=== booth_mul_arbiter ===
### Routed clock nets over the placement, booth_mul_arbiter

Bar = 20 um.
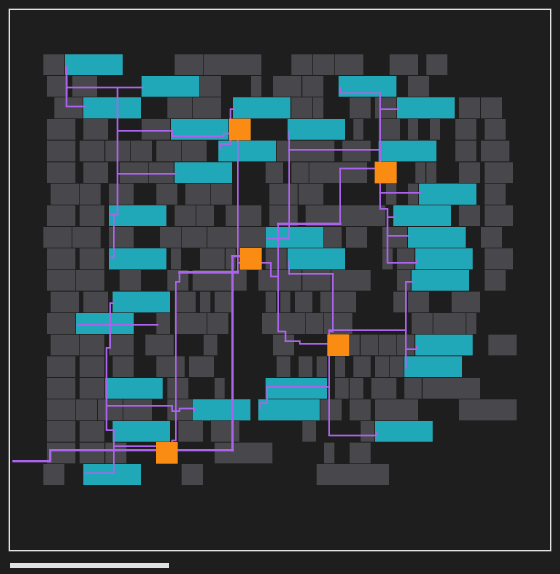

File: src/rtl/booth_mul_arbiter.sv
// Round-robin front end sharing one Booth multiplier core between NREQ requesters.
// Accept -> start pulse -> wait for done (watchdog abort) -> valid/ready response to the granted requester.
module booth_mul_arbiter #(
  parameter int NREQ    = 2,
  parameter int MCW     = 8,
  parameter int MPW     = 4,
  parameter int PW      = 9,
  parameter int TIMEOUT = 16
) (
  input  logic                 clk,
  input  logic                 rst,
  input  logic [NREQ-1:0]      req_valid,
  output logic [NREQ-1:0]      req_ready,
  input  logic [NREQ*MCW-1:0]  req_mcand,
  input  logic [NREQ*MPW-1:0]  req_mplier,
  output logic [NREQ-1:0]      resp_valid,
  input  logic [NREQ-1:0]      resp_ready,
  output logic [PW-1:0]        resp_product,
  output logic                 resp_timeout,
  output logic                 core_start,
  output logic                 core_abort,
  output logic [MCW-1:0]       core_mcand,
  output logic [MPW-1:0]       core_mplier,
  input  logic                 core_done,
  input  logic [PW-1:0]        core_product,
  output logic                 busy
);

  localparam int IW = (NREQ > 1) ? $clog2(NREQ) : 1;
  localparam int TW = $clog2(TIMEOUT) + 1;

  typedef enum logic [1:0] {S_IDLE, S_ISSUE, S_WAIT, S_RESP} state_t;

  state_t         state_q, state_d;
  logic [IW-1:0]  rr_ptr_q, rr_ptr_d;
  logic [IW-1:0]  gnt_q, gnt_d;
  logic [TW-1:0]  timer_q, timer_d;
  logic [MCW-1:0] mcand_q, mcand_d;
  logic [MPW-1:0] mplier_q, mplier_d;
  logic [PW-1:0]  prod_q, prod_d;
  logic           tout_q, tout_d;

  logic           win_vld;
  logic [IW-1:0]  win_idx;
  logic [NREQ-1:0] win_onehot;
  logic [MCW-1:0] mcand_sel;
  logic [MPW-1:0] mplier_sel;
  logic           rdy_sel;
  logic           deadline;
  int             cand;

  // Rotating priority search starting at rr_ptr, plus winner operand mux.
  always_comb begin
    win_vld    = 1'b0;
    win_idx    = '0;
    cand       = 0;
    win_onehot = '0;
    mcand_sel  = '0;
    mplier_sel = '0;
    rdy_sel    = 1'b0;
    for (int k = 0; k < NREQ; k++) begin
      cand = int'(rr_ptr_q) + k;
      if (cand >= NREQ) cand = cand - NREQ;
      for (int i = 0; i < NREQ; i++) begin
        if (!win_vld && cand == i && req_valid[i]) begin
          win_vld = 1'b1;
          win_idx = IW'(i);
        end
      end
    end
    for (int i = 0; i < NREQ; i++) begin
      win_onehot[i] = win_vld && (win_idx == IW'(i));
      if (win_idx == IW'(i)) begin
        mcand_sel  = req_mcand[i*MCW +: MCW];
        mplier_sel = req_mplier[i*MPW +: MPW];
      end
      if (gnt_q == IW'(i)) rdy_sel = resp_ready[i];
    end
  end

  assign deadline = (timer_q == TW'(TIMEOUT - 1));

  always_comb begin
    state_d  = state_q;
    rr_ptr_d = rr_ptr_q;
    gnt_d    = gnt_q;
    timer_d  = timer_q;
    mcand_d  = mcand_q;
    mplier_d = mplier_q;
    prod_d   = prod_q;
    tout_d   = tout_q;
    case (state_q)
      S_IDLE: begin
        if (win_vld) begin
          mcand_d  = mcand_sel;
          mplier_d = mplier_sel;
          gnt_d    = win_idx;
          rr_ptr_d = (int'(win_idx) == NREQ - 1) ? '0 : win_idx + 1'b1;
          state_d  = S_ISSUE;
        end
      end
      S_ISSUE: begin
        timer_d = '0;
        state_d = S_WAIT;
      end
      S_WAIT: begin
        timer_d = timer_q + 1'b1;
        // A done on the deadline cycle still delivers the real product.
        if (core_done) begin
          prod_d  = core_product;
          tout_d  = 1'b0;
          state_d = S_RESP;
        end else if (deadline) begin
          prod_d  = '0;
          tout_d  = 1'b1;
          state_d = S_RESP;
        end
      end
      S_RESP: begin
        if (rdy_sel) state_d = S_IDLE;
      end
      default: state_d = S_IDLE;
    endcase
  end

  always_ff @(posedge clk) begin
    if (rst) begin
      state_q  <= S_IDLE;
      rr_ptr_q <= '0;
      gnt_q    <= '0;
      timer_q  <= '0;
      mcand_q  <= '0;
      mplier_q <= '0;
      prod_q   <= '0;
      tout_q   <= 1'b0;
    end else begin
      state_q  <= state_d;
      rr_ptr_q <= rr_ptr_d;
      gnt_q    <= gnt_d;
      timer_q  <= timer_d;
      mcand_q  <= mcand_d;
      mplier_q <= mplier_d;
      prod_q   <= prod_d;
      tout_q   <= tout_d;
    end
  end

  always_comb begin
    resp_valid = '0;
    for (int i = 0; i < NREQ; i++) begin
      resp_valid[i] = (state_q == S_RESP) && (gnt_q == IW'(i));
    end
  end

  assign req_ready    = (state_q == S_IDLE) ? win_onehot : '0;
  assign core_start   = (state_q == S_ISSUE);
  assign core_abort   = (state_q == S_WAIT) && deadline && !core_done;
  assign core_mcand   = mcand_q;
  assign core_mplier  = mplier_q;
  assign resp_product = prod_q;
  assign resp_timeout = tout_q;
  assign busy         = (state_q != S_IDLE);

endmodule

File: config.mk
export PLATFORM = sky130hd
export DESIGN_NAME = booth_mul_arbiter
export DESIGN_NICKNAME = d
export VERILOG_FILES = /design/src/rtl/booth_mul_arbiter.sv
export SDC_FILE = /design/constraint.sdc
export NUM_CORES = 1
export LEC_CHECK = 0
export CORE_MARGIN = 4
export CORE_UTILIZATION = 40
export DETAILED_ROUTE_END_ITERATION = 10
export GPL_ROUTABILITY_DRIVEN = 1
export MAX_ROUTING_LAYER = met4
export PLACE_DENSITY = 0.88
export SKIP_LAST_GASP = 1
export SYNTH_ARGS = -nofsm -noshare
export SYNTH_HDL_FRONTEND = slang
export SYNTH_SLANG_ARGS = --single-unit
export TNS_END_PERCENT = 30
File: constraint.sdc
create_clock -name clk -period 1.85 [get_ports clk]
set_input_delay 0.185 -clock clk [delete_from_list [all_inputs] [get_ports clk]]
set_output_delay 0.185 -clock clk [all_outputs]
set_load 0.1 [all_outputs]
=== trace_capture_unit ===
`config.mk`:
```
export PLATFORM = sky130hd
export DESIGN_NAME = trace_capture_unit
export DESIGN_NICKNAME = d
export VERILOG_FILES = /design/src/rtl/trace_pkg.sv /design/src/rtl/trace_fifo.sv /design/src/rtl/trace_capture_unit.sv
export SDC_FILE = /design/constraint.sdc
export NUM_CORES = 1
export LEC_CHECK = 0
export CAP_MARGIN = 20
export CORE_MARGIN = 1
export CORE_UTILIZATION = 40
export DETAILED_ROUTE_END_ITERATION = 10
export PLACE_DENSITY = 0.55
export SLEW_MARGIN = 20
export SYNTH_ARGS = -nofsm -noshare
export SYNTH_HDL_FRONTEND = slang
export SYNTH_SLANG_ARGS = --single-unit
```
`constraint.sdc`:
```
create_clock -name clk -period 4 [get_ports clk]
set_input_delay 0.6 -clock clk [delete_from_list [all_inputs] [get_ports clk]]
set_output_delay 0.6 -clock clk [all_outputs]
set_load 0.02 [all_outputs]
```
`src/rtl/trace_pkg.sv`:
```
// rtl/trace_pkg.sv - shared types and constants for the trace capture unit
// Contents: event type codes, capture FSM states and the record layout.
package trace_pkg;

    localparam int TYPE_W    = 3;
    localparam int NUM_TYPES = 6;

    typedef enum logic [TYPE_W-1:0] {
        T_REGW  = 3'd0,
        T_BR_NT = 3'd1,
        T_BR_T  = 3'd2,
        T_CALL  = 3'd3,
        T_RET   = 3'd4,
        T_HLT   = 3'd5
    } ev_type_t;

    typedef enum logic [1:0] {
        S_IDLE    = 2'd0,
        S_CAPTURE = 2'd1,
        S_FROZEN  = 2'd2
    } state_t;

    // Record layout for the default 16-bit data / 16-bit stamp build.
    typedef struct packed {
        ev_type_t    ev_type;
        logic [15:0] pc;
        logic [15:0] value;
        logic [15:0] cycle;
    } trace_rec_t;

endpackage

```
`src/rtl/trace_fifo.sv`:
```
// rtl/trace_fifo.sv - circular record buffer with optional overwrite of the oldest entry
// Ports: clk, rst (async active-low), clear (sync flush), push/pop/overwrite_en,
//        wr_data in; head (oldest record), count, full, empty out.
module trace_fifo #(
    parameter int WIDTH = 51,
    parameter int DEPTH = 16
) (
    input  logic                     clk,
    input  logic                     rst,
    input  logic                     clear,
    input  logic                     push,
    input  logic                     pop,
    input  logic                     overwrite_en,
    input  logic [WIDTH-1:0]         wr_data,
    output logic [WIDTH-1:0]         head,
    output logic [$clog2(DEPTH):0]   count,
    output logic                     full,
    output logic                     empty
);
    localparam int PTR_W = $clog2(DEPTH);

    logic [WIDTH-1:0] mem [DEPTH];
    logic [PTR_W-1:0] wr_ptr;
    logic [PTR_W-1:0] rd_ptr;
    logic [PTR_W:0]   cnt;
    logic             do_pop;
    logic             do_push;
    logic             do_over;

    assign full  = (cnt == (PTR_W+1)'(DEPTH));
    assign empty = (cnt == '0);
    assign head  = mem[rd_ptr];
    assign count = cnt;

    // A same-cycle pop frees a slot, so a full push with a pop is a plain push.
    assign do_pop  = pop & ~empty & ~clear;
    assign do_over = push & full & ~do_pop & overwrite_en & ~clear;
    assign do_push = push & ~clear & (~full | do_pop | overwrite_en);

    always_ff @(posedge clk or negedge rst) begin
        if (!rst) begin
            wr_ptr <= '0;
            rd_ptr <= '0;
            cnt    <= '0;
        end else if (clear) begin
            wr_ptr <= '0;
            rd_ptr <= '0;
            cnt    <= '0;
        end else begin
            if (do_push) begin
                wr_ptr <= wr_ptr + 1'b1;
            end
            // Overwrite drops the oldest entry by moving the read side along.
            if (do_pop | do_over) begin
                rd_ptr <= rd_ptr + 1'b1;
            end
            case ({do_push & ~do_over, do_pop})
                2'b10:   cnt <= cnt + 1'b1;
                2'b01:   cnt <= cnt - 1'b1;
                default: cnt <= cnt;
            endcase
        end
    end

    always_ff @(posedge clk) begin
        if (do_push) begin
            mem[wr_ptr] <= wr_data;
        end
    end

endmodule

```
`src/rtl/trace_capture_unit.sv`:
```
// rtl/trace_capture_unit.sv - retire-event trace recorder with time stamps and drain port
// Ports: clk, rst (async active-low); ev_* retire strobes and fields; cfg_* capture
//        configuration; clear (sync flush); rd_valid/rd_ready/rd_data drain port;
//        count occupancy, drop_cnt lost events, state capture FSM state.
module trace_capture_unit
    import trace_pkg::*;
#(
    parameter int DATA_W = 16,
    parameter int ADDR_W = 4,
    parameter int DEPTH  = 16,
    parameter int CYC_W  = 16
) (
    input  logic                             clk,
    input  logic                             rst,
    input  logic                             ev_regw,
    input  logic                             ev_branch,
    input  logic                             ev_call,
    input  logic                             ev_ret,
    input  logic                             ev_hlt,
    input  logic                             ev_taken,
    input  logic [ADDR_W-1:0]                ev_reg_addr,
    input  logic [DATA_W-1:0]                ev_reg_data,
    input  logic [DATA_W-1:0]                ev_pc,
    input  logic [DATA_W-1:0]                ev_target,
    input  logic                             cfg_en,
    input  logic                             cfg_mode,
    input  logic [5:0]                       cfg_mask,
    input  logic [5:0]                       cfg_trig_mask,
    input  logic                             clear,
    output logic                             rd_valid,
    input  logic                             rd_ready,
    output logic [TYPE_W+2*DATA_W+CYC_W-1:0] rd_data,
    output logic [$clog2(DEPTH):0]           count,
    output logic [7:0]                       drop_cnt,
    output logic [1:0]                       state
);
    localparam int REC_W = TYPE_W + 2*DATA_W + CYC_W;

    logic [NUM_TYPES-1:0] ev_en;
    logic                 win_valid;
    logic [TYPE_W-1:0]    win_type;
    logic [DATA_W-1:0]    win_pc;
    logic [DATA_W-1:0]    win_value;
    logic [2:0]           num_en;
    logic [2:0]           win_losers;

    // Sample-stage registers: the arbitrated event is held one cycle before commit.
    logic                 s_valid;
    logic [TYPE_W-1:0]    s_type;
    logic [DATA_W-1:0]    s_pc;
    logic [DATA_W-1:0]    s_value;
    logic [CYC_W-1:0]     s_stamp;
    logic [2:0]           s_losers;

    logic [CYC_W-1:0]     cyc;
    logic [1:0]           state_q;
    logic [7:0]           drop_q;
    logic [REC_W-1:0]     head;
    logic                 fifo_full;
    logic                 fifo_empty;
    logic                 pop;
    logic                 accept;
    logic                 full_drop;
    logic                 push;
    logic [8:0]           drop_sum;

    always_comb begin
        ev_en          = '0;
        ev_en[T_REGW]  = ev_regw;
        ev_en[T_BR_NT] = ev_branch & ~ev_taken;
        ev_en[T_BR_T]  = ev_branch & ev_taken;
        ev_en[T_CALL]  = ev_call;
        ev_en[T_RET]   = ev_ret;
        ev_en[T_HLT]   = ev_hlt;
        ev_en          = ev_en & cfg_mask;
    end

    always_comb begin
        win_valid = |ev_en;
        win_type  = T_REGW;
        if (ev_en[T_HLT])        win_type = T_HLT;
        else if (ev_en[T_CALL])  win_type = T_CALL;
        else if (ev_en[T_RET])   win_type = T_RET;
        else if (ev_en[T_BR_T])  win_type = T_BR_T;
        else if (ev_en[T_BR_NT]) win_type = T_BR_NT;
        num_en = '0;
        for (int i = 0; i < NUM_TYPES; i++) begin
            num_en = num_en + {2'b00, ev_en[i]};
        end
        win_losers = win_valid ? (num_en - 3'd1) : 3'd0;
        win_pc     = ev_pc;
        win_value  = ev_target;
        case (win_type)
            T_REGW: begin
                win_pc    = DATA_W'(ev_reg_addr);
                win_value = ev_reg_data;
            end
            T_BR_NT, T_HLT: win_value = '0;
            default: ;
        endcase
    end

    always_ff @(posedge clk or negedge rst) begin
        if (!rst) begin
            cyc      <= '0;
            s_valid  <= 1'b0;
            s_type   <= '0;
            s_pc     <= '0;
            s_value  <= '0;
            s_stamp  <= '0;
            s_losers <= '0;
        end else begin
            cyc      <= cyc + CYC_W'(1);
            s_valid  <= win_valid & ~clear;
            s_type   <= win_type;
            s_pc     <= win_pc;
            s_value  <= win_value;
            s_stamp  <= cyc;
            s_losers <= win_losers;
        end
    end

    assign rd_valid  = ~fifo_empty;
    assign rd_data   = fifo_empty ? '0 : head;
    assign pop       = rd_valid & rd_ready;
    assign accept    = s_valid & cfg_en &
                       ((state_q == S_CAPTURE) |
                        ((state_q == S_IDLE) & cfg_trig_mask[s_type]));
    assign full_drop = accept & fifo_full & ~pop & ~cfg_mode;
    assign push      = accept & ~full_drop & ~clear;
    assign drop_sum  = {1'b0, drop_q} + {6'd0, (accept ? s_losers : 3'd0)} + {8'd0, full_drop};

    always_ff @(posedge clk or negedge rst) begin
        if (!rst) begin
            state_q <= S_IDLE;
            drop_q  <= '0;
        end else if (clear) begin
            state_q <= S_IDLE;
            drop_q  <= '0;
        end else begin
            drop_q <= drop_sum[8] ? 8'hFF : drop_sum[7:0];
            case (state_q)
                S_IDLE: begin
                    if (accept) begin
                        state_q <= (s_type == T_HLT) ? S_FROZEN : S_CAPTURE;
                    end
                end
                S_CAPTURE: begin
                    if (!cfg_en) begin
                        state_q <= S_IDLE;
                    end else if (accept && s_type == T_HLT) begin
                        state_q <= S_FROZEN;
                    end
                end
                default: state_q <= S_FROZEN;
            endcase
        end
    end

    assign drop_cnt = drop_q;
    assign state    = state_q;

    trace_fifo #(
        .WIDTH (REC_W),
        .DEPTH (DEPTH)
    ) u_fifo (
        .clk          (clk),
        .rst          (rst),
        .clear        (clear),
        .push         (push),
        .pop          (pop),
        .overwrite_en (cfg_mode),
        .wr_data      ({s_type, s_pc, s_value, s_stamp}),
        .head         (head),
        .count        (count),
        .full         (fifo_full),
        .empty        (fifo_empty)
    );

endmodule

```
### Sequential cells colored by netlist name, booth_mul_arbiter

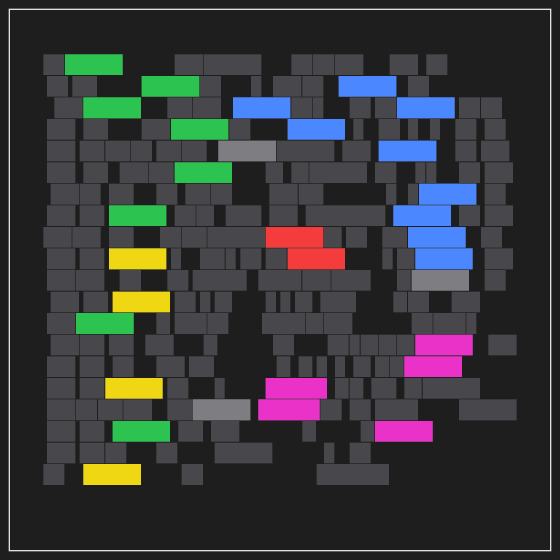
| color | signal | sequential cells |
|---|---|---|
| green | core_mcand | 8 |
| yellow | core_mplier | 4 |
| magenta | timer_q | 5 |
| blue | resp_product | 9 |
| red | state_q | 2 |
not colored: 3
Seq. pwr: 0.893 mW
Flop area: 623 um2

About 'Routed clock nets over the placement' of booth_mul_arbiter:
[purple] clock wires | length: 427 um
[cyan] flip-flops | count: 31
[orange] cells driving clock nets | count: 5
routed clock nets: 6
clock distribution power: 0.403 mW
worst skew pair latency: 330 ps
power share of the clock group: 12.5%
Final Skew: 5.84 ps

==> flow_summary.ini, booth_mul_arbiter <==
; flow metrics
[floorplanning]
ioPinCount = 69
fp_util_pct = 42.3

[clock_network]
cts_hold_buf = 0
cts_root_buffer = clkbuf_4
cts_setup_buffers = 2
numCtsBuffers = 5

[yosys]
yosys_area_um2 = 1450
top_area_share_pct = 42.9
synth_stat.cells = 145
top_cells_by_count = 31 x dfxtp_1, 13 x a32oi_1, 13 x nor2_1
synth.avg_cell_area_um2 = 9.97

[pwr]
p_sw_share_pct = 52.3

[worst_setup_path]
crit_fanout = 6
crit_type = reg2out

[final_layout]
fin_nets = 263
final_area_um2 = 2270
diodes = 0

[detailed_routing]
met1_length_mm = 1.56
dr.max_layer_used = met4
drc = 0
vias_per_cell = 5.41

[sta]
worst_slack_ps = 62.0
post-route-period-util_pct = 96.7
slew_headroom_pct = 63.7

[global_routing]
top_usage_layer = met2
grt_pass1_vias = 1377
grt.overflow.total = 0

[placement]
port_buffers = 68

[run]
cap_violations = 0

[outcome]
status = finished, final reports clean
[booth_mul_arbiter: worst max-delay path, stage by stage (launching register included)]
cell and delay [ps]:
dfxtp_1 360, inv_1 100, ha_2 230, buf_4 150
nand2_1 80, a21oi_2 160, buf_12 200
[booth_mul_arbiter: final timing paths]
check | start | to | slack, ps | cells after the start
max | state_q[0] | req_ready[0] | 60 | 6
min | core_mcand[1] | core_mcand[1] | 470 | 1
min reg2reg | core_mcand[1] | core_mcand[1] | 470 | 1
max reg2reg | timer_q[0] | resp_product[2] | 70 | 8
### The metal 4 layer, trace_capture_unit

Supply wires on this layer in gray.
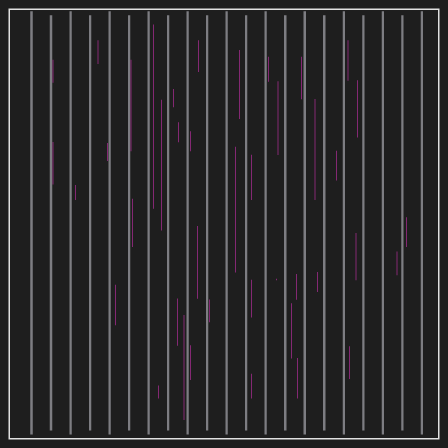
main direction: vertical
nets with wire on the layer: 12
total wire length: 80.4 mm
Vias: 16341

==> flow_summary.ini, trace_capture_unit <==
; flow metrics
[yosys]
top_cell = edfxtp_1
postSynthSeqShare_pct = 76.9
mux_share_pct = 16.6
top_area_cell = edfxtp_1

[final_layout]
clkbuf_count = 128
comb_cells = 547
inv_count = 11
drive_gt1_share_pct = 26.6

[worst_setup_path]
cp.arrival_ps = 3330
max_stage_delay_ps = 560

[pwr]
power_density_nw_per_um2 = 552
power_frac_comb_pct = 17.3

[clock_network]
cts_tree = built

[outcome]
status = finished, final reports clean

[placement]
dp.cells = 2842
place_hpwl_mm = 44.1

[detailed_routing]
drt-pass1-iter-count = 5

[sta]
max_freq_mhz = 255
==> trace_capture_unit: worst paths after layout <==
| path | startpoint | to | slack (ps) |
|---|---|---|---|
| max in group asynchronous | rst | s_value[8] | 3100 |
| min reg2reg | cyc[15] | s_stamp[15] | 400 |
| min in group clk | cyc[15] | s_stamp[15] | 400 |
| min | rst | s_type[2] | 60 |
| max reg2reg | s_type[2] | drop_cnt[1] | 490 |
| max | u_fifo.rd_ptr[0] | rd_data[46] | 70 |

=== bpu_update_ctrl ===
### src/rtl/bpu_update_ctrl.sv
// gshare PHT update controller: forms the lookup index, keeps the speculative GHR,
// queues in-flight predictions in order and drives registered PHT training / recovery.
module bpu_update_ctrl #(
    parameter int ADDR_WIDTH = 9,
    parameter int PC_WIDTH   = 64,
    parameter int DEPTH      = 8
) (
    input  logic                      in_Clk,
    input  logic                      in_Rst,
    input  logic                      in_pred_valid,
    input  logic [PC_WIDTH-1:0]       in_pred_pc,
    input  logic                      in_pred_taken,
    output logic                      out_pred_ready,
    output logic [ADDR_WIDTH-1:0]     out_lookup_addr,
    input  logic                      in_resolve_valid,
    input  logic                      in_resolve_taken,
    output logic                      out_pht_en,
    output logic [ADDR_WIDTH-1:0]     out_pht_addr,
    output logic                      out_pht_data,
    output logic                      out_mispredict,
    output logic [ADDR_WIDTH-1:0]     out_ghr,
    output logic [$clog2(DEPTH):0]    out_count
);

    localparam int PTR_W = $clog2(DEPTH);
    localparam int CNT_W = PTR_W + 1;

    logic [ADDR_WIDTH-1:0] idx_mem_q  [DEPTH];
    logic                  pred_mem_q [DEPTH];
    logic [ADDR_WIDTH-1:0] snap_mem_q [DEPTH];

    logic [PTR_W-1:0]      rd_ptr_q, rd_ptr_d;
    logic [PTR_W-1:0]      wr_ptr_q, wr_ptr_d;
    logic [CNT_W-1:0]      count_q, count_d;
    logic [ADDR_WIDTH-1:0] ghr_q, ghr_d;
    logic                  pht_en_q, pht_en_d;
    logic [ADDR_WIDTH-1:0] pht_addr_q, pht_addr_d;
    logic                  pht_data_q, pht_data_d;
    logic                  mispredict_q, mispredict_d;

    logic                  push, pop, mis;
    logic                  unused_pc;

    assign unused_pc = ^{in_pred_pc[PC_WIDTH-1:ADDR_WIDTH+2], in_pred_pc[1:0]};

    assign out_lookup_addr = in_pred_pc[ADDR_WIDTH+1:2] ^ ghr_q;
    assign out_pred_ready  = (count_q < CNT_W'(DEPTH));

    assign push = in_pred_valid && out_pred_ready;
    assign pop  = in_resolve_valid && (count_q != '0);
    assign mis  = pop && (pred_mem_q[rd_ptr_q] != in_resolve_taken);

    always_comb begin
        rd_ptr_d     = rd_ptr_q;
        wr_ptr_d     = wr_ptr_q;
        count_d      = count_q;
        ghr_d        = ghr_q;
        pht_en_d     = pop;
        pht_addr_d   = pht_addr_q;
        pht_data_d   = pht_data_q;
        mispredict_d = mis;

        if (pop) begin
            pht_addr_d = idx_mem_q[rd_ptr_q];
            pht_data_d = in_resolve_taken;
        end

        // A mispredict discards any same-cycle push: repair from the head snapshot and flush.
        if (mis) begin
            ghr_d    = {snap_mem_q[rd_ptr_q][ADDR_WIDTH-2:0], in_resolve_taken};
            rd_ptr_d = '0;
            wr_ptr_d = '0;
            count_d  = '0;
        end else begin
            if (push) begin
                wr_ptr_d = wr_ptr_q + PTR_W'(1);
                ghr_d    = {ghr_q[ADDR_WIDTH-2:0], in_pred_taken};
            end
            if (pop) begin
                rd_ptr_d = rd_ptr_q + PTR_W'(1);
            end
            count_d = count_q + CNT_W'(push) - CNT_W'(pop);
        end
    end

    always_ff @(posedge in_Clk) begin
        if (in_Rst) begin
            rd_ptr_q     <= '0;
            wr_ptr_q     <= '0;
            count_q      <= '0;
            ghr_q        <= '0;
            pht_en_q     <= 1'b0;
            pht_addr_q   <= '0;
            pht_data_q   <= 1'b0;
            mispredict_q <= 1'b0;
        end else begin
            rd_ptr_q     <= rd_ptr_d;
            wr_ptr_q     <= wr_ptr_d;
            count_q      <= count_d;
            ghr_q        <= ghr_d;
            pht_en_q     <= pht_en_d;
            pht_addr_q   <= pht_addr_d;
            pht_data_q   <= pht_data_d;
            mispredict_q <= mispredict_d;
        end
    end

    always_ff @(posedge in_Clk) begin
        if (!in_Rst && push && !mis) begin
            idx_mem_q[wr_ptr_q]  <= out_lookup_addr;
            pred_mem_q[wr_ptr_q] <= in_pred_taken;
            snap_mem_q[wr_ptr_q] <= ghr_q;
        end
    end

    assign out_pht_en     = pht_en_q;
    assign out_pht_addr   = pht_addr_q;
    assign out_pht_data   = pht_data_q;
    assign out_mispredict = mispredict_q;
    assign out_ghr        = ghr_q;
    assign out_count      = count_q;

endmodule
### config.mk
export PLATFORM = sky130hd
export DESIGN_NAME = bpu_update_ctrl
export DESIGN_NICKNAME = d
export VERILOG_FILES = /design/src/rtl/bpu_update_ctrl.sv
export SDC_FILE = /design/constraint.sdc
export NUM_CORES = 1
export LEC_CHECK = 0
export ABC_AREA = 1
export CAP_MARGIN = 25
export CORE_MARGIN = 5
export CORE_UTILIZATION = 40
export CTS_CLUSTER_DIAMETER = 150
export DETAILED_ROUTE_END_ITERATION = 16
export PLACE_DENSITY_LB_ADDON = 0.12
export SLEW_MARGIN = 20
export SYNTH_ARGS = -nofsm -noshare
export SYNTH_HDL_FRONTEND = slang
export SYNTH_SLANG_ARGS = --single-unit
export TNS_END_PERCENT = 100
### constraint.sdc
create_clock -name in_Clk -period 3.5 [get_ports in_Clk]
set_input_delay 0.7 -clock in_Clk [delete_from_list [all_inputs] [get_ports in_Clk]]
set_output_delay 0.7 -clock in_Clk [all_outputs]
set_load 0.02 [all_outputs]
=== pc_next_unit_flat ===
**config.mk**
```make
export PLATFORM = sky130hd
export DESIGN_NAME = pc_next_unit_flat
export DESIGN_NICKNAME = d
export VERILOG_FILES = /design/src/rtl/pc_next_unit_if.sv /design/src/rtl/pc_next_unit.sv /design/src/flat_wrapper.sv
export SDC_FILE = /design/constraint.sdc
export NUM_CORES = 1
export LEC_CHECK = 0
export CORE_MARGIN = 8
export CORE_UTILIZATION = 44
export CTS_BUF_LIST = sky130_fd_sc_hd__clkbuf_4 sky130_fd_sc_hd__clkbuf_8
export DETAILED_ROUTE_END_ITERATION = 6
export PLACE_DENSITY = 0.66
export SLEW_MARGIN = 5
export SYNTH_ARGS = -nofsm -noshare
export SYNTH_HDL_FRONTEND = slang
export SYNTH_SLANG_ARGS = --single-unit
```
**constraint.sdc**
```tcl
create_clock -name clk -period 6.5 [get_ports clk]
set_input_delay 0.65 -clock clk [delete_from_list [all_inputs] [get_ports clk]]
set_output_delay 0.65 -clock clk [all_outputs]
set_load 0.05 [all_outputs]
```
**src/rtl/pc_next_unit_if.sv**
```systemverilog
// pc_next_unit_if: groups the per-cycle control-flow inputs and the next-address /
// return-stack status outputs of pc_next_unit.
//   master modport: the decoder/PC side drives bios_reset, hlt, pc_in, op, cond and target,
//                   and receives address, depth, overflow and underflow.
//   slave modport : the pc_next_unit side (the reverse directions).
interface pc_next_unit_if #(
  parameter int unsigned WIDTH = 10,
  parameter int unsigned DEPTH = 8
);
  localparam int unsigned DW = $clog2(DEPTH + 1);

  logic             bios_reset;
  logic             hlt;
  logic [WIDTH-1:0] pc_in;
  logic [2:0]       op;
  logic             cond;
  logic [WIDTH-1:0] target;
  logic [WIDTH-1:0] address;
  logic [DW-1:0]    depth;
  logic             overflow;
  logic             underflow;

  modport master (
    output bios_reset, hlt, pc_in, op, cond, target,
    input  address, depth, overflow, underflow
  );

  modport slave (
    input  bios_reset, hlt, pc_in, op, cond, target,
    output address, depth, overflow, underflow
  );
endinterface

```
**src/rtl/pc_next_unit.sv**
```systemverilog
// pc_next_unit: next-address generator upstream of the PC register.
// Produces the next PC combinationally from pc_in and the decoded operation, and keeps a
// circular return-address stack with sticky overflow/underflow flags.
//   clk   : clock, all state changes on the rising edge
//   reset : asynchronous active-high clear of depth, flags and top pointer
//   bus   : pc_next_unit_if.slave
//           bios_reset (sync clear), hlt (freeze), pc_in, op, cond, target  -> inputs
//           address (combinational), depth, overflow, underflow (registered) -> outputs
module pc_next_unit #(
  parameter int unsigned WIDTH = 10,
  parameter int unsigned DEPTH = 8
) (
  input logic            clk,
  input logic            reset,
  pc_next_unit_if.slave  bus
);
  localparam int unsigned DW = $clog2(DEPTH + 1);
  localparam int unsigned PW = $clog2(DEPTH);

  localparam logic [2:0] OpSeq   = 3'b000;
  localparam logic [2:0] OpJmp   = 3'b001;
  localparam logic [2:0] OpBrz   = 3'b010;
  localparam logic [2:0] OpCall  = 3'b011;
  localparam logic [2:0] OpRet   = 3'b100;
  localparam logic [2:0] OpBrrel = 3'b101;

  localparam logic [DW-1:0]    DepthFull = DW'(DEPTH);
  localparam logic [DW-1:0]    DepthOne  = DW'(1);
  localparam logic [PW-1:0]    PtrOne    = PW'(1);
  localparam logic [WIDTH-1:0] AddrOne   = WIDTH'(1);

  logic [WIDTH-1:0] stack_q [DEPTH];
  logic [PW-1:0]    top_q, top_d;
  logic [DW-1:0]    depth_q, depth_d;
  logic             overflow_q, overflow_d;
  logic             underflow_q, underflow_d;

  logic [WIDTH-1:0] pc_inc;
  logic [WIDTH-1:0] address;
  logic             push;
  logic             pop;
  logic             ret_empty;

  assign pc_inc = bus.pc_in + AddrOne;

  // Address decode; push/pop are only raised when no higher-priority control is active,
  // so stack updates always agree with what the PC register loads.
  always_comb begin
    address   = pc_inc;
    push      = 1'b0;
    pop       = 1'b0;
    ret_empty = 1'b0;
    if (reset || bus.bios_reset) begin
      address = '0;
    end else if (bus.hlt) begin
      address = bus.pc_in;
    end else begin
      case (bus.op)
        OpJmp:   address = bus.target;
        OpBrz:   address = bus.cond ? bus.target : pc_inc;
        OpCall: begin
          address = bus.target;
          push    = 1'b1;
        end
        OpRet: begin
          if (depth_q != '0) begin
            address = stack_q[top_q];
            pop     = 1'b1;
          end else begin
            ret_empty = 1'b1;
          end
        end
        // Offset is two's complement; modular addition handles the sign.
        OpBrrel: address = bus.cond ? (pc_inc + bus.target) : pc_inc;
        default: address = pc_inc;
      endcase
    end
  end

  always_comb begin
    top_d       = top_q;
    depth_d     = depth_q;
    overflow_d  = overflow_q;
    underflow_d = underflow_q;
    if (bus.bios_reset) begin
      top_d       = '0;
      depth_d     = '0;
      overflow_d  = 1'b0;
      underflow_d = 1'b0;
    end else if (push) begin
      top_d = top_q + PtrOne;
      if (depth_q == DepthFull) begin
        overflow_d = 1'b1;
      end else begin
        depth_d = depth_q + DepthOne;
      end
    end else if (pop) begin
      top_d   = top_q - PtrOne;
      depth_d = depth_q - DepthOne;
    end else if (ret_empty) begin
      underflow_d = 1'b1;
    end
  end

  always_ff @(posedge clk or posedge reset) begin
    if (reset) begin
      top_q       <= '0;
      depth_q     <= '0;
      overflow_q  <= 1'b0;
      underflow_q <= 1'b0;
    end else begin
      top_q       <= top_d;
      depth_q     <= depth_d;
      overflow_q  <= overflow_d;
      underflow_q <= underflow_d;
    end
  end

  // Storage needs no reset: entries are only read when depth says they are valid.
  // The push lands at the advanced pointer; when full this overwrites the oldest entry.
  always_ff @(posedge clk) begin
    if (push) begin
      stack_q[top_q + PtrOne] <= pc_inc;
    end
  end

  assign bus.address   = address;
  assign bus.depth     = depth_q;
  assign bus.overflow  = overflow_q;
  assign bus.underflow = underflow_q;
endmodule

```
**src/flat_wrapper.sv**
```systemverilog
// flat-port wrapper written by rule: the top's interface ports become plain ports
module pc_next_unit_flat 
#(
  parameter int unsigned WIDTH = 10,
  parameter int unsigned DEPTH = 8
)
  (clk, reset, bus_bios_reset, bus_hlt, bus_pc_in, bus_op, bus_cond, bus_target, bus_address, bus_depth, bus_overflow, bus_underflow);
  pc_next_unit_if #(.WIDTH(WIDTH), .DEPTH(DEPTH)) bus_i ();
  input logic clk;
  input logic reset;
  input wire logic [$bits(bus_i.bios_reset)-1:0] bus_bios_reset;
  input wire logic [$bits(bus_i.hlt)-1:0] bus_hlt;
  input wire logic [$bits(bus_i.pc_in)-1:0] bus_pc_in;
  input wire logic [$bits(bus_i.op)-1:0] bus_op;
  input wire logic [$bits(bus_i.cond)-1:0] bus_cond;
  input wire logic [$bits(bus_i.target)-1:0] bus_target;
  output wire logic [$bits(bus_i.address)-1:0] bus_address;
  output wire logic [$bits(bus_i.depth)-1:0] bus_depth;
  output wire logic [$bits(bus_i.overflow)-1:0] bus_overflow;
  output wire logic [$bits(bus_i.underflow)-1:0] bus_underflow;
  assign bus_i.bios_reset = bus_bios_reset;
  assign bus_i.hlt = bus_hlt;
  assign bus_i.pc_in = bus_pc_in;
  assign bus_i.op = bus_op;
  assign bus_i.cond = bus_cond;
  assign bus_i.target = bus_target;
  assign bus_address = bus_i.address;
  assign bus_depth = bus_i.depth;
  assign bus_overflow = bus_i.overflow;
  assign bus_underflow = bus_i.underflow;
  pc_next_unit #(.WIDTH(WIDTH), .DEPTH(DEPTH)) u_core (.clk(clk), .reset(reset), .bus(bus_i));
endmodule
```
=== serial_add_ctrl ===
### config.mk
export PLATFORM = sky130hd
export DESIGN_NAME = serial_add_ctrl
export DESIGN_NICKNAME = d
export VERILOG_FILES = /design/src/rtl/serial_add_ctrl.sv
export SDC_FILE = /design/constraint.sdc
export NUM_CORES = 1
export LEC_CHECK = 0
export ABC_AREA = 1
export CORE_MARGIN = 4
export CORE_UTILIZATION = 33
export CTS_CLUSTER_DIAMETER = 50
export DETAILED_ROUTE_END_ITERATION = 8
export GPL_TIMING_DRIVEN = 0
export SLEW_MARGIN = 30
export SYNTH_ARGS = -nofsm -noshare
export SYNTH_HDL_FRONTEND = slang
export SYNTH_SLANG_ARGS = --single-unit
### constraint.sdc
create_clock -name clk -period 1.3 [get_ports clk]
set_input_delay 0.13 -clock clk [delete_from_list [all_inputs] [get_ports clk]]
set_output_delay 0.13 -clock clk [all_outputs]
set_load 0.005 [all_outputs]
### src/rtl/serial_add_ctrl.sv
// -----------------------------------------------------------------------------
// serial_add_ctrl
//   Bit-serial adder sequencer. A single full-adder cell (two half adders plus
//   an OR) is time-shared across all WIDTH bit positions. The operands are
//   shifted through it LSB-first and the carry is kept in a flop.
//
// Ports
//   clk        rising-edge clock
//   rst        synchronous, active-high reset
//   in_valid   operands present
//   in_ready   controller can accept operands (IDLE only)
//   op_a       operand A [WIDTH]
//   op_b       operand B [WIDTH]
//   cin        carry-in, captured with the operands
//   out_valid  sum/cout valid
//   out_ready  consumer takes the result
//   sum        registered sum [WIDTH]
//   cout       registered carry-out
//   busy       high in RUN or DONE
// -----------------------------------------------------------------------------

module half_adder (
    input  logic a,
    input  logic b,
    output logic s,
    output logic c
);
    assign s = a ^ b;
    assign c = a & b;
endmodule

module serial_add_ctrl #(
    parameter int WIDTH = 8
) (
    input  logic             clk,
    input  logic             rst,
    input  logic             in_valid,
    output logic             in_ready,
    input  logic [WIDTH-1:0] op_a,
    input  logic [WIDTH-1:0] op_b,
    input  logic             cin,
    output logic             out_valid,
    input  logic             out_ready,
    output logic [WIDTH-1:0] sum,
    output logic             cout,
    output logic             busy
);
    localparam int CW = $clog2(WIDTH) + 1;

    typedef enum logic [1:0] {IDLE, RUN, DONE} state_t;

    state_t           state_reg;
    logic [WIDTH-1:0] shift_a_reg;
    logic [WIDTH-1:0] shift_b_reg;
    logic [WIDTH-1:0] sum_sh_reg;
    logic [WIDTH-1:0] sum_sh_next;
    logic             carry_reg;
    logic [CW-1:0]    cnt_reg;
    logic [WIDTH-1:0] sum_reg;
    logic             cout_reg;
    logic             out_valid_reg;
    logic             in_ready_reg;
    logic             busy_reg;

    // Full-adder cell: propagate/generate from the first half adder, then the
    // second half adder folds in the running carry.
    logic p_bit, g_bit, bit_s, t_bit, carry_next, last_bit;

    half_adder ha_ab (
        .a (shift_a_reg[0]),
        .b (shift_b_reg[0]),
        .s (p_bit),
        .c (g_bit)
    );

    half_adder ha_pc (
        .a (p_bit),
        .b (carry_reg),
        .s (bit_s),
        .c (t_bit)
    );

    assign carry_next = g_bit | t_bit;
    assign last_bit   = (cnt_reg == CW'(WIDTH - 1));

    // Sum register shifts right; the new bit enters at the MSB so that after
    // WIDTH steps the first computed bit has arrived at bit 0.
    generate
        for (genvar gi = 0; gi < WIDTH - 1; gi++) begin : g_sum_shift
            assign sum_sh_next[gi] = sum_sh_reg[gi + 1];
        end
    endgenerate
    assign sum_sh_next[WIDTH-1] = bit_s;

    always_ff @(posedge clk) begin
        if (rst) begin
            state_reg     <= IDLE;
            shift_a_reg   <= '0;
            shift_b_reg   <= '0;
            sum_sh_reg    <= '0;
            carry_reg     <= 1'b0;
            cnt_reg       <= '0;
            sum_reg       <= '0;
            cout_reg      <= 1'b0;
            out_valid_reg <= 1'b0;
            in_ready_reg  <= 1'b1;
            busy_reg      <= 1'b0;
        end else begin
            case (state_reg)
                IDLE: begin
                    if (in_valid) begin
                        shift_a_reg  <= op_a;
                        shift_b_reg  <= op_b;
                        carry_reg    <= cin;
                        cnt_reg      <= '0;
                        state_reg    <= RUN;
                        in_ready_reg <= 1'b0;
                        busy_reg     <= 1'b1;
                    end
                end
                RUN: begin
                    shift_a_reg <= shift_a_reg >> 1;
                    shift_b_reg <= shift_b_reg >> 1;
                    sum_sh_reg  <= sum_sh_next;
                    carry_reg   <= carry_next;
                    cnt_reg     <= cnt_reg + CW'(1);
                    if (last_bit) begin
                        state_reg <= DONE;
                    end
                end
                DONE: begin
                    // First DONE edge publishes the result; only then is the
                    // output handshake honoured, so sum/cout never move while
                    // out_valid is high.
                    if (!out_valid_reg) begin
                        sum_reg       <= sum_sh_reg;
                        cout_reg      <= carry_reg;
                        out_valid_reg <= 1'b1;
                    end else if (out_ready) begin
                        out_valid_reg <= 1'b0;
                        state_reg     <= IDLE;
                        in_ready_reg  <= 1'b1;
                        busy_reg      <= 1'b0;
                    end
                end
                default: begin
                    state_reg <= IDLE;
                end
            endcase
        end
    end

    assign in_ready  = in_ready_reg;
    assign out_valid = out_valid_reg;
    assign sum       = sum_reg;
    assign cout      = cout_reg;
    assign busy      = busy_reg;

endmodule

=== instr_encoder ===
[config.mk]
export PLATFORM = sky130hd
export DESIGN_NAME = instr_encoder
export DESIGN_NICKNAME = d
export VERILOG_FILES = /design/src/rtl/instr_encoder.sv
export SDC_FILE = /design/constraint.sdc
export NUM_CORES = 1
export LEC_CHECK = 0
export CAP_MARGIN = 20
export CORE_ASPECT_RATIO = 1.75
export CORE_UTILIZATION = 50
export CTS_CLUSTER_SIZE = 28
export DETAILED_ROUTE_END_ITERATION = 7
export PLACE_DENSITY = 0.78
export SLEW_MARGIN = 20
export SYNTH_ARGS = -nofsm -noshare
export SYNTH_HDL_FRONTEND = slang
export SYNTH_SLANG_ARGS = --single-unit
[constraint.sdc]
create_clock -name clock -period 6.8 [get_ports clock]
set_input_delay 1.02 -clock clock [delete_from_list [all_inputs] [get_ports clock]]
set_output_delay 1.02 -clock clock [all_outputs]
set_load 0.02 [all_outputs]
[src/rtl/instr_encoder.sv]
// MIPS instruction encoder feeding a small FIFO that streams encoded words into
// instruction memory at consecutive word addresses.
module instr_encoder #(
    parameter int unsigned DEPTH     = 4,
    parameter int unsigned ADDR_W    = 8,
    parameter int unsigned BASE_ADDR = 0
) (
    input  logic              clock,
    input  logic              reset,
    input  logic              flush,
    input  logic              in_valid,
    output logic              in_ready,
    input  logic [3:0]        in_op,
    input  logic [4:0]        in_rs,
    input  logic [4:0]        in_rt,
    input  logic [4:0]        in_rd,
    input  logic [4:0]        in_shamt,
    input  logic [5:0]        in_funct,
    input  logic [15:0]       in_imm,
    input  logic [25:0]       in_target,
    output logic              wr_valid,
    input  logic              wr_ready,
    output logic [ADDR_W-1:0] wr_addr,
    output logic [31:0]       wr_data,
    output logic              err,
    output logic [15:0]       count
);

    localparam int unsigned PTR_W = $clog2(DEPTH);
    localparam int unsigned OCC_W = PTR_W + 1;
    localparam logic [OCC_W-1:0]  OccFull  = OCC_W'(DEPTH);
    localparam logic [ADDR_W-1:0] BaseAddr = ADDR_W'(BASE_ADDR);

    localparam logic [1:0] FmtR   = 2'd0;
    localparam logic [1:0] FmtI   = 2'd1;
    localparam logic [1:0] FmtJ   = 2'd2;
    localparam logic [1:0] FmtBad = 2'd3;

    logic [31:0]       mem_q [DEPTH];
    logic [PTR_W-1:0]  wr_ptr_q, wr_ptr_d;
    logic [PTR_W-1:0]  rd_ptr_q, rd_ptr_d;
    logic [OCC_W-1:0]  occ_q, occ_d;
    logic [ADDR_W-1:0] addr_q, addr_d;
    logic [15:0]       count_q, count_d;
    logic              err_q, err_d;

    logic [5:0]  opc;
    logic [1:0]  fmt;
    logic [4:0]  rs_eff;
    logic [31:0] enc_word;
    logic        accept, push, pop;

    always_comb begin
        opc    = 6'b000000;
        fmt    = FmtI;
        rs_eff = in_rs;
        unique case (in_op)
            4'd0:    fmt = FmtR;
            4'd1:    opc = 6'b100011;
            4'd2:    opc = 6'b101011;
            4'd3:    opc = 6'b000100;
            4'd4:    opc = 6'b000101;
            4'd5:    begin opc = 6'b000010; fmt = FmtJ; end
            4'd6:    begin opc = 6'b000011; fmt = FmtJ; end
            4'd7:    opc = 6'b001000;
            4'd8:    opc = 6'b001100;
            4'd9:    opc = 6'b001101;
            4'd10:   opc = 6'b001110;
            4'd11:   opc = 6'b001010;
            4'd12:   opc = 6'b001011;
            4'd13:   begin opc = 6'b001111; rs_eff = 5'd0; end
            default: fmt = FmtBad;
        endcase
    end

    always_comb begin
        unique case (fmt)
            FmtR:    enc_word = {6'b000000, in_rs, in_rt, in_rd, in_shamt, in_funct};
            FmtI:    enc_word = {opc, rs_eff, in_rt, in_imm};
            FmtJ:    enc_word = {opc, in_target};
            default: enc_word = 32'd0;
        endcase
    end

    assign in_ready = (occ_q < OccFull) && !flush && !reset;
    assign accept   = in_valid && in_ready;
    assign push     = accept && (fmt != FmtBad);
    assign wr_valid = (occ_q != '0);
    assign pop      = wr_valid && wr_ready;

    always_comb begin
        occ_d    = occ_q;
        wr_ptr_d = wr_ptr_q;
        rd_ptr_d = rd_ptr_q;
        addr_d   = addr_q;
        count_d  = count_q;
        err_d    = err_q;
        if (pop) begin
            rd_ptr_d = rd_ptr_q + PTR_W'(1);
            addr_d   = addr_q + ADDR_W'(4);
            if (count_q != 16'hFFFF) begin
                count_d = count_q + 16'd1;
            end
        end
        if (push) begin
            wr_ptr_d = wr_ptr_q + PTR_W'(1);
        end
        if (accept && (fmt == FmtBad)) begin
            err_d = 1'b1;
        end
        if (push && !pop) begin
            occ_d = occ_q + OCC_W'(1);
        end else if (pop && !push) begin
            occ_d = occ_q - OCC_W'(1);
        end
        // A write completing during flush still advances address and count.
        if (flush) begin
            occ_d    = '0;
            wr_ptr_d = '0;
            rd_ptr_d = '0;
        end
    end

    always_ff @(posedge clock) begin
        if (reset) begin
            occ_q    <= '0;
            wr_ptr_q <= '0;
            rd_ptr_q <= '0;
            addr_q   <= BaseAddr;
            count_q  <= 16'd0;
            err_q    <= 1'b0;
            for (int i = 0; i < int'(DEPTH); i++) begin
                mem_q[i] <= 32'd0;
            end
        end else begin
            occ_q    <= occ_d;
            wr_ptr_q <= wr_ptr_d;
            rd_ptr_q <= rd_ptr_d;
            addr_q   <= addr_d;
            count_q  <= count_d;
            err_q    <= err_d;
            if (push) begin
                mem_q[wr_ptr_q] <= enc_word;
            end
        end
    end

    assign wr_addr = addr_q;
    assign wr_data = mem_q[rd_ptr_q];
    assign err     = err_q;
    assign count   = count_q;

endmodule

### Routed clock nets over the placement, bpu_update_ctrl

Bar = 50 um.
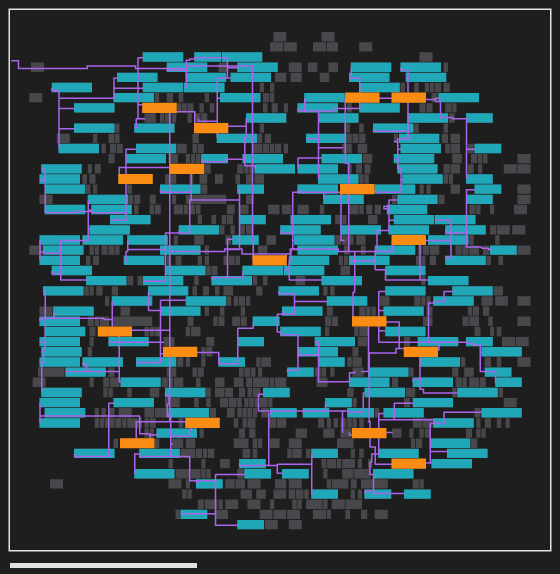
[purple] clock wires | length: 2060 um
[cyan] flip-flops | count: 178
[orange] cells driving clock nets | count: 17
routed clock nets: 18
clock distribution power: 1.88 mW
Final Skew: 8.63 ps
worst skew pair latency: 430 ps
power share of the clock group: 28.9%

==> flow_summary.ini, bpu_update_ctrl <==
; flow metrics
[sta]
fin_hold_ws_ps = 467
finalMaxSlewViolations = 0

[floorplanning]
fp_util_pct = 40.4
die_height_um = 145
tap_cells = 229

[detailed_routing]
vias = 4872
dr.max_layer_used = met4
finalWirelength_mm = 16.9

[yosys]
floorplan.nets = 721
yosys_area_um2 = 7240

[global_routing]
grt_pass1_vias = 4684
grt_pass1_wl_mm = 26.5

[worst_setup_path]
r2r-end = idx_mem_q[4][4]
cp-start-kind = register

[clock_network]
clkSlewWorstSetupHoldPaths_ps = 60
h-tree-depth = 4
numCtsBuffers = 17
cts_setup_buffers = 0

[outcome]
status = finished, final reports clean

[final_layout]
largest_class = sequential cells
finalNonFillerCells = 958
final_area_um2 = 8760

[pwr]
powerSeq_mw = 2.76
leakage_nw = 3.15
==> bpu_update_ctrl: cell families (layout without fill, tap and decap cells) <==
kind of cell | count (synthesis) | count (layout)
DFF | 178 | 178
and+or+nand+nor | 279 | 279
AOI/OAI and AO/OA | 108 | 108
adders and majority gates | 7 | 7
buffers and inverters | 61 | 146
xor gates and xnor gates | 11 | 11
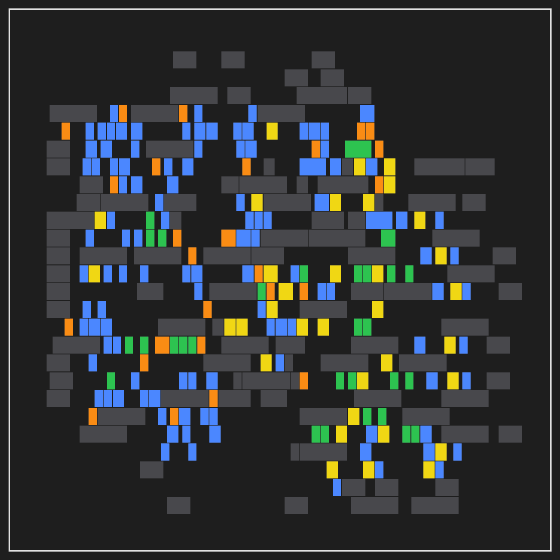
*Selected gate families, serial_add_ctrl*
| color | family | cells |
|---|---|---|
| orange | inverters | 26 |
| green | NOR gates | 29 |
| yellow | inverting AOI/OAI gates | 34 |
| blue | NAND gates | 110 |
dominant logic cell type in the layout: nand2_1
tally of non-filler cells in the final layout: 365

==> flow_summary.ini, serial_add_ctrl <==
; flow metrics
[global_routing]
track_usage_pct = 13.0

[sta]
fin_setup_tns_ps = 0
slew_headroom_pct = 64.2

[pwr]
power-top-group = registers
powerComb_mw = 0.354

[final_layout]
clkbuf_count = 5
comb_area_share_pct = 34.4
flop-count = 43
n_fill_cell = 564
syn_to_final_growth_pct = 27.7
largest_class = sequential cells

[detailed_routing]
drc = 0
finalWirelength_mm = 3.91

[outcome]
status = finished, final reports clean

[worst_setup_path]
crit_buf_inv = 1

[clock_network]
h-tree-depth = 2
cts_tree = built
insertion_delay_ps = 290

[floorplanning]
rows = 26

[yosys]
top_area_cell = dfxtp_1
postSynthSeqShare_pct = 47.1
yosys_area_um2 = 1830

[worst_hold_path]
min_to = shift_a_reg[7]
[serial_add_ctrl: cell families after synthesis]
| family | synth area share (%) |
|---|---|
| AOI/OAI and AO/OA | 9.45 |
| adders and majority gates | 1.78 |
| DFF | 47.1 |
| buffers and inverters | 9.51 |
| and+or+nand+nor | 32.2 |
[serial_add_ctrl: layer usage]
metal	vias to the layer above	track usage, %
met1	735	15.3
met5	-	0
met2	31	22.9
li1	890	-
met3	4	3.69
met4	0	3.49
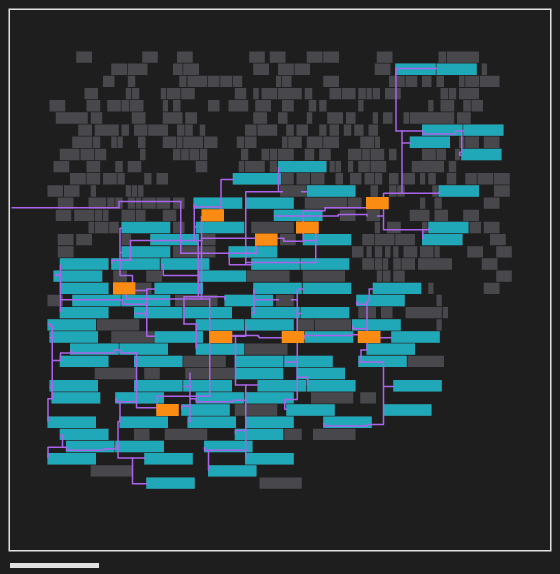
*Routed clock nets over the placement, pc_next_unit_flat*
Bar = 20 um.
[purple] clock wires | length: 915 um
[orange] cells driving clock nets | count: 9
[cyan] flip-flops | count: 89
routed clock nets: 10

==> flow_summary.ini, pc_next_unit_flat <==
; flow metrics
[sta]
fin_crit_ps = 5550
fin_setup_tns_ps = 0
finalMaxSlewViolations = 0

[yosys]
top_cells_by_count = 80 x edfxtp_1, 21 x a21oi_1, 17 x mux4_1, 17 x nor2_1, 16 x nand2_1
postSynthSeqShare_pct = 54.5
syn_inst = 347

[clock_network]
cts_root_buffer = clkbuf_8

[outcome]
status = finished, final reports clean

[global_routing]
grt_max_degree = 27
track_usage_pct = 16.7
grt.overflow.total = 0

[worst_setup_path]
cp_slowest_cell = xnor2_1

[final_layout]
nonClockBufferCount = 52
buf_share_pct = 8.89
lay_top_count = edfxtp_1

[run]
cap_violations = 0
[pc_next_unit_flat: routing by layer]
metal | vias up | wire length [um] | track usage [%]
met4 | 0 | 130 | 3.51
met2 | 145 | 5890 | 26.5
met3 | 18 | 772 | 3.92
li1 | 1484 | - | -
met1 | 1678 | 5320 | 22.7
met5 | - | 0 | 0
[pc_next_unit_flat: flip-flops by register name, indices dropped and copies added, names as in the netlist]
name / flops
u_core.bus.depth: 4
u_core.bus.underflow: 1
u_core.top_q: 3
u_core.stack_q: 80
u_core.bus.overflow: 1
### Routed clock nets over the placement, instr_encoder

Bar = 20 um.
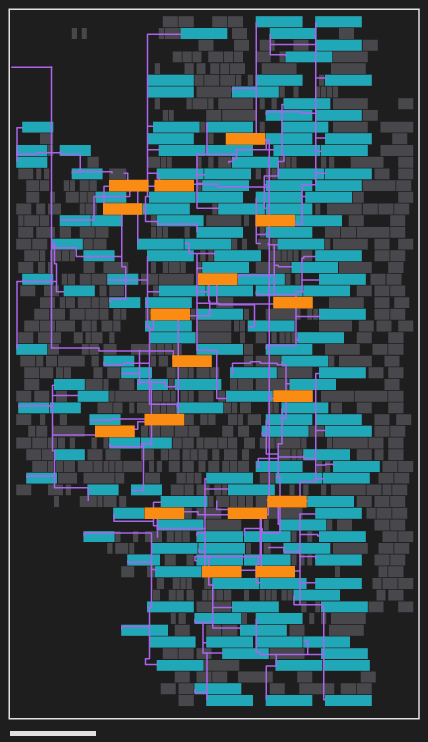
[cyan] flip-flops | count: 156
[orange] cells driving clock nets | count: 17
[purple] clock wires | length: 1810 um
routed clock nets: 18

### The metal 4 layer, instr_encoder

Supply wires on this layer in gray.
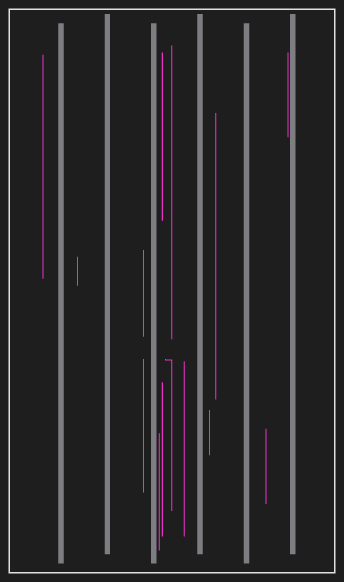
longest straight run: 85.7 um
share of all routed wire: 3.2%
main direction: vertical
wire length on this layer: 591 um

==> flow_summary.ini, instr_encoder <==
; flow metrics
[final_layout]
drive_gt1_share_pct = 14.0
diodes = 0
finalNonFillerCells = 911
inv_count = 10
clkbuf_count = 17
n_fill_cell = 1069

[clock_network]
clkSlewWorstSetupHoldPaths_ps = 70
h-tree-depth = 4
cts_sinks = 156
insertion_delay_ps = 430

[placement]
port_buffers = 132

[detailed_routing]
wl_met3_mm = 1.23
dr.max_layer_used = met4
vias = 5411

[sta]
fin_hold_ws_ps = 501
rsz0062_at_grt = false
post-route-period-util_pct = 70.4

[worst_setup_path]
ff2ff_setup_slack_ps = 3520
crit_fanout = 33

[yosys]
ys_types = 58
synthTopCellsByArea = edfxtp_1 49%, mux4_2 9.2%, dfxtp_1 8.5%, nor2_1 6.0%, a31oi_4 2.8%
synthArstFlopShare_pct = 0
ys_sh_adder_pct = 0.762

[global_routing]
top_usage_layer = met2
gr-usage-met3_pct = 4.88
grt_max_degree = 34
grt_pass1_wl_mm = 28.8

[pwr]
irDropWorstVdd_mv = 0.183

[outcome]
status = finished, final reports clean

[floorplanning]
die-width_um = 94.9
instr_encoder: sequential cells by signal, summed over array words and instances, names as in the netlist, named ones only:
register / count
wr_ptr_q: 2
wr_addr: 6
err: 1
occ_q: 3
mem_q: 124
rd_ptr_q: 2
count: 16
instr_encoder: critical path: stages:
cell	delay [ps]
clkdlybuf4s50_1	1030
nand3_1	580
nand2_2	760
inv_1	200
nand3_1	130
buf_4	350
nand2_1	440
buf_4	400
instr_encoder: where the power goes:
part,switching (mW),total (mW),internal [mW]
registers,0.0127,1.08,1.06
logic,0.142,0.260,0.118
clock network,0.444,0.939,0.495
total,0.599,2.28,1.68

=== store_unit_rv32i_flat ===
===== config.mk =====
export PLATFORM = sky130hd
export DESIGN_NAME = store_unit_rv32i_flat
export DESIGN_NICKNAME = d
export VERILOG_FILES = /design/src/rtl/store_unit_rv32i_pkg.sv /design/src/rtl/store_unit_rv32i_if.sv /design/src/rtl/store_unit_rv32i_aligner.sv /design/src/rtl/store_unit_rv32i.sv /design/src/flat_wrapper.sv
export SDC_FILE = /design/constraint.sdc
export NUM_CORES = 1
export LEC_CHECK = 0
export ABC_AREA = 1
export CAP_MARGIN = 20
export CORE_ASPECT_RATIO = 1.2
export CORE_UTILIZATION = 50
export CTS_CLUSTER_SIZE = 8
export DETAILED_ROUTE_END_ITERATION = 16
export PLACE_DENSITY = 0.81
export SLEW_MARGIN = 5
export SYNTH_ARGS = -nofsm -noshare
export SYNTH_HDL_FRONTEND = slang
export SYNTH_SLANG_ARGS = --single-unit

===== constraint.sdc =====
create_clock -name clk -period 2.1 [get_ports clk]
set_input_delay 0.21 -clock clk [delete_from_list [all_inputs] [get_ports clk]]
set_output_delay 0.21 -clock clk [all_outputs]
set_load 0.03 [all_outputs]

===== src/rtl/store_unit_rv32i_pkg.sv =====
// Shared definitions for the RV32I store unit: store width encodings, the
// controller state type and the base byte-mask lookup.
package rv32i_store_pkg;

    localparam logic [2:0] W_BYTE = 3'd0;
    localparam logic [2:0] W_HALF = 3'd1;
    localparam logic [2:0] W_WORD = 3'd2;

    typedef enum logic [1:0] {
        ST_IDLE  = 2'd0,
        ST_BEAT0 = 2'd1,
        ST_BEAT1 = 2'd2,
        ST_DONE  = 2'd3
    } state_e;

    // Unshifted byte enables for a store width; all-zero marks an illegal width.
    function automatic logic [3:0] base_mask(input logic [2:0] width_type);
        case (width_type)
            W_BYTE:  base_mask = 4'b0001;
            W_HALF:  base_mask = 4'b0011;
            W_WORD:  base_mask = 4'b1111;
            default: base_mask = 4'b0000;
        endcase
    endfunction

endpackage


===== src/rtl/store_unit_rv32i_if.sv =====
// Request, write-beat and completion signals of the store unit.
// slave  : the store unit itself.
// master : its environment (memory stage issuing requests plus the data memory).
interface store_unit_rv32i_if #(
    parameter int ADDR_W = 32
);
    logic              req_valid;
    logic              req_ready;
    logic [2:0]        req_width_type;
    logic [ADDR_W-1:0] req_addr;
    logic [31:0]       req_data;
    logic              mem_wvalid;
    logic              mem_wready;
    logic [ADDR_W-1:0] mem_waddr;
    logic [31:0]       mem_wdata;
    logic [3:0]        mem_wstrb;
    logic              done_valid;
    logic              done_err;
    logic              busy;

    modport slave (
        input  req_valid, req_width_type, req_addr, req_data, mem_wready,
        output req_ready, mem_wvalid, mem_waddr, mem_wdata, mem_wstrb,
               done_valid, done_err, busy
    );

    modport master (
        output req_valid, req_width_type, req_addr, req_data, mem_wready,
        input  req_ready, mem_wvalid, mem_waddr, mem_wdata, mem_wstrb,
               done_valid, done_err, busy
    );
endinterface


===== src/rtl/store_unit_rv32i_aligner.sv =====
// Combinational lane alignment: places right-justified store data and its
// byte enables into an 8-byte window starting at the byte offset.
module store_lane_aligner
    import rv32i_store_pkg::*;
(
    input  logic [31:0] data_i,
    input  logic [1:0]  off_i,
    input  logic [2:0]  width_i,
    output logic [63:0] data64_o,
    output logic [7:0]  strb8_o,
    output logic        split_o
);
    logic [3:0] mask;

    // Shift data and mask by the byte offset; any enable above lane 3 needs a second beat.
    always_comb begin
        mask     = base_mask(width_i);
        data64_o = {32'b0, data_i} << {off_i, 3'b000};
        strb8_o  = {4'b0, mask} << off_i;
        split_o  = |strb8_o[7:4];
    end
endmodule


===== src/rtl/store_unit_rv32i.sv =====
// RV32I store unit: converts one SB/SH/SW request into one or two
// word-aligned write beats and reports completion with an error flag.
module store_unit_rv32i
    import rv32i_store_pkg::*;
#(
    parameter int ADDR_W   = 32,
    parameter bit SPLIT_EN = 1'b1
) (
    input  logic               clk,
    input  logic               rst_n,
    store_unit_rv32i_if.slave  bus
);
    state_e            state_q, state_d;
    logic [ADDR_W-1:0] addr_q, addr_d;
    logic [63:0]       data_q, data_d;
    logic [7:0]        strb_q, strb_d;
    logic              split_q, split_d;
    logic              err_q, err_d;

    logic [63:0]       al_data64;
    logic [7:0]        al_strb8;
    logic              al_split;
    logic              illegal;

    store_lane_aligner u_aligner (
        .data_i   (bus.req_data),
        .off_i    (bus.req_addr[1:0]),
        .width_i  (bus.req_width_type),
        .data64_o (al_data64),
        .strb8_o  (al_strb8),
        .split_o  (al_split)
    );

    assign illegal = (base_mask(bus.req_width_type) == 4'b0000);

    // State and latched request; reset abandons any store in flight.
    always_ff @(posedge clk or negedge rst_n) begin
        if (!rst_n) begin
            state_q <= ST_IDLE;
            addr_q  <= '0;
            data_q  <= '0;
            strb_q  <= '0;
            split_q <= 1'b0;
            err_q   <= 1'b0;
        end else begin
            state_q <= state_d;
            addr_q  <= addr_d;
            data_q  <= data_d;
            strb_q  <= strb_d;
            split_q <= split_d;
            err_q   <= err_d;
        end
    end

    // Next-state logic and outputs; beat fields come straight from held
    // registers, so they stay stable while the memory stalls.
    always_comb begin
        state_d        = state_q;
        addr_d         = addr_q;
        data_d         = data_q;
        strb_d         = strb_q;
        split_d        = split_q;
        err_d          = err_q;
        bus.req_ready  = 1'b0;
        bus.mem_wvalid = 1'b0;
        bus.mem_waddr  = '0;
        bus.mem_wdata  = '0;
        bus.mem_wstrb  = 4'b0000;
        bus.done_valid = 1'b0;
        bus.done_err   = 1'b0;
        bus.busy       = (state_q != ST_IDLE);
        case (state_q)
            ST_IDLE: begin
                bus.req_ready = 1'b1;
                if (bus.req_valid) begin
                    addr_d  = {bus.req_addr[ADDR_W-1:2], 2'b00};
                    data_d  = al_data64;
                    strb_d  = al_strb8;
                    split_d = al_split;
                    err_d   = illegal || (al_split && !SPLIT_EN);
                    state_d = (illegal || (al_split && !SPLIT_EN)) ? ST_DONE : ST_BEAT0;
                end
            end
            ST_BEAT0: begin
                bus.mem_wvalid = 1'b1;
                bus.mem_waddr  = addr_q;
                bus.mem_wdata  = data_q[31:0];
                bus.mem_wstrb  = strb_q[3:0];
                if (bus.mem_wready) begin
                    state_d = split_q ? ST_BEAT1 : ST_DONE;
                end
            end
            ST_BEAT1: begin
                bus.mem_wvalid = 1'b1;
                bus.mem_waddr  = addr_q + ADDR_W'(4);
                bus.mem_wdata  = data_q[63:32];
                bus.mem_wstrb  = strb_q[7:4];
                if (bus.mem_wready) begin
                    state_d = ST_DONE;
                end
            end
            ST_DONE: begin
                bus.done_valid = 1'b1;
                bus.done_err   = err_q;
                state_d        = ST_IDLE;
            end
            default: state_d = ST_IDLE;
        endcase
    end
endmodule


===== src/flat_wrapper.sv =====
// flat-port wrapper written by rule: the top's interface ports become plain ports
module store_unit_rv32i_flat import rv32i_store_pkg::*;
#(
    parameter int ADDR_W   = 32,
    parameter bit SPLIT_EN = 1'b1
)
  (clk, rst_n, bus_req_valid, bus_req_width_type, bus_req_addr, bus_req_data, bus_mem_wready, bus_req_ready, bus_mem_wvalid, bus_mem_waddr, bus_mem_wdata, bus_mem_wstrb, bus_done_valid, bus_done_err, bus_busy);
  store_unit_rv32i_if #(.ADDR_W(ADDR_W)) bus_i ();
  input  logic clk;
  input  logic rst_n;
  input wire logic [$bits(bus_i.req_valid)-1:0] bus_req_valid;
  input wire logic [$bits(bus_i.req_width_type)-1:0] bus_req_width_type;
  input wire logic [$bits(bus_i.req_addr)-1:0] bus_req_addr;
  input wire logic [$bits(bus_i.req_data)-1:0] bus_req_data;
  input wire logic [$bits(bus_i.mem_wready)-1:0] bus_mem_wready;
  output wire logic [$bits(bus_i.req_ready)-1:0] bus_req_ready;
  output wire logic [$bits(bus_i.mem_wvalid)-1:0] bus_mem_wvalid;
  output wire logic [$bits(bus_i.mem_waddr)-1:0] bus_mem_waddr;
  output wire logic [$bits(bus_i.mem_wdata)-1:0] bus_mem_wdata;
  output wire logic [$bits(bus_i.mem_wstrb)-1:0] bus_mem_wstrb;
  output wire logic [$bits(bus_i.done_valid)-1:0] bus_done_valid;
  output wire logic [$bits(bus_i.done_err)-1:0] bus_done_err;
  output wire logic [$bits(bus_i.busy)-1:0] bus_busy;
  assign bus_i.req_valid = bus_req_valid;
  assign bus_i.req_width_type = bus_req_width_type;
  assign bus_i.req_addr = bus_req_addr;
  assign bus_i.req_data = bus_req_data;
  assign bus_i.mem_wready = bus_mem_wready;
  assign bus_req_ready = bus_i.req_ready;
  assign bus_mem_wvalid = bus_i.mem_wvalid;
  assign bus_mem_waddr = bus_i.mem_waddr;
  assign bus_mem_wdata = bus_i.mem_wdata;
  assign bus_mem_wstrb = bus_i.mem_wstrb;
  assign bus_done_valid = bus_i.done_valid;
  assign bus_done_err = bus_i.done_err;
  assign bus_busy = bus_i.busy;
  store_unit_rv32i #(.ADDR_W(ADDR_W), .SPLIT_EN(SPLIT_EN)) u_core (.clk(clk), .rst_n(rst_n), .bus(bus_i));
endmodule

=== qblock_sprite_ctrl ===
**config.mk**
```make
export PLATFORM = sky130hd
export DESIGN_NAME = qblock_sprite_ctrl
export DESIGN_NICKNAME = d
export VERILOG_FILES = /design/src/rtl/qblock_pkg.sv /design/src/rtl/qblock_anim_fsm.sv /design/src/rtl/qblock_sprite_ctrl.sv
export SDC_FILE = /design/constraint.sdc
export NUM_CORES = 1
export LEC_CHECK = 0
export CORE_MARGIN = 3
export CORE_UTILIZATION = 44
export DETAILED_ROUTE_END_ITERATION = 12
export GPL_TIMING_DRIVEN = 0
export MAX_ROUTING_LAYER = met4
export PLACE_DENSITY = 0.87
export SYNTH_ARGS = -nofsm -noshare
export SYNTH_HDL_FRONTEND = slang
export SYNTH_HIERARCHICAL = 1
export SYNTH_SLANG_ARGS = --single-unit
```
**constraint.sdc**
```tcl
create_clock -name Clk -period 7.6 [get_ports Clk]
set_input_delay 1.14 -clock Clk [delete_from_list [all_inputs] [get_ports Clk]]
set_output_delay 1.14 -clock Clk [all_outputs]
set_load 0.1 [all_outputs]
```
**src/rtl/qblock_pkg.sv**
```systemverilog
`default_nettype none
// ============================================================================
// Module   : qblock_pkg
// Purpose  : Shared types and constants for the question-block sprite path
// Revision : 1.0  initial release
// ============================================================================
package qblock_pkg;

    // Animation modes of the block
    typedef enum logic [1:0] {
        BLINK = 2'd0,
        BUMP  = 2'd1,
        USED  = 2'd2
    } anim_state_t;

    // Frame index of the spent ("used") block artwork
    localparam logic [1:0] FRAME_USED = 2'd3;

    // Vertical lift (pixels) for each frame of the bump animation
    localparam int BUMP_LEN = 8;
    localparam logic [BUMP_LEN-1:0][3:0] BUMP_OFS = {
        4'd2, 4'd4, 4'd6, 4'd8, 4'd8, 4'd6, 4'd4, 4'd2
    };

    // Magenta key colour in the sprite ROMs
    localparam logic [23:0] TRANSPARENT_RGB = 24'h800080;

    // Blink phases 0,1,2,3 show frames 0,1,2,1 (ping-pong shimmer)
    function automatic logic [1:0] blink_frame(input logic [1:0] phase);
        return (phase == 2'd3) ? 2'd1 : phase;
    endfunction

endpackage
`default_nettype wire

```
**src/rtl/qblock_anim_fsm.sv**
```systemverilog
`default_nettype none
// ============================================================================
// Module   : qblock_anim_fsm
// Purpose  : Blink / bump / used animation sequencer; yields frame and lift
// Revision : 1.0  initial release
// ============================================================================
module qblock_anim_fsm
    import qblock_pkg::*;
#(
    parameter int HOLD_FRAMES = 8,
    parameter int BUMP_FRAMES = 8
) (
    input  logic       Clk,
    input  logic       Reset,
    input  logic       frame_tick_i,
    input  logic       hit_i,
    output logic [1:0] frame_sel_o,
    output logic [3:0] y_off_o
);

    localparam int              HCW       = (HOLD_FRAMES > 1) ? $clog2(HOLD_FRAMES) : 1;
    localparam logic [HCW-1:0]  HOLD_LAST = HCW'(HOLD_FRAMES - 1);
    localparam logic [2:0]      BUMP_LAST = 3'(BUMP_FRAMES - 1);

    anim_state_t    state_q, state_d;
    logic [1:0]     phase_q, phase_d;
    logic [HCW-1:0] hold_q,  hold_d;
    logic [2:0]     bump_q,  bump_d;

    // State register with synchronous reset back to the first blink frame
    always_ff @(posedge Clk) begin
        if (Reset) begin
            state_q <= BLINK;
            phase_q <= 2'd0;
            hold_q  <= '0;
            bump_q  <= 3'd0;
        end else begin
            state_q <= state_d;
            phase_q <= phase_d;
            hold_q  <= hold_d;
            bump_q  <= bump_d;
        end
    end

    // Next-state logic: a hit pre-empts a coincident tick in BLINK
    always_comb begin
        state_d = state_q;
        phase_d = phase_q;
        hold_d  = hold_q;
        bump_d  = bump_q;
        case (state_q)
            BLINK: begin
                if (hit_i) begin
                    state_d = BUMP;
                    bump_d  = 3'd0;
                end else if (frame_tick_i) begin
                    if (hold_q == HOLD_LAST) begin
                        hold_d  = '0;
                        phase_d = phase_q + 2'd1;
                    end else begin
                        hold_d  = hold_q + HCW'(1);
                    end
                end
            end
            BUMP: begin
                if (frame_tick_i) begin
                    if (bump_q == BUMP_LAST) begin
                        state_d = USED;
                    end else begin
                        bump_d  = bump_q + 3'd1;
                    end
                end
            end
            default: begin
                // USED is terminal until reset
            end
        endcase
    end

    // Output decode: artwork frame and upward lift for the current state
    always_comb begin
        frame_sel_o = blink_frame(phase_q);
        y_off_o     = 4'd0;
        case (state_q)
            BUMP: begin
                frame_sel_o = FRAME_USED;
                y_off_o     = BUMP_OFS[bump_q];
            end
            USED: begin
                frame_sel_o = FRAME_USED;
            end
            default: begin
            end
        endcase
    end

endmodule
`default_nettype wire

```
**src/rtl/qblock_sprite_ctrl.sv**
```systemverilog
`default_nettype none
// ============================================================================
// Module   : qblock_sprite_ctrl
// Purpose  : Raster-to-ROM addressing, animation and transparency for the
//            question-block sprite; two-stage free-running pipeline
// Revision : 1.0  initial release
// ============================================================================
module qblock_sprite_ctrl
    import qblock_pkg::*;
#(
    parameter int          SPRITE_W    = 20,
    parameter int          SPRITE_H    = 20,
    parameter int          HOLD_FRAMES = 8,
    parameter int          BUMP_FRAMES = 8,
    parameter logic [23:0] TRANSPARENT = TRANSPARENT_RGB
) (
    input  logic        Clk,
    input  logic        Reset,
    input  logic        frame_tick,
    input  logic        hit,
    input  logic [9:0]  DrawX,
    input  logic [9:0]  DrawY,
    input  logic [9:0]  block_x,
    input  logic [9:0]  block_y,
    input  logic [23:0] rom_color,
    output logic [8:0]  read_address,
    output logic [1:0]  frame_sel,
    output logic        pixel_on,
    output logic [23:0] pixel_color
);

    logic [1:0]  w_anim_frame;
    logic [3:0]  w_y_off;
    logic [9:0]  w_top;
    logic [9:0]  w_rel_x;
    logic [9:0]  w_rel_y;

    logic [8:0]  read_address_q, read_address_d;
    logic [1:0]  frame_sel_q;
    logic        in_q, in_d;
    logic        pixel_on_q, pixel_on_d;
    logic [23:0] pixel_color_q, pixel_color_d;

    qblock_anim_fsm #(
        .HOLD_FRAMES (HOLD_FRAMES),
        .BUMP_FRAMES (BUMP_FRAMES)
    ) u_anim (
        .Clk          (Clk),
        .Reset        (Reset),
        .frame_tick_i (frame_tick),
        .hit_i        (hit),
        .frame_sel_o  (w_anim_frame),
        .y_off_o      (w_y_off)
    );

    // Stage 1 combinational: offsets wrap in 10 bits so left/above misses
    // become large values and fail the bound test
    always_comb begin
        w_top          = block_y - {6'd0, w_y_off};
        w_rel_x        = DrawX - block_x;
        w_rel_y        = DrawY - w_top;
        in_d           = (w_rel_x < 10'(SPRITE_W)) && (w_rel_y < 10'(SPRITE_H));
        read_address_d = in_d ? 9'(w_rel_y * 10'(SPRITE_W) + w_rel_x) : 9'd0;
    end

    // Stage 2 combinational: key out the transparent colour
    always_comb begin
        pixel_on_d    = in_q && (rom_color != TRANSPARENT);
        pixel_color_d = pixel_on_d ? rom_color : 24'd0;
    end

    // Pipeline registers for both stages
    always_ff @(posedge Clk) begin
        if (Reset) begin
            read_address_q <= 9'd0;
            frame_sel_q    <= 2'd0;
            in_q           <= 1'b0;
            pixel_on_q     <= 1'b0;
            pixel_color_q  <= 24'd0;
        end else begin
            read_address_q <= read_address_d;
            frame_sel_q    <= w_anim_frame;
            in_q           <= in_d;
            pixel_on_q     <= pixel_on_d;
            pixel_color_q  <= pixel_color_d;
        end
    end

    assign read_address = read_address_q;
    assign frame_sel    = frame_sel_q;
    assign pixel_on     = pixel_on_q;
    assign pixel_color  = pixel_color_q;

endmodule
`default_nettype wire

```
=== video_ctrl_regs ===
### src/rtl/ogege_regs_pkg.sv
// ogege_regs_pkg
//   Shared constants for the video control register block: bus and field widths,
//   register byte offsets and the default colour reset values.
//   No ports.
package ogege_regs_pkg;

    localparam int unsigned DATA_W  = 8;
    localparam int unsigned ADDR_W  = 4;
    localparam int unsigned COLOR_W = 12;
    localparam int unsigned FRAME_W = 16;
    // Width of the upper colour nibble carried by the *_HI registers.
    localparam int unsigned HI_W    = COLOR_W - DATA_W;

    localparam logic [COLOR_W-1:0] RST_FG_DEFAULT = 12'hFFF;
    localparam logic [COLOR_W-1:0] RST_BG_DEFAULT = 12'h000;

    localparam logic [ADDR_W-1:0] ADDR_FG_LO    = 4'h0;
    localparam logic [ADDR_W-1:0] ADDR_FG_HI    = 4'h1;
    localparam logic [ADDR_W-1:0] ADDR_BG_LO    = 4'h2;
    localparam logic [ADDR_W-1:0] ADDR_BG_HI    = 4'h3;
    localparam logic [ADDR_W-1:0] ADDR_SCROLL   = 4'h4;
    localparam logic [ADDR_W-1:0] ADDR_STATUS   = 4'h5;
    localparam logic [ADDR_W-1:0] ADDR_IRQ_EN   = 4'h6;
    localparam logic [ADDR_W-1:0] ADDR_FRAME_LO = 4'h7;
    localparam logic [ADDR_W-1:0] ADDR_FRAME_HI = 4'h8;
    localparam logic [ADDR_W-1:0] ADDR_SCRATCH  = 4'h9;

endpackage

### src/rtl/rise_detect.sv
// rise_detect
//   Single-bit rising-edge detector with a configurable reset value for the
//   delayed copy, so a level already high at reset release can be masked.
//   i_clk  : clock
//   i_rst  : synchronous active-high reset
//   i_sig  : level to watch (synchronous to i_clk)
//   o_rise : high for the cycle in which i_sig is 1 and was 0 on the previous edge
module rise_detect #(
    parameter logic RST_VAL = 1'b0
) (
    input  logic i_clk,
    input  logic i_rst,
    input  logic i_sig,
    output logic o_rise
);

    logic sig_q;

    always_ff @(posedge i_clk) begin
        if (i_rst) begin
            sig_q <= RST_VAL;
        end else begin
            sig_q <= i_sig;
        end
    end

    assign o_rise = i_sig & ~sig_q;

endmodule

### src/rtl/video_ctrl_regs.sv
// video_ctrl_regs
//   CPU-visible control/status registers for the video core: atomic colour
//   updates, vertical scroll, VBL flag with interrupt, frame counter with a
//   latched high byte, and a scratch byte.
//   i_clk, i_rst            : clock, synchronous active-high reset
//   i_cs, i_stb, i_we       : chip select, bus strobe (edge-started), write enable
//   i_addr, i_data          : register offset, write data
//   i_vsync_evt             : frame-start level from the timing core
//   o_data, o_data_ready    : registered read data, one-cycle read-complete pulse
//   o_fg_color, o_bg_color  : committed colours
//   o_scroll_y              : vertical text scroll in pixel rows
//   o_irq                   : level interrupt (VBL & IRQ_EN)
module video_ctrl_regs
    import ogege_regs_pkg::*;
#(
    parameter logic [COLOR_W-1:0] RST_FG = RST_FG_DEFAULT,
    parameter logic [COLOR_W-1:0] RST_BG = RST_BG_DEFAULT
) (
    input  logic               i_clk,
    input  logic               i_rst,
    input  logic               i_cs,
    input  logic               i_stb,
    input  logic               i_we,
    input  logic [ADDR_W-1:0]  i_addr,
    input  logic [DATA_W-1:0]  i_data,
    input  logic               i_vsync_evt,
    output logic [DATA_W-1:0]  o_data,
    output logic               o_data_ready,
    output logic [COLOR_W-1:0] o_fg_color,
    output logic [COLOR_W-1:0] o_bg_color,
    output logic [DATA_W-1:0]  o_scroll_y,
    output logic               o_irq
);

    logic stb_rise;
    logic vsync_rise;
    logic access;
    logic wr_en;
    logic rd_en;

    logic [DATA_W-1:0]  fg_lo_q, fg_lo_d;
    logic [DATA_W-1:0]  bg_lo_q, bg_lo_d;
    logic [COLOR_W-1:0] fg_q, fg_d;
    logic [COLOR_W-1:0] bg_q, bg_d;
    logic [DATA_W-1:0]  scroll_q, scroll_d;
    logic               vbl_q, vbl_d;
    logic               irq_en_q, irq_en_d;
    logic [FRAME_W-1:0] frame_q, frame_d;
    logic [DATA_W-1:0]  shadow_q, shadow_d;
    logic [DATA_W-1:0]  scratch_q, scratch_d;
    logic [DATA_W-1:0]  rdata_q, rdata_d;
    logic               rready_q, rready_d;
    logic               irq_q, irq_d;
    logic [DATA_W-1:0]  rd_mux;

    // Strobe history resets high so a strobe held across reset release is not an access.
    rise_detect #(
        .RST_VAL (1'b1)
    ) u_stb_rise (
        .i_clk  (i_clk),
        .i_rst  (i_rst),
        .i_sig  (i_stb),
        .o_rise (stb_rise)
    );

    rise_detect #(
        .RST_VAL (1'b0)
    ) u_vsync_rise (
        .i_clk  (i_clk),
        .i_rst  (i_rst),
        .i_sig  (i_vsync_evt),
        .o_rise (vsync_rise)
    );

    assign access = i_cs & stb_rise & ~i_rst;
    assign wr_en  = access & i_we;
    assign rd_en  = access & ~i_we;

    // Read multiplexer; unused bits and reserved offsets read as zero.
    always_comb begin
        rd_mux = '0;
        case (i_addr)
            ADDR_FG_LO:    rd_mux = fg_lo_q;
            ADDR_FG_HI:    rd_mux = {{(DATA_W-HI_W){1'b0}}, fg_q[COLOR_W-1:DATA_W]};
            ADDR_BG_LO:    rd_mux = bg_lo_q;
            ADDR_BG_HI:    rd_mux = {{(DATA_W-HI_W){1'b0}}, bg_q[COLOR_W-1:DATA_W]};
            ADDR_SCROLL:   rd_mux = scroll_q;
            ADDR_STATUS:   rd_mux = {{(DATA_W-1){1'b0}}, vbl_q};
            ADDR_IRQ_EN:   rd_mux = {{(DATA_W-1){1'b0}}, irq_en_q};
            ADDR_FRAME_LO: rd_mux = frame_q[DATA_W-1:0];
            ADDR_FRAME_HI: rd_mux = shadow_q;
            ADDR_SCRATCH:  rd_mux = scratch_q;
            default:       rd_mux = '0;
        endcase
    end

    always_comb begin
        fg_lo_d   = fg_lo_q;
        bg_lo_d   = bg_lo_q;
        fg_d      = fg_q;
        bg_d      = bg_q;
        scroll_d  = scroll_q;
        vbl_d     = vbl_q;
        irq_en_d  = irq_en_q;
        frame_d   = frame_q;
        shadow_d  = shadow_q;
        scratch_d = scratch_q;
        rdata_d   = rdata_q;
        rready_d  = rd_en;

        if (wr_en) begin
            case (i_addr)
                ADDR_FG_LO:   fg_lo_d = i_data;
                // HI write commits the staged low byte together with the new nibble.
                ADDR_FG_HI:   fg_d = {i_data[HI_W-1:0], fg_lo_q};
                ADDR_BG_LO:   bg_lo_d = i_data;
                ADDR_BG_HI:   bg_d = {i_data[HI_W-1:0], bg_lo_q};
                ADDR_SCROLL:  scroll_d = i_data;
                ADDR_STATUS:  begin
                    if (i_data[0]) begin
                        vbl_d = 1'b0;
                    end
                end
                ADDR_IRQ_EN:  irq_en_d = i_data[0];
                ADDR_SCRATCH: scratch_d = i_data;
                default:      ;
            endcase
        end

        // Applied after the write decode so a same-cycle set beats W1C.
        if (vsync_rise) begin
            vbl_d   = 1'b1;
            frame_d = frame_q + FRAME_W'(1);
        end

        if (rd_en) begin
            rdata_d = rd_mux;
            // Freeze the high byte so a LO-then-HI read pair is coherent.
            if (i_addr == ADDR_FRAME_LO) begin
                shadow_d = frame_q[FRAME_W-1:DATA_W];
            end
        end

        irq_d = vbl_d & irq_en_d;
    end

    always_ff @(posedge i_clk) begin
        if (i_rst) begin
            fg_lo_q   <= '0;
            bg_lo_q   <= '0;
            fg_q      <= RST_FG;
            bg_q      <= RST_BG;
            scroll_q  <= '0;
            vbl_q     <= 1'b0;
            irq_en_q  <= 1'b0;
            frame_q   <= '0;
            shadow_q  <= '0;
            scratch_q <= '0;
            rdata_q   <= '0;
            rready_q  <= 1'b0;
            irq_q     <= 1'b0;
        end else begin
            fg_lo_q   <= fg_lo_d;
            bg_lo_q   <= bg_lo_d;
            fg_q      <= fg_d;
            bg_q      <= bg_d;
            scroll_q  <= scroll_d;
            vbl_q     <= vbl_d;
            irq_en_q  <= irq_en_d;
            frame_q   <= frame_d;
            shadow_q  <= shadow_d;
            scratch_q <= scratch_d;
            rdata_q   <= rdata_d;
            rready_q  <= rready_d;
            irq_q     <= irq_d;
        end
    end

    assign o_data       = rdata_q;
    assign o_data_ready = rready_q;
    assign o_fg_color   = fg_q;
    assign o_bg_color   = bg_q;
    assign o_scroll_y   = scroll_q;
    assign o_irq        = irq_q;

endmodule
### config.mk
export PLATFORM = sky130hd
export DESIGN_NAME = video_ctrl_regs
export DESIGN_NICKNAME = d
export VERILOG_FILES = /design/src/rtl/ogege_regs_pkg.sv /design/src/rtl/rise_detect.sv /design/src/rtl/video_ctrl_regs.sv
export SDC_FILE = /design/constraint.sdc
export NUM_CORES = 1
export LEC_CHECK = 0
export ABC_AREA = 1
export CAP_MARGIN = 10
export CORE_MARGIN = 5
export CORE_UTILIZATION = 35
export DETAILED_ROUTE_END_ITERATION = 12
export PLACE_DENSITY = 0.61
export SLEW_MARGIN = 0
export SYNTH_ARGS = -nofsm -noshare
export SYNTH_HDL_FRONTEND = slang
export SYNTH_SLANG_ARGS = --single-unit
export TNS_END_PERCENT = 100
### constraint.sdc
create_clock -name i_clk -period 3.3 [get_ports i_clk]
set_input_delay 0.495 -clock i_clk [delete_from_list [all_inputs] [get_ports i_clk]]
set_output_delay 0.495 -clock i_clk [all_outputs]
set_load 0.02 [all_outputs]
=== expr_eval ===
`src/rtl/expr_eval.sv`:
```
// Purpose : validates and evaluates single-digit "d((+|*)d)*=" byte streams, '*' binding tighter than '+'.
// Latency : done pulses in the cycle after '=' is accepted; each multiply occupies 4 cycles.
// Backpr. : in_ready drops while the shift-add multiplier runs and during the done cycle.
// Ports   : clk, clr (async, active high); in/in_valid/in_ready byte handshake;
//           result/error hold the last completed expression; done is a one-cycle pulse.
module expr_eval #(
  parameter int WIDTH = 16
) (
  input  logic             clk,
  input  logic             clr,
  input  logic [7:0]       in,
  input  logic             in_valid,
  output logic             in_ready,
  output logic [WIDTH-1:0] result,
  output logic             error,
  output logic             done
);

  typedef enum logic [2:0] {START, OPND, OPR, MUL, ERR, FIN} state_t;

  state_t           state, state_nxt;
  logic [WIDTH-1:0] sum, prod, mcand, acc, mul_nxt, dig;
  logic [3:0]       mdig;
  logic [1:0]       cnt;
  logic             pend_mul;
  logic             take, is_dig, is_eq, is_plus, is_star;

  assign take    = in_valid & in_ready;
  assign is_dig  = (in >= 8'h30) && (in <= 8'h39);
  assign is_eq   = (in == 8'h3D);
  assign is_plus = (in == 8'h2B);
  assign is_star = (in == 8'h2A);
  // ASCII digits are 0x30..0x39, so the low nibble is the digit value.
  assign dig     = {{(WIDTH-4){1'b0}}, in[3:0]};

  // One shift-add step: partial product for multiplier bit cnt.
  assign mul_nxt = mdig[cnt] ? acc + (mcand << cnt) : acc;

  assign in_ready = (state != MUL) && (state != FIN);
  assign done     = (state == FIN);

  always_ff @(posedge clk or posedge clr) begin
    if (clr) state <= START;
    else     state <= state_nxt;
  end

  always_comb begin
    state_nxt = state;
    case (state)
      START, OPND: begin
        if (take) begin
          if (is_dig)     state_nxt = (state == OPND && pend_mul) ? MUL : OPR;
          else if (is_eq) state_nxt = FIN;
          else            state_nxt = ERR;
        end
      end
      OPR: begin
        if (take) begin
          if (is_plus || is_star) state_nxt = OPND;
          else if (is_eq)         state_nxt = FIN;
          else                    state_nxt = ERR;
        end
      end
      MUL:     if (cnt == 2'd3) state_nxt = OPR;
      ERR:     if (take && is_eq) state_nxt = FIN;
      FIN:     state_nxt = START;
      default: state_nxt = START;
    endcase
  end

  always_ff @(posedge clk or posedge clr) begin
    if (clr) begin
      sum      <= '0;
      prod     <= '0;
      pend_mul <= 1'b0;
      mcand    <= '0;
      mdig     <= '0;
      acc      <= '0;
      cnt      <= '0;
      result   <= '0;
      error    <= 1'b0;
    end else begin
      case (state)
        START, OPND: begin
          if (take) begin
            if (is_dig) begin
              if (state == OPND && pend_mul) begin
                mcand <= prod;
                mdig  <= in[3:0];
                acc   <= '0;
                cnt   <= '0;
              end else begin
                prod <= dig;
              end
            end else if (is_eq) begin
              // '=' where an operand was expected: malformed.
              result <= '0;
              error  <= 1'b1;
            end
          end
        end
        OPR: begin
          if (take) begin
            if (is_plus) begin
              sum      <= sum + prod;
              pend_mul <= 1'b0;
            end else if (is_star) begin
              pend_mul <= 1'b1;
            end else if (is_eq) begin
              result <= sum + prod;
              error  <= 1'b0;
            end
          end
        end
        MUL: begin
          acc <= mul_nxt;
          cnt <= cnt + 2'd1;
          if (cnt == 2'd3) begin
            prod     <= mul_nxt;
            pend_mul <= 1'b0;
          end
        end
        ERR: begin
          if (take && is_eq) begin
            result <= '0;
            error  <= 1'b1;
          end
        end
        FIN: begin
          sum      <= '0;
          prod     <= '0;
          pend_mul <= 1'b0;
        end
        default: ;
      endcase
    end
  end

endmodule

```
`config.mk`:
```
export PLATFORM = sky130hd
export DESIGN_NAME = expr_eval
export DESIGN_NICKNAME = d
export VERILOG_FILES = /design/src/rtl/expr_eval.sv
export SDC_FILE = /design/constraint.sdc
export NUM_CORES = 1
export LEC_CHECK = 0
export ABC_AREA = 0
export CAP_MARGIN = 40
export CORE_AREA = 4 4 135 137
export CTS_BUF_LIST = sky130_fd_sc_hd__clkbuf_8
export CTS_CLUSTER_SIZE = 25
export DETAILED_ROUTE_END_ITERATION = 6
export DIE_AREA = 0 0 139 141
export GPL_TIMING_DRIVEN = 0
export SYNTH_ARGS = -nofsm -noshare
export SYNTH_HDL_FRONTEND = slang
export SYNTH_SLANG_ARGS = --single-unit
```
`constraint.sdc`:
```
create_clock -name clk -period 3.6 [get_ports clk]
set_clock_uncertainty 0.05 [all_clocks]
set_input_delay 0.72 -clock clk [delete_from_list [all_inputs] [get_ports clk]]
set_output_delay 0.72 -clock clk [all_outputs]
set_load 0.005 [all_outputs]
```
### Sizing map, store_unit_rv32i_flat

Bar = 20 um.
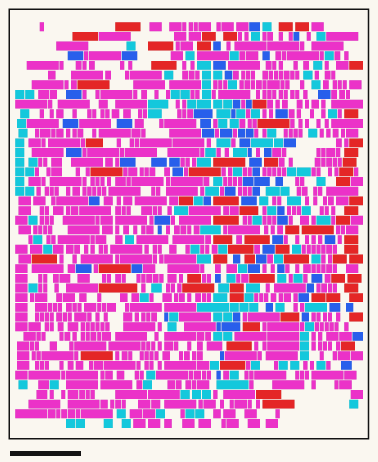
| color | size | cells |
|---|---|---|
| cyan | drive 3 to 4 | 130 |
| red | drive 6 and up | 67 |
| magenta | drive 1 or less | 793 |
| blue | drive 2 | 70 |
P&R area growth vs syn: 50.8%
Buffers excl. clock: 233
post-route setup slack: -218 ps

==> flow_summary.ini, store_unit_rv32i_flat <==
; flow metrics
[sta]
max_freq_mhz = 431
hold_viol_final = 0
setup_viol = 22
worst_pin_slew_ps = 562
worst_slack_ps = -218

[pwr]
p_sw_share_pct = 46.0
clk-power_mw = 1.71
leakage_nw = 4.21

[outcome]
violations = setup timing
status = finished, violations left

[detailed_routing]
ant_nets = 0
wl_met3_mm = 1.37

[yosys]
syn_inst = 854
ys_sh_adder_pct = 1.07

[final_layout]
register_area_um2 = 2430
n_fill_cell = 786
lay_top_count = nand2_1

[placement]
gp_congestion = 0.994
dpl-instance-area_um2 = 7870
port_buffers = 141

[clock_network]
cts_root_buffer = clkbuf_16

[worst_setup_path]
crit_fanout = 5
crit_type = reg2out

[floorplanning]
die_height_um = 120
-- store_unit_rv32i_flat: path summary, 6_finish.rpt --
| path | slack [ps] | to | depth (start not counted) |
|---|---|---|---|
| max | -220 | bus_mem_waddr[14] | 10 |
| min | 250 | u_core.addr_q[22] | 2 |
| max reg2reg | 360 | u_core.state_q[1] | 9 |
| min reg2reg | 490 | u_core.data_q[34] | 2 |
| max in group asynchronous | 1150 | u_core.addr_q[13] | 3 |
| min in group clk | 390 | u_core.addr_q[15] | 3 |
### Sequential cells colored by netlist name, video_ctrl_regs

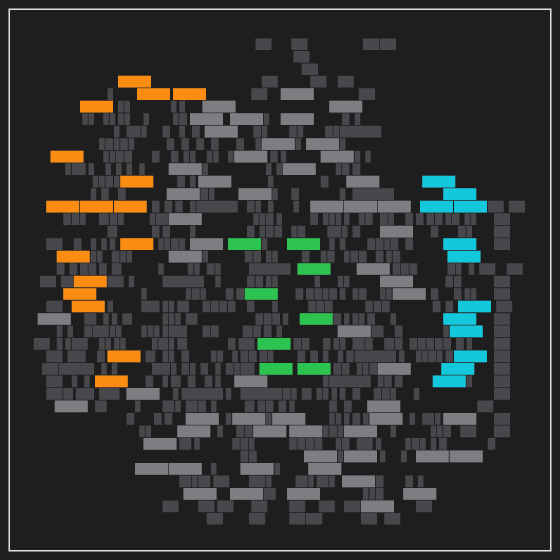
| color | signal | sequential cells |
|---|---|---|
| cyan | o_bg_color | 12 |
| green | scratch_q | 8 |
| orange | frame_q | 16 |
not colored: 58
fraction of area in registers: 37.5%
Seq. pwr: 1.14 mW
fin util: 44.1%
Flop area: 1880 um2

### Routed clock nets over the placement, video_ctrl_regs

Bar = 20 um.
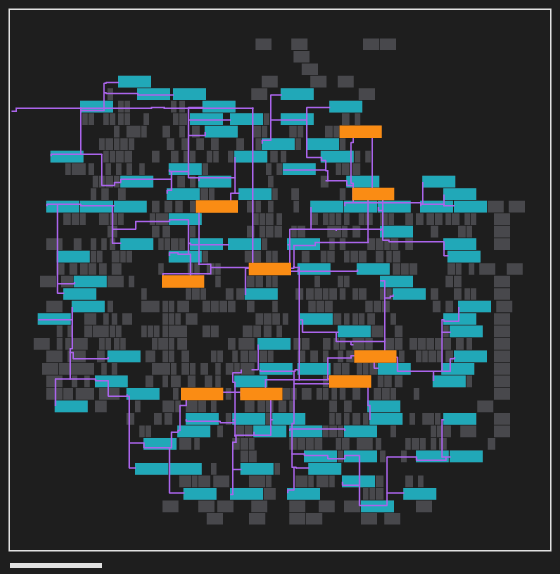
[purple] clock wires | length: 1150 um
[orange] cells driving clock nets | count: 9
[cyan] flip-flops | count: 94
flops lie: widely spread
routed clock nets: 10

==> flow_summary.ini, video_ctrl_regs <==
; flow metrics
[outcome]
status = finished, final reports clean

[yosys]
top_cells_by_count = 142 x nand2_1, 94 x dfxtp_1, 68 x a21oi_1
synth-seq-cells = 94
synthTopCellsByArea = dfxtp_1 46%, nand2_1 13%, a21oi_1 8.4%, nand3_1 8.0%, inv_1 4.9%
flop_cell = dfxtp_1
top_cell = nand2_1
floorplan.nets = 582
synthArstFlopShare_pct = 0
yosys.area_share.aoi_pct = 15.2

[final_layout]
regMostFlops = frame_q
comb_area_share_pct = 36.8
syn_to_final_growth_pct = 23.7
lay_top_cells = 142 x nand2_1, 94 x dfxtp_1, 68 x a21oi_1
finalNonFillerCells = 763
clock_area_share_pct = 5.46

[run]
cap_violations = 0

[detailed_routing]
vias_per_cell = 5.04

[sta]
worst_pin_slew_ps = 537

[worst_setup_path]
crit_required_ps = 3510
crit_fanout = 14

[clock_network]
post_cts_resized = 0

[worst_hold_path]
worstHoldPathCells = 2
==> video_ctrl_regs: power breakdown <==
group          total (mW)  internal (mW)  switching (mW)
Sequential           1.14           1.14         0.00422
Clock               0.970          0.515           0.454
Combinational       0.114         0.0361          0.0777
Total                2.23           1.69           0.536
==> video_ctrl_regs: metrics by stage <==
stage / instance area (um2) / util [%]
floorplan: 4050 / -
detailed placement: 4740 / 41.7
CTS: 5020 / 44.1
global placement: 4740 / 41.7
finish: 5020 / 44.1
global route: 5020 / 44.1
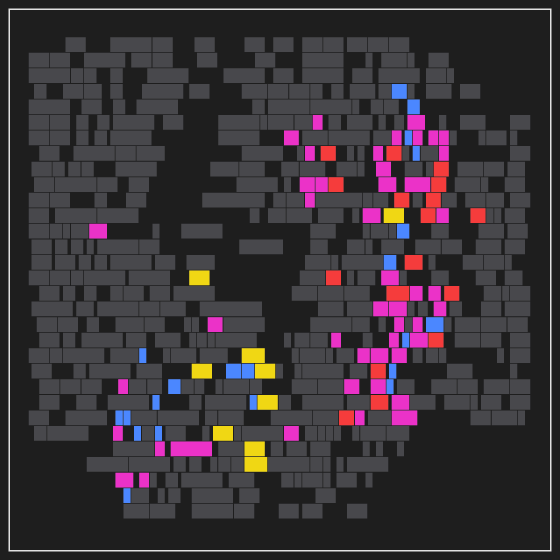
*Selected gate families, qblock_sprite_ctrl*
| color | family | cells |
|---|---|---|
| blue | NAND gates | 21 |
| yellow | multiplexers | 9 |
| red | AND-OR and OR-AND gates | 17 |
| magenta | inverting AOI/OAI gates | 46 |
dominant logic cell type in the layout: clkdlybuf4s50_1
tally of non-filler cells in the final layout: 582

### Routed clock nets over the placement, qblock_sprite_ctrl

Bar = 20 um.
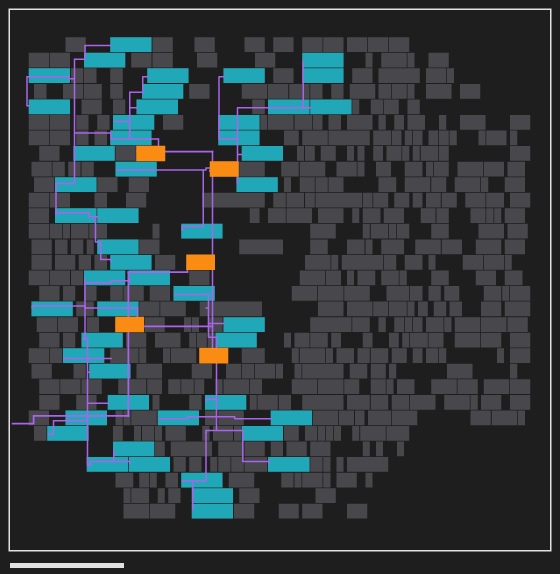
[cyan] flip-flops | count: 50
[orange] cells driving clock nets | count: 5
[purple] clock wires | length: 512 um
routed clock nets: 6
Final Skew: 8.87 ps
clock distribution power: 0.222 mW
power share of the clock group: 16.2%
worst skew pair latency: 290 ps

==> flow_summary.ini, qblock_sprite_ctrl <==
; flow metrics
[run]
cap_violations = 0
warnings = 30

[yosys]
synth_stat.cells = 372
top_cell = dfxtp_1
yosys_warnings = 6
mux_share_pct = 2.69
floorplan.nets = 495

[worst_setup_path]
crit_fanout = 5

[worst_hold_path]
hp-start = u_anim/hold_q[2]

[placement]
port_buffers = 103
gp_congestion = 0.855

[final_layout]
n_fill_cell = 604
final_area_um2 = 4740

[clock_network]
post_cts_resized = 0
cts_hold_buf = 0

[outcome]
status = finished, final reports clean

[global_routing]
grt.overflow.total = 0

[sta]
worst_slack_ps = 2420
fin_crit_ps = 5180
slew_headroom_pct = 32.9

[pwr]
powerSeq_mw = 0.283
p_switching_mw = 0.552

[detailed_routing]
vias_per_cell = 4.95
[qblock_sprite_ctrl: routing by layer]
metal | vias up | part of all wire, % | track usage (%)
li1 | 1489 | - | -
met1 | 1294 | 40 | 18.1
met4 | 0 | 1.3 | 4.69
met2 | 88 | 50 | 30.9
met3 | 11 | 9.2 | 5.98
met5 | - | 0 | -
[qblock_sprite_ctrl: area by class of cell]
cell class	count	area share [%]
clock buffers	6	1.74
flip-flops and latches	50	21.1
well taps	99	2.61
plain buffers	9	1.32
inverters	47	3.72
multi-input cells	266	46.5
clock inverters	2	1.27
repair buffers	103	21.7
### The metal 4 layer, expr_eval

Supply wires on this layer in gray.
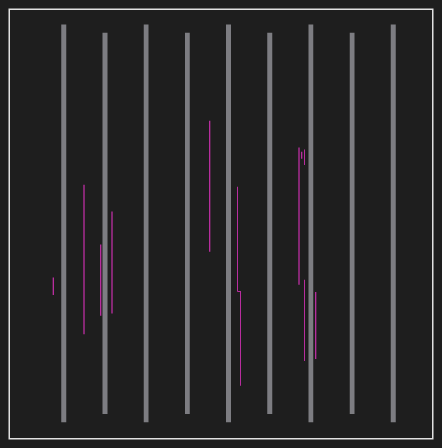
share of all routed wire: 2.2%
nets with wire on the layer: 10
main direction: vertical
wire length on this layer: 320 um

==> flow_summary.ini, expr_eval <==
; flow metrics
[floorplanning]
die_height_um = 141
fp_util_pct = 33.4

[placement]
gp_congestion = 0.890
dpl-instance-area_um2 = 6290

[worst_setup_path]
crit_end = prod[13]
crit_type = reg2reg
rr_worst_depth = 12
cp-start-kind = register

[clock_network]
cts_setup_buffers = 0

[yosys]
syn_area_um2 = 5700
simple_gate_share_pct = 15.0
synth-seq-cells = 91

[final_layout]
comb_area_share_pct = 50.4
nonClockBufferCount = 51
n_fill_cell = 1712
largest_class = combinational gates
syn_to_final_growth_pct = 13.6

[outcome]
status = finished, final reports clean

[global_routing]
grt_max_degree = 58

[detailed_routing]
vias = 4576
wl_met3_um = 514
vias_per_cell = 5.36
wl_per_cell_um = 16.9

[sta]
slew_headroom_pct = 59.0
setup_viol = 0
fin_setup_tns_ps = 0
[expr_eval: critical path: cells and delay by family, from the launching register on]
kind	cells	cell delay, ps
buffers and inverters	2	470
adder cells (fa/ha/maj)	1	370
flip-flops	1	500
AND/OR/NAND/NOR	2	330
AND-OR/OR-AND	7	1550
[expr_eval: power by group through the flow]
stage,Combinational [mW],Sequential (mW),Clock [mW]
2_1_floorplan,0.794,1.22,0
3_3_place_gp,1.02,1.25,0
3_5_place_dp,1.05,1.25,0
4_1_cts,1.06,1.23,0.671
5_1_grt,1.19,1.25,0.715
6_report,1.06,1.23,0.650

=== regfile_wb ===
### Routed clock nets over the placement, regfile_wb

Bar = 20 um.
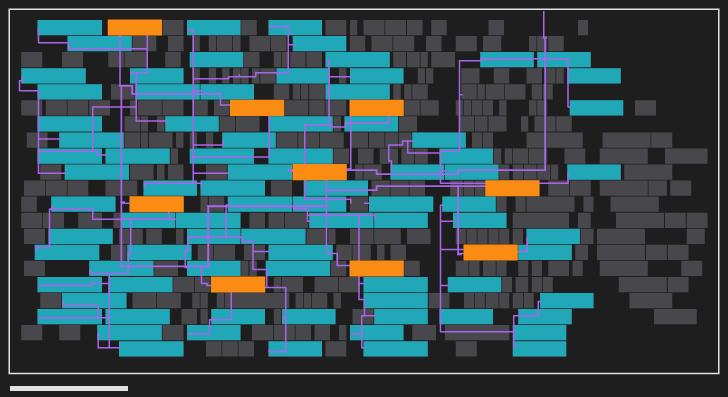

--- config.mk ---
export PLATFORM = sky130hd
export DESIGN_NAME = regfile_wb
export DESIGN_NICKNAME = d
export VERILOG_FILES = /design/src/rtl/regfile_wb_pkg.sv /design/src/rtl/wb_load_fifo.sv /design/src/rtl/regfile_wb.sv
export SDC_FILE = /design/constraint.sdc
export NUM_CORES = 1
export LEC_CHECK = 0
export ABC_AREA = 0
export CORE_ASPECT_RATIO = 0.5
export CORE_MARGIN = 1.5
export CORE_UTILIZATION = 54
export CTS_CLUSTER_DIAMETER = 30
export DETAILED_ROUTE_END_ITERATION = 8
export GPL_TIMING_DRIVEN = 1
export HOLD_SLACK_MARGIN = 0.03
export PLACE_DENSITY = 0.85
export SYNTH_ARGS = -nofsm -noshare
export SYNTH_HDL_FRONTEND = slang
export SYNTH_HIERARCHICAL = 1
export SYNTH_SLANG_ARGS = --single-unit
--- constraint.sdc ---
create_clock -name clk -period 3 [get_ports clk]
set_input_delay 0.6 -clock clk [delete_from_list [all_inputs] [get_ports clk]]
set_output_delay 0.6 -clock clk [all_outputs]
set_load 0.1 [all_outputs]
--- src/rtl/regfile_wb_pkg.sv ---
// Shared datapath defaults for regfile, decode, ALU and the write-back stage.
// Also carries the write-port source selection type.
package regfile_wb_pkg;

    localparam int WIDTH   = 16;
    localparam int REGBITS = 4;

    typedef enum logic [1:0] {
        SEL_NONE = 2'd0,
        SEL_LOAD = 2'd1,
        SEL_ALU  = 2'd2
    } wb_sel_e;

endpackage

--- src/rtl/wb_load_fifo.sv ---
// Load-return FIFO: DEPTH entries of {wa, wd}, wrap-around pointers, occupancy count.
// Push is refused when full and pop when empty, so callers may drive them freely.
module wb_load_fifo #(
    parameter int DEPTH = 2,
    parameter int DW    = 20
) (
    input  logic          clk,
    input  logic          reset,
    input  logic          i_push,
    input  logic [DW-1:0] i_data,
    input  logic          i_pop,
    output logic [DW-1:0] o_data,
    output logic          o_full,
    output logic          o_empty
);

    localparam int AW = $clog2(DEPTH);
    localparam logic [AW:0] FULL_CNT = (AW+1)'(DEPTH);

    logic [DW-1:0] r_mem [DEPTH];
    logic [AW-1:0] r_wr_ptr;
    logic [AW-1:0] r_rd_ptr;
    logic [AW:0]   r_count;
    logic          w_push;
    logic          w_pop;

    assign o_full  = (r_count == FULL_CNT);
    assign o_empty = (r_count == '0);
    assign w_push  = i_push && !o_full;
    assign w_pop   = i_pop && !o_empty;
    assign o_data  = r_mem[r_rd_ptr];

    // Power-of-two depth lets the pointers wrap by plain overflow.
    always_ff @(posedge clk or negedge reset) begin
        if (!reset) begin
            r_wr_ptr <= '0;
            r_rd_ptr <= '0;
            r_count  <= '0;
        end else begin
            if (w_push) r_wr_ptr <= r_wr_ptr + 1'b1;
            if (w_pop)  r_rd_ptr <= r_rd_ptr + 1'b1;
            case ({w_push, w_pop})
                2'b10:   r_count <= r_count + 1'b1;
                2'b01:   r_count <= r_count - 1'b1;
                default: r_count <= r_count;
            endcase
        end
    end

    always_ff @(posedge clk) begin
        if (w_push) r_mem[r_wr_ptr] <= i_data;
    end

endmodule

--- src/rtl/regfile_wb.sv ---
// Write-back stage: merges ALU results and load returns onto the regfile write port,
// and tracks outstanding loads per register so decode can stall on them.
module regfile_wb #(
    parameter int WIDTH   = regfile_wb_pkg::WIDTH,
    parameter int REGBITS = regfile_wb_pkg::REGBITS,
    parameter int DEPTH   = 2
) (
    input  logic               clk,
    input  logic               reset,
    input  logic               alu_valid,
    output logic               alu_ready,
    input  logic [REGBITS-1:0] alu_wa,
    input  logic [WIDTH-1:0]   alu_wd,
    input  logic               ld_issue,
    input  logic [REGBITS-1:0] ld_issue_wa,
    input  logic               ld_valid,
    output logic               ld_ready,
    input  logic [REGBITS-1:0] ld_wa,
    input  logic [WIDTH-1:0]   ld_wd,
    input  logic               wb_hold,
    input  logic [REGBITS-1:0] ra1,
    input  logic [REGBITS-1:0] ra2,
    output logic               pend1,
    output logic               pend2,
    output logic               regwrite,
    output logic [REGBITS-1:0] wa,
    output logic [WIDTH-1:0]   wd,
    output logic               busy,
    output logic               sb_err
);

    import regfile_wb_pkg::*;

    localparam int NREG = 1 << REGBITS;

    logic [NREG-1:0]          r_pending;
    logic [NREG-1:0]          w_pending_nxt;
    logic [REGBITS+WIDTH-1:0] w_head;
    logic [REGBITS-1:0]       w_head_wa;
    logic [WIDTH-1:0]         w_head_wd;
    logic                     w_fifo_full;
    logic                     w_fifo_empty;
    logic                     w_pop;
    logic                     w_issue_err;
    wb_sel_e                  w_sel;

    wb_load_fifo #(
        .DEPTH (DEPTH),
        .DW    (REGBITS + WIDTH)
    ) u_fifo (
        .clk     (clk),
        .reset   (reset),
        .i_push  (ld_valid),
        .i_data  ({ld_wa, ld_wd}),
        .i_pop   (w_pop),
        .o_data  (w_head),
        .o_full  (w_fifo_full),
        .o_empty (w_fifo_empty)
    );

    assign {w_head_wa, w_head_wd} = w_head;
    assign ld_ready  = !w_fifo_full;
    assign alu_ready = !wb_hold && w_fifo_empty;
    assign busy      = !w_fifo_empty || (|r_pending);
    assign pend1     = r_pending[ra1];
    assign pend2     = r_pending[ra2];

    // Queued loads always beat the ALU for the single write port.
    always_comb begin
        w_sel = SEL_NONE;
        if (!wb_hold) begin
            if (!w_fifo_empty)  w_sel = SEL_LOAD;
            else if (alu_valid) w_sel = SEL_ALU;
        end
    end

    assign w_pop = (w_sel == SEL_LOAD);

    // Set is applied after clear so a same-cycle issue to the popped register wins.
    always_comb begin
        w_pending_nxt = r_pending;
        if (w_pop)    w_pending_nxt[w_head_wa]   = 1'b0;
        if (ld_issue) w_pending_nxt[ld_issue_wa] = 1'b1;
    end

    assign w_issue_err = ld_issue && r_pending[ld_issue_wa] &&
                         !(w_pop && (w_head_wa == ld_issue_wa));

    always_ff @(posedge clk or negedge reset) begin
        if (!reset) begin
            regwrite  <= 1'b0;
            wa        <= '0;
            wd        <= '0;
            r_pending <= '0;
            sb_err    <= 1'b0;
        end else begin
            regwrite  <= (w_sel != SEL_NONE);
            r_pending <= w_pending_nxt;
            if (w_issue_err) sb_err <= 1'b1;
            case (w_sel)
                SEL_LOAD: begin
                    wa <= w_head_wa;
                    wd <= w_head_wd;
                end
                SEL_ALU: begin
                    wa <= alu_wa;
                    wd <= alu_wd;
                end
                default: begin
                    wa <= wa;
                    wd <= wd;
                end
            endcase
        end
    end

endmodule

=== cordic_arbiter ===
<file path="src/rtl/cordic_arbiter.sv">
// Round-robin arbiter that shares one pipelined CORDIC between NUM_REQ requesters.
// Results return in issue order and are steered back through an ID FIFO. Mode changes drain the pipe first.
module cordic_arbiter #(
  parameter int NUM_REQ         = 4,
  parameter int DATA_WIDTH      = 56,
  parameter int MAX_OUTSTANDING = 16,
  parameter int ID_WIDTH        = $clog2(NUM_REQ)
) (
  input  logic                               i_clk,
  input  logic                               i_sync_rst_n,
  input  logic                               i_en,
  input  logic [NUM_REQ-1:0]                 i_req_vld,
  input  logic [NUM_REQ-1:0][DATA_WIDTH-1:0] i_req_data,
  input  logic [NUM_REQ-1:0][1:0]            i_req_mode,
  output logic [NUM_REQ-1:0]                 o_req_rdy,
  output logic                               o_cordic_vld,
  output logic [DATA_WIDTH-1:0]              o_cordic_data,
  output logic [1:0]                         o_cordic_mode,
  input  logic                               i_cordic_vld,
  input  logic [DATA_WIDTH-1:0]              i_cordic_data,
  output logic [NUM_REQ-1:0]                 o_rsp_vld,
  output logic [DATA_WIDTH-1:0]              o_rsp_data,
  output logic [$clog2(MAX_OUTSTANDING):0]   o_outstanding,
  output logic                               o_busy,
  output logic                               o_err_orphan
);

  localparam int PTR_W = $clog2(MAX_OUTSTANDING);
  localparam int CNT_W = PTR_W + 1;

  typedef enum logic [1:0] {ISSUE, DRAIN, SWITCH} state_t;

  state_t              state;
  logic [ID_WIDTH-1:0] rr_ptr;
  logic                lock_vld;
  logic [ID_WIDTH-1:0] lock_id;
  logic [ID_WIDTH-1:0] fifo [MAX_OUTSTANDING];
  logic [PTR_W-1:0]    wr_ptr, rd_ptr;

  logic                cand_found;
  logic [ID_WIDTH-1:0] cand;
  logic                mode_ok, full, grant, accept, pop;

  function automatic logic [ID_WIDTH-1:0] rr_idx(input logic [ID_WIDTH-1:0] base, input int off);
    int s;
    s = int'(base) + off;
    if (s >= NUM_REQ) s -= NUM_REQ;
    return ID_WIDTH'(s);
  endfunction

  // A held lock overrides the rotating search so the switched-to requester goes first.
  always_comb begin
    cand       = '0;
    cand_found = 1'b0;
    if (lock_vld) begin
      cand       = lock_id;
      cand_found = i_req_vld[lock_id];
    end else begin
      for (int i = 0; i < NUM_REQ; i++) begin
        if (!cand_found && i_req_vld[rr_idx(rr_ptr, i)]) begin
          cand_found = 1'b1;
          cand       = rr_idx(rr_ptr, i);
        end
      end
    end
  end

  assign mode_ok = (i_req_mode[cand] == o_cordic_mode);
  assign full    = (o_outstanding == CNT_W'(MAX_OUTSTANDING));
  assign grant   = i_sync_rst_n && (state == ISSUE) && i_en && cand_found && mode_ok && !full;

  always_comb begin
    o_req_rdy = '0;
    if (grant) o_req_rdy[cand] = 1'b1;
  end

  assign accept = |(i_req_vld & o_req_rdy);
  assign pop    = i_cordic_vld && (o_outstanding != '0);
  assign o_busy = (o_outstanding != '0) || (state != ISSUE);

  always_ff @(posedge i_clk) begin
    if (accept) fifo[wr_ptr] <= cand;
  end

  always_ff @(posedge i_clk) begin
    if (!i_sync_rst_n) begin
      state         <= ISSUE;
      rr_ptr        <= '0;
      lock_vld      <= 1'b0;
      lock_id       <= '0;
      wr_ptr        <= '0;
      rd_ptr        <= '0;
      o_outstanding <= '0;
      o_cordic_vld  <= 1'b0;
      o_cordic_data <= '0;
      o_cordic_mode <= 2'b00;
      o_rsp_vld     <= '0;
      o_rsp_data    <= '0;
      o_err_orphan  <= 1'b0;
    end else begin
      o_cordic_vld  <= accept;
      if (accept) begin
        o_cordic_data <= i_req_data[cand];
        wr_ptr        <= wr_ptr + 1'b1;
      end
      o_outstanding <= o_outstanding + CNT_W'(accept) - CNT_W'(pop);

      o_rsp_vld <= '0;
      if (pop) begin
        rd_ptr              <= rd_ptr + 1'b1;
        o_rsp_vld[fifo[rd_ptr]] <= 1'b1;
        o_rsp_data          <= i_cordic_data;
      end
      // A result with no tag behind it cannot be routed; flag it and drop it.
      if (i_cordic_vld && (o_outstanding == '0)) o_err_orphan <= 1'b1;

      case (state)
        ISSUE: begin
          if (accept) begin
            rr_ptr   <= rr_idx(cand, 1);
            lock_vld <= 1'b0;
          end else if (lock_vld && !i_req_vld[lock_id]) begin
            lock_vld <= 1'b0;
          end else if (i_en && cand_found && !mode_ok) begin
            lock_vld <= 1'b1;
            lock_id  <= cand;
            state    <= (o_outstanding == '0) ? SWITCH : DRAIN;
          end
        end
        DRAIN: begin
          if ((o_outstanding == '0) && !o_cordic_vld) state <= SWITCH;
        end
        SWITCH: begin
          o_cordic_mode <= i_req_mode[lock_id];
          state         <= ISSUE;
        end
        default: state <= ISSUE;
      endcase
    end
  end

endmodule

</file>
<file path="config.mk">
export PLATFORM = sky130hd
export DESIGN_NAME = cordic_arbiter
export DESIGN_NICKNAME = d
export VERILOG_FILES = /design/src/rtl/cordic_arbiter.sv
export SDC_FILE = /design/constraint.sdc
export NUM_CORES = 1
export LEC_CHECK = 0
export CAP_MARGIN = 20
export CORE_AREA = 2 2 167 169
export DETAILED_ROUTE_END_ITERATION = 8
export DIE_AREA = 0 0 169 171
export MAX_ROUTING_LAYER = met4
export PLACE_DENSITY = 0.79
export SYNTH_ARGS = -nofsm -noshare
export SYNTH_HDL_FRONTEND = slang
export SYNTH_SLANG_ARGS = --single-unit
</file>
<file path="constraint.sdc">
create_clock -name i_clk -period 13.1 [get_ports i_clk]
set_clock_uncertainty 0.05 [all_clocks]
set_input_delay 2.62 -clock i_clk [delete_from_list [all_inputs] [get_ports i_clk]]
set_output_delay 2.62 -clock i_clk [all_outputs]
set_load 0.02 [all_outputs]
</file>
### Routed clock nets over the placement, cordic_arbiter

Bar = 50 um.
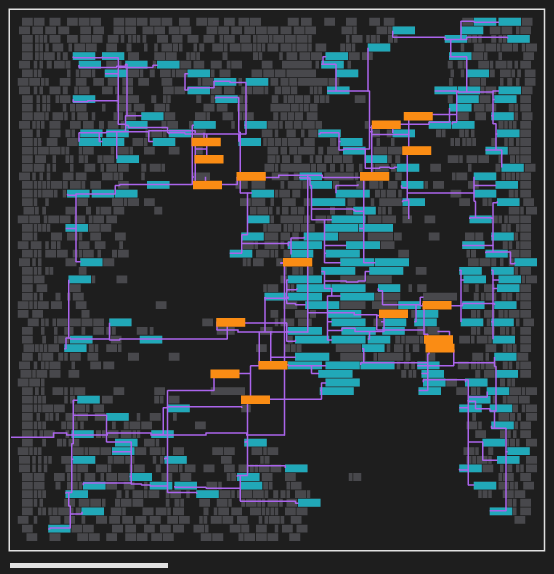
[cyan] flip-flops | count: 176
[purple] clock wires | length: 2400 um
[orange] cells driving clock nets | count: 17
flops lie: widely spread
routed clock nets: 18

==> flow_summary.ini, cordic_arbiter <==
; flow metrics
[floorplanning]
die_height_um = 171
die-area_um2 = 28900

[yosys]
synthTopCellsByArea = dfxtp_1 32%, nand2_1 17%, mux2i_1 13%, edfxtp_1 11%, a21oi_1 3.6%
flop_cell = dfxtp_1
synth_stat.cells = 1065

[final_layout]
lay_top_cells = 424 x clkdlybuf4s50_1, 407 x nand2_1, 144 x dfxtp_1

[detailed_routing]
vias_per_cell = 4.80
drt-pass1-iter-count = 7
vias = 8690
dr.first_iter.drc_count = 421

[worst_setup_path]
crit_fanout = 37
rr_worst_depth = 19
crit_buf_inv = 4

[clock_network]
numCtsBuffers = 17

[sta]
post-route-period-util_pct = 68.6

[outcome]
status = finished, final reports clean

[worst_hold_path]
hold_path_class = reg2reg
## cordic_arbiter: stage by stage
stage / power, mW / hold WS, ps / worst slack (ps) / std cells
global placement: 1.84 / 391 / 4150 / 1775
floorplan: 1.43 / 409 / 5720 / 1065
detailed placement: 1.86 / 396 / 4130 / 1775
global route: 2.53 / 422 / 3880 / 1812
CTS: 2.41 / 407 / 4110 / 1807
finish: 2.38 / 403 / 4120 / 1812
### The metal 4 layer, regfile_wb

Supply wires on this layer in gray.
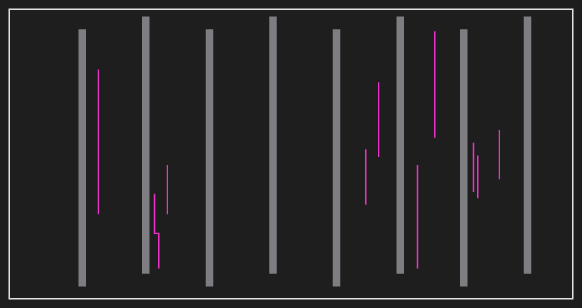
longest straight run: 30.6 um
wire length on this layer: 158 um
main direction: vertical
share of all routed wire: 1.8%

## Picture notes: 'Routed clock nets over the placement' of regfile_wb
[cyan] flip-flops | count: 82
[purple] clock wires | length: 911 um
[orange] cells driving clock nets | count: 9
flops lie: widely spread
routed clock nets: 10
Final Skew: 11.1 ps
clock distribution power: 1.16 mW
worst skew pair latency: 340 ps
power share of the clock group: 19.5%

==> flow_summary.ini, regfile_wb <==
; flow metrics
[worst_setup_path]
cp_slowest_cell = or4b_2
crit_required_ps = 2400
max_stage_delay_ps = 610
critical_path_depth = 5
worstPathCellList = nor2_2 -> or4b_2 -> nor3_1 -> nand4_1 -> buf_12
crit_start = u_fifo/r_count[1]

[yosys]
flop_cell = dfrtp_1
mux_share_pct = 15.1
edf_count = 40
synth-xor-area-share_pct = 1.66
ys_sh_adder_pct = 0.339
ys_types = 35

[floorplanning]
die_height_um = 61.5
core_area_um2 = 6650

[pwr]
p_sw_share_pct = 45.8

[outcome]
status = finished, final reports clean

[clock_network]
cts_hold_buf = 0

[final_layout]
inv_count = 5
largest_reg_flops = 40
syn_to_final_growth_pct = 33.7
regMostFlops = u_fifo/r_mem

[placement]
dpl_worst_slack_ps = -70.8

[sta]
worst_slack_ps = 191
hold_viol_final = 0

[worst_hold_path]
hold_path_class = in2async

[global_routing]
grt_antenna_before_repair = 0
grt_max_degree = 43

[detailed_routing]
vias_per_cell = 5.90
drc = 0

[run]
warnings = 26
regfile_wb: routing by layer:
layer,GRT usage (%),vias to the layer above,wire length (um)
met1,31.9,1393,3670
met5,0,-,0
li1,-,1240,-
met2,47.2,112,4660
met3,6.76,22,536
met4,11.2,0,158
regfile_wb: power groups by stage:
stage               Combinational [mW]  Clock (mW)  Sequential [mW]
finish                            2.86        1.16             1.94
global route                      3.01        1.22             1.98
CTS                               2.86        1.17             1.93
detailed placement                2.84           0             1.94
global placement                  2.76           0             1.91
floorplan                         1.16           0             2.82

==> screenshots <==
Sizing map.
picture 1
Bar = 50 um.
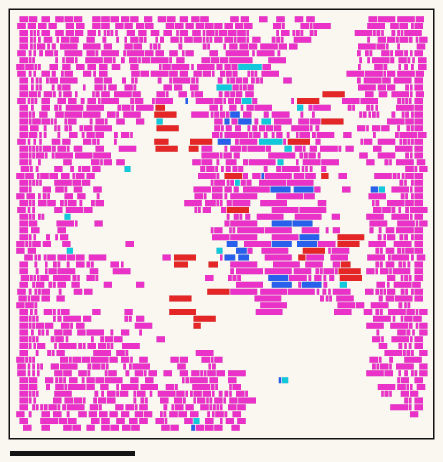
picture 2
Bar = 20 um.
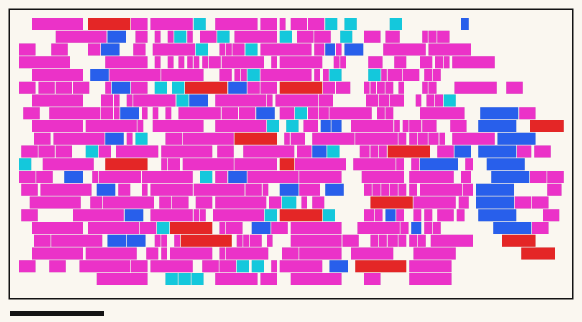
- largest die: picture 1
- most cells: picture 1
- regfile_wb = picture 2
- cordic_arbiter = picture 1

Key to picture 1:
| color | size | cells |
|---|---|---|
| magenta | drive 1 or less | 1391 |
| blue | drive 2 | 23 |
| red | drive 6 and up | 29 |
| cyan | drive 3 to 4 | 18 |


=== uart_rx_fifo ===
### Sequential cells colored by netlist name, uart_rx_fifo

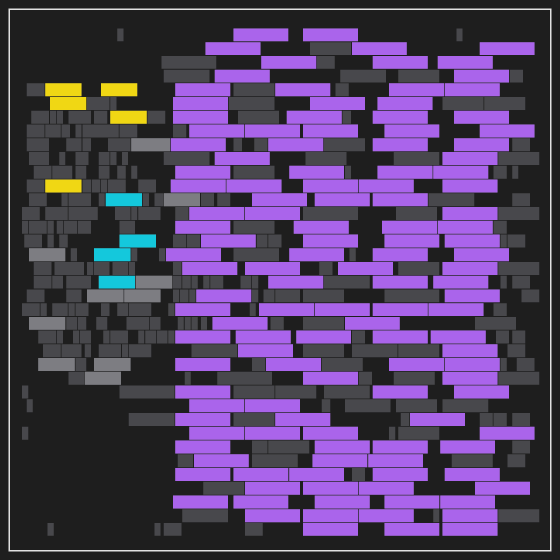

## src/rtl/uart_rx_fifo.sv

```systemverilog
// Receive-side byte FIFO behind uart_rx: edge-detected writes, first-word-fall-through reads, sticky overflow.
// Optional saturating dropped-byte counter enabled by defining UART_RXF_DROPCNT_EN.
module uart_rx_fifo #(
    parameter int DEPTH  = 16,
    parameter int DATA_W = 8
) (
    input  logic                     clk,
    input  logic                     reset,
    input  logic                     in_valid,
    input  logic [DATA_W-1:0]        in_data,
    output logic                     out_valid,
    input  logic                     out_ready,
    output logic [DATA_W-1:0]        out_data,
    output logic [$clog2(DEPTH):0]   count,
    output logic                     full,
    output logic                     empty,
    output logic                     overflow,
    input  logic                     ovf_clr,
    output logic [7:0]               drop_cnt
);
    localparam int AW = $clog2(DEPTH);
    localparam int CW = AW + 1;

    logic [DATA_W-1:0] mem [DEPTH];
    logic [AW-1:0]     wr_ptr_reg;
    logic [AW-1:0]     rd_ptr_reg;
    logic [CW-1:0]     count_reg;
    logic [CW-1:0]     count_next;
    logic              in_valid_q_reg;
    logic              overflow_reg;

    logic wr_req;
    logic pop;
    logic wr_accept;
    logic drop;

    // Status comes only from the registered count, keeping host-side inputs off these paths.
    assign empty     = (count_reg == '0);
    assign full      = (count_reg == CW'(DEPTH));
    assign out_valid = ~empty;
    assign count     = count_reg;
    assign out_data  = mem[rd_ptr_reg];
    assign overflow  = overflow_reg;

    assign wr_req    = in_valid & ~in_valid_q_reg;
    assign pop       = out_valid & out_ready;
    // A pop in the same cycle frees the slot, so a write while full still lands.
    assign wr_accept = wr_req & (~full | pop);
    assign drop      = wr_req & full & ~pop;

    always_comb begin
        count_next = count_reg;
        if (wr_accept && !pop)
            count_next = count_reg + CW'(1);
        else if (!wr_accept && pop)
            count_next = count_reg - CW'(1);
    end

    always_ff @(posedge clk) begin
        if (reset) begin
            in_valid_q_reg <= 1'b1;
            wr_ptr_reg     <= '0;
            rd_ptr_reg     <= '0;
            count_reg      <= '0;
            overflow_reg   <= 1'b0;
        end else begin
            in_valid_q_reg <= in_valid;
            count_reg      <= count_next;
            if (wr_accept)
                wr_ptr_reg <= wr_ptr_reg + AW'(1);
            if (pop)
                rd_ptr_reg <= rd_ptr_reg + AW'(1);
            if (drop)
                overflow_reg <= 1'b1;
            else if (ovf_clr)
                overflow_reg <= 1'b0;
        end
    end

    always_ff @(posedge clk) begin
        if (wr_accept && !reset)
            mem[wr_ptr_reg] <= in_data;
    end

`ifdef UART_RXF_DROPCNT_EN
    logic [7:0] drop_cnt_reg;

    always_ff @(posedge clk) begin
        if (reset)
            drop_cnt_reg <= '0;
        else if (ovf_clr)
            drop_cnt_reg <= drop ? 8'd1 : 8'd0;
        else if (drop && drop_cnt_reg != 8'hFF)
            drop_cnt_reg <= drop_cnt_reg + 8'd1;
    end

    assign drop_cnt = drop_cnt_reg;
`else
    assign drop_cnt = '0;
`endif

endmodule

```

## config.mk

```make
export PLATFORM = sky130hd
export DESIGN_NAME = uart_rx_fifo
export DESIGN_NICKNAME = d
export VERILOG_FILES = /design/src/rtl/uart_rx_fifo.sv
export SDC_FILE = /design/constraint.sdc
export NUM_CORES = 1
export LEC_CHECK = 0
export CAP_MARGIN = 10
export CORE_MARGIN = 2
export CORE_UTILIZATION = 56
export CTS_CLUSTER_SIZE = 14
export DETAILED_ROUTE_END_ITERATION = 8
export PLACE_DENSITY = 0.84
export SYNTH_ARGS = -nofsm -noshare
export SYNTH_HDL_FRONTEND = slang
export SYNTH_SLANG_ARGS = --single-unit
```

## constraint.sdc

```tcl
create_clock -name clk -period 6.9 [get_ports clk]
set_input_delay 0.69 -clock clk [delete_from_list [all_inputs] [get_ports clk]]
set_output_delay 0.69 -clock clk [all_outputs]
set_load 0.01 [all_outputs]
```

=== vga_scroll_addr_gen ===
`src/rtl/vga_pkg.sv`:
```
// Shared VGA definitions: default active-area timing, scroll mode encodings
// and image-dimension helper.
package vga_pkg;

  localparam int unsigned H_ACT_DEF = 640;
  localparam int unsigned V_ACT_DEF = 480;

  typedef enum logic [1:0] {
    MODE_UP    = 2'b00,
    MODE_DOWN  = 2'b01,
    MODE_LEFT  = 2'b10,
    MODE_RIGHT = 2'b11
  } scroll_mode_e;

  function automatic int unsigned img_dim(input int unsigned act, input int unsigned shift);
    return act >> shift;
  endfunction

endpackage

```
`src/rtl/mod_step.sv`:
```
// Combinational modular step: res = (val + step) mod dim, or (val - step) mod dim
// when dir=1. Assumes val < dim and step < dim.
module mod_step #(
  parameter int unsigned W = 9
) (
  input  logic [W-1:0] val,
  input  logic [3:0]   step,
  input  logic [W:0]   dim,
  input  logic         dir,
  output logic [W-1:0] res
);

  logic [W:0] val_x;
  logic [W:0] step_x;
  logic [W:0] sum;
  logic [W:0] res_w;

  always_comb begin
    val_x  = {1'b0, val};
    step_x = {{(W-3){1'b0}}, step};
    sum    = val_x + step_x;
    if (dir) begin
      res_w = (val_x < step_x) ? (val_x + dim - step_x) : (val_x - step_x);
    end else begin
      res_w = (sum >= dim) ? (sum - dim) : sum;
    end
    res = res_w[W-1:0];
  end

endmodule

```
`src/rtl/vga_scroll_addr_gen.sv`:
```
// Maps VGA counters to a downscaled frame-buffer address with wrap-around
// scrolling; offsets step once per FRAME_DIV frames at the start of v-blank.
module vga_scroll_addr_gen
  import vga_pkg::*;
#(
  parameter int unsigned H_ACT       = H_ACT_DEF,
  parameter int unsigned V_ACT       = V_ACT_DEF,
  parameter int unsigned SCALE_SHIFT = 1,
  parameter int unsigned ADDR_W      = 17,
  parameter int unsigned FRAME_DIV   = 1
) (
  input  logic              clk,
  input  logic              rst,
  input  logic              en,
  input  logic              home,
  input  logic [1:0]        mode,
  input  logic [3:0]        step,
  input  logic [9:0]        h_cnt,
  input  logic [9:0]        v_cnt,
  input  logic              valid,
  output logic [ADDR_W-1:0] pixel_addr,
  output logic              addr_valid,
  output logic [8:0]        x_off,
  output logic [8:0]        y_off
);

  localparam int unsigned IMG_W = img_dim(H_ACT, SCALE_SHIFT);
  localparam int unsigned IMG_H = img_dim(V_ACT, SCALE_SHIFT);
  localparam int unsigned CNT_W = (FRAME_DIV > 1) ? $clog2(FRAME_DIV) : 1;

  scroll_mode_e mode_e;

  logic [9:0]        xs_q, xs_d, ys_q, ys_d;
  logic              v1_q, v1_d;
  logic [ADDR_W-1:0] pixel_addr_q, pixel_addr_d;
  logic              addr_valid_q, addr_valid_d;
  logic [8:0]        x_off_q, x_off_d, y_off_q, y_off_d;
  logic [CNT_W-1:0]  fcnt_q, fcnt_d;
  logic              tick_cond_q, tick_cond_d;

  logic [9:0]  xi, yi;
  logic [10:0] xsum, ysum, xwrap, ywrap;
  logic [31:0] prod, addr_sum;
  logic        tick, upd;
  logic [8:0]  x_step_res, y_step_res;

  assign mode_e = scroll_mode_e'(mode);

  mod_step #(.W(9)) u_step_x (
    .val (x_off_q),
    .step(step),
    .dim (10'(IMG_W)),
    .dir (mode_e == MODE_RIGHT),
    .res (x_step_res)
  );

  mod_step #(.W(9)) u_step_y (
    .val (y_off_q),
    .step(step),
    .dim (10'(IMG_H)),
    .dir (mode_e == MODE_DOWN),
    .res (y_step_res)
  );

  // 320 = 256 + 64, so the default row stride needs only two shifts and an add
  if (IMG_W == 320) begin : g_shift_add
    assign prod = ({22'b0, ys_q} << 8) + ({22'b0, ys_q} << 6);
  end else begin : g_mul
    assign prod = {22'b0, ys_q} * IMG_W;
  end

  always_comb begin
    xi    = h_cnt >> SCALE_SHIFT;
    yi    = v_cnt >> SCALE_SHIFT;
    xsum  = {1'b0, xi} + {2'b0, x_off_q};
    ysum  = {1'b0, yi} + {2'b0, y_off_q};
    xwrap = (xsum >= 11'(IMG_W)) ? (xsum - 11'(IMG_W)) : xsum;
    ywrap = (ysum >= 11'(IMG_H)) ? (ysum - 11'(IMG_H)) : ysum;
    xs_d  = xwrap[9:0];
    ys_d  = ywrap[9:0];
    v1_d  = valid;

    addr_sum     = prod + {22'b0, xs_q};
    pixel_addr_d = addr_sum[ADDR_W-1:0];
    addr_valid_d = v1_q;

    tick_cond_d = (h_cnt == 10'd0) && (v_cnt == 10'(V_ACT));
    tick        = tick_cond_d && !tick_cond_q;

    fcnt_d = fcnt_q;
    upd    = 1'b0;
    if (tick && en) begin
      if (fcnt_q == CNT_W'(FRAME_DIV - 1)) begin
        fcnt_d = '0;
        upd    = 1'b1;
      end else begin
        fcnt_d = fcnt_q + CNT_W'(1);
      end
    end

    x_off_d = x_off_q;
    y_off_d = y_off_q;
    if (home) begin
      fcnt_d  = '0;
      x_off_d = '0;
      y_off_d = '0;
    end else if (upd) begin
      unique case (mode_e)
        MODE_UP, MODE_DOWN:    y_off_d = y_step_res;
        MODE_LEFT, MODE_RIGHT: x_off_d = x_step_res;
        default: ;
      endcase
    end
  end

  always_ff @(posedge clk or posedge rst) begin
    if (rst) begin
      xs_q         <= '0;
      ys_q         <= '0;
      v1_q         <= 1'b0;
      pixel_addr_q <= '0;
      addr_valid_q <= 1'b0;
      x_off_q      <= '0;
      y_off_q      <= '0;
      fcnt_q       <= '0;
      tick_cond_q  <= 1'b0;
    end else begin
      xs_q         <= xs_d;
      ys_q         <= ys_d;
      v1_q         <= v1_d;
      pixel_addr_q <= pixel_addr_d;
      addr_valid_q <= addr_valid_d;
      x_off_q      <= x_off_d;
      y_off_q      <= y_off_d;
      fcnt_q       <= fcnt_d;
      tick_cond_q  <= tick_cond_d;
    end
  end

  assign pixel_addr = pixel_addr_q;
  assign addr_valid = addr_valid_q;
  assign x_off      = x_off_q;
  assign y_off      = y_off_q;

endmodule
```
`config.mk`:
```
export PLATFORM = sky130hd
export DESIGN_NAME = vga_scroll_addr_gen
export DESIGN_NICKNAME = d
export VERILOG_FILES = /design/src/rtl/vga_pkg.sv /design/src/rtl/mod_step.sv /design/src/rtl/vga_scroll_addr_gen.sv
export SDC_FILE = /design/constraint.sdc
export NUM_CORES = 1
export LEC_CHECK = 0
export ABC_AREA = 0
export CELL_PAD_IN_SITES_DETAIL_PLACEMENT = 0
export CELL_PAD_IN_SITES_GLOBAL_PLACEMENT = 1
export CORE_MARGIN = 3
export CORE_UTILIZATION = 35
export DETAILED_ROUTE_END_ITERATION = 10
export PLACE_DENSITY = 0.68
export SLEW_MARGIN = 5
export SYNTH_ARGS = -nofsm -noshare
export SYNTH_HDL_FRONTEND = slang
export SYNTH_SLANG_ARGS = --single-unit
```
`constraint.sdc`:
```
create_clock -name clk -period 3.86 [get_ports clk]
set_input_delay 0.579 -clock clk [delete_from_list [all_inputs] [get_ports clk]]
set_output_delay 0.579 -clock clk [all_outputs]
set_load 0.03 [all_outputs]
```
=== fetch_queue ===
`src/rtl/fetch_queue_pkg.sv`:
```
// Shared definitions for the fetch queue: NOP encoding, default depth and
// the {PC, instruction} entry layout stored in the queue.
package fetch_queue_pkg;

  localparam logic [31:0] INSTR_NOP = 32'h0000_0000;
  localparam int          FQ_DEPTH  = 4;

  typedef struct packed {
    logic [31:0] pc;
    logic [31:0] instr;
  } fq_entry_t;

  // Bundle a fetched pair into one storage word.
  function automatic fq_entry_t make_entry(input logic [31:0] pc,
                                           input logic [31:0] instr);
    fq_entry_t e;
    e.pc    = pc;
    e.instr = instr;
    return e;
  endfunction

endpackage

```
`src/rtl/fetch_queue_mem.sv`:
```
// DEPTH-entry storage for the fetch queue: one synchronous write port and one
// asynchronous read port. Contents are never reset; validity lives in the
// parent's occupancy count.
module fetch_queue_mem
  import fetch_queue_pkg::*;
#(
  parameter int DEPTH = FQ_DEPTH,
  parameter int AW    = 2
) (
  input  logic            clk,
  input  logic            we,
  input  logic [AW-1:0]   waddr,
  input  fq_entry_t       wdata,
  input  logic [AW-1:0]   raddr,
  output fq_entry_t       rdata
);

  fq_entry_t mem_q [DEPTH];

  // Write the addressed entry on the clock edge when enabled.
  always_ff @(posedge clk) begin
    if (we) begin
      mem_q[waddr] <= wdata;
    end
  end

  assign rdata = mem_q[raddr];

endmodule

```
`src/rtl/fetch_queue.sv`:
```
// Decoupling FIFO between instruction fetch and decode. Holds the read/write
// pointers and the occupancy count, gives flush priority over push and pop,
// and masks the head outputs to PC 0 / NOP when the queue is empty.
module fetch_queue
  import fetch_queue_pkg::*;
#(
  parameter int DEPTH = FQ_DEPTH,
  parameter int AW    = 2
) (
  input  logic          clk,
  input  logic          rst,
  input  logic          in_valid,
  input  logic [31:0]   in_pc,
  input  logic [31:0]   in_instr,
  output logic          in_ready,
  output logic          fetch_stall,
  output logic          out_valid,
  output logic [31:0]   out_pc,
  output logic [31:0]   out_instr,
  input  logic          out_ready,
  input  logic          flush,
  output logic [AW:0]   count
);

  localparam logic [AW:0]   FULL_CNT = (AW+1)'(DEPTH);
  localparam logic [AW:0]   CNT_ONE  = (AW+1)'(1);
  localparam logic [AW-1:0] PTR_ONE  = AW'(1);

  logic [AW-1:0] wr_ptr_q, wr_ptr_d;
  logic [AW-1:0] rd_ptr_q, rd_ptr_d;
  logic [AW:0]   count_q,  count_d;

  logic      full_s;
  logic      empty_s;
  logic      push_s;
  logic      pop_s;
  logic      we_s;
  fq_entry_t wdata_s;
  fq_entry_t head_s;

  // Full/empty come only from the registered count, so in_ready and
  // fetch_stall can only move on a clock edge (a same-cycle pop never
  // opens a slot for a same-cycle push).
  assign full_s  = (count_q == FULL_CNT);
  assign empty_s = (count_q == '0);
  assign push_s  = in_valid && !full_s;
  assign pop_s   = out_ready && !empty_s;

  // A flush discards any push in the same cycle, so nothing is written.
  assign we_s    = push_s && !flush;
  assign wdata_s = make_entry(in_pc, in_instr);

  // Next-state for pointers and count; flush wins over push and pop.
  always_comb begin
    wr_ptr_d = wr_ptr_q;
    rd_ptr_d = rd_ptr_q;
    count_d  = count_q;
    if (flush) begin
      wr_ptr_d = '0;
      rd_ptr_d = '0;
      count_d  = '0;
    end else begin
      if (push_s) begin
        wr_ptr_d = wr_ptr_q + PTR_ONE;
      end else begin
        wr_ptr_d = wr_ptr_q;
      end
      if (pop_s) begin
        rd_ptr_d = rd_ptr_q + PTR_ONE;
      end else begin
        rd_ptr_d = rd_ptr_q;
      end
      case ({push_s, pop_s})
        2'b10:   count_d = count_q + CNT_ONE;
        2'b01:   count_d = count_q - CNT_ONE;
        default: count_d = count_q;
      endcase
    end
  end

  // Pointer and occupancy registers with asynchronous reset.
  always_ff @(posedge clk or posedge rst) begin
    if (rst) begin
      wr_ptr_q <= '0;
      rd_ptr_q <= '0;
      count_q  <= '0;
    end else begin
      wr_ptr_q <= wr_ptr_d;
      rd_ptr_q <= rd_ptr_d;
      count_q  <= count_d;
    end
  end

  fetch_queue_mem #(
    .DEPTH (DEPTH),
    .AW    (AW)
  ) u_mem (
    .clk   (clk),
    .we    (we_s),
    .waddr (wr_ptr_q),
    .wdata (wdata_s),
    .raddr (rd_ptr_q),
    .rdata (head_s)
  );

  // Head outputs are a direct read at rd_ptr, masked when nothing is queued.
  always_comb begin
    out_valid = !empty_s;
    if (empty_s) begin
      out_pc    = 32'h0000_0000;
      out_instr = INSTR_NOP;
    end else begin
      out_pc    = head_s.pc;
      out_instr = head_s.instr;
    end
  end

  assign in_ready    = !full_s;
  assign fetch_stall = full_s;
  assign count       = count_q;

endmodule

```
`config.mk`:
```
export PLATFORM = sky130hd
export DESIGN_NAME = fetch_queue
export DESIGN_NICKNAME = d
export VERILOG_FILES = /design/src/rtl/fetch_queue_pkg.sv /design/src/rtl/fetch_queue_mem.sv /design/src/rtl/fetch_queue.sv
export SDC_FILE = /design/constraint.sdc
export NUM_CORES = 1
export LEC_CHECK = 0
export CORE_UTILIZATION = 50
export DETAILED_ROUTE_END_ITERATION = 12
export GPL_TIMING_DRIVEN = 0
export HOLD_SLACK_MARGIN = 0.1
export PLACE_DENSITY_LB_ADDON = 0.25
export SLEW_MARGIN = 20
export SYNTH_ARGS = -nofsm -noshare
export SYNTH_HDL_FRONTEND = slang
export SYNTH_HIERARCHICAL = 1
export SYNTH_SLANG_ARGS = --single-unit
```
`constraint.sdc`:
```
create_clock -name clk -period 8.95 [get_ports clk]
set_clock_uncertainty 0.15 [all_clocks]
set_input_delay 1.79 -clock clk [delete_from_list [all_inputs] [get_ports clk]]
set_output_delay 1.79 -clock clk [all_outputs]
set_load 0.02 [all_outputs]
```
=== ped_crossing_ctrl ===
--- config.mk ---
export PLATFORM = sky130hd
export DESIGN_NAME = ped_crossing_ctrl
export DESIGN_NICKNAME = d
export VERILOG_FILES = /design/src/rtl/traffic_pkg.sv /design/src/rtl/ped_phase_counter.sv /design/src/rtl/ped_crossing_ctrl.sv
export SDC_FILE = /design/constraint.sdc
export NUM_CORES = 1
export LEC_CHECK = 0
export CAP_MARGIN = 20
export CORE_AREA = 10 10 47 49
export DETAILED_ROUTE_END_ITERATION = 10
export DIE_AREA = 0 0 57 59
export GPL_TIMING_DRIVEN = 0
export PLACE_DENSITY_LB_ADDON = 0.1
export SLEW_MARGIN = 20
export SYNTH_ARGS = -nofsm -noshare
export SYNTH_HDL_FRONTEND = slang
export SYNTH_SLANG_ARGS = --single-unit
--- constraint.sdc ---
create_clock -name clk -period 2.45 [get_ports clk]
set_clock_uncertainty 0.15 [all_clocks]
set_input_delay 0.3675 -clock clk [delete_from_list [all_inputs] [get_ports clk]]
set_output_delay 0.3675 -clock clk [all_outputs]
set_load 0.02 [all_outputs]
--- src/rtl/traffic_pkg.sv ---
// Shared definitions for the vehicle/pedestrian crossing blocks:
// pedestrian FSM state encoding and lamp-vector bit positions.
package traffic_pkg;

    typedef enum logic [1:0] {
        STOP  = 2'd0,
        WALK  = 2'd1,
        FLASH = 2'd2,
        FAULT = 2'd3
    } ped_state_t;

    localparam int LAMP_RED    = 0;
    localparam int LAMP_GREEN  = 1;
    localparam int LAMP_YELLOW = 2;

endpackage

--- src/rtl/ped_phase_counter.sv ---
// Loadable down counter timing the WALK and FLASH phases.
// Load has priority over decrement; zero flags the last cycle of a phase.
module ped_phase_counter #(
    parameter int CNT_W = 3
) (
    input  logic             clk,
    input  logic             rst_n,
    input  logic             load,
    input  logic             dec,
    input  logic [CNT_W-1:0] load_val,
    output logic [CNT_W-1:0] cnt,
    output logic             zero
);

    always_ff @(posedge clk or negedge rst_n) begin
        if (!rst_n)
            cnt <= '0;
        else if (load)
            cnt <= load_val;
        else if (dec)
            cnt <= cnt - 1'b1;
    end

    assign zero = (cnt == '0);

endmodule

--- src/rtl/ped_crossing_ctrl.sv ---
// Pedestrian crossing controller slaved to the vehicle lamp outputs:
// serves latched button requests in the next red phase and locks up on bad lamp inputs.
module ped_crossing_ctrl
    import traffic_pkg::*;
#(
    parameter int WALK_CYC  = 2,
    parameter int FLASH_CYC = 2,
    parameter int CNT_W     = 3
) (
    input  logic             clk,
    input  logic             rst_n,
    input  logic             red,
    input  logic             green,
    input  logic             yellow,
    input  logic             ped_button,
    output logic             walk,
    output logic             dont_walk,
    output logic [CNT_W-1:0] countdown,
    output logic             req_pending,
    output logic             fault
);

    ped_state_t       state, state_nx;
    logic             red_d;
    logic             red_rise;
    logic             flash_ph, flash_nx;
    logic             req_nx;
    logic [2:0]       lamps;
    logic [1:0]       lamp_count;
    logic             lamp_err;
    logic             cnt_load, cnt_dec;
    logic [CNT_W-1:0] cnt_load_val;
    logic [CNT_W-1:0] cnt;
    logic             cnt_zero;

    ped_phase_counter #(.CNT_W(CNT_W)) u_phase_counter (
        .clk      (clk),
        .rst_n    (rst_n),
        .load     (cnt_load),
        .dec      (cnt_dec),
        .load_val (cnt_load_val),
        .cnt      (cnt),
        .zero     (cnt_zero)
    );

    always_ff @(posedge clk or negedge rst_n) begin
        if (!rst_n) begin
            state       <= STOP;
            red_d       <= 1'b0;
            flash_ph    <= 1'b0;
            req_pending <= 1'b0;
        end else begin
            state       <= state_nx;
            red_d       <= red;
            flash_ph    <= flash_nx;
            req_pending <= req_nx;
        end
    end

    always_comb begin
        lamps              = 3'b000;
        lamps[LAMP_RED]    = red;
        lamps[LAMP_GREEN]  = green;
        lamps[LAMP_YELLOW] = yellow;
        lamp_count = {1'b0, lamps[0]} + {1'b0, lamps[1]} + {1'b0, lamps[2]};
        lamp_err   = (lamp_count != 2'd1);
        red_rise   = red & ~red_d;
    end

    always_comb begin
        state_nx     = state;
        flash_nx     = flash_ph;
        cnt_load     = 1'b0;
        cnt_dec      = 1'b0;
        cnt_load_val = '0;
        case (state)
            STOP: begin
                if (red_rise && (req_pending || ped_button)) begin
                    state_nx     = WALK;
                    cnt_load     = 1'b1;
                    cnt_load_val = CNT_W'(WALK_CYC - 1);
                end
            end
            WALK: begin
                if (!red) begin
                    state_nx = STOP;
                end else if (cnt_zero) begin
                    state_nx     = FLASH;
                    cnt_load     = 1'b1;
                    cnt_load_val = CNT_W'(FLASH_CYC - 1);
                    flash_nx     = 1'b1;
                end else begin
                    cnt_dec = 1'b1;
                end
            end
            FLASH: begin
                if (!red || cnt_zero) begin
                    state_nx = STOP;
                end else begin
                    cnt_dec  = 1'b1;
                    flash_nx = ~flash_ph;
                end
            end
            FAULT: state_nx = FAULT;
            default: state_nx = FAULT;
        endcase
        // The lamp check overrides whatever the phase logic decided
        if (lamp_err) begin
            state_nx = FAULT;
            cnt_load = 1'b0;
            cnt_dec  = 1'b0;
            flash_nx = flash_ph;
        end
    end

    // A press coinciding with WALK entry is served by that entry, not re-latched
    always_comb begin
        req_nx = req_pending;
        if (state == FAULT || state_nx == FAULT)
            req_nx = 1'b0;
        else if (state == STOP && state_nx == WALK)
            req_nx = 1'b0;
        else if (ped_button)
            req_nx = 1'b1;
    end

    always_comb begin
        walk      = (state == WALK) & red;
        dont_walk = 1'b1;
        countdown = '0;
        case (state)
            WALK: begin
                dont_walk = ~red;
                countdown = cnt + 1'b1;
            end
            FLASH: begin
                dont_walk = ~red | flash_ph;
                countdown = cnt + 1'b1;
            end
            default: dont_walk = 1'b1;
        endcase
        fault = (state == FAULT);
    end

endmodule

=== cdc_multi_sync ===
**src/rtl/cdc_pkg.sv**
```systemverilog
// Shared definitions for the multi-bit level synchroniser: per-channel pulse
// modes and the helper that decides whether a level change raises a pulse.
package cdc_pkg;

    localparam logic [1:0] MODE_NONE = 2'b00;
    localparam logic [1:0] MODE_RISE = 2'b01;
    localparam logic [1:0] MODE_FALL = 2'b10;
    localparam logic [1:0] MODE_ANY  = 2'b11;

    // Called only when the filtered level actually changes; new_level is its new value.
    function automatic logic edge_pulse(input logic [1:0] mode, input logic new_level);
        logic r;
        r = 1'b0;
        case (mode)
            MODE_NONE: r = 1'b0;
            MODE_RISE: r = new_level;
            MODE_FALL: r = ~new_level;
            MODE_ANY:  r = 1'b1;
        endcase
        return r;
    endfunction

endpackage

```
**src/rtl/cdc_sync_chan.sv**
```systemverilog
// One synchroniser channel: flop chain, glitch-filter counter, filtered level
// and an optional one-cycle edge pulse, all reset asynchronously by RST (low).
module cdc_sync_chan
    import cdc_pkg::*;
#(
    parameter int   NUM_STAGES = 2,
    parameter int   FILTER_LEN = 1,
    parameter logic RST_VAL    = 1'b0
) (
    input  logic       CLK,
    input  logic       RST,
    input  logic       async_i,
    input  logic [1:0] mode_i,
    output logic       sync_o,
    output logic       pulse_o
);

    if (NUM_STAGES < 2) begin : g_bad_stages
        $error("cdc_sync_chan: NUM_STAGES must be at least 2");
    end
    if (FILTER_LEN < 1) begin : g_bad_filter
        $error("cdc_sync_chan: FILTER_LEN must be at least 1");
    end

    localparam int               CNT_W    = $clog2(FILTER_LEN) + 1;
    localparam logic [CNT_W-1:0] CNT_LAST = CNT_W'(FILTER_LEN - 1);

    logic [NUM_STAGES-1:0] chain_q;
    logic [CNT_W-1:0]      cnt_q, cnt_d;
    logic                  sync_q, sync_d;
    logic                  pulse_q, pulse_d;
    logic                  synced;

    assign synced = chain_q[NUM_STAGES-1];

    // Any sample that agrees with the current level restarts the qualification.
    always_comb begin
        cnt_d   = '0;
        sync_d  = sync_q;
        pulse_d = 1'b0;
        if (synced != sync_q) begin
            if (cnt_q == CNT_LAST) begin
                sync_d  = synced;
                pulse_d = edge_pulse(mode_i, synced);
            end else begin
                cnt_d = cnt_q + CNT_W'(1);
            end
        end
    end

    always_ff @(posedge CLK or negedge RST) begin
        if (!RST) begin
            chain_q <= {NUM_STAGES{RST_VAL}};
            cnt_q   <= '0;
            sync_q  <= RST_VAL;
            pulse_q <= 1'b0;
        end else begin
            chain_q <= {chain_q[NUM_STAGES-2:0], async_i};
            cnt_q   <= cnt_d;
            sync_q  <= sync_d;
            pulse_q <= pulse_d;
        end
    end

    assign sync_o  = sync_q;
    assign pulse_o = pulse_q;

endmodule

```
**src/rtl/cdc_multi_sync.sv**
```systemverilog
// Multi-bit level synchroniser: BUS_WIDTH independent channels, each with its
// own flop chain, glitch filter and run-time selectable edge pulse.
module cdc_multi_sync
    import cdc_pkg::*;
#(
    parameter int                   NUM_STAGES = 2,
    parameter int                   BUS_WIDTH  = 8,
    parameter int                   FILTER_LEN = 1,
    parameter logic [BUS_WIDTH-1:0] RST_VAL    = '0
) (
    input  logic                   CLK,
    input  logic                   RST,
    input  logic [BUS_WIDTH-1:0]   ASYNC,
    input  logic [2*BUS_WIDTH-1:0] MODE,
    output logic [BUS_WIDTH-1:0]   SYNC,
    output logic [BUS_WIDTH-1:0]   PULSE
);

    if (BUS_WIDTH < 1) begin : g_bad_width
        $error("cdc_multi_sync: BUS_WIDTH must be at least 1");
    end

    // Channels share nothing but clock and reset; no bus coherency is implied.
    for (genvar i = 0; i < BUS_WIDTH; i++) begin : g_chan
        cdc_sync_chan #(
            .NUM_STAGES (NUM_STAGES),
            .FILTER_LEN (FILTER_LEN),
            .RST_VAL    (RST_VAL[i])
        ) u_chan (
            .CLK     (CLK),
            .RST     (RST),
            .async_i (ASYNC[i]),
            .mode_i  (MODE[2*i +: 2]),
            .sync_o  (SYNC[i]),
            .pulse_o (PULSE[i])
        );
    end

endmodule

```
**config.mk**
```make
export PLATFORM = sky130hd
export DESIGN_NAME = cdc_multi_sync
export DESIGN_NICKNAME = d
export VERILOG_FILES = /design/src/rtl/cdc_pkg.sv /design/src/rtl/cdc_sync_chan.sv /design/src/rtl/cdc_multi_sync.sv
export SDC_FILE = /design/constraint.sdc
export NUM_CORES = 1
export LEC_CHECK = 0
export ABC_AREA = 1
export CAP_MARGIN = 20
export CORE_ASPECT_RATIO = 0.9
export CORE_MARGIN = 10
export CORE_UTILIZATION = 40
export CTS_CLUSTER_DIAMETER = 60
export DETAILED_ROUTE_END_ITERATION = 6
export PLACE_DENSITY_LB_ADDON = 0.2
export RECOVER_POWER = 25
export SLEW_MARGIN = 20
export SYNTH_ARGS = -nofsm -noshare
export SYNTH_HDL_FRONTEND = slang
export SYNTH_HIERARCHICAL = 1
export SYNTH_SLANG_ARGS = --single-unit
```
**constraint.sdc**
```tcl
create_clock -name CLK -period 0.8 [get_ports CLK]
set_input_delay 0.16 -clock CLK [delete_from_list [all_inputs] [get_ports CLK]]
set_output_delay 0.16 -clock CLK [all_outputs]
set_load 0.005 [all_outputs]
```

==> layout pictures side by side <==
Sizing map.
shot_01.png
Bar = 20 um.
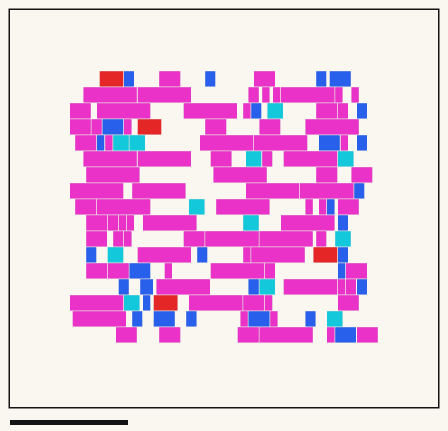
shot_02.png
Bar = 20 um.
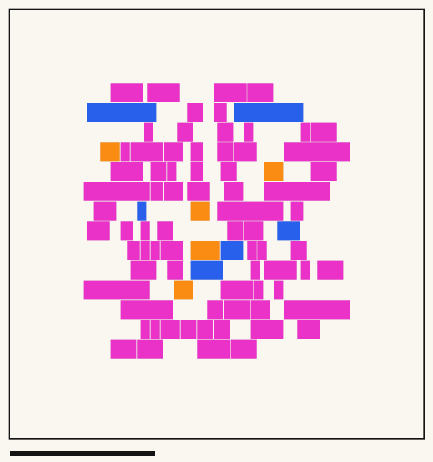
shot_03.png
Bar = 50 um.
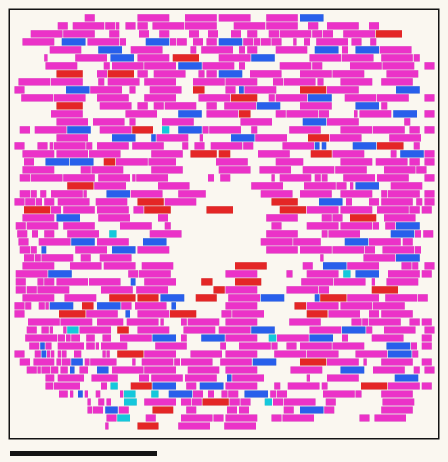
shot_04.png
Bar = 50 um.
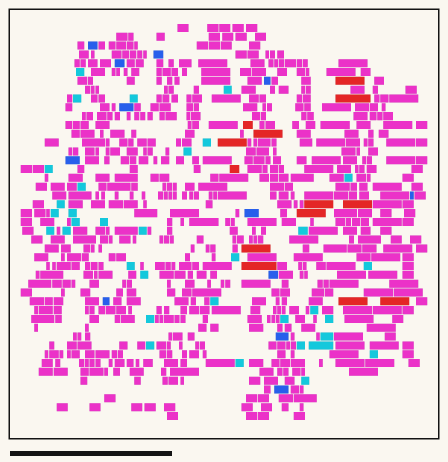
shot_05.png
Bar = 20 um.
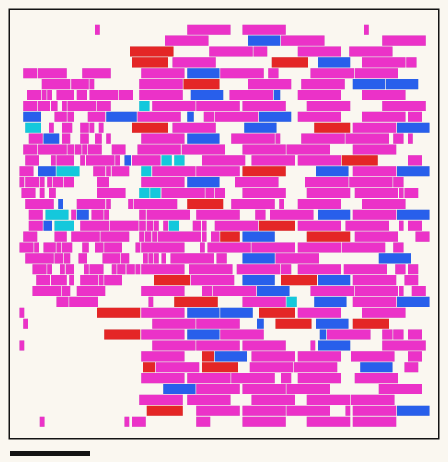
cdc_multi_sync -> shot_01.png
uart_rx_fifo -> shot_05.png
vga_scroll_addr_gen -> shot_04.png
ped_crossing_ctrl -> shot_02.png
fetch_queue -> shot_03.png

### Clock wiring as the flow saved it, vga_scroll_addr_gen

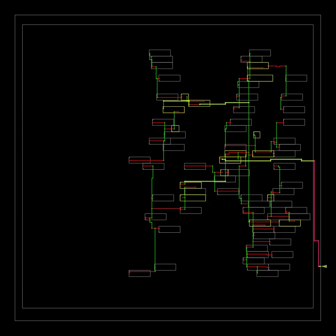
Flops: 58
worst skew pair latency: 320 ps

### Sequential cells colored by netlist name, vga_scroll_addr_gen

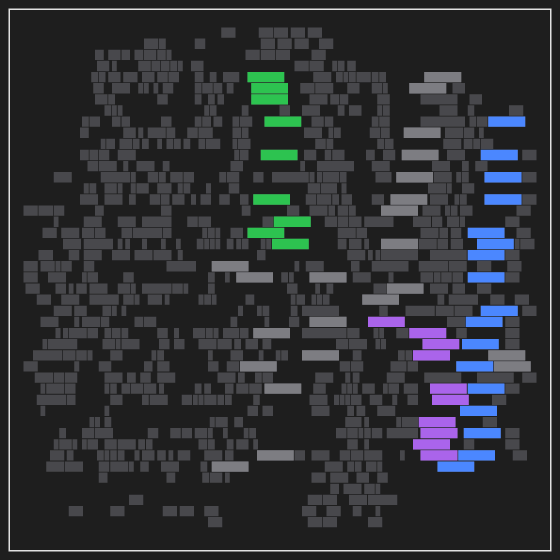
| color | signal | sequential cells |
|---|---|---|
| green | y_off | 9 |
| purple | xs_q | 10 |
| blue | pixel_addr | 17 |
not colored: 22

==> flow_summary.ini, vga_scroll_addr_gen <==
; flow metrics
[floorplanning]
ioPinCount = 67

[placement]
port_buffers = 66

[yosys]
yosys_warnings = 0
synth-seq-cells = 58
mux_share_pct = 1.33
synth_stat.cells = 625

[worst_setup_path]
crit_start = h_cnt[2]
cp_slowest_cell = clkdlybuf4s50_1
r2r-end = xs_q[9]
timing.rr.start = x_off[0]

[global_routing]
grt.met1_usage_pct = 22.8
grt.overflow.total = 0

[clock_network]
h-tree-depth = 3
cts_tree = built

[worst_hold_path]
min_to = pixel_addr[1]
hold_path_class = reg2reg

[detailed_routing]
met1_length_mm = 6.85

[sta]
slew_headroom_pct = 51.5

[outcome]
status = finished, final reports clean
==> vga_scroll_addr_gen: registers in the layout (all words and copies together) (netlist names) <==
register / flops
y_off: 9
addr_valid: 1
pixel_addr: 17
tick_cond_q: 1
x_off: 9
ys_q: 10
addr_valid_d: 1
xs_q: 10
==> vga_scroll_addr_gen: area by class of cell <==
cell class / count / area share [%]
repair buffers: 95 / 12.7
multi-input cells: 493 / 55.0
flip-flops and latches: 58 / 20.9
well taps: 211 / 3.80
clock inverters: 7 / 1.46
clock buffers: 9 / 3.24
inverters: 54 / 2.92
### Selected gate families, ped_crossing_ctrl

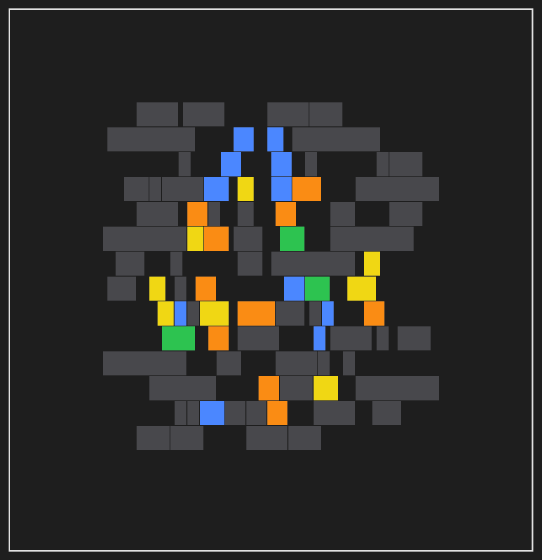
| color | family | cells |
|---|---|---|
| orange | AND and OR gates | 10 |
| green | AND-OR and OR-AND gates | 3 |
| blue | NAND gates | 11 |
| yellow | inverting AOI/OAI gates | 8 |
Comb/total area: 49.4%
dominant logic cell type in the layout: clkdlybuf4s50_1
tally of non-filler cells in the final layout: 101

### Clock wiring as the flow saved it, ped_crossing_ctrl

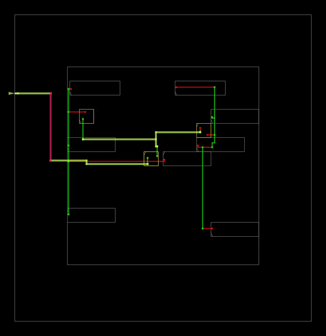
Flops: 8
worst skew pair latency: 250 ps
clock distribution power: 0.103 mW
Clock Sinks: 8

==> flow_summary.ini, ped_crossing_ctrl <==
; flow metrics
[pwr]
irDropWorstVdd_mv = 0.190
clkPwrFrac_pct = 39.7
p_switching_mw = 0.0593
leakage_nw = 0.373

[yosys]
syn_inst = 69
synth_stat.cells = 69
synth-seq-cells = 8
flop_cell = dfrtp_1
synthArstFlopShare_pct = 100
simple_gate_share_pct = 32.1

[placement]
port_buffers = 12
dpl-instance-area_um2 = 756

[floorplanning]
core_area_um2 = 1400
die-width_um = 57

[sta]
worst_slack_ps = 71.8
fin_setup_tns_ps = 0

[clock_network]
cts_tree = built
post_cts_resized = 3

[detailed_routing]
drc = 0
dr.first_iter.drc_count = 7
vias_per_cell = 5.36

[worst_setup_path]
ff2ff_setup_slack_ps = 340
cp-start-kind = input port

[global_routing]
gr-usage-met3_pct = 5.15
grt_antenna_before_repair = 0
track_usage_pct = 8.80
gr-usage-met2_pct = 15.0
grt_max_degree = 9

[final_layout]
mi_logic_area_um2 = 395

[outcome]
status = finished, final reports clean
ped_crossing_ctrl: synthesized netlist by cell type, types with 2 or more instances:
cell | count | area share [%]
inv_1 | 8 | 4.9
nand2_1 | 3 | 1.8
nor2b_1 | 2 | 2.0
or3_1 | 2 | 2.0
a21oi_1 | 3 | 2.4
nand2b_1 | 2 | 2.0
nand4_1 | 3 | 3.0
dfrtp_1 | 8 | 33
nand3b_1 | 2 | 2.4
and2_1 | 5 | 5.1
ha_1 | 7 | 14
nor2_1 | 6 | 3.7
o21ai_0 | 3 | 2.4
### Routed clock nets over the placement, cdc_multi_sync

Bar = 20 um.
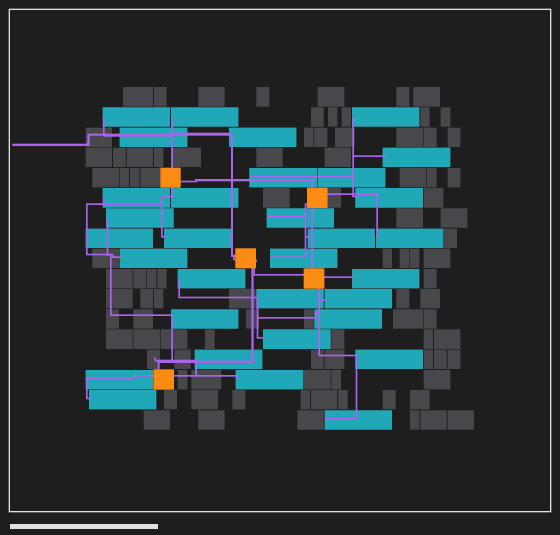
[cyan] flip-flops | count: 32
[purple] clock wires | length: 362 um
[orange] cells driving clock nets | count: 5
routed clock nets: 6
Final Skew: 2.15 ps
clock distribution power: 0.800 mW

### Clock wiring as the flow saved it, cdc_multi_sync

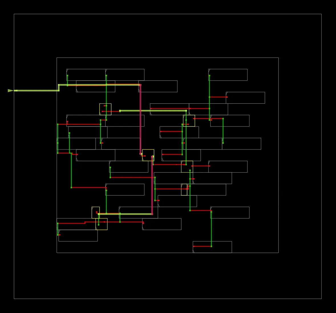
Clock Sinks: 32
clock buffers: 6
Flops: 32

==> flow_summary.ini, cdc_multi_sync <==
; flow metrics
[global_routing]
gr-usage-met2_pct = 16.2
grt.overflow.total = 0
grt_pass1_wl_mm = 3.56

[floorplanning]
die-width_um = 72.7
tap_cells = 28

[worst_setup_path]
critical_path_depth = 1
worstPathCellList = buf_2
crit_fanout = 2
r2r-end = g_chan[0].u_chan/pulse_o

[sta]
setup_viol = 17
worst_slack_ps = -200
max_freq_mhz = 1000

[placement]
dp.cells = 146
place_hpwl_mm = 1.62

[detailed_routing]
dr.first_iter.drc_count = 24
met1_length_um = 750
vias_per_cell = 4.47

[yosys]
top_cells_by_count = 32 x dfrtp_1, 16 x inv_1, 16 x nand3_1
ys_sh_adder_pct = 0
synth-seq-cells = 32
yosys_warnings = 6
top_area_share_pct = 80.0

[clock_network]
clkSlewWorstSetupHoldPaths_ps = 90

[final_layout]
register_area_um2 = 801
comb_area_share_pct = 9.73

[pwr]
p_seq_share_pct = 61.0

[outcome]
status = finished, violations left
violations = setup timing
==> cdc_multi_sync: flip-flops by register name, summed over array words and instances, names as in the netlist <==
register               count
g_chan.u_chan/chain_q     16
g_chan.u_chan/pulse_o      8
g_chan.u_chan/sync_o       8
==> cdc_multi_sync: per-stage QoR <==
stage / total power, mW / setup slack (ps) / hold slack (ps)
after floorplan: 1.83 / 179 / -136
after global placement: 2.10 / -208 / 333
after detailed placement: 2.11 / -243 / 335
after CTS: 2.91 / -220 / 198
after global routing: 3.04 / -273 / 364
final: 2.86 / -200 / 342
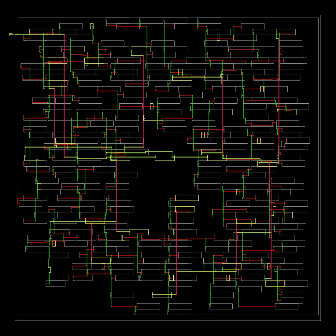
*Clock wiring as the flow saved it, fetch_queue*
Flops: 263
Clock Sinks: 263
worst skew pair latency: 500 ps
clock distribution power: 1.00 mW
Num CTS Buffers: 27

==> flow_summary.ini, fetch_queue <==
; flow metrics
[detailed_routing]
dr.max_layer_used = met4
wl_met3_mm = 1.03
met1_length_mm = 7.80

[floorplanning]
fp_util_pct = 50.9
core_area_um2 = 20200
die-area_um2 = 21200

[placement]
dp.cells = 882

[yosys]
yosys_area_um2 = 10300
edf_count = 256
flop_cell = edfxtp_1
ys_top_logic_family = multiplexers
top_cells_by_count = 256 x edfxtp_1, 64 x and2_1, 60 x mux4_2

[worst_setup_path]
cp_slowest_cell = clkdlybuf4s50_1

[final_layout]
regMostFlops = u_mem/mem_q
comb_cells = 170
fin_nets = 711
diodes = 0
inv_count = 4

[outcome]
status = finished, final reports clean

[global_routing]
grt_antenna_before_repair = 0

[clock_network]
cts_hold_buf = 0

[worst_hold_path]
worstHoldPathCells = 2

[sta]
rsz0062_at_grt = false
==> fetch_queue: power by group through the flow <==
| stage | sequential, mW | combinational (mW) | clock [mW] |
|---|---|---|---|
| after floorplan | 1.43 | 0.333 | 0 |
| after global placement | 1.43 | 0.558 | 0 |
| after detailed placement | 1.43 | 0.573 | 0 |
| after CTS | 1.40 | 0.575 | 1.03 |
| after global routing | 1.41 | 0.601 | 1.07 |
| final | 1.40 | 0.564 | 1.00 |
### Routed clock nets over the placement, uart_rx_fifo

Bar = 20 um.
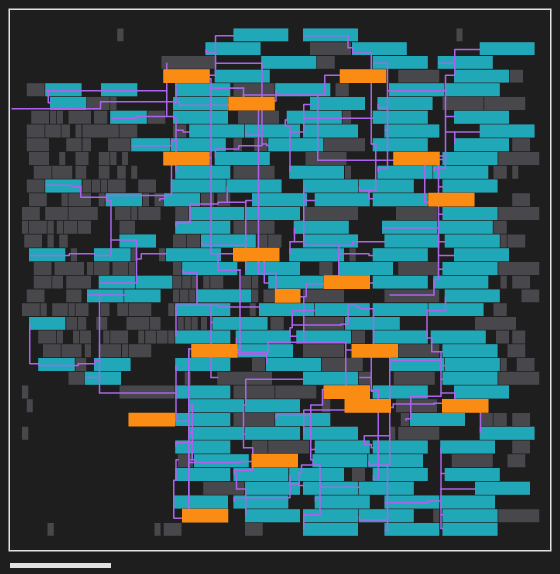
[cyan] flip-flops | count: 147
[orange] cells driving clock nets | count: 17
[purple] clock wires | length: 1580 um
flops lie: widely spread

Notes on 'Sequential cells colored by netlist name' of uart_rx_fifo above:
| color | signal | sequential cells |
|---|---|---|
| cyan | rd_ptr_reg | 4 |
| purple | mem | 128 |
| yellow | count | 5 |
not colored: 10
Flop area: 4230 um2
Seq. pwr: 1.02 mW

==> flow_summary.ini, uart_rx_fifo <==
; flow metrics
[worst_hold_path]
hold_path_class = reg2reg
min_to = overflow

[pwr]
clkPwrFrac_pct = 38.1

[yosys]
synthTopCellsByArea = edfxtp_1 65%, mux4_2 12%, dfxtp_1 6.4%, nor2_1 2.1%, a22oi_1 2.0%
top_cells_by_count = 128 x edfxtp_1, 33 x nor2_1, 32 x mux4_2

[clock_network]
h-tree-depth = 4
cts_sinks = 147

[placement]
port_buffers = 29

[global_routing]
grt.overflow.total = 0

[final_layout]
diodes = 0
mi_logic_area_um2 = 1580
final_area_um2 = 6960

[sta]
post-route-period-util_pct = 51.9
fin_setup_tns_ps = 0

[outcome]
status = finished, final reports clean

[worst_setup_path]
rr_worst_depth = 9

[detailed_routing]
wl_met3_um = 721
-- uart_rx_fifo: per-layer routing --
layer,up-vias,global-route usage [%]
li1,1369,-
met1,1535,27.2
met2,135,37.2
met3,12,6.14
met4,0,6.22
met5,-,0
-- uart_rx_fifo: placed cells by master, fill, tap and decap left out, types with 8 or more instances in the layout --
cell type          n
conb_1             8
nor2_1            33
mux4_2            32
ha_1               9
edfxtp_1         128
a22oi_1           16
dfxtp_1           18
nand2_1           10
clkdlybuf4s50_1   29
clkbuf_16         16

=== muldiv_unit ===
### Sequential cells colored by netlist name, muldiv_unit

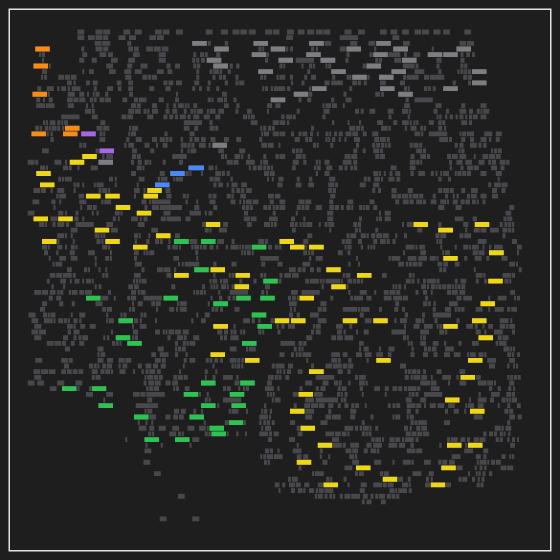

--- config.mk ---
export PLATFORM = sky130hd
export DESIGN_NAME = muldiv_unit
export DESIGN_NICKNAME = d
export VERILOG_FILES = /design/src/rtl/muldiv_pkg.sv /design/src/rtl/muldiv_unit.sv
export SDC_FILE = /design/constraint.sdc
export NUM_CORES = 1
export LEC_CHECK = 0
export CORE_MARGIN = 8
export CORE_UTILIZATION = 25
export DETAILED_ROUTE_END_ITERATION = 10
export PLACE_DENSITY_LB_ADDON = 0.05
export SYNTH_ARGS = -nofsm -noshare
export SYNTH_HDL_FRONTEND = slang
export SYNTH_SLANG_ARGS = --single-unit
export TNS_END_PERCENT = 10
--- constraint.sdc ---
create_clock -name CLK -period 4.7 [get_ports CLK]
set_input_delay 1.41 -clock CLK [delete_from_list [all_inputs] [get_ports CLK]]
set_output_delay 1.41 -clock CLK [all_outputs]
set_load 0.01 [all_outputs]
--- src/rtl/muldiv_pkg.sv ---
// Shared M-extension definitions: FUNC3 op encodings, multiply/divide FSM states
// and operand-signedness helpers used by the decoder, ALU control and muldiv_unit.
package muldiv_pkg;

    typedef enum logic [2:0] {
        OP_MUL    = 3'b000,
        OP_MULH   = 3'b001,
        OP_MULHSU = 3'b010,
        OP_MULHU  = 3'b011,
        OP_DIV    = 3'b100,
        OP_DIVU   = 3'b101,
        OP_REM    = 3'b110,
        OP_REMU   = 3'b111
    } muldiv_op_e;

    typedef enum logic [1:0] {
        ST_IDLE   = 2'd0,
        ST_CALC   = 2'd1,
        ST_FINISH = 2'd2
    } muldiv_state_e;

    function automatic logic op_is_div(input muldiv_op_e op);
        return op inside {OP_DIV, OP_DIVU, OP_REM, OP_REMU};
    endfunction

    function automatic logic op_signed_a(input muldiv_op_e op);
        return op inside {OP_MULH, OP_MULHSU, OP_DIV, OP_REM};
    endfunction

    function automatic logic op_signed_b(input muldiv_op_e op);
        return op inside {OP_MULH, OP_DIV, OP_REM};
    endfunction

endpackage

--- src/rtl/muldiv_unit.sv ---
// Iterative RV M-extension unit: radix-2 shift-add multiply and restoring divide on
// operand magnitudes, one bit per cycle, sign fix-up in FINISH, abortable by FLUSH.
module muldiv_unit
    import muldiv_pkg::*;
#(
    parameter int XLEN = 32
) (
    input  logic            CLK,
    input  logic            RESET_N,
    input  logic            START,
    input  logic            FLUSH,
    input  logic [2:0]      FUNC3,
    input  logic [XLEN-1:0] OPERAND_A,
    input  logic [XLEN-1:0] OPERAND_B,
    output logic            BUSY,
    output logic            DONE,
    output logic [XLEN-1:0] RESULT,
    output muldiv_state_e   dbg_state_o
);

    localparam int CW = $clog2(XLEN + 1);
    localparam logic [XLEN-1:0] MOST_NEG = {1'b1, {(XLEN-1){1'b0}}};

    muldiv_state_e     state_q, state_d;
    muldiv_op_e        op_q, op_d;
    logic [CW-1:0]     cnt_q, cnt_d;
    logic [2*XLEN-1:0] acc_q, acc_d;
    logic [XLEN-1:0]   opnd_q, opnd_d;
    logic              neg_a_q, neg_a_d, neg_b_q, neg_b_d;
    logic [XLEN-1:0]   result_q, result_d;
    logic              done_q, done_d;

    muldiv_op_e        in_op;
    logic              in_neg_a, in_neg_b, div_zero, div_ovf;
    logic [XLEN-1:0]   mag_a, mag_b;

    logic [XLEN:0]     mul_sum, rem_shift;
    logic              rem_ge;
    logic [XLEN-1:0]   rem_new;
    logic [2*XLEN-1:0] step_next, prod_fix;
    logic [XLEN-1:0]   quot_fix, rem_fix, fin_result;

    always_comb begin
        in_op    = muldiv_op_e'(FUNC3);
        in_neg_a = op_signed_a(in_op) && OPERAND_A[XLEN-1];
        in_neg_b = op_signed_b(in_op) && OPERAND_B[XLEN-1];
        mag_a    = in_neg_a ? -OPERAND_A : OPERAND_A;
        mag_b    = in_neg_b ? -OPERAND_B : OPERAND_B;
        div_zero = op_is_div(in_op) && (OPERAND_B == '0);
        div_ovf  = (in_op == OP_DIV || in_op == OP_REM) &&
                   (OPERAND_A == MOST_NEG) && (OPERAND_B == '1);
    end

    // acc holds {partial product, remaining multiplier} or {partial remainder, dividend/quotient}.
    always_comb begin
        mul_sum   = {1'b0, acc_q[2*XLEN-1:XLEN]} + (acc_q[0] ? {1'b0, opnd_q} : '0);
        rem_shift = {acc_q[2*XLEN-1:XLEN], acc_q[XLEN-1]};
        rem_ge    = rem_shift >= {1'b0, opnd_q};
        rem_new   = rem_ge ? XLEN'(rem_shift - {1'b0, opnd_q}) : rem_shift[XLEN-1:0];
        if (op_is_div(op_q)) begin
            step_next = {rem_new, acc_q[XLEN-2:0], rem_ge};
        end else begin
            step_next = {mul_sum, acc_q[XLEN-1:1]};
        end

        prod_fix   = (neg_a_q ^ neg_b_q) ? -acc_q : acc_q;
        quot_fix   = (neg_a_q ^ neg_b_q) ? -acc_q[XLEN-1:0] : acc_q[XLEN-1:0];
        rem_fix    = neg_a_q ? -acc_q[2*XLEN-1:XLEN] : acc_q[2*XLEN-1:XLEN];
        fin_result = rem_fix;
        case (op_q)
            OP_MUL:                      fin_result = prod_fix[XLEN-1:0];
            OP_MULH, OP_MULHSU, OP_MULHU: fin_result = prod_fix[2*XLEN-1:XLEN];
            OP_DIV, OP_DIVU:             fin_result = quot_fix;
            default:                     fin_result = rem_fix;
        endcase
    end

    always_comb begin
        state_d  = state_q;
        op_d     = op_q;
        cnt_d    = cnt_q;
        acc_d    = acc_q;
        opnd_d   = opnd_q;
        neg_a_d  = neg_a_q;
        neg_b_d  = neg_b_q;
        result_d = result_q;
        done_d   = 1'b0;

        case (state_q)
            ST_IDLE: begin
                if (START) begin
                    op_d    = in_op;
                    neg_a_d = in_neg_a;
                    neg_b_d = in_neg_b;
                    if (div_zero) begin
                        result_d = (in_op inside {OP_DIV, OP_DIVU}) ? '1 : OPERAND_A;
                        done_d   = 1'b1;
                    end else if (div_ovf) begin
                        result_d = (in_op == OP_DIV) ? OPERAND_A : '0;
                        done_d   = 1'b1;
                    end else begin
                        state_d = ST_CALC;
                        cnt_d   = CW'(XLEN);
                        opnd_d  = op_is_div(in_op) ? mag_b : mag_a;
                        acc_d   = {{XLEN{1'b0}}, (op_is_div(in_op) ? mag_a : mag_b)};
                    end
                end
            end
            ST_CALC: begin
                acc_d = step_next;
                cnt_d = cnt_q - CW'(1);
                if (cnt_q == CW'(1)) begin
                    state_d = ST_FINISH;
                end
            end
            ST_FINISH: begin
                result_d = fin_result;
                done_d   = 1'b1;
                state_d  = ST_IDLE;
            end
            default: state_d = ST_IDLE;
        endcase

        // Abort wins over everything, including a same-cycle START.
        if (FLUSH) begin
            state_d  = ST_IDLE;
            done_d   = 1'b0;
            result_d = result_q;
        end
    end

    always_ff @(posedge CLK) begin
        if (!RESET_N) begin
            state_q  <= ST_IDLE;
            op_q     <= OP_MUL;
            cnt_q    <= '0;
            acc_q    <= '0;
            opnd_q   <= '0;
            neg_a_q  <= 1'b0;
            neg_b_q  <= 1'b0;
            result_q <= '0;
            done_q   <= 1'b0;
        end else begin
            state_q  <= state_d;
            op_q     <= op_d;
            cnt_q    <= cnt_d;
            acc_q    <= acc_d;
            opnd_q   <= opnd_d;
            neg_a_q  <= neg_a_d;
            neg_b_q  <= neg_b_d;
            result_q <= result_d;
            done_q   <= done_d;
        end
    end

    assign BUSY        = (state_q != ST_IDLE);
    assign DONE        = done_q;
    assign RESULT      = result_q;
    assign dbg_state_o = state_q;

endmodule

=== field_packer ===
$ cat config.mk
export PLATFORM = sky130hd
export DESIGN_NAME = field_packer
export DESIGN_NICKNAME = d
export VERILOG_FILES = /design/src/rtl/field_packer.sv
export SDC_FILE = /design/constraint.sdc
export NUM_CORES = 1
export LEC_CHECK = 0
export CAP_MARGIN = 15
export CORE_ASPECT_RATIO = 1.5
export CORE_UTILIZATION = 60
export CTS_BUF_LIST = sky130_fd_sc_hd__clkbuf_4
export DETAILED_ROUTE_END_ITERATION = 16
export GPL_TIMING_DRIVEN = 1
export PLACE_DENSITY = 0.95
export SYNTH_ARGS = -nofsm -noshare
export SYNTH_HDL_FRONTEND = slang
export SYNTH_SLANG_ARGS = --single-unit
$ cat constraint.sdc
create_clock -name clk -period 5.7 [get_ports clk]
set_input_delay 0.855 -clock clk [delete_from_list [all_inputs] [get_ports clk]]
set_output_delay 0.855 -clock clk [all_outputs]
set_load 0.01 [all_outputs]
$ cat src/rtl/field_packer.sv
// field_packer: packs variable-length fields MSB-first into OUT_W-bit words with flush on in_last.
// Optional per-field inversion is compiled in with `define FIELD_PACKER_INV_EN.
module field_packer #(
    parameter  int OUT_W   = 8,
    parameter  int FIELD_W = 4,
    localparam int LEN_W   = $clog2(FIELD_W + 1),
    localparam int CNT_W   = $clog2(OUT_W + 1)
) (
    input  logic               clk,
    input  logic               rst,
    input  logic               in_valid,
    output logic               in_ready,
    input  logic [FIELD_W-1:0] in_data,
    input  logic [LEN_W-1:0]   in_len,
    input  logic               in_inv,
    input  logic               in_last,
    output logic               out_valid,
    input  logic               out_ready,
    output logic [OUT_W-1:0]   out_data,
    output logic [CNT_W-1:0]   out_bits,
    output logic               out_last
);

    typedef enum logic [1:0] {ACCUM, HOLD, HOLD_FLUSH} state_t;

    state_t                     state;
    logic [OUT_W-1:0]           acc;
    logic [CNT_W-1:0]           cnt;

    logic [LEN_W-1:0]           leff;
    logic [LEN_W-1:0]           lsh;
    logic [FIELD_W-1:0]         fsrc;
    logic [FIELD_W-1:0]         mask;
    logic [FIELD_W-1:0]         fbits;
    logic [FIELD_W-1:0]         falign;
    logic [OUT_W+FIELD_W-1:0]   wide;
    logic [OUT_W-1:0]           word;
    logic [OUT_W-1:0]           acc_rem;
    logic [CNT_W:0]             total;
    logic [CNT_W-1:0]           rem;

`ifdef FIELD_PACKER_INV_EN
    assign fsrc = in_inv ? ~in_data : in_data;
`else
    logic unused_inv;
    assign unused_inv = in_inv;
    assign fsrc       = in_data;
`endif

    assign in_ready = (state == ACCUM);

    // acc keeps held bits left-aligned; the new field lands just below them in a
    // window FIELD_W bits wider than a word so any overflow is kept as remainder.
    always_comb begin
        leff    = (in_len > LEN_W'(FIELD_W)) ? LEN_W'(FIELD_W) : in_len;
        mask    = ~({FIELD_W{1'b1}} << leff);
        fbits   = fsrc & mask;
        lsh     = LEN_W'(FIELD_W) - leff;
        falign  = fbits << lsh;
        wide    = {acc, {FIELD_W{1'b0}}} | ({falign, {OUT_W{1'b0}}} >> cnt);
        word    = wide[OUT_W+FIELD_W-1 -: OUT_W];
        acc_rem = OUT_W'(wide[FIELD_W-1:0]) << (OUT_W - FIELD_W);
        total   = (CNT_W+1)'(cnt) + (CNT_W+1)'(leff);
        rem     = CNT_W'(total - (CNT_W+1)'(OUT_W));
    end

    always_ff @(posedge clk) begin
        if (rst) begin
            state     <= ACCUM;
            acc       <= '0;
            cnt       <= '0;
            out_valid <= 1'b0;
            out_data  <= '0;
            out_bits  <= '0;
            out_last  <= 1'b0;
        end else begin
            case (state)
                ACCUM: begin
                    if (in_valid) begin
                        if (total >= (CNT_W+1)'(OUT_W)) begin
                            out_data  <= word;
                            out_bits  <= CNT_W'(OUT_W);
                            out_valid <= 1'b1;
                            acc       <= acc_rem;
                            cnt       <= rem;
                            // a leftover tail after the last field needs its own word
                            if (in_last && rem != '0) begin
                                out_last <= 1'b0;
                                state    <= HOLD_FLUSH;
                            end else begin
                                out_last <= in_last;
                                state    <= HOLD;
                            end
                        end else if (in_last) begin
                            acc <= '0;
                            cnt <= '0;
                            if (total != '0) begin
                                out_data  <= word;
                                out_bits  <= CNT_W'(total);
                                out_last  <= 1'b1;
                                out_valid <= 1'b1;
                                state     <= HOLD;
                            end
                        end else begin
                            acc <= word;
                            cnt <= CNT_W'(total);
                        end
                    end
                end
                HOLD: begin
                    if (out_ready) begin
                        out_valid <= 1'b0;
                        state     <= ACCUM;
                    end
                end
                HOLD_FLUSH: begin
                    if (out_ready) begin
                        out_data <= acc;
                        out_bits <= cnt;
                        out_last <= 1'b1;
                        acc      <= '0;
                        cnt      <= '0;
                        state    <= HOLD;
                    end
                end
                default: state <= ACCUM;
            endcase
        end
    end

endmodule

=== spi_master ===
===== src/rtl/spi_master.sv =====
// ---------------------------------------------------------------------------
// spi_master
//
// Host-side SPI master for the frequency-meter slave. A transaction is one
// command byte sent with spi_dc_o=0, followed by 0..8 read bytes clocked
// with spi_dc_o=1. Bytes received on MISO are returned one at a time to the
// local requester. SPI mode 0 (SCLK idles low), MSB first, one transaction
// per CS_N assertion.
//
// Parameters
//   CLK_DIV  system cycles per SCLK half-period (>= 4, the slave resyncs SCLK)
//   CS_GAP   minimum system cycles CS_N stays high between transactions (>= 1)
//
// Ports
//   clk_i, rst_n_i     system clock, asynchronous active-low reset
//   cmd_vld_i/rdy_o    request handshake; accepted only while idle
//   cmd_byte_i         command byte (e.g. register address)
//   rd_len_i           number of read bytes, values above 8 clamp to 8
//   rd_byte_vld_o      1-cycle strobe, rd_byte_data_o holds a received byte
//   done_o             1-cycle strobe when CS_N is released
//   busy_o             high from accept until the CS gap has elapsed
//   spi_sclk_o/mosi_o/cs_n_o/dc_o, spi_miso_i   SPI pins (MISO is async)
//
// Optional build macro SPI_MASTER_PACK64_EN adds
//   rd_word_vld_o      1-cycle strobe with done_o when at least one byte read
//   rd_word_data_o     read bytes packed big-endian (byte 0 -> [63:56]),
//                      unread bytes zero, held until the next packed word
// ---------------------------------------------------------------------------
module spi_master #(
  parameter int CLK_DIV = 4,
  parameter int CS_GAP  = 4
) (
  input  logic        clk_i,
  input  logic        rst_n_i,
  input  logic        cmd_vld_i,
  output logic        cmd_rdy_o,
  input  logic [7:0]  cmd_byte_i,
  input  logic [3:0]  rd_len_i,
  output logic        rd_byte_vld_o,
  output logic [7:0]  rd_byte_data_o,
  output logic        done_o,
  output logic        busy_o,
  output logic        spi_sclk_o,
  output logic        spi_mosi_o,
  output logic        spi_cs_n_o,
  output logic        spi_dc_o,
  input  logic        spi_miso_i
`ifdef SPI_MASTER_PACK64_EN
  ,
  output logic        rd_word_vld_o,
  output logic [63:0] rd_word_data_o
`endif
);

  localparam int DIV_W = $clog2(CLK_DIV);
  localparam int GAP_W = $clog2(CS_GAP) + 1;
  localparam logic [DIV_W-1:0] DIV_LAST = DIV_W'(CLK_DIV - 1);
  localparam logic [GAP_W-1:0] GAP_LAST = GAP_W'(CS_GAP - 1);

  typedef enum logic [2:0] {
    S_IDLE,
    S_SETUP,
    S_CMD,
    S_DATA,
    S_HOLD,
    S_GAP
  } state_t;

  state_t             state_q;
  logic [DIV_W-1:0]   div_q;
  logic [GAP_W-1:0]   gap_q;
  logic [2:0]         bit_cnt_q;
  logic [3:0]         byte_cnt_q;
  logic [3:0]         len_q;
  logic [6:0]         cmd_sh_q;
  logic [6:0]         rx_sh_q;
  logic               miso_s1_q;
  logic               miso_s2_q;
  logic               sclk_q;
  logic               mosi_q;
  logic               cs_n_q;
  logic               dc_q;
  logic               cmd_rdy_q;
  logic               busy_q;
  logic               rd_byte_vld_q;
  logic [7:0]         rd_byte_data_q;
  logic               done_q;

  logic               half_end;
  logic               byte_done;
  logic               hold_end;
  logic [3:0]         rd_len_d;
  logic [7:0]         rx_byte_d;

  // Last system cycle of the current SCLK half-period.
  assign half_end  = (div_q == DIV_LAST);
  assign rd_len_d  = (rd_len_i > 4'd8) ? 4'd8 : rd_len_i;
  assign rx_byte_d = {rx_sh_q, miso_s2_q};

  // bit_cnt_q advances on every rising SCLK edge, so it reads 0 during the
  // high phase that carries the 8th bit of a byte.
  assign byte_done = (state_q == S_DATA) && half_end && sclk_q && (bit_cnt_q == 3'd0);
  assign hold_end  = (state_q == S_HOLD) && half_end;

  // MISO arrives from another clock domain.
  always_ff @(posedge clk_i or negedge rst_n_i) begin
    if (!rst_n_i) begin
      miso_s1_q <= 1'b0;
      miso_s2_q <= 1'b0;
    end else begin
      miso_s1_q <= spi_miso_i;
      miso_s2_q <= miso_s1_q;
    end
  end

  always_ff @(posedge clk_i or negedge rst_n_i) begin
    if (!rst_n_i) begin
      state_q        <= S_IDLE;
      div_q          <= '0;
      gap_q          <= '0;
      bit_cnt_q      <= 3'd0;
      byte_cnt_q     <= 4'd0;
      len_q          <= 4'd0;
      cmd_sh_q       <= 7'd0;
      rx_sh_q        <= 7'd0;
      sclk_q         <= 1'b0;
      mosi_q         <= 1'b0;
      cs_n_q         <= 1'b1;
      dc_q           <= 1'b0;
      cmd_rdy_q      <= 1'b1;
      busy_q         <= 1'b0;
      rd_byte_vld_q  <= 1'b0;
      rd_byte_data_q <= 8'd0;
      done_q         <= 1'b0;
    end else begin
      rd_byte_vld_q <= 1'b0;
      done_q        <= 1'b0;

      if (state_q inside {S_SETUP, S_CMD, S_DATA, S_HOLD}) begin
        div_q <= half_end ? '0 : div_q + 1'b1;
      end

      case (state_q)
        S_IDLE: begin
          if (cmd_vld_i) begin
            len_q      <= rd_len_d;
            byte_cnt_q <= rd_len_d;
            cmd_sh_q   <= cmd_byte_i[6:0];
            mosi_q     <= cmd_byte_i[7];
            cs_n_q     <= 1'b0;
            dc_q       <= 1'b0;
            div_q      <= '0;
            bit_cnt_q  <= 3'd0;
            cmd_rdy_q  <= 1'b0;
            busy_q     <= 1'b1;
            state_q    <= S_SETUP;
          end
        end

        // CS_N low with bit 7 on MOSI for one half-period before the first
        // rising edge.
        S_SETUP: begin
          if (half_end) begin
            sclk_q    <= 1'b1;
            bit_cnt_q <= bit_cnt_q + 3'd1;
            state_q   <= S_CMD;
          end
        end

        S_CMD: begin
          if (half_end) begin
            if (sclk_q) begin
              sclk_q <= 1'b0;
              if (bit_cnt_q == 3'd0) begin
                // 8th falling edge: command done, switch to data phase now
                // so dc is stable before the first data rising edge.
                mosi_q <= 1'b0;
                dc_q   <= (len_q != 4'd0);
              end else begin
                mosi_q   <= cmd_sh_q[6];
                cmd_sh_q <= {cmd_sh_q[5:0], 1'b0};
              end
            end else if (bit_cnt_q == 3'd0) begin
              if (len_q == 4'd0) begin
                state_q <= S_HOLD;
              end else begin
                sclk_q    <= 1'b1;
                bit_cnt_q <= bit_cnt_q + 3'd1;
                state_q   <= S_DATA;
              end
            end else begin
              sclk_q    <= 1'b1;
              bit_cnt_q <= bit_cnt_q + 3'd1;
            end
          end
        end

        // MISO is taken at the end of every high phase, i.e. as late as
        // possible so the slave's own input synchronisers have settled.
        S_DATA: begin
          if (half_end) begin
            if (sclk_q) begin
              sclk_q  <= 1'b0;
              rx_sh_q <= rx_byte_d[6:0];
              if (byte_done) begin
                rd_byte_vld_q  <= 1'b1;
                rd_byte_data_q <= rx_byte_d;
                byte_cnt_q     <= byte_cnt_q - 4'd1;
              end
            end else if ((bit_cnt_q == 3'd0) && (byte_cnt_q == 4'd0)) begin
              state_q <= S_HOLD;
            end else begin
              sclk_q    <= 1'b1;
              bit_cnt_q <= bit_cnt_q + 3'd1;
            end
          end
        end

        S_HOLD: begin
          if (hold_end) begin
            cs_n_q  <= 1'b1;
            dc_q    <= 1'b0;
            done_q  <= 1'b1;
            gap_q   <= '0;
            state_q <= S_GAP;
          end
        end

        S_GAP: begin
          if (gap_q == GAP_LAST) begin
            busy_q    <= 1'b0;
            cmd_rdy_q <= 1'b1;
            state_q   <= S_IDLE;
          end else begin
            gap_q <= gap_q + 1'b1;
          end
        end

        default: begin
          state_q <= S_IDLE;
        end
      endcase
    end
  end

`ifdef SPI_MASTER_PACK64_EN
  logic [63:0] word_acc_q;
  logic [63:0] rd_word_data_q;
  logic        rd_word_vld_q;
  logic [2:0]  byte_idx_d;
  logic [5:0]  byte_sh_d;

  // Index of the byte currently completing, counted from the first one.
  assign byte_idx_d = 3'(len_q - byte_cnt_q);
  assign byte_sh_d  = {byte_idx_d, 3'b000};

  always_ff @(posedge clk_i or negedge rst_n_i) begin
    if (!rst_n_i) begin
      word_acc_q     <= 64'd0;
      rd_word_data_q <= 64'd0;
      rd_word_vld_q  <= 1'b0;
    end else begin
      rd_word_vld_q <= 1'b0;
      if ((state_q == S_IDLE) && cmd_vld_i) begin
        word_acc_q <= 64'd0;
      end else if (byte_done) begin
        word_acc_q <= word_acc_q | ({rx_byte_d, 56'd0} >> byte_sh_d);
      end
      if (hold_end && (len_q != 4'd0)) begin
        rd_word_vld_q  <= 1'b1;
        rd_word_data_q <= word_acc_q;
      end
    end
  end

  assign rd_word_vld_o  = rd_word_vld_q;
  assign rd_word_data_o = rd_word_data_q;
`endif

  assign cmd_rdy_o      = cmd_rdy_q;
  assign busy_o         = busy_q;
  assign done_o         = done_q;
  assign rd_byte_vld_o  = rd_byte_vld_q;
  assign rd_byte_data_o = rd_byte_data_q;
  assign spi_sclk_o     = sclk_q;
  assign spi_mosi_o     = mosi_q;
  assign spi_cs_n_o     = cs_n_q;
  assign spi_dc_o       = dc_q;

endmodule

===== config.mk =====
export PLATFORM = sky130hd
export DESIGN_NAME = spi_master
export DESIGN_NICKNAME = d
export VERILOG_FILES = /design/src/rtl/spi_master.sv
export SDC_FILE = /design/constraint.sdc
export NUM_CORES = 1
export LEC_CHECK = 0
export ABC_AREA = 1
export CAP_MARGIN = 40
export CORE_MARGIN = 2
export CORE_UTILIZATION = 30
export CTS_BUF_LIST = sky130_fd_sc_hd__clkbuf_8 sky130_fd_sc_hd__clkbuf_16
export DETAILED_ROUTE_END_ITERATION = 8
export PLACE_DENSITY_LB_ADDON = 0.25
export SLEW_MARGIN = 20
export SYNTH_ARGS = -nofsm -noshare
export SYNTH_HDL_FRONTEND = slang
export SYNTH_SLANG_ARGS = --single-unit

===== constraint.sdc =====
create_clock -name clk_i -period 1.9 [get_ports clk_i]
set_input_delay 0.38 -clock clk_i [delete_from_list [all_inputs] [get_ports clk_i]]
set_output_delay 0.38 -clock clk_i [all_outputs]
set_load 0.02 [all_outputs]


==> layout pictures side by side <==
Sizing map.
image #1
Bar = 100 um.
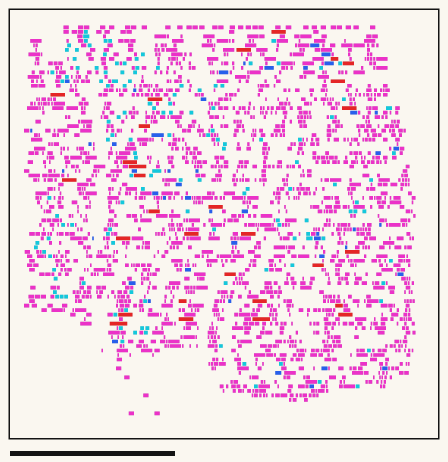
image #2
Bar = 20 um.
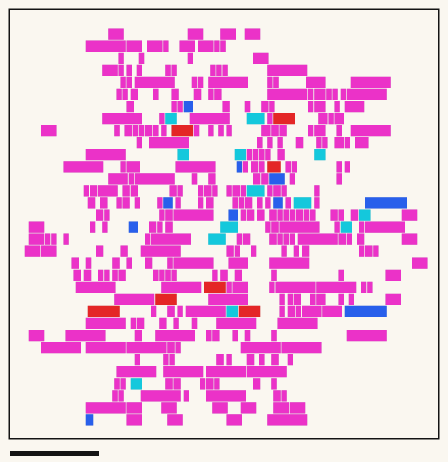
image #3
Bar = 10 um.
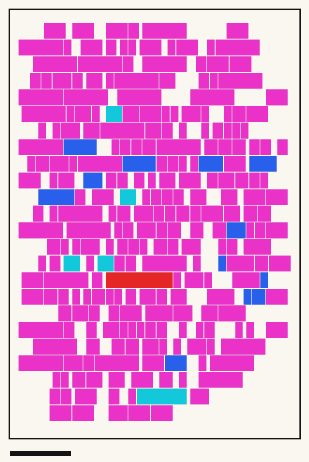
The one with the smallest die is image #3.
The one with the most cells is image #1.
field_packer: image #3
spi_master: image #2
muldiv_unit: image #1

Key to image #2:
| color | size | cells |
|---|---|---|
| red | drive 6 and up | 7 |
| blue | drive 2 | 10 |
| cyan | drive 3 to 4 | 13 |
| magenta | drive 1 or less | 339 |

### Sequential cells colored by netlist name, field_packer

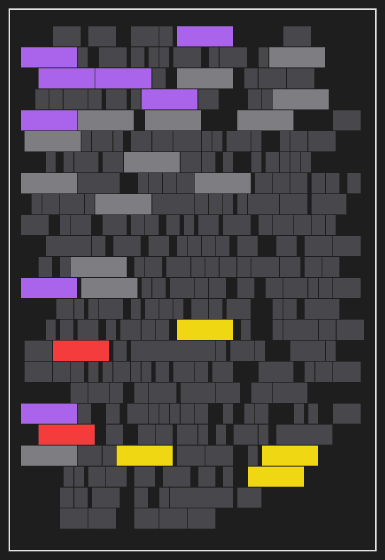
| color | signal | sequential cells |
|---|---|---|
| purple | out_data | 8 |
| yellow | cnt | 4 |
| red | state | 2 |
fin util: 74.5%
Flop area: 561 um2

==> flow_summary.ini, field_packer <==
; flow metrics
[yosys]
edf_count = 0
ys_types = 52
syn_area_um2 = 1850
top_area_cell = dfxtp_1
yosys_warnings = 0
synth.avg_cell_area_um2 = 7.59

[clock_network]
cts_hold_buf = 0
insertion_delay_ps = 340
cts_root_buffer = clkbuf_4
numCtsBuffers = 3

[sta]
slew_headroom_pct = 30.1
skew_ps = 2.32
max_freq_mhz = 274
rsz0062_at_grt = false
finalMaxSlewViolations = 0

[detailed_routing]
met1_length_mm = 1.93
drc = 0

[global_routing]
grt.met1_usage_pct = 41.8
top_usage_layer = met2
track_usage_pct = 31.9

[worst_setup_path]
cp_slowest_cell = clkdlybuf4s50_1
crit_fanout = 15
cp-start-kind = input port

[final_layout]
mi_logic_area_um2 = 1210
lay_top_cells = 34 x nor2_1, 28 x dfxtp_1, 26 x clkdlybuf4s50_1

[placement]
place_hpwl_mm = 3.41
dpl-instance-area_um2 = 2120

[floorplanning]
die-width_um = 47.4

[outcome]
status = finished, final reports clean
-- field_packer: registers in the layout, indices dropped and copies added (netlist names) --
name       cells
out_last       1
out_data       8
acc            8
cnt            4
out_bits       4
state          2
out_valid      1
-- field_packer: power breakdown --
group          leakage [nW]  internal [mW]  switching, mW
combinational         0.581         0.0761          0.102
clock                0.0279         0.0712         0.0598
sequential            0.228          0.212         0.0143
-- field_packer: layout make-up --
cell class / instances / area share (%)
flip-flops and latches: 28 / 25.8
inverters: 9 / 1.56
clock buffers: 3 / 1.04
clock inverters: 1 / 1.38
well taps: 39 / 2.25
multi-input cells: 194 / 55.6
repair buffers: 27 / 12.3
### Routed clock nets over the placement, muldiv_unit

Bar = 100 um.
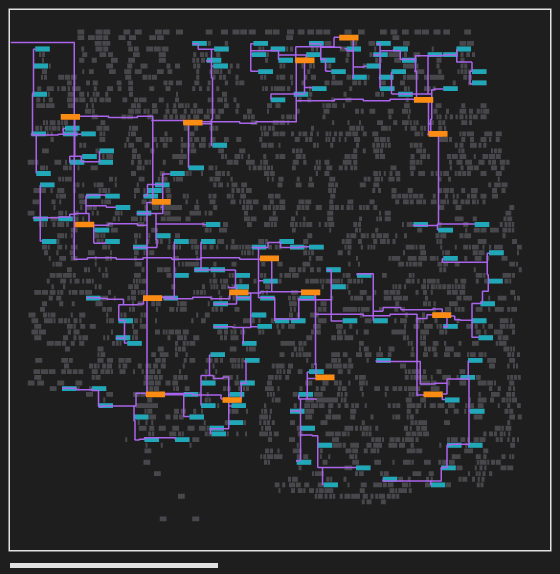
[cyan] flip-flops | count: 142
[purple] clock wires | length: 2910 um
[orange] cells driving clock nets | count: 17
flops lie: widely spread
routed clock nets: 18

## Picture notes: 'Sequential cells colored by netlist name' of muldiv_unit
| color | signal | sequential cells |
|---|---|---|
| purple | dbg_state_o | 2 |
| green | opnd_q | 32 |
| orange | cnt_q | 6 |
| blue | op_q | 3 |
| yellow | acc_q | 64 |
not colored: 35

==> flow_summary.ini, muldiv_unit <==
; flow metrics
[global_routing]
gr-usage-met3_pct = 3.48
grt_antenna_before_repair = 2

[clock_network]
cts_hold_buf = 0
post_cts_resized = 0
cts_tree = built
cts_root_buffer = clkbuf_16
clockBufferDepth = 2
clkSlewWorstSetupHoldPaths_ps = 70

[yosys]
floorplan.nets = 2271
ys_top_logic_family = AND-OR/OR-AND gates
simple_gate_share_pct = 23.3

[final_layout]
fin_nets = 2371
finalNonFillerCells = 3013

[worst_setup_path]
crit_end = RESULT[24]

[outcome]
status = finished, final reports clean

[sta]
setup_viol = 0
==> muldiv_unit: cell usage in the layout, fill, tap and decap left out, drive strengths merged, types with 17 or more instances in the layout <==
cell type and instances:
or3 23, nor4 20, nand2 202, a22oi 17, nor2b 20, ha 71
a21oi 193, xnor2 90, a31oi 49, and2 17, nand2b 17, o211ai 19
inv 78, mux2i 67, nor3 56, o21ai 176, nand4 27, xor2 93
a211oi 41, nor2 243, clkdlybuf4s50 104, a21o 32, o31ai 23, nand3 55
buf 134, clkbuf 21, dfxtp 142
### Selected gate families, spi_master

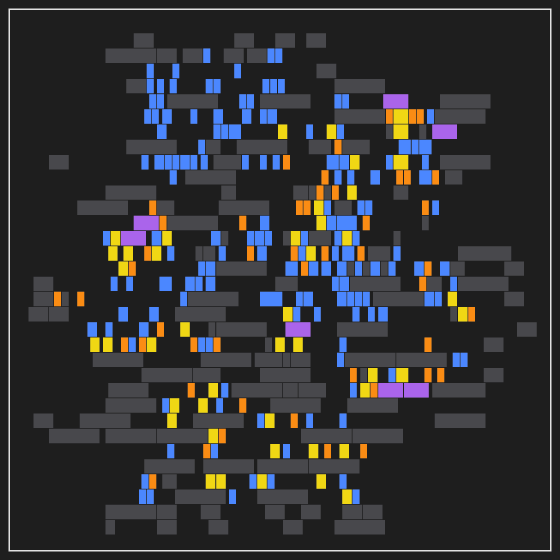
| color | family | cells |
|---|---|---|
| yellow | inverting AOI/OAI gates | 44 |
| orange | inverters | 48 |
| purple | adder and majority cells | 7 |
| blue | NAND gates | 147 |
dominant logic cell type in the layout: nand2_1
Comb/total area: 34.6%

### Clock wiring as the flow saved it, spi_master

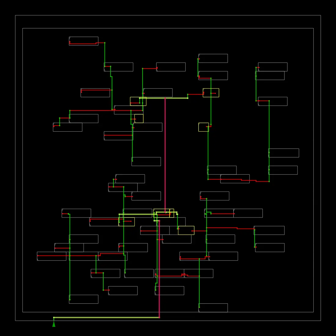
Num CTS Buffers: 5
Clock Sinks: 51
clock distribution power: 0.636 mW
clock buffers: 5

==> flow_summary.ini, spi_master <==
; flow metrics
[clock_network]
cts_setup_buffers = 0
clockBufferDepth = 2
post_cts_resized = 0

[final_layout]
flop-count = 51
inv_count = 48
syn_to_final_growth_pct = 22.2
buf_share_pct = 12.0
final_area_um2 = 3140
n_fill_cell = 877
largest_reg_flops = 8

[yosys]
synth-seq-cells = 51
synth.avg_cell_area_um2 = 7.89
ys_types = 24
ys_sh_adder_pct = 3.41

[detailed_routing]
vias = 2164
finalWirelength_mm = 5.42

[worst_setup_path]
crit_buf_inv = 1
crit_start = spi_cs_n_o

[pwr]
irDropWorstVdd_mv = 0.492
p_seq_share_pct = 37.0
p_sw_share_pct = 44.2
power_mw = 4.45

[outcome]
status = finished, final reports clean

[global_routing]
grt_antenna_before_repair = 0
[spi_master: Yosys cell counts (all sizes together)]
| cell type | number |
|---|---|
| nand2 | 109 |
| dfrtp | 49 |
| inv | 48 |
| o21ai | 35 |
| nand3 | 34 |
| nor2 | 21 |
| ha | 7 |
| a21oi | 5 |
| buf | 4 |
| nand4 | 4 |
| o21bai | 3 |
| dfstp | 2 |
| o211a | 1 |
| o22ai | 1 |
| or2 | 1 |
| xnor2 | 1 |
| xor2 | 1 |
[spi_master: metal layers]
metal,wire [um],track usage (%)
met2,2610,21.4
met1,2560,17.5
met4,83,4.58
met3,172,2.64
met5,0,0

=== pwl_integ_dump_ctrl ===
### Routed clock nets over the placement, pwl_integ_dump_ctrl

Bar = 20 um.
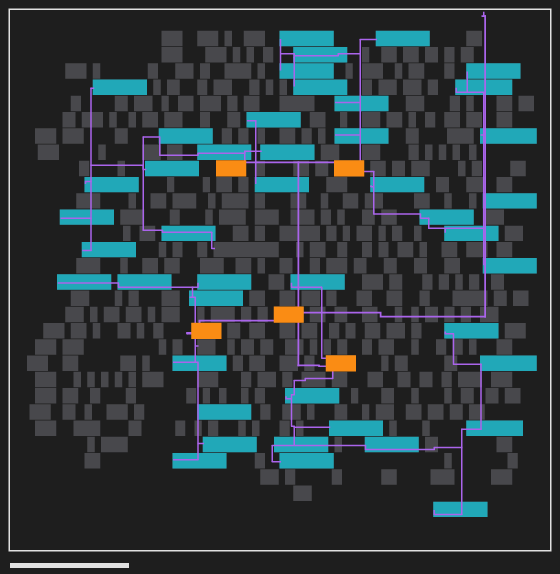

===== src/rtl/pwl_integ_dump_ctrl.sv =====
// Integrate-and-dump sequencer for a PWL integrator with reset: times dump, settle and
// integration windows, counts trigger edges per window. Optional HOLD timeout: INTEG_CTRL_TIMEOUT_EN.
module pwl_integ_dump_ctrl #(
    parameter int CW       = 8,
    parameter int WW       = 8,
    parameter int N_SETTLE = 1,
    parameter int T_OUT    = 64
) (
    input  logic          clk,
    input  logic          rstn,
    input  logic          start,
    input  logic          cont,
    input  logic          abort,
    input  logic [CW-1:0] integ_len,
    input  logic [CW-1:0] dump_len,
    input  logic          trig_in,
    output logic          integ_rst,
    output logic          sample,
    output logic          busy,
    output logic          res_valid,
    input  logic          res_ready,
    output logic [WW-1:0] wrap_cnt,
    output logic          overrun
);

    typedef enum logic [2:0] {IDLE, DUMP, SETTLE, INTEG, HOLD} state_t;

    localparam logic [CW-1:0] SETTLE_LAST = (N_SETTLE > 0) ? CW'(N_SETTLE - 1) : '0;
    localparam logic [WW-1:0] WRAP_MAX    = '1;

    state_t        state;
    logic [CW-1:0] cnt;
    logic [CW-1:0] integ_last;
    logic [CW-1:0] dump_last;
    logic          aborting;
    logic          trig_s1;
    logic          trig_s2;
    logic          trig_d;
    logic          trig_edge;
    logic          timeout;

    always_ff @(posedge clk or negedge rstn) begin
        if (!rstn) begin
            trig_s1 <= 1'b0;
            trig_s2 <= 1'b0;
            trig_d  <= 1'b0;
        end else begin
            trig_s1 <= trig_in;
            trig_s2 <= trig_s1;
            trig_d  <= trig_s2;
        end
    end

    assign trig_edge = trig_s2 & ~trig_d;

`ifdef INTEG_CTRL_TIMEOUT_EN
    localparam int TW = (T_OUT > 1) ? $clog2(T_OUT) : 1;
    localparam logic [TW-1:0] T_LAST = TW'(T_OUT - 1);

    logic [TW-1:0] tcnt;

    always_ff @(posedge clk or negedge rstn) begin
        if (!rstn) begin
            tcnt <= '0;
        end else if (state != HOLD) begin
            tcnt <= '0;
        end else if (!timeout) begin
            tcnt <= tcnt + 1'b1;
        end
    end

    assign timeout = (state == HOLD) && (tcnt == T_LAST);
`else
    // Never fires: without the timeout build HOLD waits for the consumer forever.
    assign timeout = (T_OUT < 0);
`endif

    // Counters load "length-1" and count down, so outputs can be set one cycle ahead and stay registered.
    always_ff @(posedge clk or negedge rstn) begin
        if (!rstn) begin
            state      <= IDLE;
            cnt        <= '0;
            integ_last <= '0;
            dump_last  <= '0;
            aborting   <= 1'b0;
            integ_rst  <= 1'b1;
            sample     <= 1'b0;
            busy       <= 1'b0;
            res_valid  <= 1'b0;
            wrap_cnt   <= '0;
            overrun    <= 1'b0;
        end else begin
            sample <= 1'b0;
            if (abort && state != IDLE) begin
                state     <= DUMP;
                aborting  <= 1'b1;
                integ_rst <= 1'b1;
                busy      <= 1'b1;
                res_valid <= 1'b0;
            end else begin
                case (state)
                    IDLE: begin
                        if (start) begin
                            state      <= DUMP;
                            aborting   <= 1'b0;
                            busy       <= 1'b1;
                            integ_rst  <= 1'b1;
                            overrun    <= 1'b0;
                            wrap_cnt   <= '0;
                            integ_last <= (integ_len == '0) ? '0 : integ_len - 1'b1;
                            dump_last  <= (dump_len == '0) ? '0 : dump_len - 1'b1;
                            cnt        <= (dump_len == '0) ? '0 : dump_len - 1'b1;
                        end
                    end
                    DUMP: begin
                        if (aborting) begin
                            state     <= IDLE;
                            aborting  <= 1'b0;
                            busy      <= 1'b0;
                            integ_rst <= 1'b1;
                        end else if (cnt != '0) begin
                            cnt <= cnt - 1'b1;
                        end else if (N_SETTLE > 0) begin
                            state     <= SETTLE;
                            cnt       <= SETTLE_LAST;
                            integ_rst <= 1'b0;
                        end else begin
                            state     <= INTEG;
                            cnt       <= integ_last;
                            sample    <= (integ_last == '0);
                            integ_rst <= 1'b0;
                        end
                    end
                    SETTLE: begin
                        if (cnt != '0) begin
                            cnt <= cnt - 1'b1;
                        end else begin
                            state  <= INTEG;
                            cnt    <= integ_last;
                            sample <= (integ_last == '0);
                        end
                    end
                    INTEG: begin
                        if (trig_edge && wrap_cnt != WRAP_MAX) begin
                            wrap_cnt <= wrap_cnt + 1'b1;
                        end
                        if (cnt != '0) begin
                            cnt    <= cnt - 1'b1;
                            sample <= (cnt == CW'(1));
                        end else begin
                            state     <= HOLD;
                            integ_rst <= 1'b1;
                            res_valid <= 1'b1;
                        end
                    end
                    HOLD: begin
                        if (start) begin
                            overrun <= 1'b1;
                        end
                        if (res_ready || timeout) begin
                            res_valid <= 1'b0;
                            if (!res_ready) begin
                                overrun <= 1'b1;
                            end
                            if (cont) begin
                                state    <= DUMP;
                                cnt      <= dump_last;
                                wrap_cnt <= '0;
                            end else begin
                                state <= IDLE;
                                busy  <= 1'b0;
                            end
                        end else if (cont) begin
                            // Continuous re-arm is being held off by an unconsumed result.
                            overrun <= 1'b1;
                        end
                    end
                    default: begin
                        state     <= IDLE;
                        busy      <= 1'b0;
                        integ_rst <= 1'b1;
                        res_valid <= 1'b0;
                    end
                endcase
            end
        end
    end

endmodule


===== config.mk =====
export PLATFORM = sky130hd
export DESIGN_NAME = pwl_integ_dump_ctrl
export DESIGN_NICKNAME = d
export VERILOG_FILES = /design/src/rtl/pwl_integ_dump_ctrl.sv
export SDC_FILE = /design/constraint.sdc
export NUM_CORES = 1
export LEC_CHECK = 0
export CAP_MARGIN = 20
export CELL_PAD_IN_SITES_DETAIL_PLACEMENT = 1
export CELL_PAD_IN_SITES_GLOBAL_PLACEMENT = 1
export CORE_MARGIN = 2
export CORE_UTILIZATION = 38
export DETAILED_ROUTE_END_ITERATION = 8
export PLACE_DENSITY = 0.86
export SETUP_SLACK_MARGIN = 0.02
export SLEW_MARGIN = 20
export SYNTH_ARGS = -nofsm -noshare
export SYNTH_HDL_FRONTEND = slang
export SYNTH_SLANG_ARGS = --single-unit

===== constraint.sdc =====
create_clock -name clk -period 2.5 [get_ports clk]
set_input_delay 0.375 -clock clk [delete_from_list [all_inputs] [get_ports clk]]
set_output_delay 0.375 -clock clk [all_outputs]
set_load 0.1 [all_outputs]

=== vec_alu_sequencer ===
===== config.mk =====
export PLATFORM = sky130hd
export DESIGN_NAME = vec_alu_sequencer
export DESIGN_NICKNAME = d
export VERILOG_FILES = /design/src/rtl/vec_alu_sequencer.sv
export SDC_FILE = /design/constraint.sdc
export NUM_CORES = 1
export LEC_CHECK = 0
export CAP_MARGIN = 15
export CORE_MARGIN = 8
export CORE_UTILIZATION = 48
export CTS_CLUSTER_DIAMETER = 150
export DETAILED_ROUTE_END_ITERATION = 12
export PLACE_DENSITY_LB_ADDON = 0.05
export RECOVER_POWER = 100
export SYNTH_ARGS = -nofsm -noshare
export SYNTH_HDL_FRONTEND = slang
export SYNTH_SLANG_ARGS = --single-unit

===== constraint.sdc =====
create_clock -name clk -period 2.7 [get_ports clk]
set_clock_uncertainty 0.2 [all_clocks]
set_input_delay 0.27 -clock clk [delete_from_list [all_inputs] [get_ports clk]]
set_output_delay 0.27 -clock clk [all_outputs]
set_load 0.01 [all_outputs]

===== src/rtl/vec_alu_sequencer.sv =====
// rtl/vec_alu_sequencer.sv - issues a packed vector instruction lane by lane to a scalar ALU
module vec_alu_sequencer #(
    parameter int dataSize = 8,
    parameter int lanes    = 4,
    parameter int laneIdxW = $clog2(lanes)
) (
    input  logic                      clk,
    input  logic                      rst_n,
    input  logic                      in_valid,
    output logic                      in_ready,
    input  logic [2:0]                in_op,
    input  logic [lanes*dataSize-1:0] in_vec_a,
    input  logic [lanes*dataSize-1:0] in_vec_b,
    output logic [2:0]                alu_op,
    output logic [dataSize-1:0]       alu_operand1,
    output logic [dataSize-1:0]       alu_operand2,
    input  logic [dataSize-1:0]       alu_result,
    input  logic                      alu_neg,
    input  logic                      alu_zero,
    output logic                      out_valid,
    input  logic                      out_ready,
    output logic [lanes*dataSize-1:0] out_vec,
    output logic [lanes-1:0]          out_neg_mask,
    output logic                      out_zero,
    output logic                      busy
);

    typedef enum logic [1:0] {
        IDLE = 2'd0,
        RUN  = 2'd1,
        DONE = 2'd2
    } state_t;

    localparam logic [laneIdxW-1:0] last_lane = laneIdxW'(lanes - 1);

    state_t                    state;
    state_t                    state_next;
    logic [laneIdxW-1:0]       lane_cnt;
    logic [2:0]                op_q;
    logic [lanes*dataSize-1:0] vec_a_q;
    logic [lanes*dataSize-1:0] vec_b_q;
    logic                      zero_acc;
    logic [dataSize-1:0]       lane_a;
    logic [dataSize-1:0]       lane_b;

    assign lane_a = vec_a_q[lane_cnt*dataSize +: dataSize];
    assign lane_b = vec_b_q[lane_cnt*dataSize +: dataSize];

    // State register; reset abandons any instruction in flight
    always_ff @(posedge clk or negedge rst_n) begin
        if (!rst_n) begin
            state <= IDLE;
        end else begin
            state <= state_next;
        end
    end

    // Next state and handshake/ALU drive; ALU inputs are zero outside RUN
    always_comb begin
        state_next   = state;
        in_ready     = 1'b0;
        out_valid    = 1'b0;
        busy         = 1'b0;
        alu_op       = 3'd0;
        alu_operand1 = '0;
        alu_operand2 = '0;
        case (state)
            IDLE: begin
                in_ready = 1'b1;
                if (in_valid) begin
                    state_next = RUN;
                end
            end
            RUN: begin
                busy         = 1'b1;
                alu_op       = op_q;
                alu_operand1 = lane_a;
                alu_operand2 = lane_b;
                if (lane_cnt == last_lane) begin
                    state_next = DONE;
                end
            end
            DONE: begin
                busy      = 1'b1;
                out_valid = 1'b1;
                if (out_ready) begin
                    state_next = IDLE;
                end
            end
            default: begin
                state_next = IDLE;
            end
        endcase
    end

    // Instruction latch and per-lane result capture; results persist after the out handshake
    always_ff @(posedge clk or negedge rst_n) begin
        if (!rst_n) begin
            lane_cnt     <= '0;
            op_q         <= 3'd0;
            vec_a_q      <= '0;
            vec_b_q      <= '0;
            zero_acc     <= 1'b0;
            out_vec      <= '0;
            out_neg_mask <= '0;
            out_zero     <= 1'b0;
        end else begin
            case (state)
                IDLE: begin
                    if (in_valid) begin
                        op_q         <= in_op;
                        vec_a_q      <= in_vec_a;
                        vec_b_q      <= in_vec_b;
                        lane_cnt     <= '0;
                        out_vec      <= '0;
                        out_neg_mask <= '0;
                        zero_acc     <= 1'b1;
                    end
                end
                RUN: begin
                    out_vec[lane_cnt*dataSize +: dataSize] <= alu_result;
                    out_neg_mask[lane_cnt]                 <= alu_neg;
                    zero_acc                               <= zero_acc & alu_zero;
                    if (lane_cnt == last_lane) begin
                        out_zero <= zero_acc & alu_zero;
                    end else begin
                        lane_cnt <= lane_cnt + laneIdxW'(1);
                    end
                end
                default: begin
                end
            endcase
        end
    end

endmodule


=== psum_merge_router ===
`src/rtl/merge_pkg.sv`:
```
// Shared constants and lane arithmetic for the partial-sum merge router.
package merge_pkg;

  localparam int PORT_LOCAL = 0;
  localparam int PORT_XM    = 1;
  localparam int PORT_XP    = 2;
  localparam int PORT_YP    = 3;
  localparam int PORT_YM    = 4;
  localparam int NUM_DIRS   = 5;

  // Accumulator width that can hold the sum of n signed lw-bit values.
  function automatic int acc_width(input int lw, input int n);
    return lw + $clog2(n);
  endfunction

  // Reduce a full-precision lane sum to lw bits; returns {overflow, value}.
  // Only the low lw bits of the value are meaningful to the caller.
  function automatic logic [64:0] lane_add_sat(input logic signed [63:0] acc,
                                               input int lw, input int sat);
    logic signed [63:0] hi;
    logic signed [63:0] lo;
    logic signed [63:0] res;
    logic               ovf;
    hi  = (64'sd1 <<< (lw - 1)) - 64'sd1;
    lo  = -(64'sd1 <<< (lw - 1));
    ovf = (acc > hi) || (acc < lo);
    res = acc;
    if (sat != 0 && acc > hi) res = hi;
    else if (sat != 0 && acc < lo) res = lo;
    return {ovf, res};
  endfunction

endpackage

```
`src/rtl/merge_fifo.sv`:
```
// Per-input synchronous FIFO; pointers carry one extra wrap bit for full/empty.
module merge_fifo #(
  parameter int DW         = 32,
  parameter int FIFO_DEPTH = 4
) (
  input  logic          clk,
  input  logic          rst,
  input  logic          push,
  input  logic [DW-1:0] din,
  input  logic          pop,
  output logic [DW-1:0] dout,
  output logic          full,
  output logic          empty
);

  localparam int AW = $clog2(FIFO_DEPTH);

  logic [AW:0]   wptr;
  logic [AW:0]   rptr;
  logic [DW-1:0] mem [FIFO_DEPTH];

  assign empty = (wptr == rptr);
  assign full  = (wptr[AW] != rptr[AW]) && (wptr[AW-1:0] == rptr[AW-1:0]);
  assign dout  = mem[rptr[AW-1:0]];

  always_ff @(posedge clk) begin
    if (rst) begin
      wptr <= '0;
      rptr <= '0;
    end else begin
      if (push && !full) wptr <= wptr + 1'b1;
      if (pop && !empty) rptr <= rptr + 1'b1;
    end
  end

  always_ff @(posedge clk) begin
    if (push && !full) mem[wptr[AW-1:0]] <= din;
  end

endmodule

```
`src/rtl/psum_merge_router.sv`:
```
// Joins partial-sum flits from the masked input ports, adds them lane-wise and
// multicasts the merged flit to the selected output ports.
module psum_merge_router
  import merge_pkg::*;
#(
  parameter int                   NUM_PORTS  = NUM_DIRS,
  parameter int                   DW         = 32,
  parameter int                   LANES      = 4,
  parameter logic [NUM_PORTS-1:0] INPUT_MASK = NUM_PORTS'(1),
  parameter logic [NUM_PORTS-1:0] OUTPUT_SEL = NUM_PORTS'(4),
  parameter int                   FIFO_DEPTH = 4,
  parameter int                   SAT_MODE   = 0,
  parameter int                   CW         = 16
) (
  input  logic                    clk,
  input  logic                    rst,
  input  logic [NUM_PORTS*DW-1:0] data_i,
  input  logic [NUM_PORTS-1:0]    valid_i,
  output logic [NUM_PORTS-1:0]    ready_o,
  output logic [NUM_PORTS*DW-1:0] data_o,
  output logic [NUM_PORTS-1:0]    valid_o,
  input  logic [NUM_PORTS-1:0]    ready_i,
  output logic                    ovf_o,
  output logic [CW-1:0]           merge_cnt_o
);

  localparam int LW    = DW / LANES;
  localparam int ACC_W = acc_width(LW, NUM_PORTS);

  if (INPUT_MASK == '0) begin : g_bad_mask
    $fatal(1, "psum_merge_router: INPUT_MASK must select at least one port");
  end
  if (OUTPUT_SEL == '0) begin : g_bad_sel
    $fatal(1, "psum_merge_router: OUTPUT_SEL must select at least one port");
  end
  if ((DW % LANES) != 0) begin : g_bad_lanes
    $fatal(1, "psum_merge_router: DW must be a multiple of LANES");
  end
  if ((FIFO_DEPTH < 2) || ((FIFO_DEPTH & (FIFO_DEPTH - 1)) != 0)) begin : g_bad_depth
    $fatal(1, "psum_merge_router: FIFO_DEPTH must be a power of 2 >= 2");
  end
  if (ACC_W > 64) begin : g_bad_width
    $fatal(1, "psum_merge_router: lane accumulator wider than 64 bits");
  end

  logic [NUM_PORTS-1:0][DW-1:0] fifo_dout;
  logic [NUM_PORTS-1:0]         fifo_full;
  logic [NUM_PORTS-1:0]         fifo_empty;
  logic [NUM_PORTS-1:0]         fifo_push;
  logic [NUM_PORTS-1:0]         fifo_pop;

  logic                    vld_p1;
  logic [NUM_PORTS-1:0]    pend_p1;
  logic [DW-1:0]           data_p1;
  logic                    ovf_p1;
  logic [CW-1:0]           cnt_p1;
  logic                    done_p1;

  logic                    join_rdy_p0;
  logic                    fire_p0;
  logic [DW-1:0]           merged_p0;
  logic                    ovf_p0;
  logic signed [ACC_W-1:0] acc;
  logic [LANES-1:0][64:0]  lane_r;

  assign ready_o   = rst ? '0 : (INPUT_MASK & ~fifo_full);
  assign fifo_push = valid_i & ready_o;
  assign fifo_pop  = fire_p0 ? INPUT_MASK : '0;

  for (genvar p = 0; p < NUM_PORTS; p++) begin : g_in
    if (INPUT_MASK[p]) begin : g_fifo
      merge_fifo #(.DW(DW), .FIFO_DEPTH(FIFO_DEPTH)) u_fifo (
        .clk   (clk),
        .rst   (rst),
        .push  (fifo_push[p]),
        .din   (data_i[p*DW +: DW]),
        .pop   (fifo_pop[p]),
        .dout  (fifo_dout[p]),
        .full  (fifo_full[p]),
        .empty (fifo_empty[p])
      );
    end else begin : g_off
      assign fifo_dout[p]  = '0;
      assign fifo_full[p]  = 1'b1;
      assign fifo_empty[p] = 1'b1;
    end
  end

  // Stage p0: join the FIFO heads and reduce each lane.
  assign done_p1     = vld_p1 && ((pend_p1 & ~ready_i) == '0);
  assign join_rdy_p0 = ((~fifo_empty & INPUT_MASK) == INPUT_MASK);
  assign fire_p0     = join_rdy_p0 && (!vld_p1 || done_p1);

  always_comb begin
    merged_p0 = '0;
    ovf_p0    = 1'b0;
    lane_r    = '0;
    acc       = '0;
    for (int l = 0; l < LANES; l++) begin
      acc = '0;
      for (int p = 0; p < NUM_PORTS; p++) begin
        if (INPUT_MASK[p]) acc = acc + ACC_W'(signed'(fifo_dout[p][l*LW +: LW]));
      end
      lane_r[l]               = lane_add_sat(64'(acc), LW, SAT_MODE);
      merged_p0[l*LW +: LW]   = lane_r[l][LW-1:0];
      ovf_p0                  = ovf_p0 | lane_r[l][64];
    end
  end

  // Stage p1: output register, held until every selected port has taken it.
  always_ff @(posedge clk) begin
    if (rst) begin
      vld_p1  <= 1'b0;
      pend_p1 <= '0;
      data_p1 <= '0;
      ovf_p1  <= 1'b0;
      cnt_p1  <= '0;
    end else begin
      ovf_p1 <= fire_p0 & ovf_p0;
      if (done_p1) cnt_p1 <= cnt_p1 + 1'b1;
      if (fire_p0) begin
        vld_p1  <= 1'b1;
        pend_p1 <= OUTPUT_SEL;
        data_p1 <= merged_p0;
      end else if (done_p1) begin
        vld_p1  <= 1'b0;
        pend_p1 <= '0;
      end else begin
        pend_p1 <= pend_p1 & ~ready_i;
      end
    end
  end

  for (genvar p = 0; p < NUM_PORTS; p++) begin : g_out
    assign data_o[p*DW +: DW] = OUTPUT_SEL[p] ? data_p1 : '0;
  end

  assign valid_o     = (vld_p1 && !rst) ? pend_p1 : '0;
  assign ovf_o       = ovf_p1;
  assign merge_cnt_o = cnt_p1;

  // Inputs of unmasked ports and the upper bits of each lane result are don't-cares.
  logic unused_ok;
  assign unused_ok = ^{data_i, valid_i, lane_r};

endmodule

```
`config.mk`:
```
export PLATFORM = sky130hd
export DESIGN_NAME = psum_merge_router
export DESIGN_NICKNAME = d
export VERILOG_FILES = /design/src/rtl/merge_pkg.sv /design/src/rtl/merge_fifo.sv /design/src/rtl/psum_merge_router.sv
export SDC_FILE = /design/constraint.sdc
export NUM_CORES = 1
export LEC_CHECK = 0
export ABC_AREA = 1
export CORE_UTILIZATION = 43
export DETAILED_ROUTE_END_ITERATION = 6
export MAX_ROUTING_LAYER = met4
export PLACE_DENSITY = 0.81
export SYNTH_ARGS = -nofsm -noshare
export SYNTH_HDL_FRONTEND = slang
export SYNTH_SLANG_ARGS = --single-unit
```
`constraint.sdc`:
```
create_clock -name clk -period 3.4 [get_ports clk]
set_input_delay 0.51 -clock clk [delete_from_list [all_inputs] [get_ports clk]]
set_output_delay 0.51 -clock clk [all_outputs]
set_load 0.05 [all_outputs]
```

==> gallery <==
Sizing map.
(a)
Bar = 20 um.
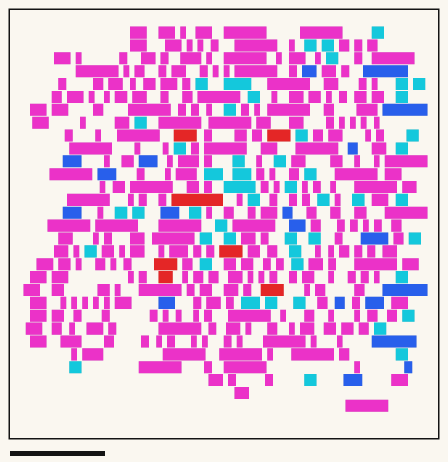
(b)
Bar = 20 um.
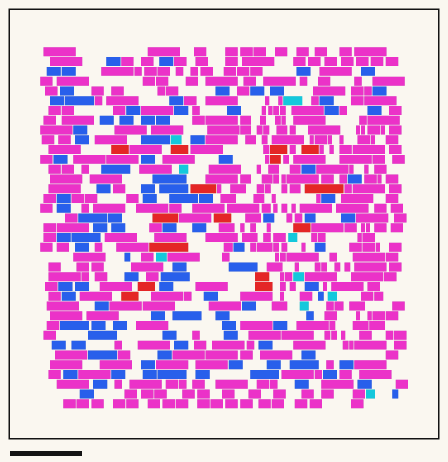
(c)
Bar = 50 um.
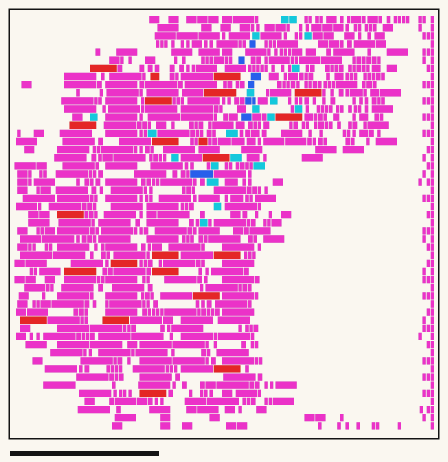
Of these, most cells: (c)
vec_alu_sequencer: (b)
psum_merge_router: (c)
pwl_integ_dump_ctrl: (a)

Key to (a):
| color | size | cells |
|---|---|---|
| cyan | drive 3 to 4 | 49 |
| red | drive 6 and up | 7 |
| blue | drive 2 | 19 |
| magenta | drive 1 or less | 315 |

### Clock wiring as the flow saved it, pwl_integ_dump_ctrl

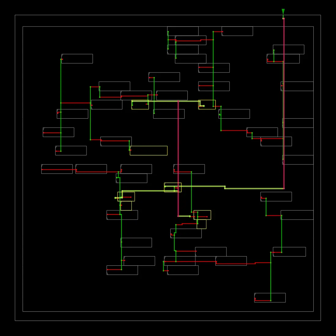
Flops: 44
Num CTS Buffers: 5
Clock Sinks: 44
Final Skew: 15.3 ps

### Sequential cells colored by netlist name, pwl_integ_dump_ctrl

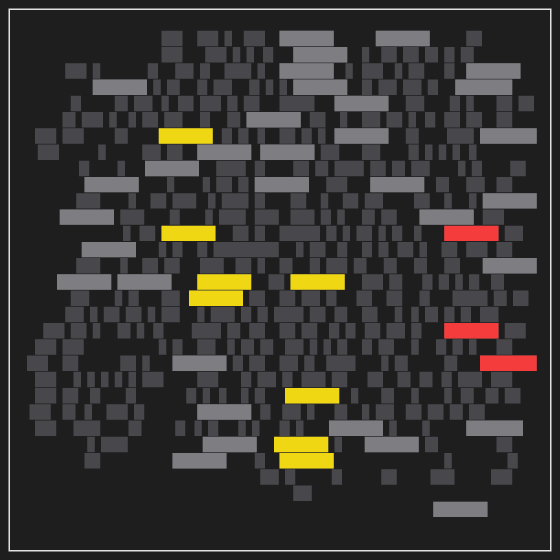
| color | signal | sequential cells |
|---|---|---|
| yellow | cnt | 8 |
| red | state | 3 |
not colored: 33

About 'Routed clock nets over the placement' of pwl_integ_dump_ctrl:
[cyan] flip-flops | count: 44
[purple] clock wires | length: 619 um
[orange] cells driving clock nets | count: 5
flops lie: widely spread
routed clock nets: 6
worst skew pair latency: 310 ps
power share of the clock group: 17.6%
clock distribution power: 0.576 mW

==> flow_summary.ini, pwl_integ_dump_ctrl <==
; flow metrics
[outcome]
status = finished, final reports clean

[floorplanning]
die_height_um = 90.5
core_area_um2 = 7250
ioPinCount = 36

[final_layout]
fin_nets = 418
buf_share_pct = 15.1
comb_area_share_pct = 45.5

[yosys]
synth-xor-area-share_pct = 3.08
syn_area_um2 = 2840
synth.avg_cell_area_um2 = 8.55
ys_top_logic_family = AND-OR/OR-AND gates

[worst_setup_path]
crit_end = cnt[1]
cp_slowest_cell = dfrtp_1

[detailed_routing]
dr.max_layer_used = met4

[sta]
setup_viol = 0

[clock_network]
cts_root_buffer = clkbuf_8
cts_hold_buf = 0

[global_routing]
top_usage_layer = met2
## pwl_integ_dump_ctrl: placed cells by master, fill, tap and decap left out, types with 6 or more instances in the layout
cell	synthesis	routed
clkdlybuf4s50_1	0	21
nand2b_1	6	6
dfrtp_1	43	40
nor3_1	15	15
nor4_1	7	7
inv_1	15	15
xnor2_1	10	10
nor2_1	34	34
ha_1	6	6
nand3_1	6	6
o21ai_0	29	29
a21oi_1	20	20
buf_4	0	43
nand2_1	35	35
## pwl_integ_dump_ctrl: power breakdown
group	switching [mW]	internal (mW)
clock	0.275	0.301
sequential	0.248	0.937
combinational	0.868	0.641
total	1.39	1.88
### Selected gate families, vec_alu_sequencer

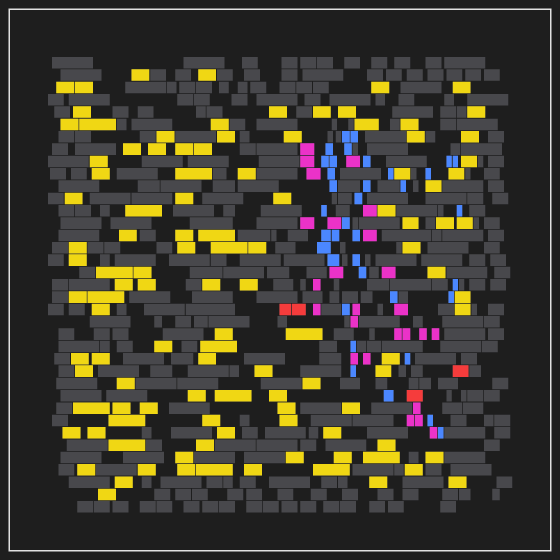
| color | family | cells |
|---|---|---|
| blue | NAND gates | 36 |
| red | AND-OR and OR-AND gates | 4 |
| magenta | inverting AOI/OAI gates | 25 |
| yellow | multiplexers | 109 |

### Routed clock nets over the placement, vec_alu_sequencer

Bar = 20 um.
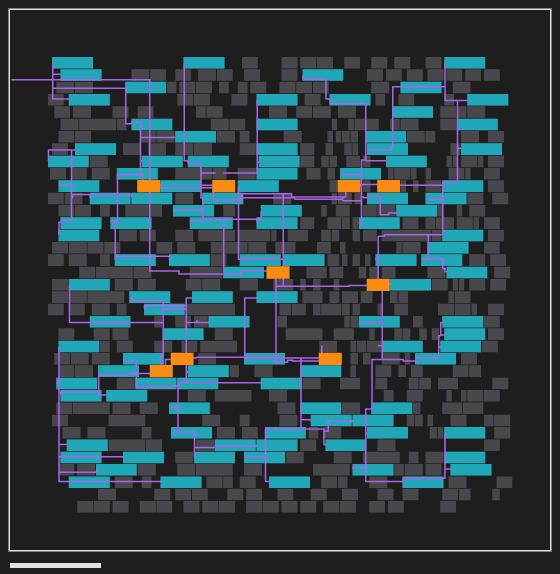
[purple] clock wires | length: 1280 um
[cyan] flip-flops | count: 109
[orange] cells driving clock nets | count: 9
routed clock nets: 10

==> flow_summary.ini, vec_alu_sequencer <==
; flow metrics
[outcome]
status = finished, final reports clean

[worst_setup_path]
max_stage_delay_ps = 520
crit_buf_inv = 2
timing.rr.start = state[1]
crit_type = reg2out
critPathCaptureType = primary output

[final_layout]
clock_area_share_pct = 3.35
syn_to_final_growth_pct = 34.9
clkbuf_count = 9

[detailed_routing]
vias_per_cell = 5.21

[yosys]
simple_gate_share_pct = 8.93
synthTopCellsByArea = dfrtp_1 53%, mux2_2 18%, mux4_2 7.1%, ha_1 2.7%, and2_1 2.3%

[sta]
rsz0062_at_grt = false

[run]
cap_violations = 0

[floorplanning]
die_height_um = 119

[pwr]
powerComb_mw = 3.32
[vec_alu_sequencer: tightest hold or removal path, stage by stage (launching register included)]
cell and delay [ps]:
dfrtp_1 350, nand2_1 40, o21ai_0 60
[vec_alu_sequencer: metal layers]
| metal | track usage (%) | vias to the layer above | wire, um |
|---|---|---|---|
| met5 | 0 | - | 0 |
| met4 | 3.64 | 0 | 62 |
| met3 | 7.04 | 4 | 833 |
| met2 | 28.4 | 83 | 6080 |
| met1 | 20.7 | 1735 | 5070 |
| li1 | - | 1621 | - |
### Clock wiring as the flow saved it, psum_merge_router

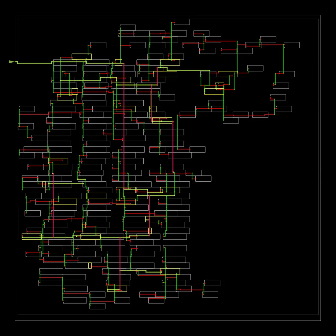
Final Skew: 14.2 ps
Num CTS Buffers: 17

==> flow_summary.ini, psum_merge_router <==
; flow metrics
[outcome]
status = finished, final reports clean

[detailed_routing]
vias_per_cell = 4.60

[pwr]
power-top-group = combinational cells
p_seq_share_pct = 37.2
p_switching_mw = 3.06

[floorplanning]
core_area_um2 = 19500

[yosys]
syn_area_um2 = 8590
synth_stat.cells = 885
yosys.area_share.aoi_pct = 7.23
synthArstFlopShare_pct = 0

[placement]
place_hpwl_mm = 10.2
dpl_worst_slack_ps = 503

[worst_setup_path]
crit_type = in2out
critPathCaptureType = primary output

[final_layout]
largest_class = sequential cells
diodes = 0
buf_share_pct = 9.97
lay_top_count = nor2_1
nonClockBufferCount = 101

[sta]
max_freq_mhz = 385
worst_slack_ps = 802
hold_viol_final = 0
==> psum_merge_router: stage by stage <==
step,instance area [um2],hold WS [ps],power (mW),utilization [%],std cells
2_1_floorplan,9080,445,5.23,-,1017
3_3_place_gp,9240,458,5.69,47.3,1216
3_5_place_dp,9240,472,5.76,47.3,1216
4_1_cts,9810,482,7.72,50.3,1248
5_1_grt,9810,512,8.08,50.3,1248
6_report,9810,482,7.67,50.3,1248

=== pc_bcd_display ===
### Sizing map, pc_bcd_display

Bar = 20 um.
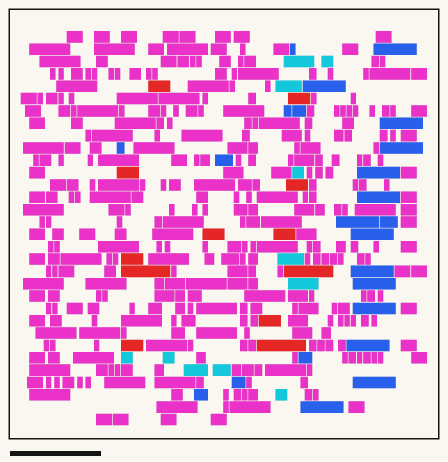

### src/rtl/pc_disp_pkg.sv
// Shared constants for the PC decimal display.
// Segment codes are active-low, bits [6:0] = a..g.
package pc_disp_pkg;

    typedef logic [1:0] state_t;

    localparam state_t ST_IDLE   = 2'd0;
    localparam state_t ST_SHIFT  = 2'd1;
    localparam state_t ST_COMMIT = 2'd2;

    localparam logic [6:0] SEG_BLANK = 7'h7F;
    localparam logic [6:0] SEG_DASH  = 7'b1111110;

    // Index 9 first, index 0 last.
    localparam logic [9:0][6:0] SEG_DIGIT = {
        7'b0000100,
        7'b0000000,
        7'b0001111,
        7'b0100000,
        7'b0100100,
        7'b1001100,
        7'b0000110,
        7'b0010010,
        7'b1001111,
        7'b0000001
    };

endpackage

### src/rtl/pc_bcd_display_seg7_enc.sv
// BCD nibble to active-low 7-segment code.
// Nibbles above 9 and forced blanks both render as blank.
import pc_disp_pkg::*;

module seg7_enc (
    input  logic [3:0] nib,
    input  logic       blank,
    output logic [6:0] code
);

    always_comb begin
        code = SEG_BLANK;
        if (!blank && nib <= 4'd9)
            code = SEG_DIGIT[nib];
    end

endmodule

### src/rtl/pc_bcd_display.sv
// Sequential shift-and-add-3 PC word-index to 7-segment display.
// Define PC_DISP_LZ_BLANK_EN to blank leading zero digits.
import pc_disp_pkg::*;

module pc_bcd_display #(
    parameter int WORD_W = 32,
    parameter int SHIFT  = 2,
    parameter int DIGITS = 2
) (
    input  logic                clk,
    input  logic                rst,
    input  logic [WORD_W-1:0]   pc,
    input  logic                update,
    output logic                busy,
    output logic                done,
    output logic                ovf,
    output logic [7*DIGITS-1:0] seg
);

    localparam int N  = WORD_W - SHIFT;
    localparam int CW = $clog2(N + 1);
    localparam int BW = 4 * DIGITS;

    state_t              state;
    logic [N-1:0]        bin;
    logic [BW-1:0]       bcd;
    logic [BW-1:0]       bcd_adj;
    logic [CW-1:0]       cnt;
    logic                ovf_int;
    logic                pending;
    logic [DIGITS-1:0]   blank;
    logic [7*DIGITS-1:0] enc;

    always_comb begin
        bcd_adj = bcd;
        for (int i = 0; i < DIGITS; i++) begin
            if (bcd[4*i +: 4] >= 4'd5)
                bcd_adj[4*i +: 4] = bcd[4*i +: 4] + 4'd3;
        end
    end

`ifdef PC_DISP_LZ_BLANK_EN
    logic seen_nz;

    // Walk from the top digit down; blank until a non-zero digit appears.
    always_comb begin
        seen_nz = 1'b0;
        blank   = '0;
        for (int i = DIGITS - 1; i >= 0; i--) begin
            seen_nz  = seen_nz | (|bcd[4*i +: 4]);
            blank[i] = (i != 0) && !seen_nz;
        end
    end
`else
    assign blank = '0;
`endif

    for (genvar i = 0; i < DIGITS; i++) begin : g_dig
        seg7_enc u_enc (
            .nib   (bcd[4*i +: 4]),
            .blank (blank[i]),
            .code  (enc[7*i +: 7])
        );
    end

    always_ff @(posedge clk or posedge rst) begin
        if (rst) begin
            state   <= ST_IDLE;
            bin     <= '0;
            bcd     <= '0;
            cnt     <= '0;
            ovf_int <= 1'b0;
            pending <= 1'b0;
            busy    <= 1'b0;
            done    <= 1'b0;
            ovf     <= 1'b0;
            seg     <= {DIGITS{SEG_BLANK}};
        end else begin
            done <= 1'b0;
            case (state)
                ST_IDLE: begin
                    if (update) begin
                        bin     <= pc[WORD_W-1:SHIFT];
                        bcd     <= '0;
                        cnt     <= '0;
                        ovf_int <= 1'b0;
                        pending <= 1'b0;
                        busy    <= 1'b1;
                        state   <= ST_SHIFT;
                    end
                end
                ST_SHIFT: begin
                    if (update)
                        pending <= 1'b1;
                    {bcd, bin} <= {bcd_adj[BW-2:0], bin, 1'b0};
                    ovf_int    <= ovf_int | bcd_adj[BW-1];
                    cnt        <= cnt + 1'b1;
                    if (cnt == CW'(N - 1)) begin
                        busy  <= 1'b0;
                        state <= ST_COMMIT;
                    end
                end
                ST_COMMIT: begin
                    seg  <= ovf_int ? {DIGITS{SEG_DASH}} : enc;
                    ovf  <= ovf_int;
                    done <= 1'b1;
                    // A request arriving on this edge is folded into the reload.
                    if (pending || update) begin
                        bin     <= pc[WORD_W-1:SHIFT];
                        bcd     <= '0;
                        cnt     <= '0;
                        ovf_int <= 1'b0;
                        pending <= 1'b0;
                        busy    <= 1'b1;
                        state   <= ST_SHIFT;
                    end else begin
                        state <= ST_IDLE;
                    end
                end
                default: begin
                    busy  <= 1'b0;
                    state <= ST_IDLE;
                end
            endcase
        end
    end

endmodule

### config.mk
export PLATFORM = sky130hd
export DESIGN_NAME = pc_bcd_display
export DESIGN_NICKNAME = d
export VERILOG_FILES = /design/src/rtl/pc_disp_pkg.sv /design/src/rtl/pc_bcd_display_seg7_enc.sv /design/src/rtl/pc_bcd_display.sv
export SDC_FILE = /design/constraint.sdc
export NUM_CORES = 1
export LEC_CHECK = 0
export CAP_MARGIN = 20
export CELL_PAD_IN_SITES_DETAIL_PLACEMENT = 0
export CELL_PAD_IN_SITES_GLOBAL_PLACEMENT = 1
export CORE_MARGIN = 2
export CORE_UTILIZATION = 40
export DETAILED_ROUTE_END_ITERATION = 8
export PLACE_DENSITY_LB_ADDON = 0.1
export SETUP_SLACK_MARGIN = 0.1
export SYNTH_ARGS = -nofsm -noshare
export SYNTH_HDL_FRONTEND = slang
export SYNTH_HIERARCHICAL = 1
export SYNTH_SLANG_ARGS = --single-unit
### constraint.sdc
create_clock -name clk -period 4 [get_ports clk]
set_input_delay 0.8 -clock clk [delete_from_list [all_inputs] [get_ports clk]]
set_output_delay 0.8 -clock clk [all_outputs]
set_load 0.01 [all_outputs]
=== str_gen ===
### src/rtl/str_gen.sv
// Stream traffic generator: framed packets with ramp/counter data, idle gaps and run limits.
// Latency: first beat is presented the cycle after an accepted start; every output is registered.
// Backpressure: a presented beat holds data/keep/last and tvalid until tready accepts it.
module str_gen #(
  parameter int DW = 32,
  parameter int LW = 16,
  parameter int GW = 8,
  parameter int CW = 16,
  localparam int BW = DW / 8
) (
  input  logic          clk,
  input  logic          rst,
  input  logic          start,
  input  logic          stop,
  input  logic [LW-1:0] cfg_len,
  input  logic [GW-1:0] cfg_gap,
  input  logic [CW-1:0] cfg_cnt,
  input  logic          cfg_mode,
  output logic          busy,
  output logic          done,
  output logic [CW-1:0] pkt_cnt,
  output logic          tvalid,
  input  logic          tready,
  output logic [DW-1:0] tdata,
  output logic [BW-1:0] tkeep,
  output logic          tlast
);

  typedef enum logic [1:0] {S_IDLE, S_SEND, S_GAP} state_t;

  state_t        state_q, state_d;
  logic [LW-1:0] len_q, len_d;          // effective packet length, never 0
  logic [GW-1:0] gap_q, gap_d;
  logic [CW-1:0] cnt_q, cnt_d;
  logic          mode_q, mode_d;
  logic [CW-1:0] pkt_cnt_q, pkt_cnt_d;
  logic [LW-1:0] rem_q, rem_d;          // bytes left after the presented beat
  logic [7:0]    off_q, off_d;          // byte offset (mod 256) of the next beat
  logic [DW-1:0] run_beat_q, run_beat_d; // beats presented so far in this run
  logic [GW-1:0] gap_ctr_q, gap_ctr_d;
  logic          stop_pend_q, stop_pend_d;
  logic          busy_q, busy_d;
  logic          done_q, done_d;
  logic          tvalid_q, tvalid_d;
  logic [DW-1:0] tdata_q, tdata_d;
  logic [BW-1:0] tkeep_q, tkeep_d;
  logic          tlast_q, tlast_d;

  // Beat builder inputs: where the next presented beat comes from.
  logic          ld_beat;
  logic          go_idle;
  logic          finish_c;
  logic [LW-1:0] len_c;
  logic [LW-1:0] src_rem;
  logic [7:0]    src_off;
  logic [7:0]    src_p;
  logic [DW-1:0] src_beat;
  logic          src_mode;
  logic          last_c;
  logic [LW-1:0] take_c;
  logic [DW-1:0] beat_dat;
  logic [BW-1:0] beat_keep;

  // Next-state, run control and construction of the next presented beat.
  always_comb begin
    state_d     = state_q;
    len_d       = len_q;
    gap_d       = gap_q;
    cnt_d       = cnt_q;
    mode_d      = mode_q;
    pkt_cnt_d   = pkt_cnt_q;
    rem_d       = rem_q;
    off_d       = off_q;
    run_beat_d  = run_beat_q;
    gap_ctr_d   = gap_ctr_q;
    stop_pend_d = stop_pend_q;
    done_d      = 1'b0;
    tvalid_d    = tvalid_q;
    tdata_d     = tdata_q;
    tkeep_d     = tkeep_q;
    tlast_d     = tlast_q;
    ld_beat     = 1'b0;
    go_idle     = 1'b0;
    finish_c    = 1'b0;
    len_c       = (cfg_len == '0) ? LW'(1) : cfg_len;
    src_rem     = len_q;
    src_off     = '0;
    src_p       = 8'(pkt_cnt_q);
    src_beat    = run_beat_q;
    src_mode    = mode_q;

    case (state_q)
      S_IDLE: begin
        if (start) begin
          len_d       = len_c;
          gap_d       = cfg_gap;
          cnt_d       = cfg_cnt;
          mode_d      = cfg_mode;
          pkt_cnt_d   = '0;
          stop_pend_d = 1'b0;
          state_d     = S_SEND;
          ld_beat     = 1'b1;
          src_rem     = len_c;
          src_p       = '0;
          src_beat    = '0;
          src_mode    = cfg_mode;
        end
      end
      S_SEND: begin
        if (stop) begin
          stop_pend_d = 1'b1;
        end
        if (tvalid_q && tready) begin
          if (tlast_q) begin
            pkt_cnt_d = pkt_cnt_q + CW'(1);
            finish_c  = stop_pend_q || stop || ((cnt_q != '0) && (pkt_cnt_d == cnt_q));
            if (finish_c) begin
              go_idle = 1'b1;
            end else if (gap_q == '0) begin
              // Back-to-back: next packet's first beat replaces this one directly.
              ld_beat = 1'b1;
              src_p   = 8'(pkt_cnt_d);
            end else begin
              state_d   = S_GAP;
              gap_ctr_d = gap_q;
              tvalid_d  = 1'b0;
              tdata_d   = '0;
              tkeep_d   = '0;
              tlast_d   = 1'b0;
            end
          end else begin
            ld_beat = 1'b1;
            src_rem = rem_q;
            src_off = off_q;
          end
        end
      end
      S_GAP: begin
        if (stop) begin
          go_idle = 1'b1;
        end else if (gap_ctr_q == GW'(1)) begin
          state_d = S_SEND;
          ld_beat = 1'b1;
        end else begin
          gap_ctr_d = gap_ctr_q - GW'(1);
        end
      end
      default: state_d = S_IDLE;
    endcase

    if (go_idle) begin
      state_d     = S_IDLE;
      done_d      = 1'b1;
      stop_pend_d = 1'b0;
      tvalid_d    = 1'b0;
      tdata_d     = '0;
      tkeep_d     = '0;
      tlast_d     = 1'b0;
    end

    // A beat carries up to BW bytes; the final beat is partially filled.
    last_c    = (src_rem <= LW'(BW));
    take_c    = last_c ? src_rem : LW'(BW);
    beat_dat  = '0;
    beat_keep = '0;
    for (int i = 0; i < BW; i++) begin
      if (LW'(i) < take_c) begin
        beat_keep[i] = 1'b1;
        beat_dat[8*i +: 8] = src_mode ? src_beat[8*i +: 8] : 8'(src_p + src_off + 8'(i));
      end
    end

    if (ld_beat) begin
      tvalid_d   = 1'b1;
      tdata_d    = beat_dat;
      tkeep_d    = beat_keep;
      tlast_d    = last_c;
      rem_d      = src_rem - take_c;
      off_d      = src_off + 8'(BW);
      run_beat_d = src_beat + DW'(1);
    end

    busy_d = (state_d != S_IDLE);
  end

  // State and registered outputs; reset aborts any run without a done pulse.
  always_ff @(posedge clk) begin
    if (rst) begin
      state_q     <= S_IDLE;
      len_q       <= '0;
      gap_q       <= '0;
      cnt_q       <= '0;
      mode_q      <= 1'b0;
      pkt_cnt_q   <= '0;
      rem_q       <= '0;
      off_q       <= '0;
      run_beat_q  <= '0;
      gap_ctr_q   <= '0;
      stop_pend_q <= 1'b0;
      busy_q      <= 1'b0;
      done_q      <= 1'b0;
      tvalid_q    <= 1'b0;
      tdata_q     <= '0;
      tkeep_q     <= '0;
      tlast_q     <= 1'b0;
    end else begin
      state_q     <= state_d;
      len_q       <= len_d;
      gap_q       <= gap_d;
      cnt_q       <= cnt_d;
      mode_q      <= mode_d;
      pkt_cnt_q   <= pkt_cnt_d;
      rem_q       <= rem_d;
      off_q       <= off_d;
      run_beat_q  <= run_beat_d;
      gap_ctr_q   <= gap_ctr_d;
      stop_pend_q <= stop_pend_d;
      busy_q      <= busy_d;
      done_q      <= done_d;
      tvalid_q    <= tvalid_d;
      tdata_q     <= tdata_d;
      tkeep_q     <= tkeep_d;
      tlast_q     <= tlast_d;
    end
  end

  assign busy    = busy_q;
  assign done    = done_q;
  assign pkt_cnt = pkt_cnt_q;
  assign tvalid  = tvalid_q;
  assign tdata   = tdata_q;
  assign tkeep   = tkeep_q;
  assign tlast   = tlast_q;

endmodule

### config.mk
export PLATFORM = sky130hd
export DESIGN_NAME = str_gen
export DESIGN_NICKNAME = d
export VERILOG_FILES = /design/src/rtl/str_gen.sv
export SDC_FILE = /design/constraint.sdc
export NUM_CORES = 1
export LEC_CHECK = 0
export CAP_MARGIN = 20
export CORE_ASPECT_RATIO = 0.7
export CORE_UTILIZATION = 25
export CTS_BUF_LIST = sky130_fd_sc_hd__clkbuf_8
export DETAILED_ROUTE_END_ITERATION = 12
export PLACE_DENSITY = 0.42
export SYNTH_ARGS = -nofsm -noshare
export SYNTH_HDL_FRONTEND = slang
export SYNTH_SLANG_ARGS = --single-unit
### constraint.sdc
create_clock -name clk -period 6.35 [get_ports clk]
set_clock_uncertainty 0.1 [all_clocks]
set_input_delay 1.27 -clock clk [delete_from_list [all_inputs] [get_ports clk]]
set_output_delay 1.27 -clock clk [all_outputs]
set_load 0.05 [all_outputs]
=== gate_exerciser ===
**src/rtl/gate_ex_pkg.sv**
```systemverilog
// Shared types and constants for the gate exerciser.
// FSM encoding, vector count and settle-time bounds.
package gate_ex_pkg;

    typedef enum logic [1:0] {
        ST_IDLE,
        ST_APPLY,
        ST_SAMPLE,
        ST_DONE
    } state_e;

    localparam int NUM_VEC    = 4;
    localparam int SETTLE_MIN = 1;
    localparam int SETTLE_MAX = 15;

    // Keep the settle time inside what the 4-bit counter can count.
    function automatic int settle_clamp(input int v);
        if (v < SETTLE_MIN) return SETTLE_MIN;
        if (v > SETTLE_MAX) return SETTLE_MAX;
        return v;
    endfunction

endpackage

```
**src/rtl/gate_ex_golden.sv**
```systemverilog
// Expected-value model of the gate unit under test.
// Purely combinational: AND, OR and NOT-of-a.
module gate_ex_golden (
    input  logic a_i,
    input  logic b_i,
    output logic and_o,
    output logic or_o,
    output logic not_o
);

    // Reference responses for one stimulus pair.
    always_comb begin
        and_o = a_i & b_i;
        or_o  = a_i | b_i;
        not_o = ~a_i;
    end

endmodule

```
**src/rtl/gate_exerciser.sv**
```systemverilog
// Walks all four (a,b) vectors through an external gate unit
// and records which vectors produced a wrong response.
module gate_exerciser
    import gate_ex_pkg::*;
#(
    parameter int SETTLE_CYCLES = 2
) (
    input  logic       clk_in,
    input  logic       rst_in,
    input  logic       start_in,
    output logic       a_out,
    output logic       b_out,
    input  logic       y_and_in,
    input  logic       y_or_in,
    input  logic       y_not_in,
    output logic       busy_out,
    output logic       done_out,
    output logic       pass_out,
    output logic [2:0] err_count_out,
    output logic [3:0] fail_vec_out
);

    localparam int         SETTLE_EFF  = settle_clamp(SETTLE_CYCLES);
    localparam logic [3:0] SETTLE_LAST = 4'(SETTLE_EFF - 1);
    localparam logic [1:0] LAST_IDX    = 2'(NUM_VEC - 1);

    state_e     state_q, state_d;
    logic [1:0] idx_q, idx_d;
    logic [3:0] settle_q, settle_d;
    logic [2:0] err_q, err_d;
    logic [3:0] fail_q, fail_d;
    logic       pass_q, pass_d;
    logic       busy_q, busy_d;
    logic       done_q, done_d;

    logic exp_and, exp_or, exp_not;
    logic mismatch;

    gate_ex_golden u_golden (
        .a_i   (idx_q[1]),
        .b_i   (idx_q[0]),
        .and_o (exp_and),
        .or_o  (exp_or),
        .not_o (exp_not)
    );

    assign mismatch = (y_and_in != exp_and)
                    | (y_or_in  != exp_or)
                    | (y_not_in != exp_not);

    // State register; reset overrides everything, including a start.
    always_ff @(posedge clk_in) begin
        if (rst_in) begin
            state_q  <= ST_IDLE;
            idx_q    <= '0;
            settle_q <= '0;
            err_q    <= '0;
            fail_q   <= '0;
            pass_q   <= 1'b0;
            busy_q   <= 1'b0;
            done_q   <= 1'b0;
        end else begin
            state_q  <= state_d;
            idx_q    <= idx_d;
            settle_q <= settle_d;
            err_q    <= err_d;
            fail_q   <= fail_d;
            pass_q   <= pass_d;
            busy_q   <= busy_d;
            done_q   <= done_d;
        end
    end

    // Next-state logic: settle, sample, step to the next vector.
    always_comb begin
        state_d  = state_q;
        idx_d    = idx_q;
        settle_d = settle_q;
        err_d    = err_q;
        fail_d   = fail_q;
        pass_d   = pass_q;
        unique case (state_q)
            ST_IDLE: begin
                if (start_in) begin
                    state_d  = ST_APPLY;
                    idx_d    = '0;
                    settle_d = '0;
                    err_d    = '0;
                    fail_d   = '0;
                    pass_d   = 1'b0;
                end
            end
            ST_APPLY: begin
                if (settle_q == SETTLE_LAST) begin
                    state_d  = ST_SAMPLE;
                    settle_d = '0;
                end else begin
                    settle_d = settle_q + 4'd1;
                end
            end
            ST_SAMPLE: begin
                if (mismatch) begin
                    fail_d = fail_q | 4'(4'b0001 << idx_q);
                    err_d  = err_q + 3'd1;
                end
                if (idx_q == LAST_IDX) begin
                    state_d = ST_DONE;
                    pass_d  = (err_d == 3'd0);
                end else begin
                    state_d = ST_APPLY;
                    idx_d   = idx_q + 2'd1;
                end
            end
            ST_DONE: begin
                state_d = ST_IDLE;
            end
            default: begin
                state_d = ST_IDLE;
            end
        endcase
        busy_d = (state_d == ST_APPLY) || (state_d == ST_SAMPLE);
        done_d = (state_d == ST_DONE);
    end

    // Output decode: stimulus only while a vector is being exercised.
    always_comb begin
        a_out = 1'b0;
        b_out = 1'b0;
        if (state_q == ST_APPLY || state_q == ST_SAMPLE) begin
            a_out = idx_q[1];
            b_out = idx_q[0];
        end
    end

    assign busy_out      = busy_q;
    assign done_out      = done_q;
    assign pass_out      = pass_q;
    assign err_count_out = err_q;
    assign fail_vec_out  = fail_q;

endmodule
```
**config.mk**
```make
export PLATFORM = sky130hd
export DESIGN_NAME = gate_exerciser
export DESIGN_NICKNAME = d
export VERILOG_FILES = /design/src/rtl/gate_ex_pkg.sv /design/src/rtl/gate_ex_golden.sv /design/src/rtl/gate_exerciser.sv
export SDC_FILE = /design/constraint.sdc
export NUM_CORES = 1
export LEC_CHECK = 0
export CAP_MARGIN = 15
export CORE_MARGIN = 1
export CORE_UTILIZATION = 45
export CTS_CLUSTER_SIZE = 8
export DETAILED_ROUTE_END_ITERATION = 10
export GPL_ROUTABILITY_DRIVEN = 0
export HOLD_SLACK_MARGIN = 0.05
export PLACE_DENSITY = 0.69
export SLEW_MARGIN = 30
export SYNTH_ARGS = -nofsm -noshare
export SYNTH_HDL_FRONTEND = slang
export SYNTH_SLANG_ARGS = --single-unit
```
**constraint.sdc**
```tcl
create_clock -name clk_in -period 2.4 [get_ports clk_in]
set_clock_uncertainty 0.1 [all_clocks]
set_input_delay 0.72 -clock clk_in [delete_from_list [all_inputs] [get_ports clk_in]]
set_output_delay 0.72 -clock clk_in [all_outputs]
set_load 0.03 [all_outputs]
```
### Routed clock nets over the placement, pc_bcd_display

Bar = 20 um.
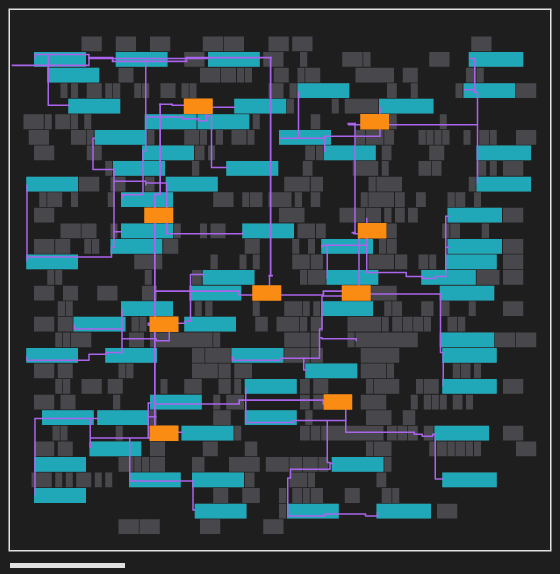
[orange] cells driving clock nets | count: 9
[cyan] flip-flops | count: 64
[purple] clock wires | length: 898 um
flops lie: widely spread
routed clock nets: 10

About 'Sizing map' of pc_bcd_display:
| color | size | cells |
|---|---|---|
| blue | drive 2 | 23 |
| cyan | drive 3 to 4 | 11 |
| red | drive 6 and up | 12 |
| magenta | drive 1 or less | 355 |

==> flow_summary.ini, pc_bcd_display <==
; flow metrics
[global_routing]
grt.met1_usage_pct = 18.9
track_usage_pct = 15.9

[placement]
dpl_worst_slack_ps = 1400

[clock_network]
cts_hold_buf = 0
h-tree-depth = 3
numCtsBuffers = 9

[worst_setup_path]
max_stage_delay_ps = 740
critical_path_depth = 5
cp.arrival_ps = 2520

[final_layout]
syn_to_final_growth_pct = 23.8
mi_logic_area_um2 = 1490

[pwr]
p_int_mw = 1.88
p_seq_share_pct = 40.4
clkPwrFrac_pct = 22.5

[floorplanning]
core_area_um2 = 7810
ioPinCount = 52

[detailed_routing]
drt-pass1-iter-count = 4

[outcome]
status = finished, final reports clean

[worst_hold_path]
worstHoldPathCells = 2

[yosys]
postSynthSeqShare_pct = 49.6

[sta]
setup_viol = 0
worst_pin_slew_ps = 979
## pc_bcd_display: through the flow
step / std cells / util [%] / total power, mW / area, um2
after floorplan: 352 / - / 2.02 / 3270
after global routing: 503 / 51.7 / 3.22 / 4040
after global placement: 487 / 48.7 / 2.28 / 3800
after detailed placement: 487 / 48.7 / 2.31 / 3800
after CTS: 503 / 51.7 / 2.99 / 4040
final: 503 / 51.7 / 2.95 / 4040
## pc_bcd_display: tightest hold or removal path, cell delays in order, from the launching register on
cell	delay [ps]
dfrtp_1	340
nand2_1	50
o31ai_1	50
### Selected gate families, gate_exerciser

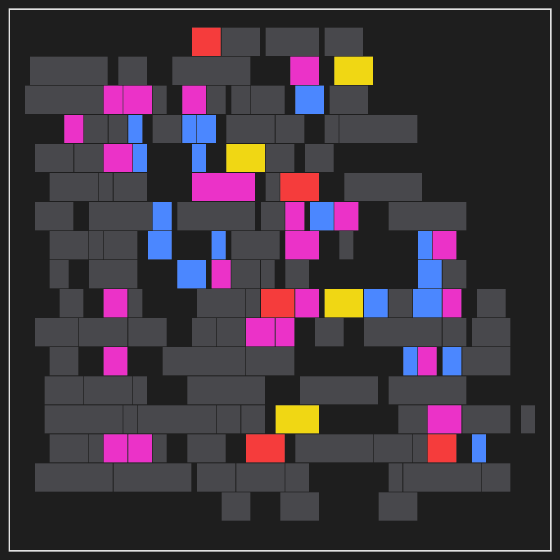
| color | family | cells |
|---|---|---|
| magenta | inverting AOI/OAI gates | 22 |
| blue | NAND gates | 18 |
| yellow | multiplexers | 4 |
| red | AND-OR and OR-AND gates | 5 |

==> flow_summary.ini, gate_exerciser <==
; flow metrics
[sta]
post-route-period-util_pct = 97.7
fin_hold_ws_ps = 385

[detailed_routing]
vias = 942
dr_wl_met2_mm = 1.14

[outcome]
status = finished, final reports clean

[global_routing]
grt.met1_usage_pct = 24.2
top_usage_layer = met2
gr-usage-met3_pct = 4.24

[pwr]
leakage_nw = 0.535

[yosys]
syn_inst = 120
synth-xor-area-share_pct = 4.00
top_cells_by_count = 18 x dfxtp_1, 11 x ha_1, 8 x inv_1, 8 x nand2_1, 8 x nor2_1
ys_types = 38
synth.avg_cell_area_um2 = 8.85

[final_layout]
seq_share_pct = 27.1
comb_area_share_pct = 48.8
mi_logic_area_um2 = 651
clkbuf_count = 4
flop-count = 18
syn_to_final_growth_pct = 25.4

[clock_network]
cts_setup_buffers = 0

[placement]
dp.cells = 168

[worst_setup_path]
critPathCaptureType = primary output

[floorplanning]
die_height_um = 50.6
fp_util_pct = 48.0
tap_cells = 28

[run]
warnings = 32
cap_violations = 0
gate_exerciser: registers in the layout, summed over array words and instances, names as in the netlist:
register / count
idx_q: 2
state_q: 2
err_count_out: 3
fail_vec_out: 4
pass_out: 1
done_out: 1
settle_q: 4
busy_out: 1
gate_exerciser: critical path: stages (launching register included):
cell	delay, ps
dfxtp_1	380
inv_1	80
ha_1	300
and2_2	190
clkdlybuf4s15_2	270
gate_exerciser: report_power, final:
part           switching, mW  total [mW]  internal, mW  leakage (nW)
combinational         0.0677       0.125        0.0571         0.368
sequential           0.00568       0.313         0.307         0.146
clock                 0.0985       0.191        0.0927        0.0210
### Sizing map, str_gen

Bar = 50 um.
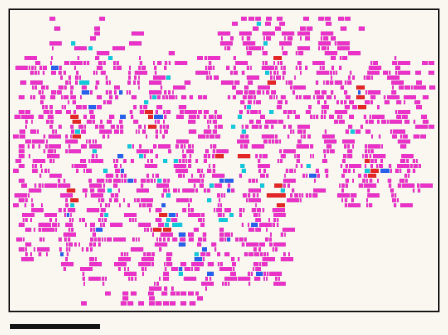
| color | size | cells |
|---|---|---|
| magenta | drive 1 or less | 1262 |
| red | drive 6 and up | 24 |
| blue | drive 2 | 29 |
| cyan | drive 3 to 4 | 43 |

### Sequential cells colored by netlist name, str_gen

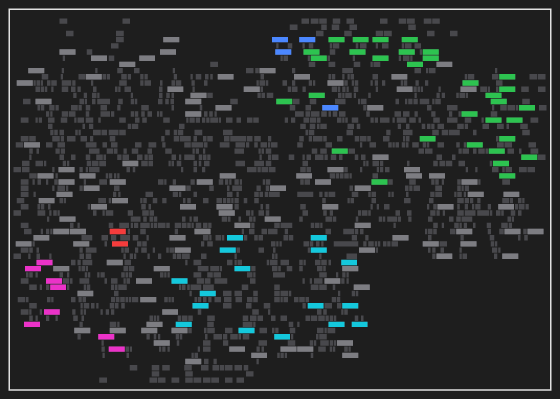
| color | signal | sequential cells |
|---|---|---|
| cyan | rem_q | 16 |
| magenta | gap_q | 8 |
| green | tdata | 32 |
| blue | tkeep | 4 |
| red | state_q | 2 |

==> flow_summary.ini, str_gen <==
; flow metrics
[yosys]
yosys_warnings = 0
synthArstFlopShare_pct = 0

[pwr]
powerSeq_mw = 1.10
clkPwrFrac_pct = 33.1

[final_layout]
register_area_um2 = 3280
inv_count = 17
n_fill_cell = 4120

[run]
warnings = 32

[clock_network]
cts_setup_buffers = 0
cts_sinks = 164

[outcome]
status = finished, final reports clean

[worst_setup_path]
crit_family = simple AND/OR/NAND/NOR gates
cp-start-kind = register

[detailed_routing]
drc = 0

[floorplanning]
fp_util_pct = 25.7

[global_routing]
grt_max_degree = 67

[sta]
fin_crit_ps = 5830

[placement]
port_buffers = 101
str_gen: worst reg2reg max path, cell delays in order, from the launching register on:
cell and delay [ps]:
dfxtp_1 490, ha_2 320, nand3_2 240, nor3_4 300
nor2_1 70, or4_1 530, nor4_2 310, buf_4 180
nor4_1 50, buf_4 170, nand2_1 160, o21ai_0 120
ha_1 220, fa_1 410, a21o_1 180, a21oi_1 210
xnor2_1 180, and2_0 380, nand2b_1 170, or4_1 490
a2111o_1 390, o211ai_1 80

==> gallery <==
Clock wiring as the flow saved it.
Plate I
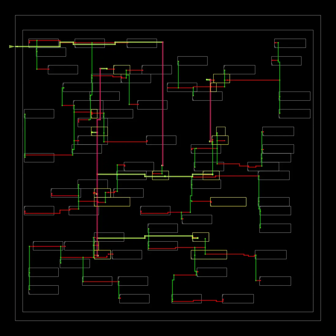
Plate II
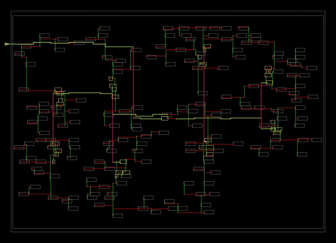
Plate III
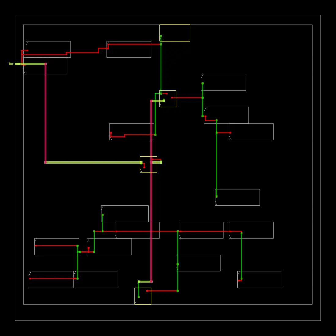
| from | picture |
|---|---|
| gate_exerciser | Plate III |
| str_gen | Plate II |
| pc_bcd_display | Plate I |
Of these, fewest sequential cells: Plate III
Of these, most clock buffers: Plate II



==> screenshots <==
Routed clock nets over the placement.
panel A
Bar = 20 um.
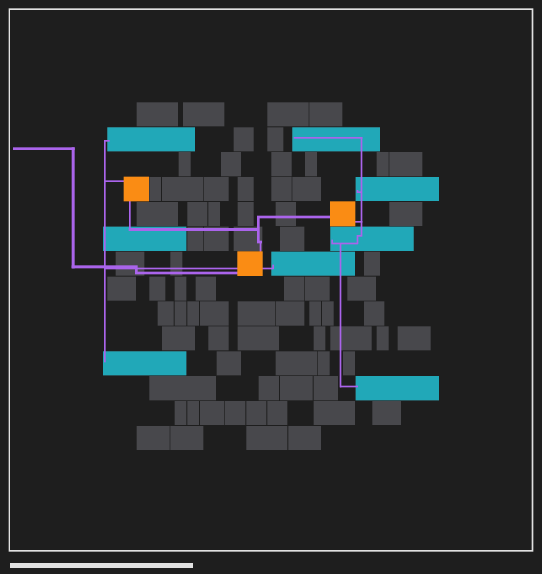
panel B
Bar = 20 um.
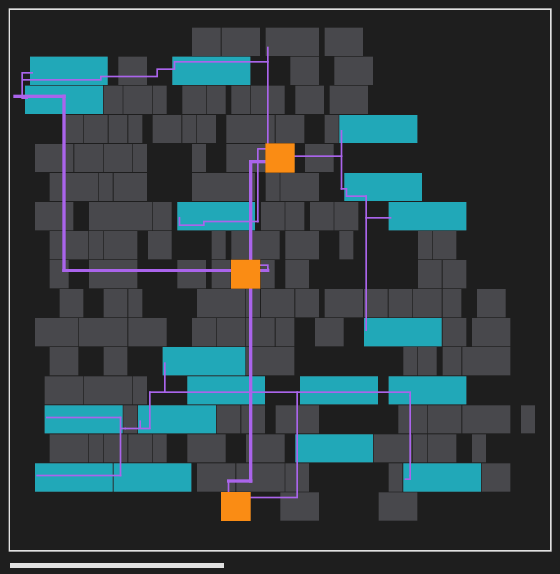
panel C
Bar = 20 um.
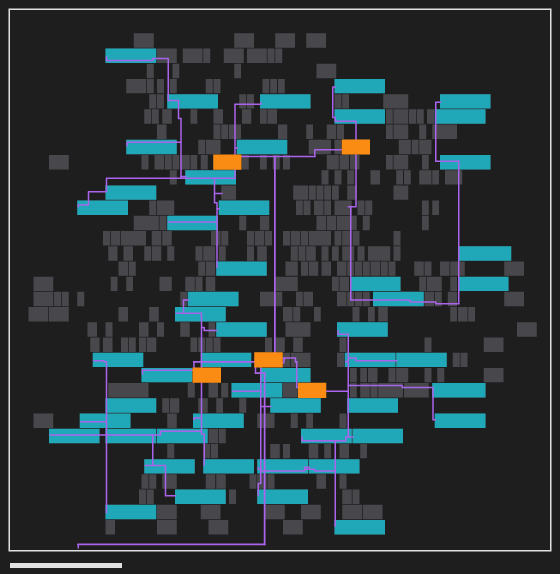
panel D
Bar = 20 um.
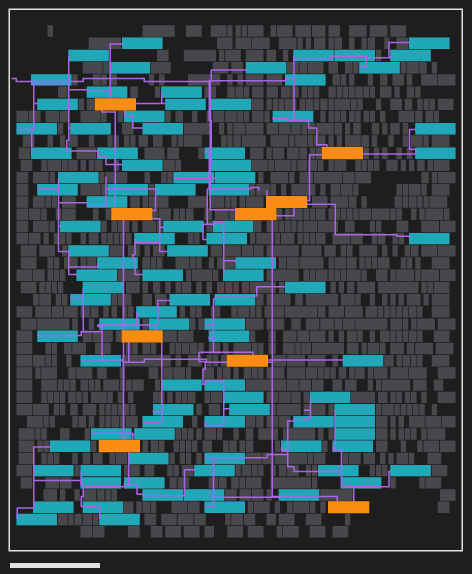
panel E
Bar = 50 um.
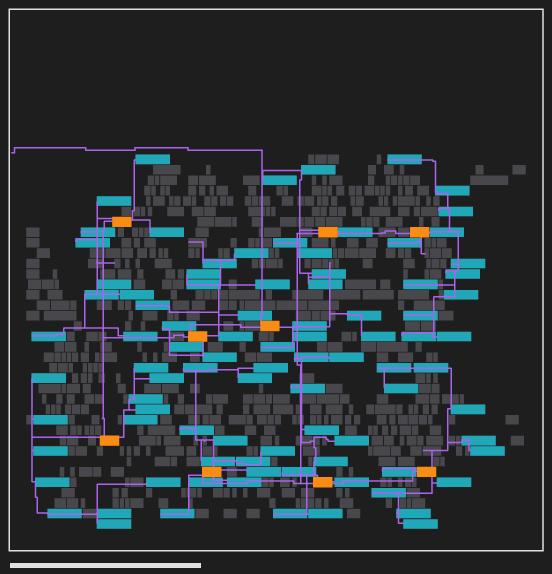
panel F
Bar = 50 um.
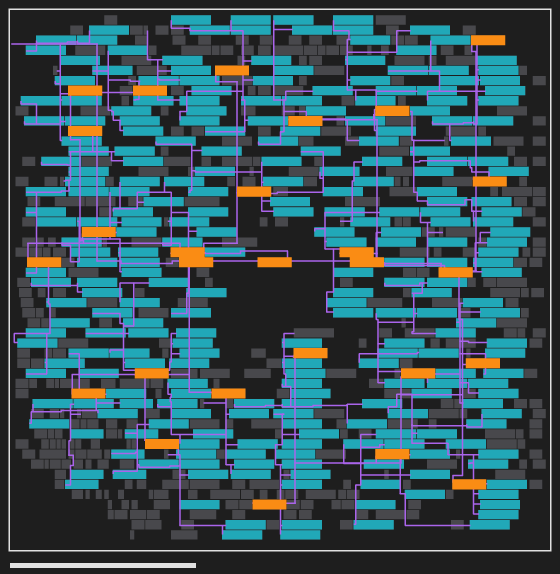
| from | picture |
|---|---|
| fetch_queue | panel F |
| ped_crossing_ctrl | panel A |
| store_unit_rv32i_flat | panel D |
| spi_master | panel C |
| expr_eval | panel E |
| gate_exerciser | panel B |
Of these, smallest die: panel B
Of these, fewest sequential cells: panel A

Key to panel B:
[cyan] flip-flops | count: 18
[orange] cells driving clock nets | count: 3
[purple] clock wires | length: 239 um
flops lie: widely spread
routed clock nets: 4


==> layout pictures side by side <==
Sequential cells colored by netlist name.
image #1
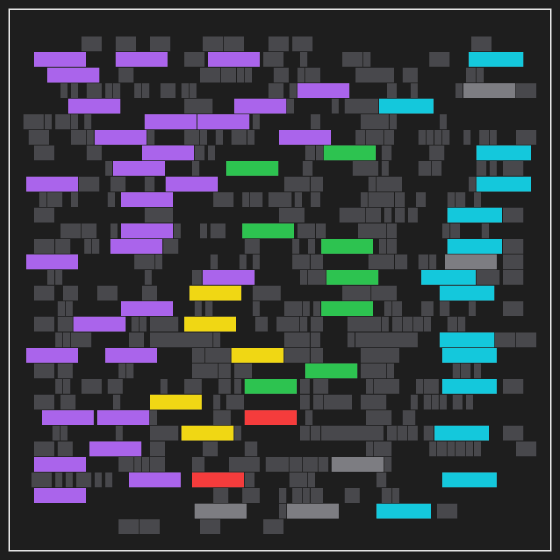
image #2
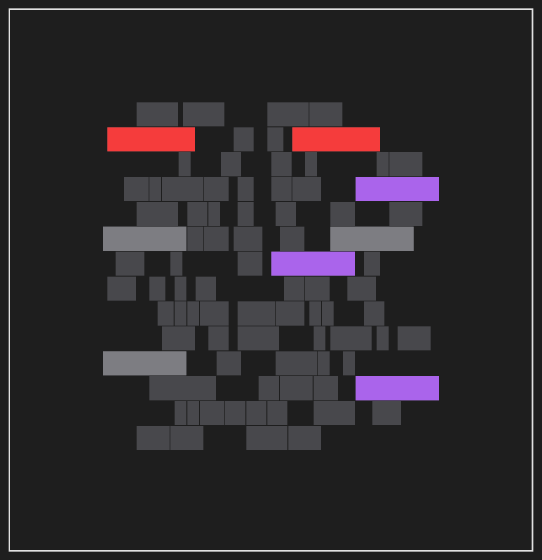
image #3
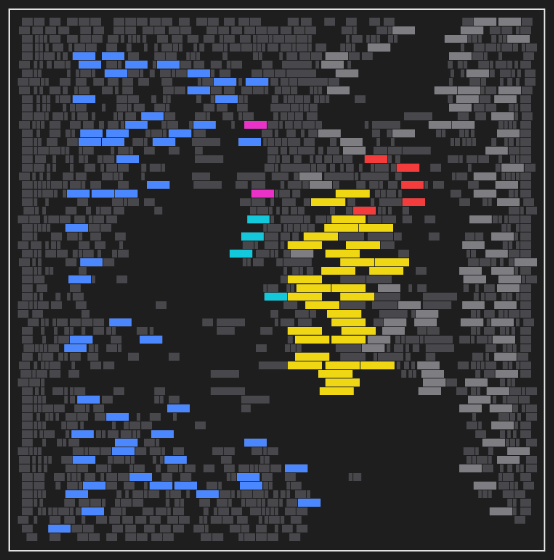
image #4
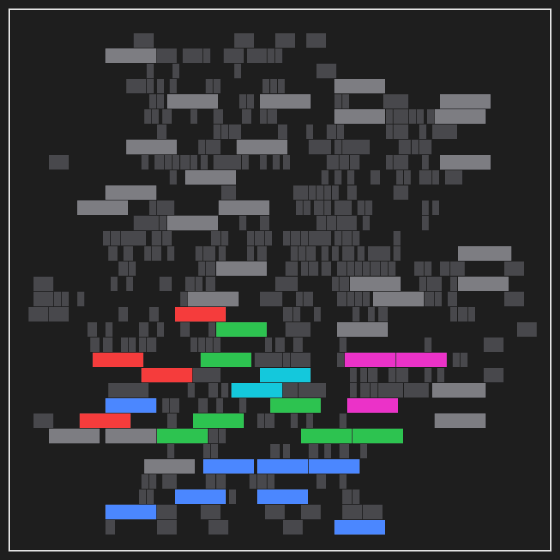
image #5
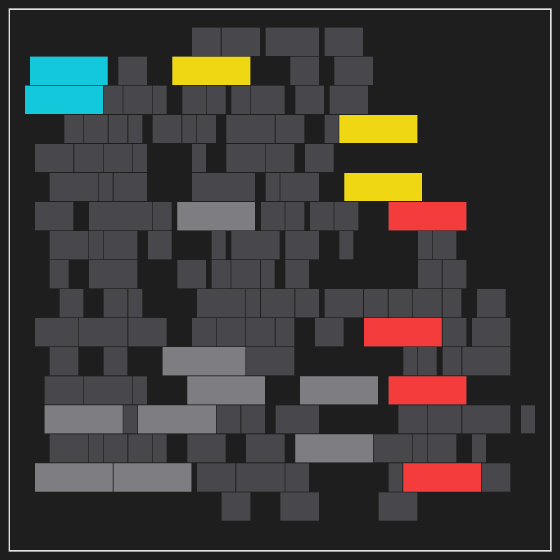
image #6
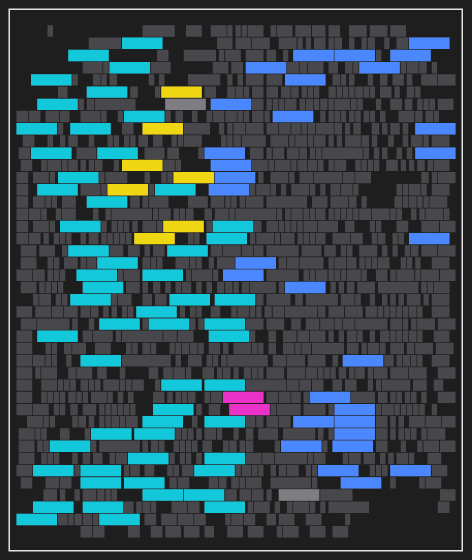
| picture | from |
|---|---|
| image #3 | cordic_arbiter |
| image #4 | spi_master |
| image #5 | gate_exerciser |
| image #2 | ped_crossing_ctrl |
| image #1 | pc_bcd_display |
| image #6 | store_unit_rv32i_flat |

Power and IR drop assume default switching activity.
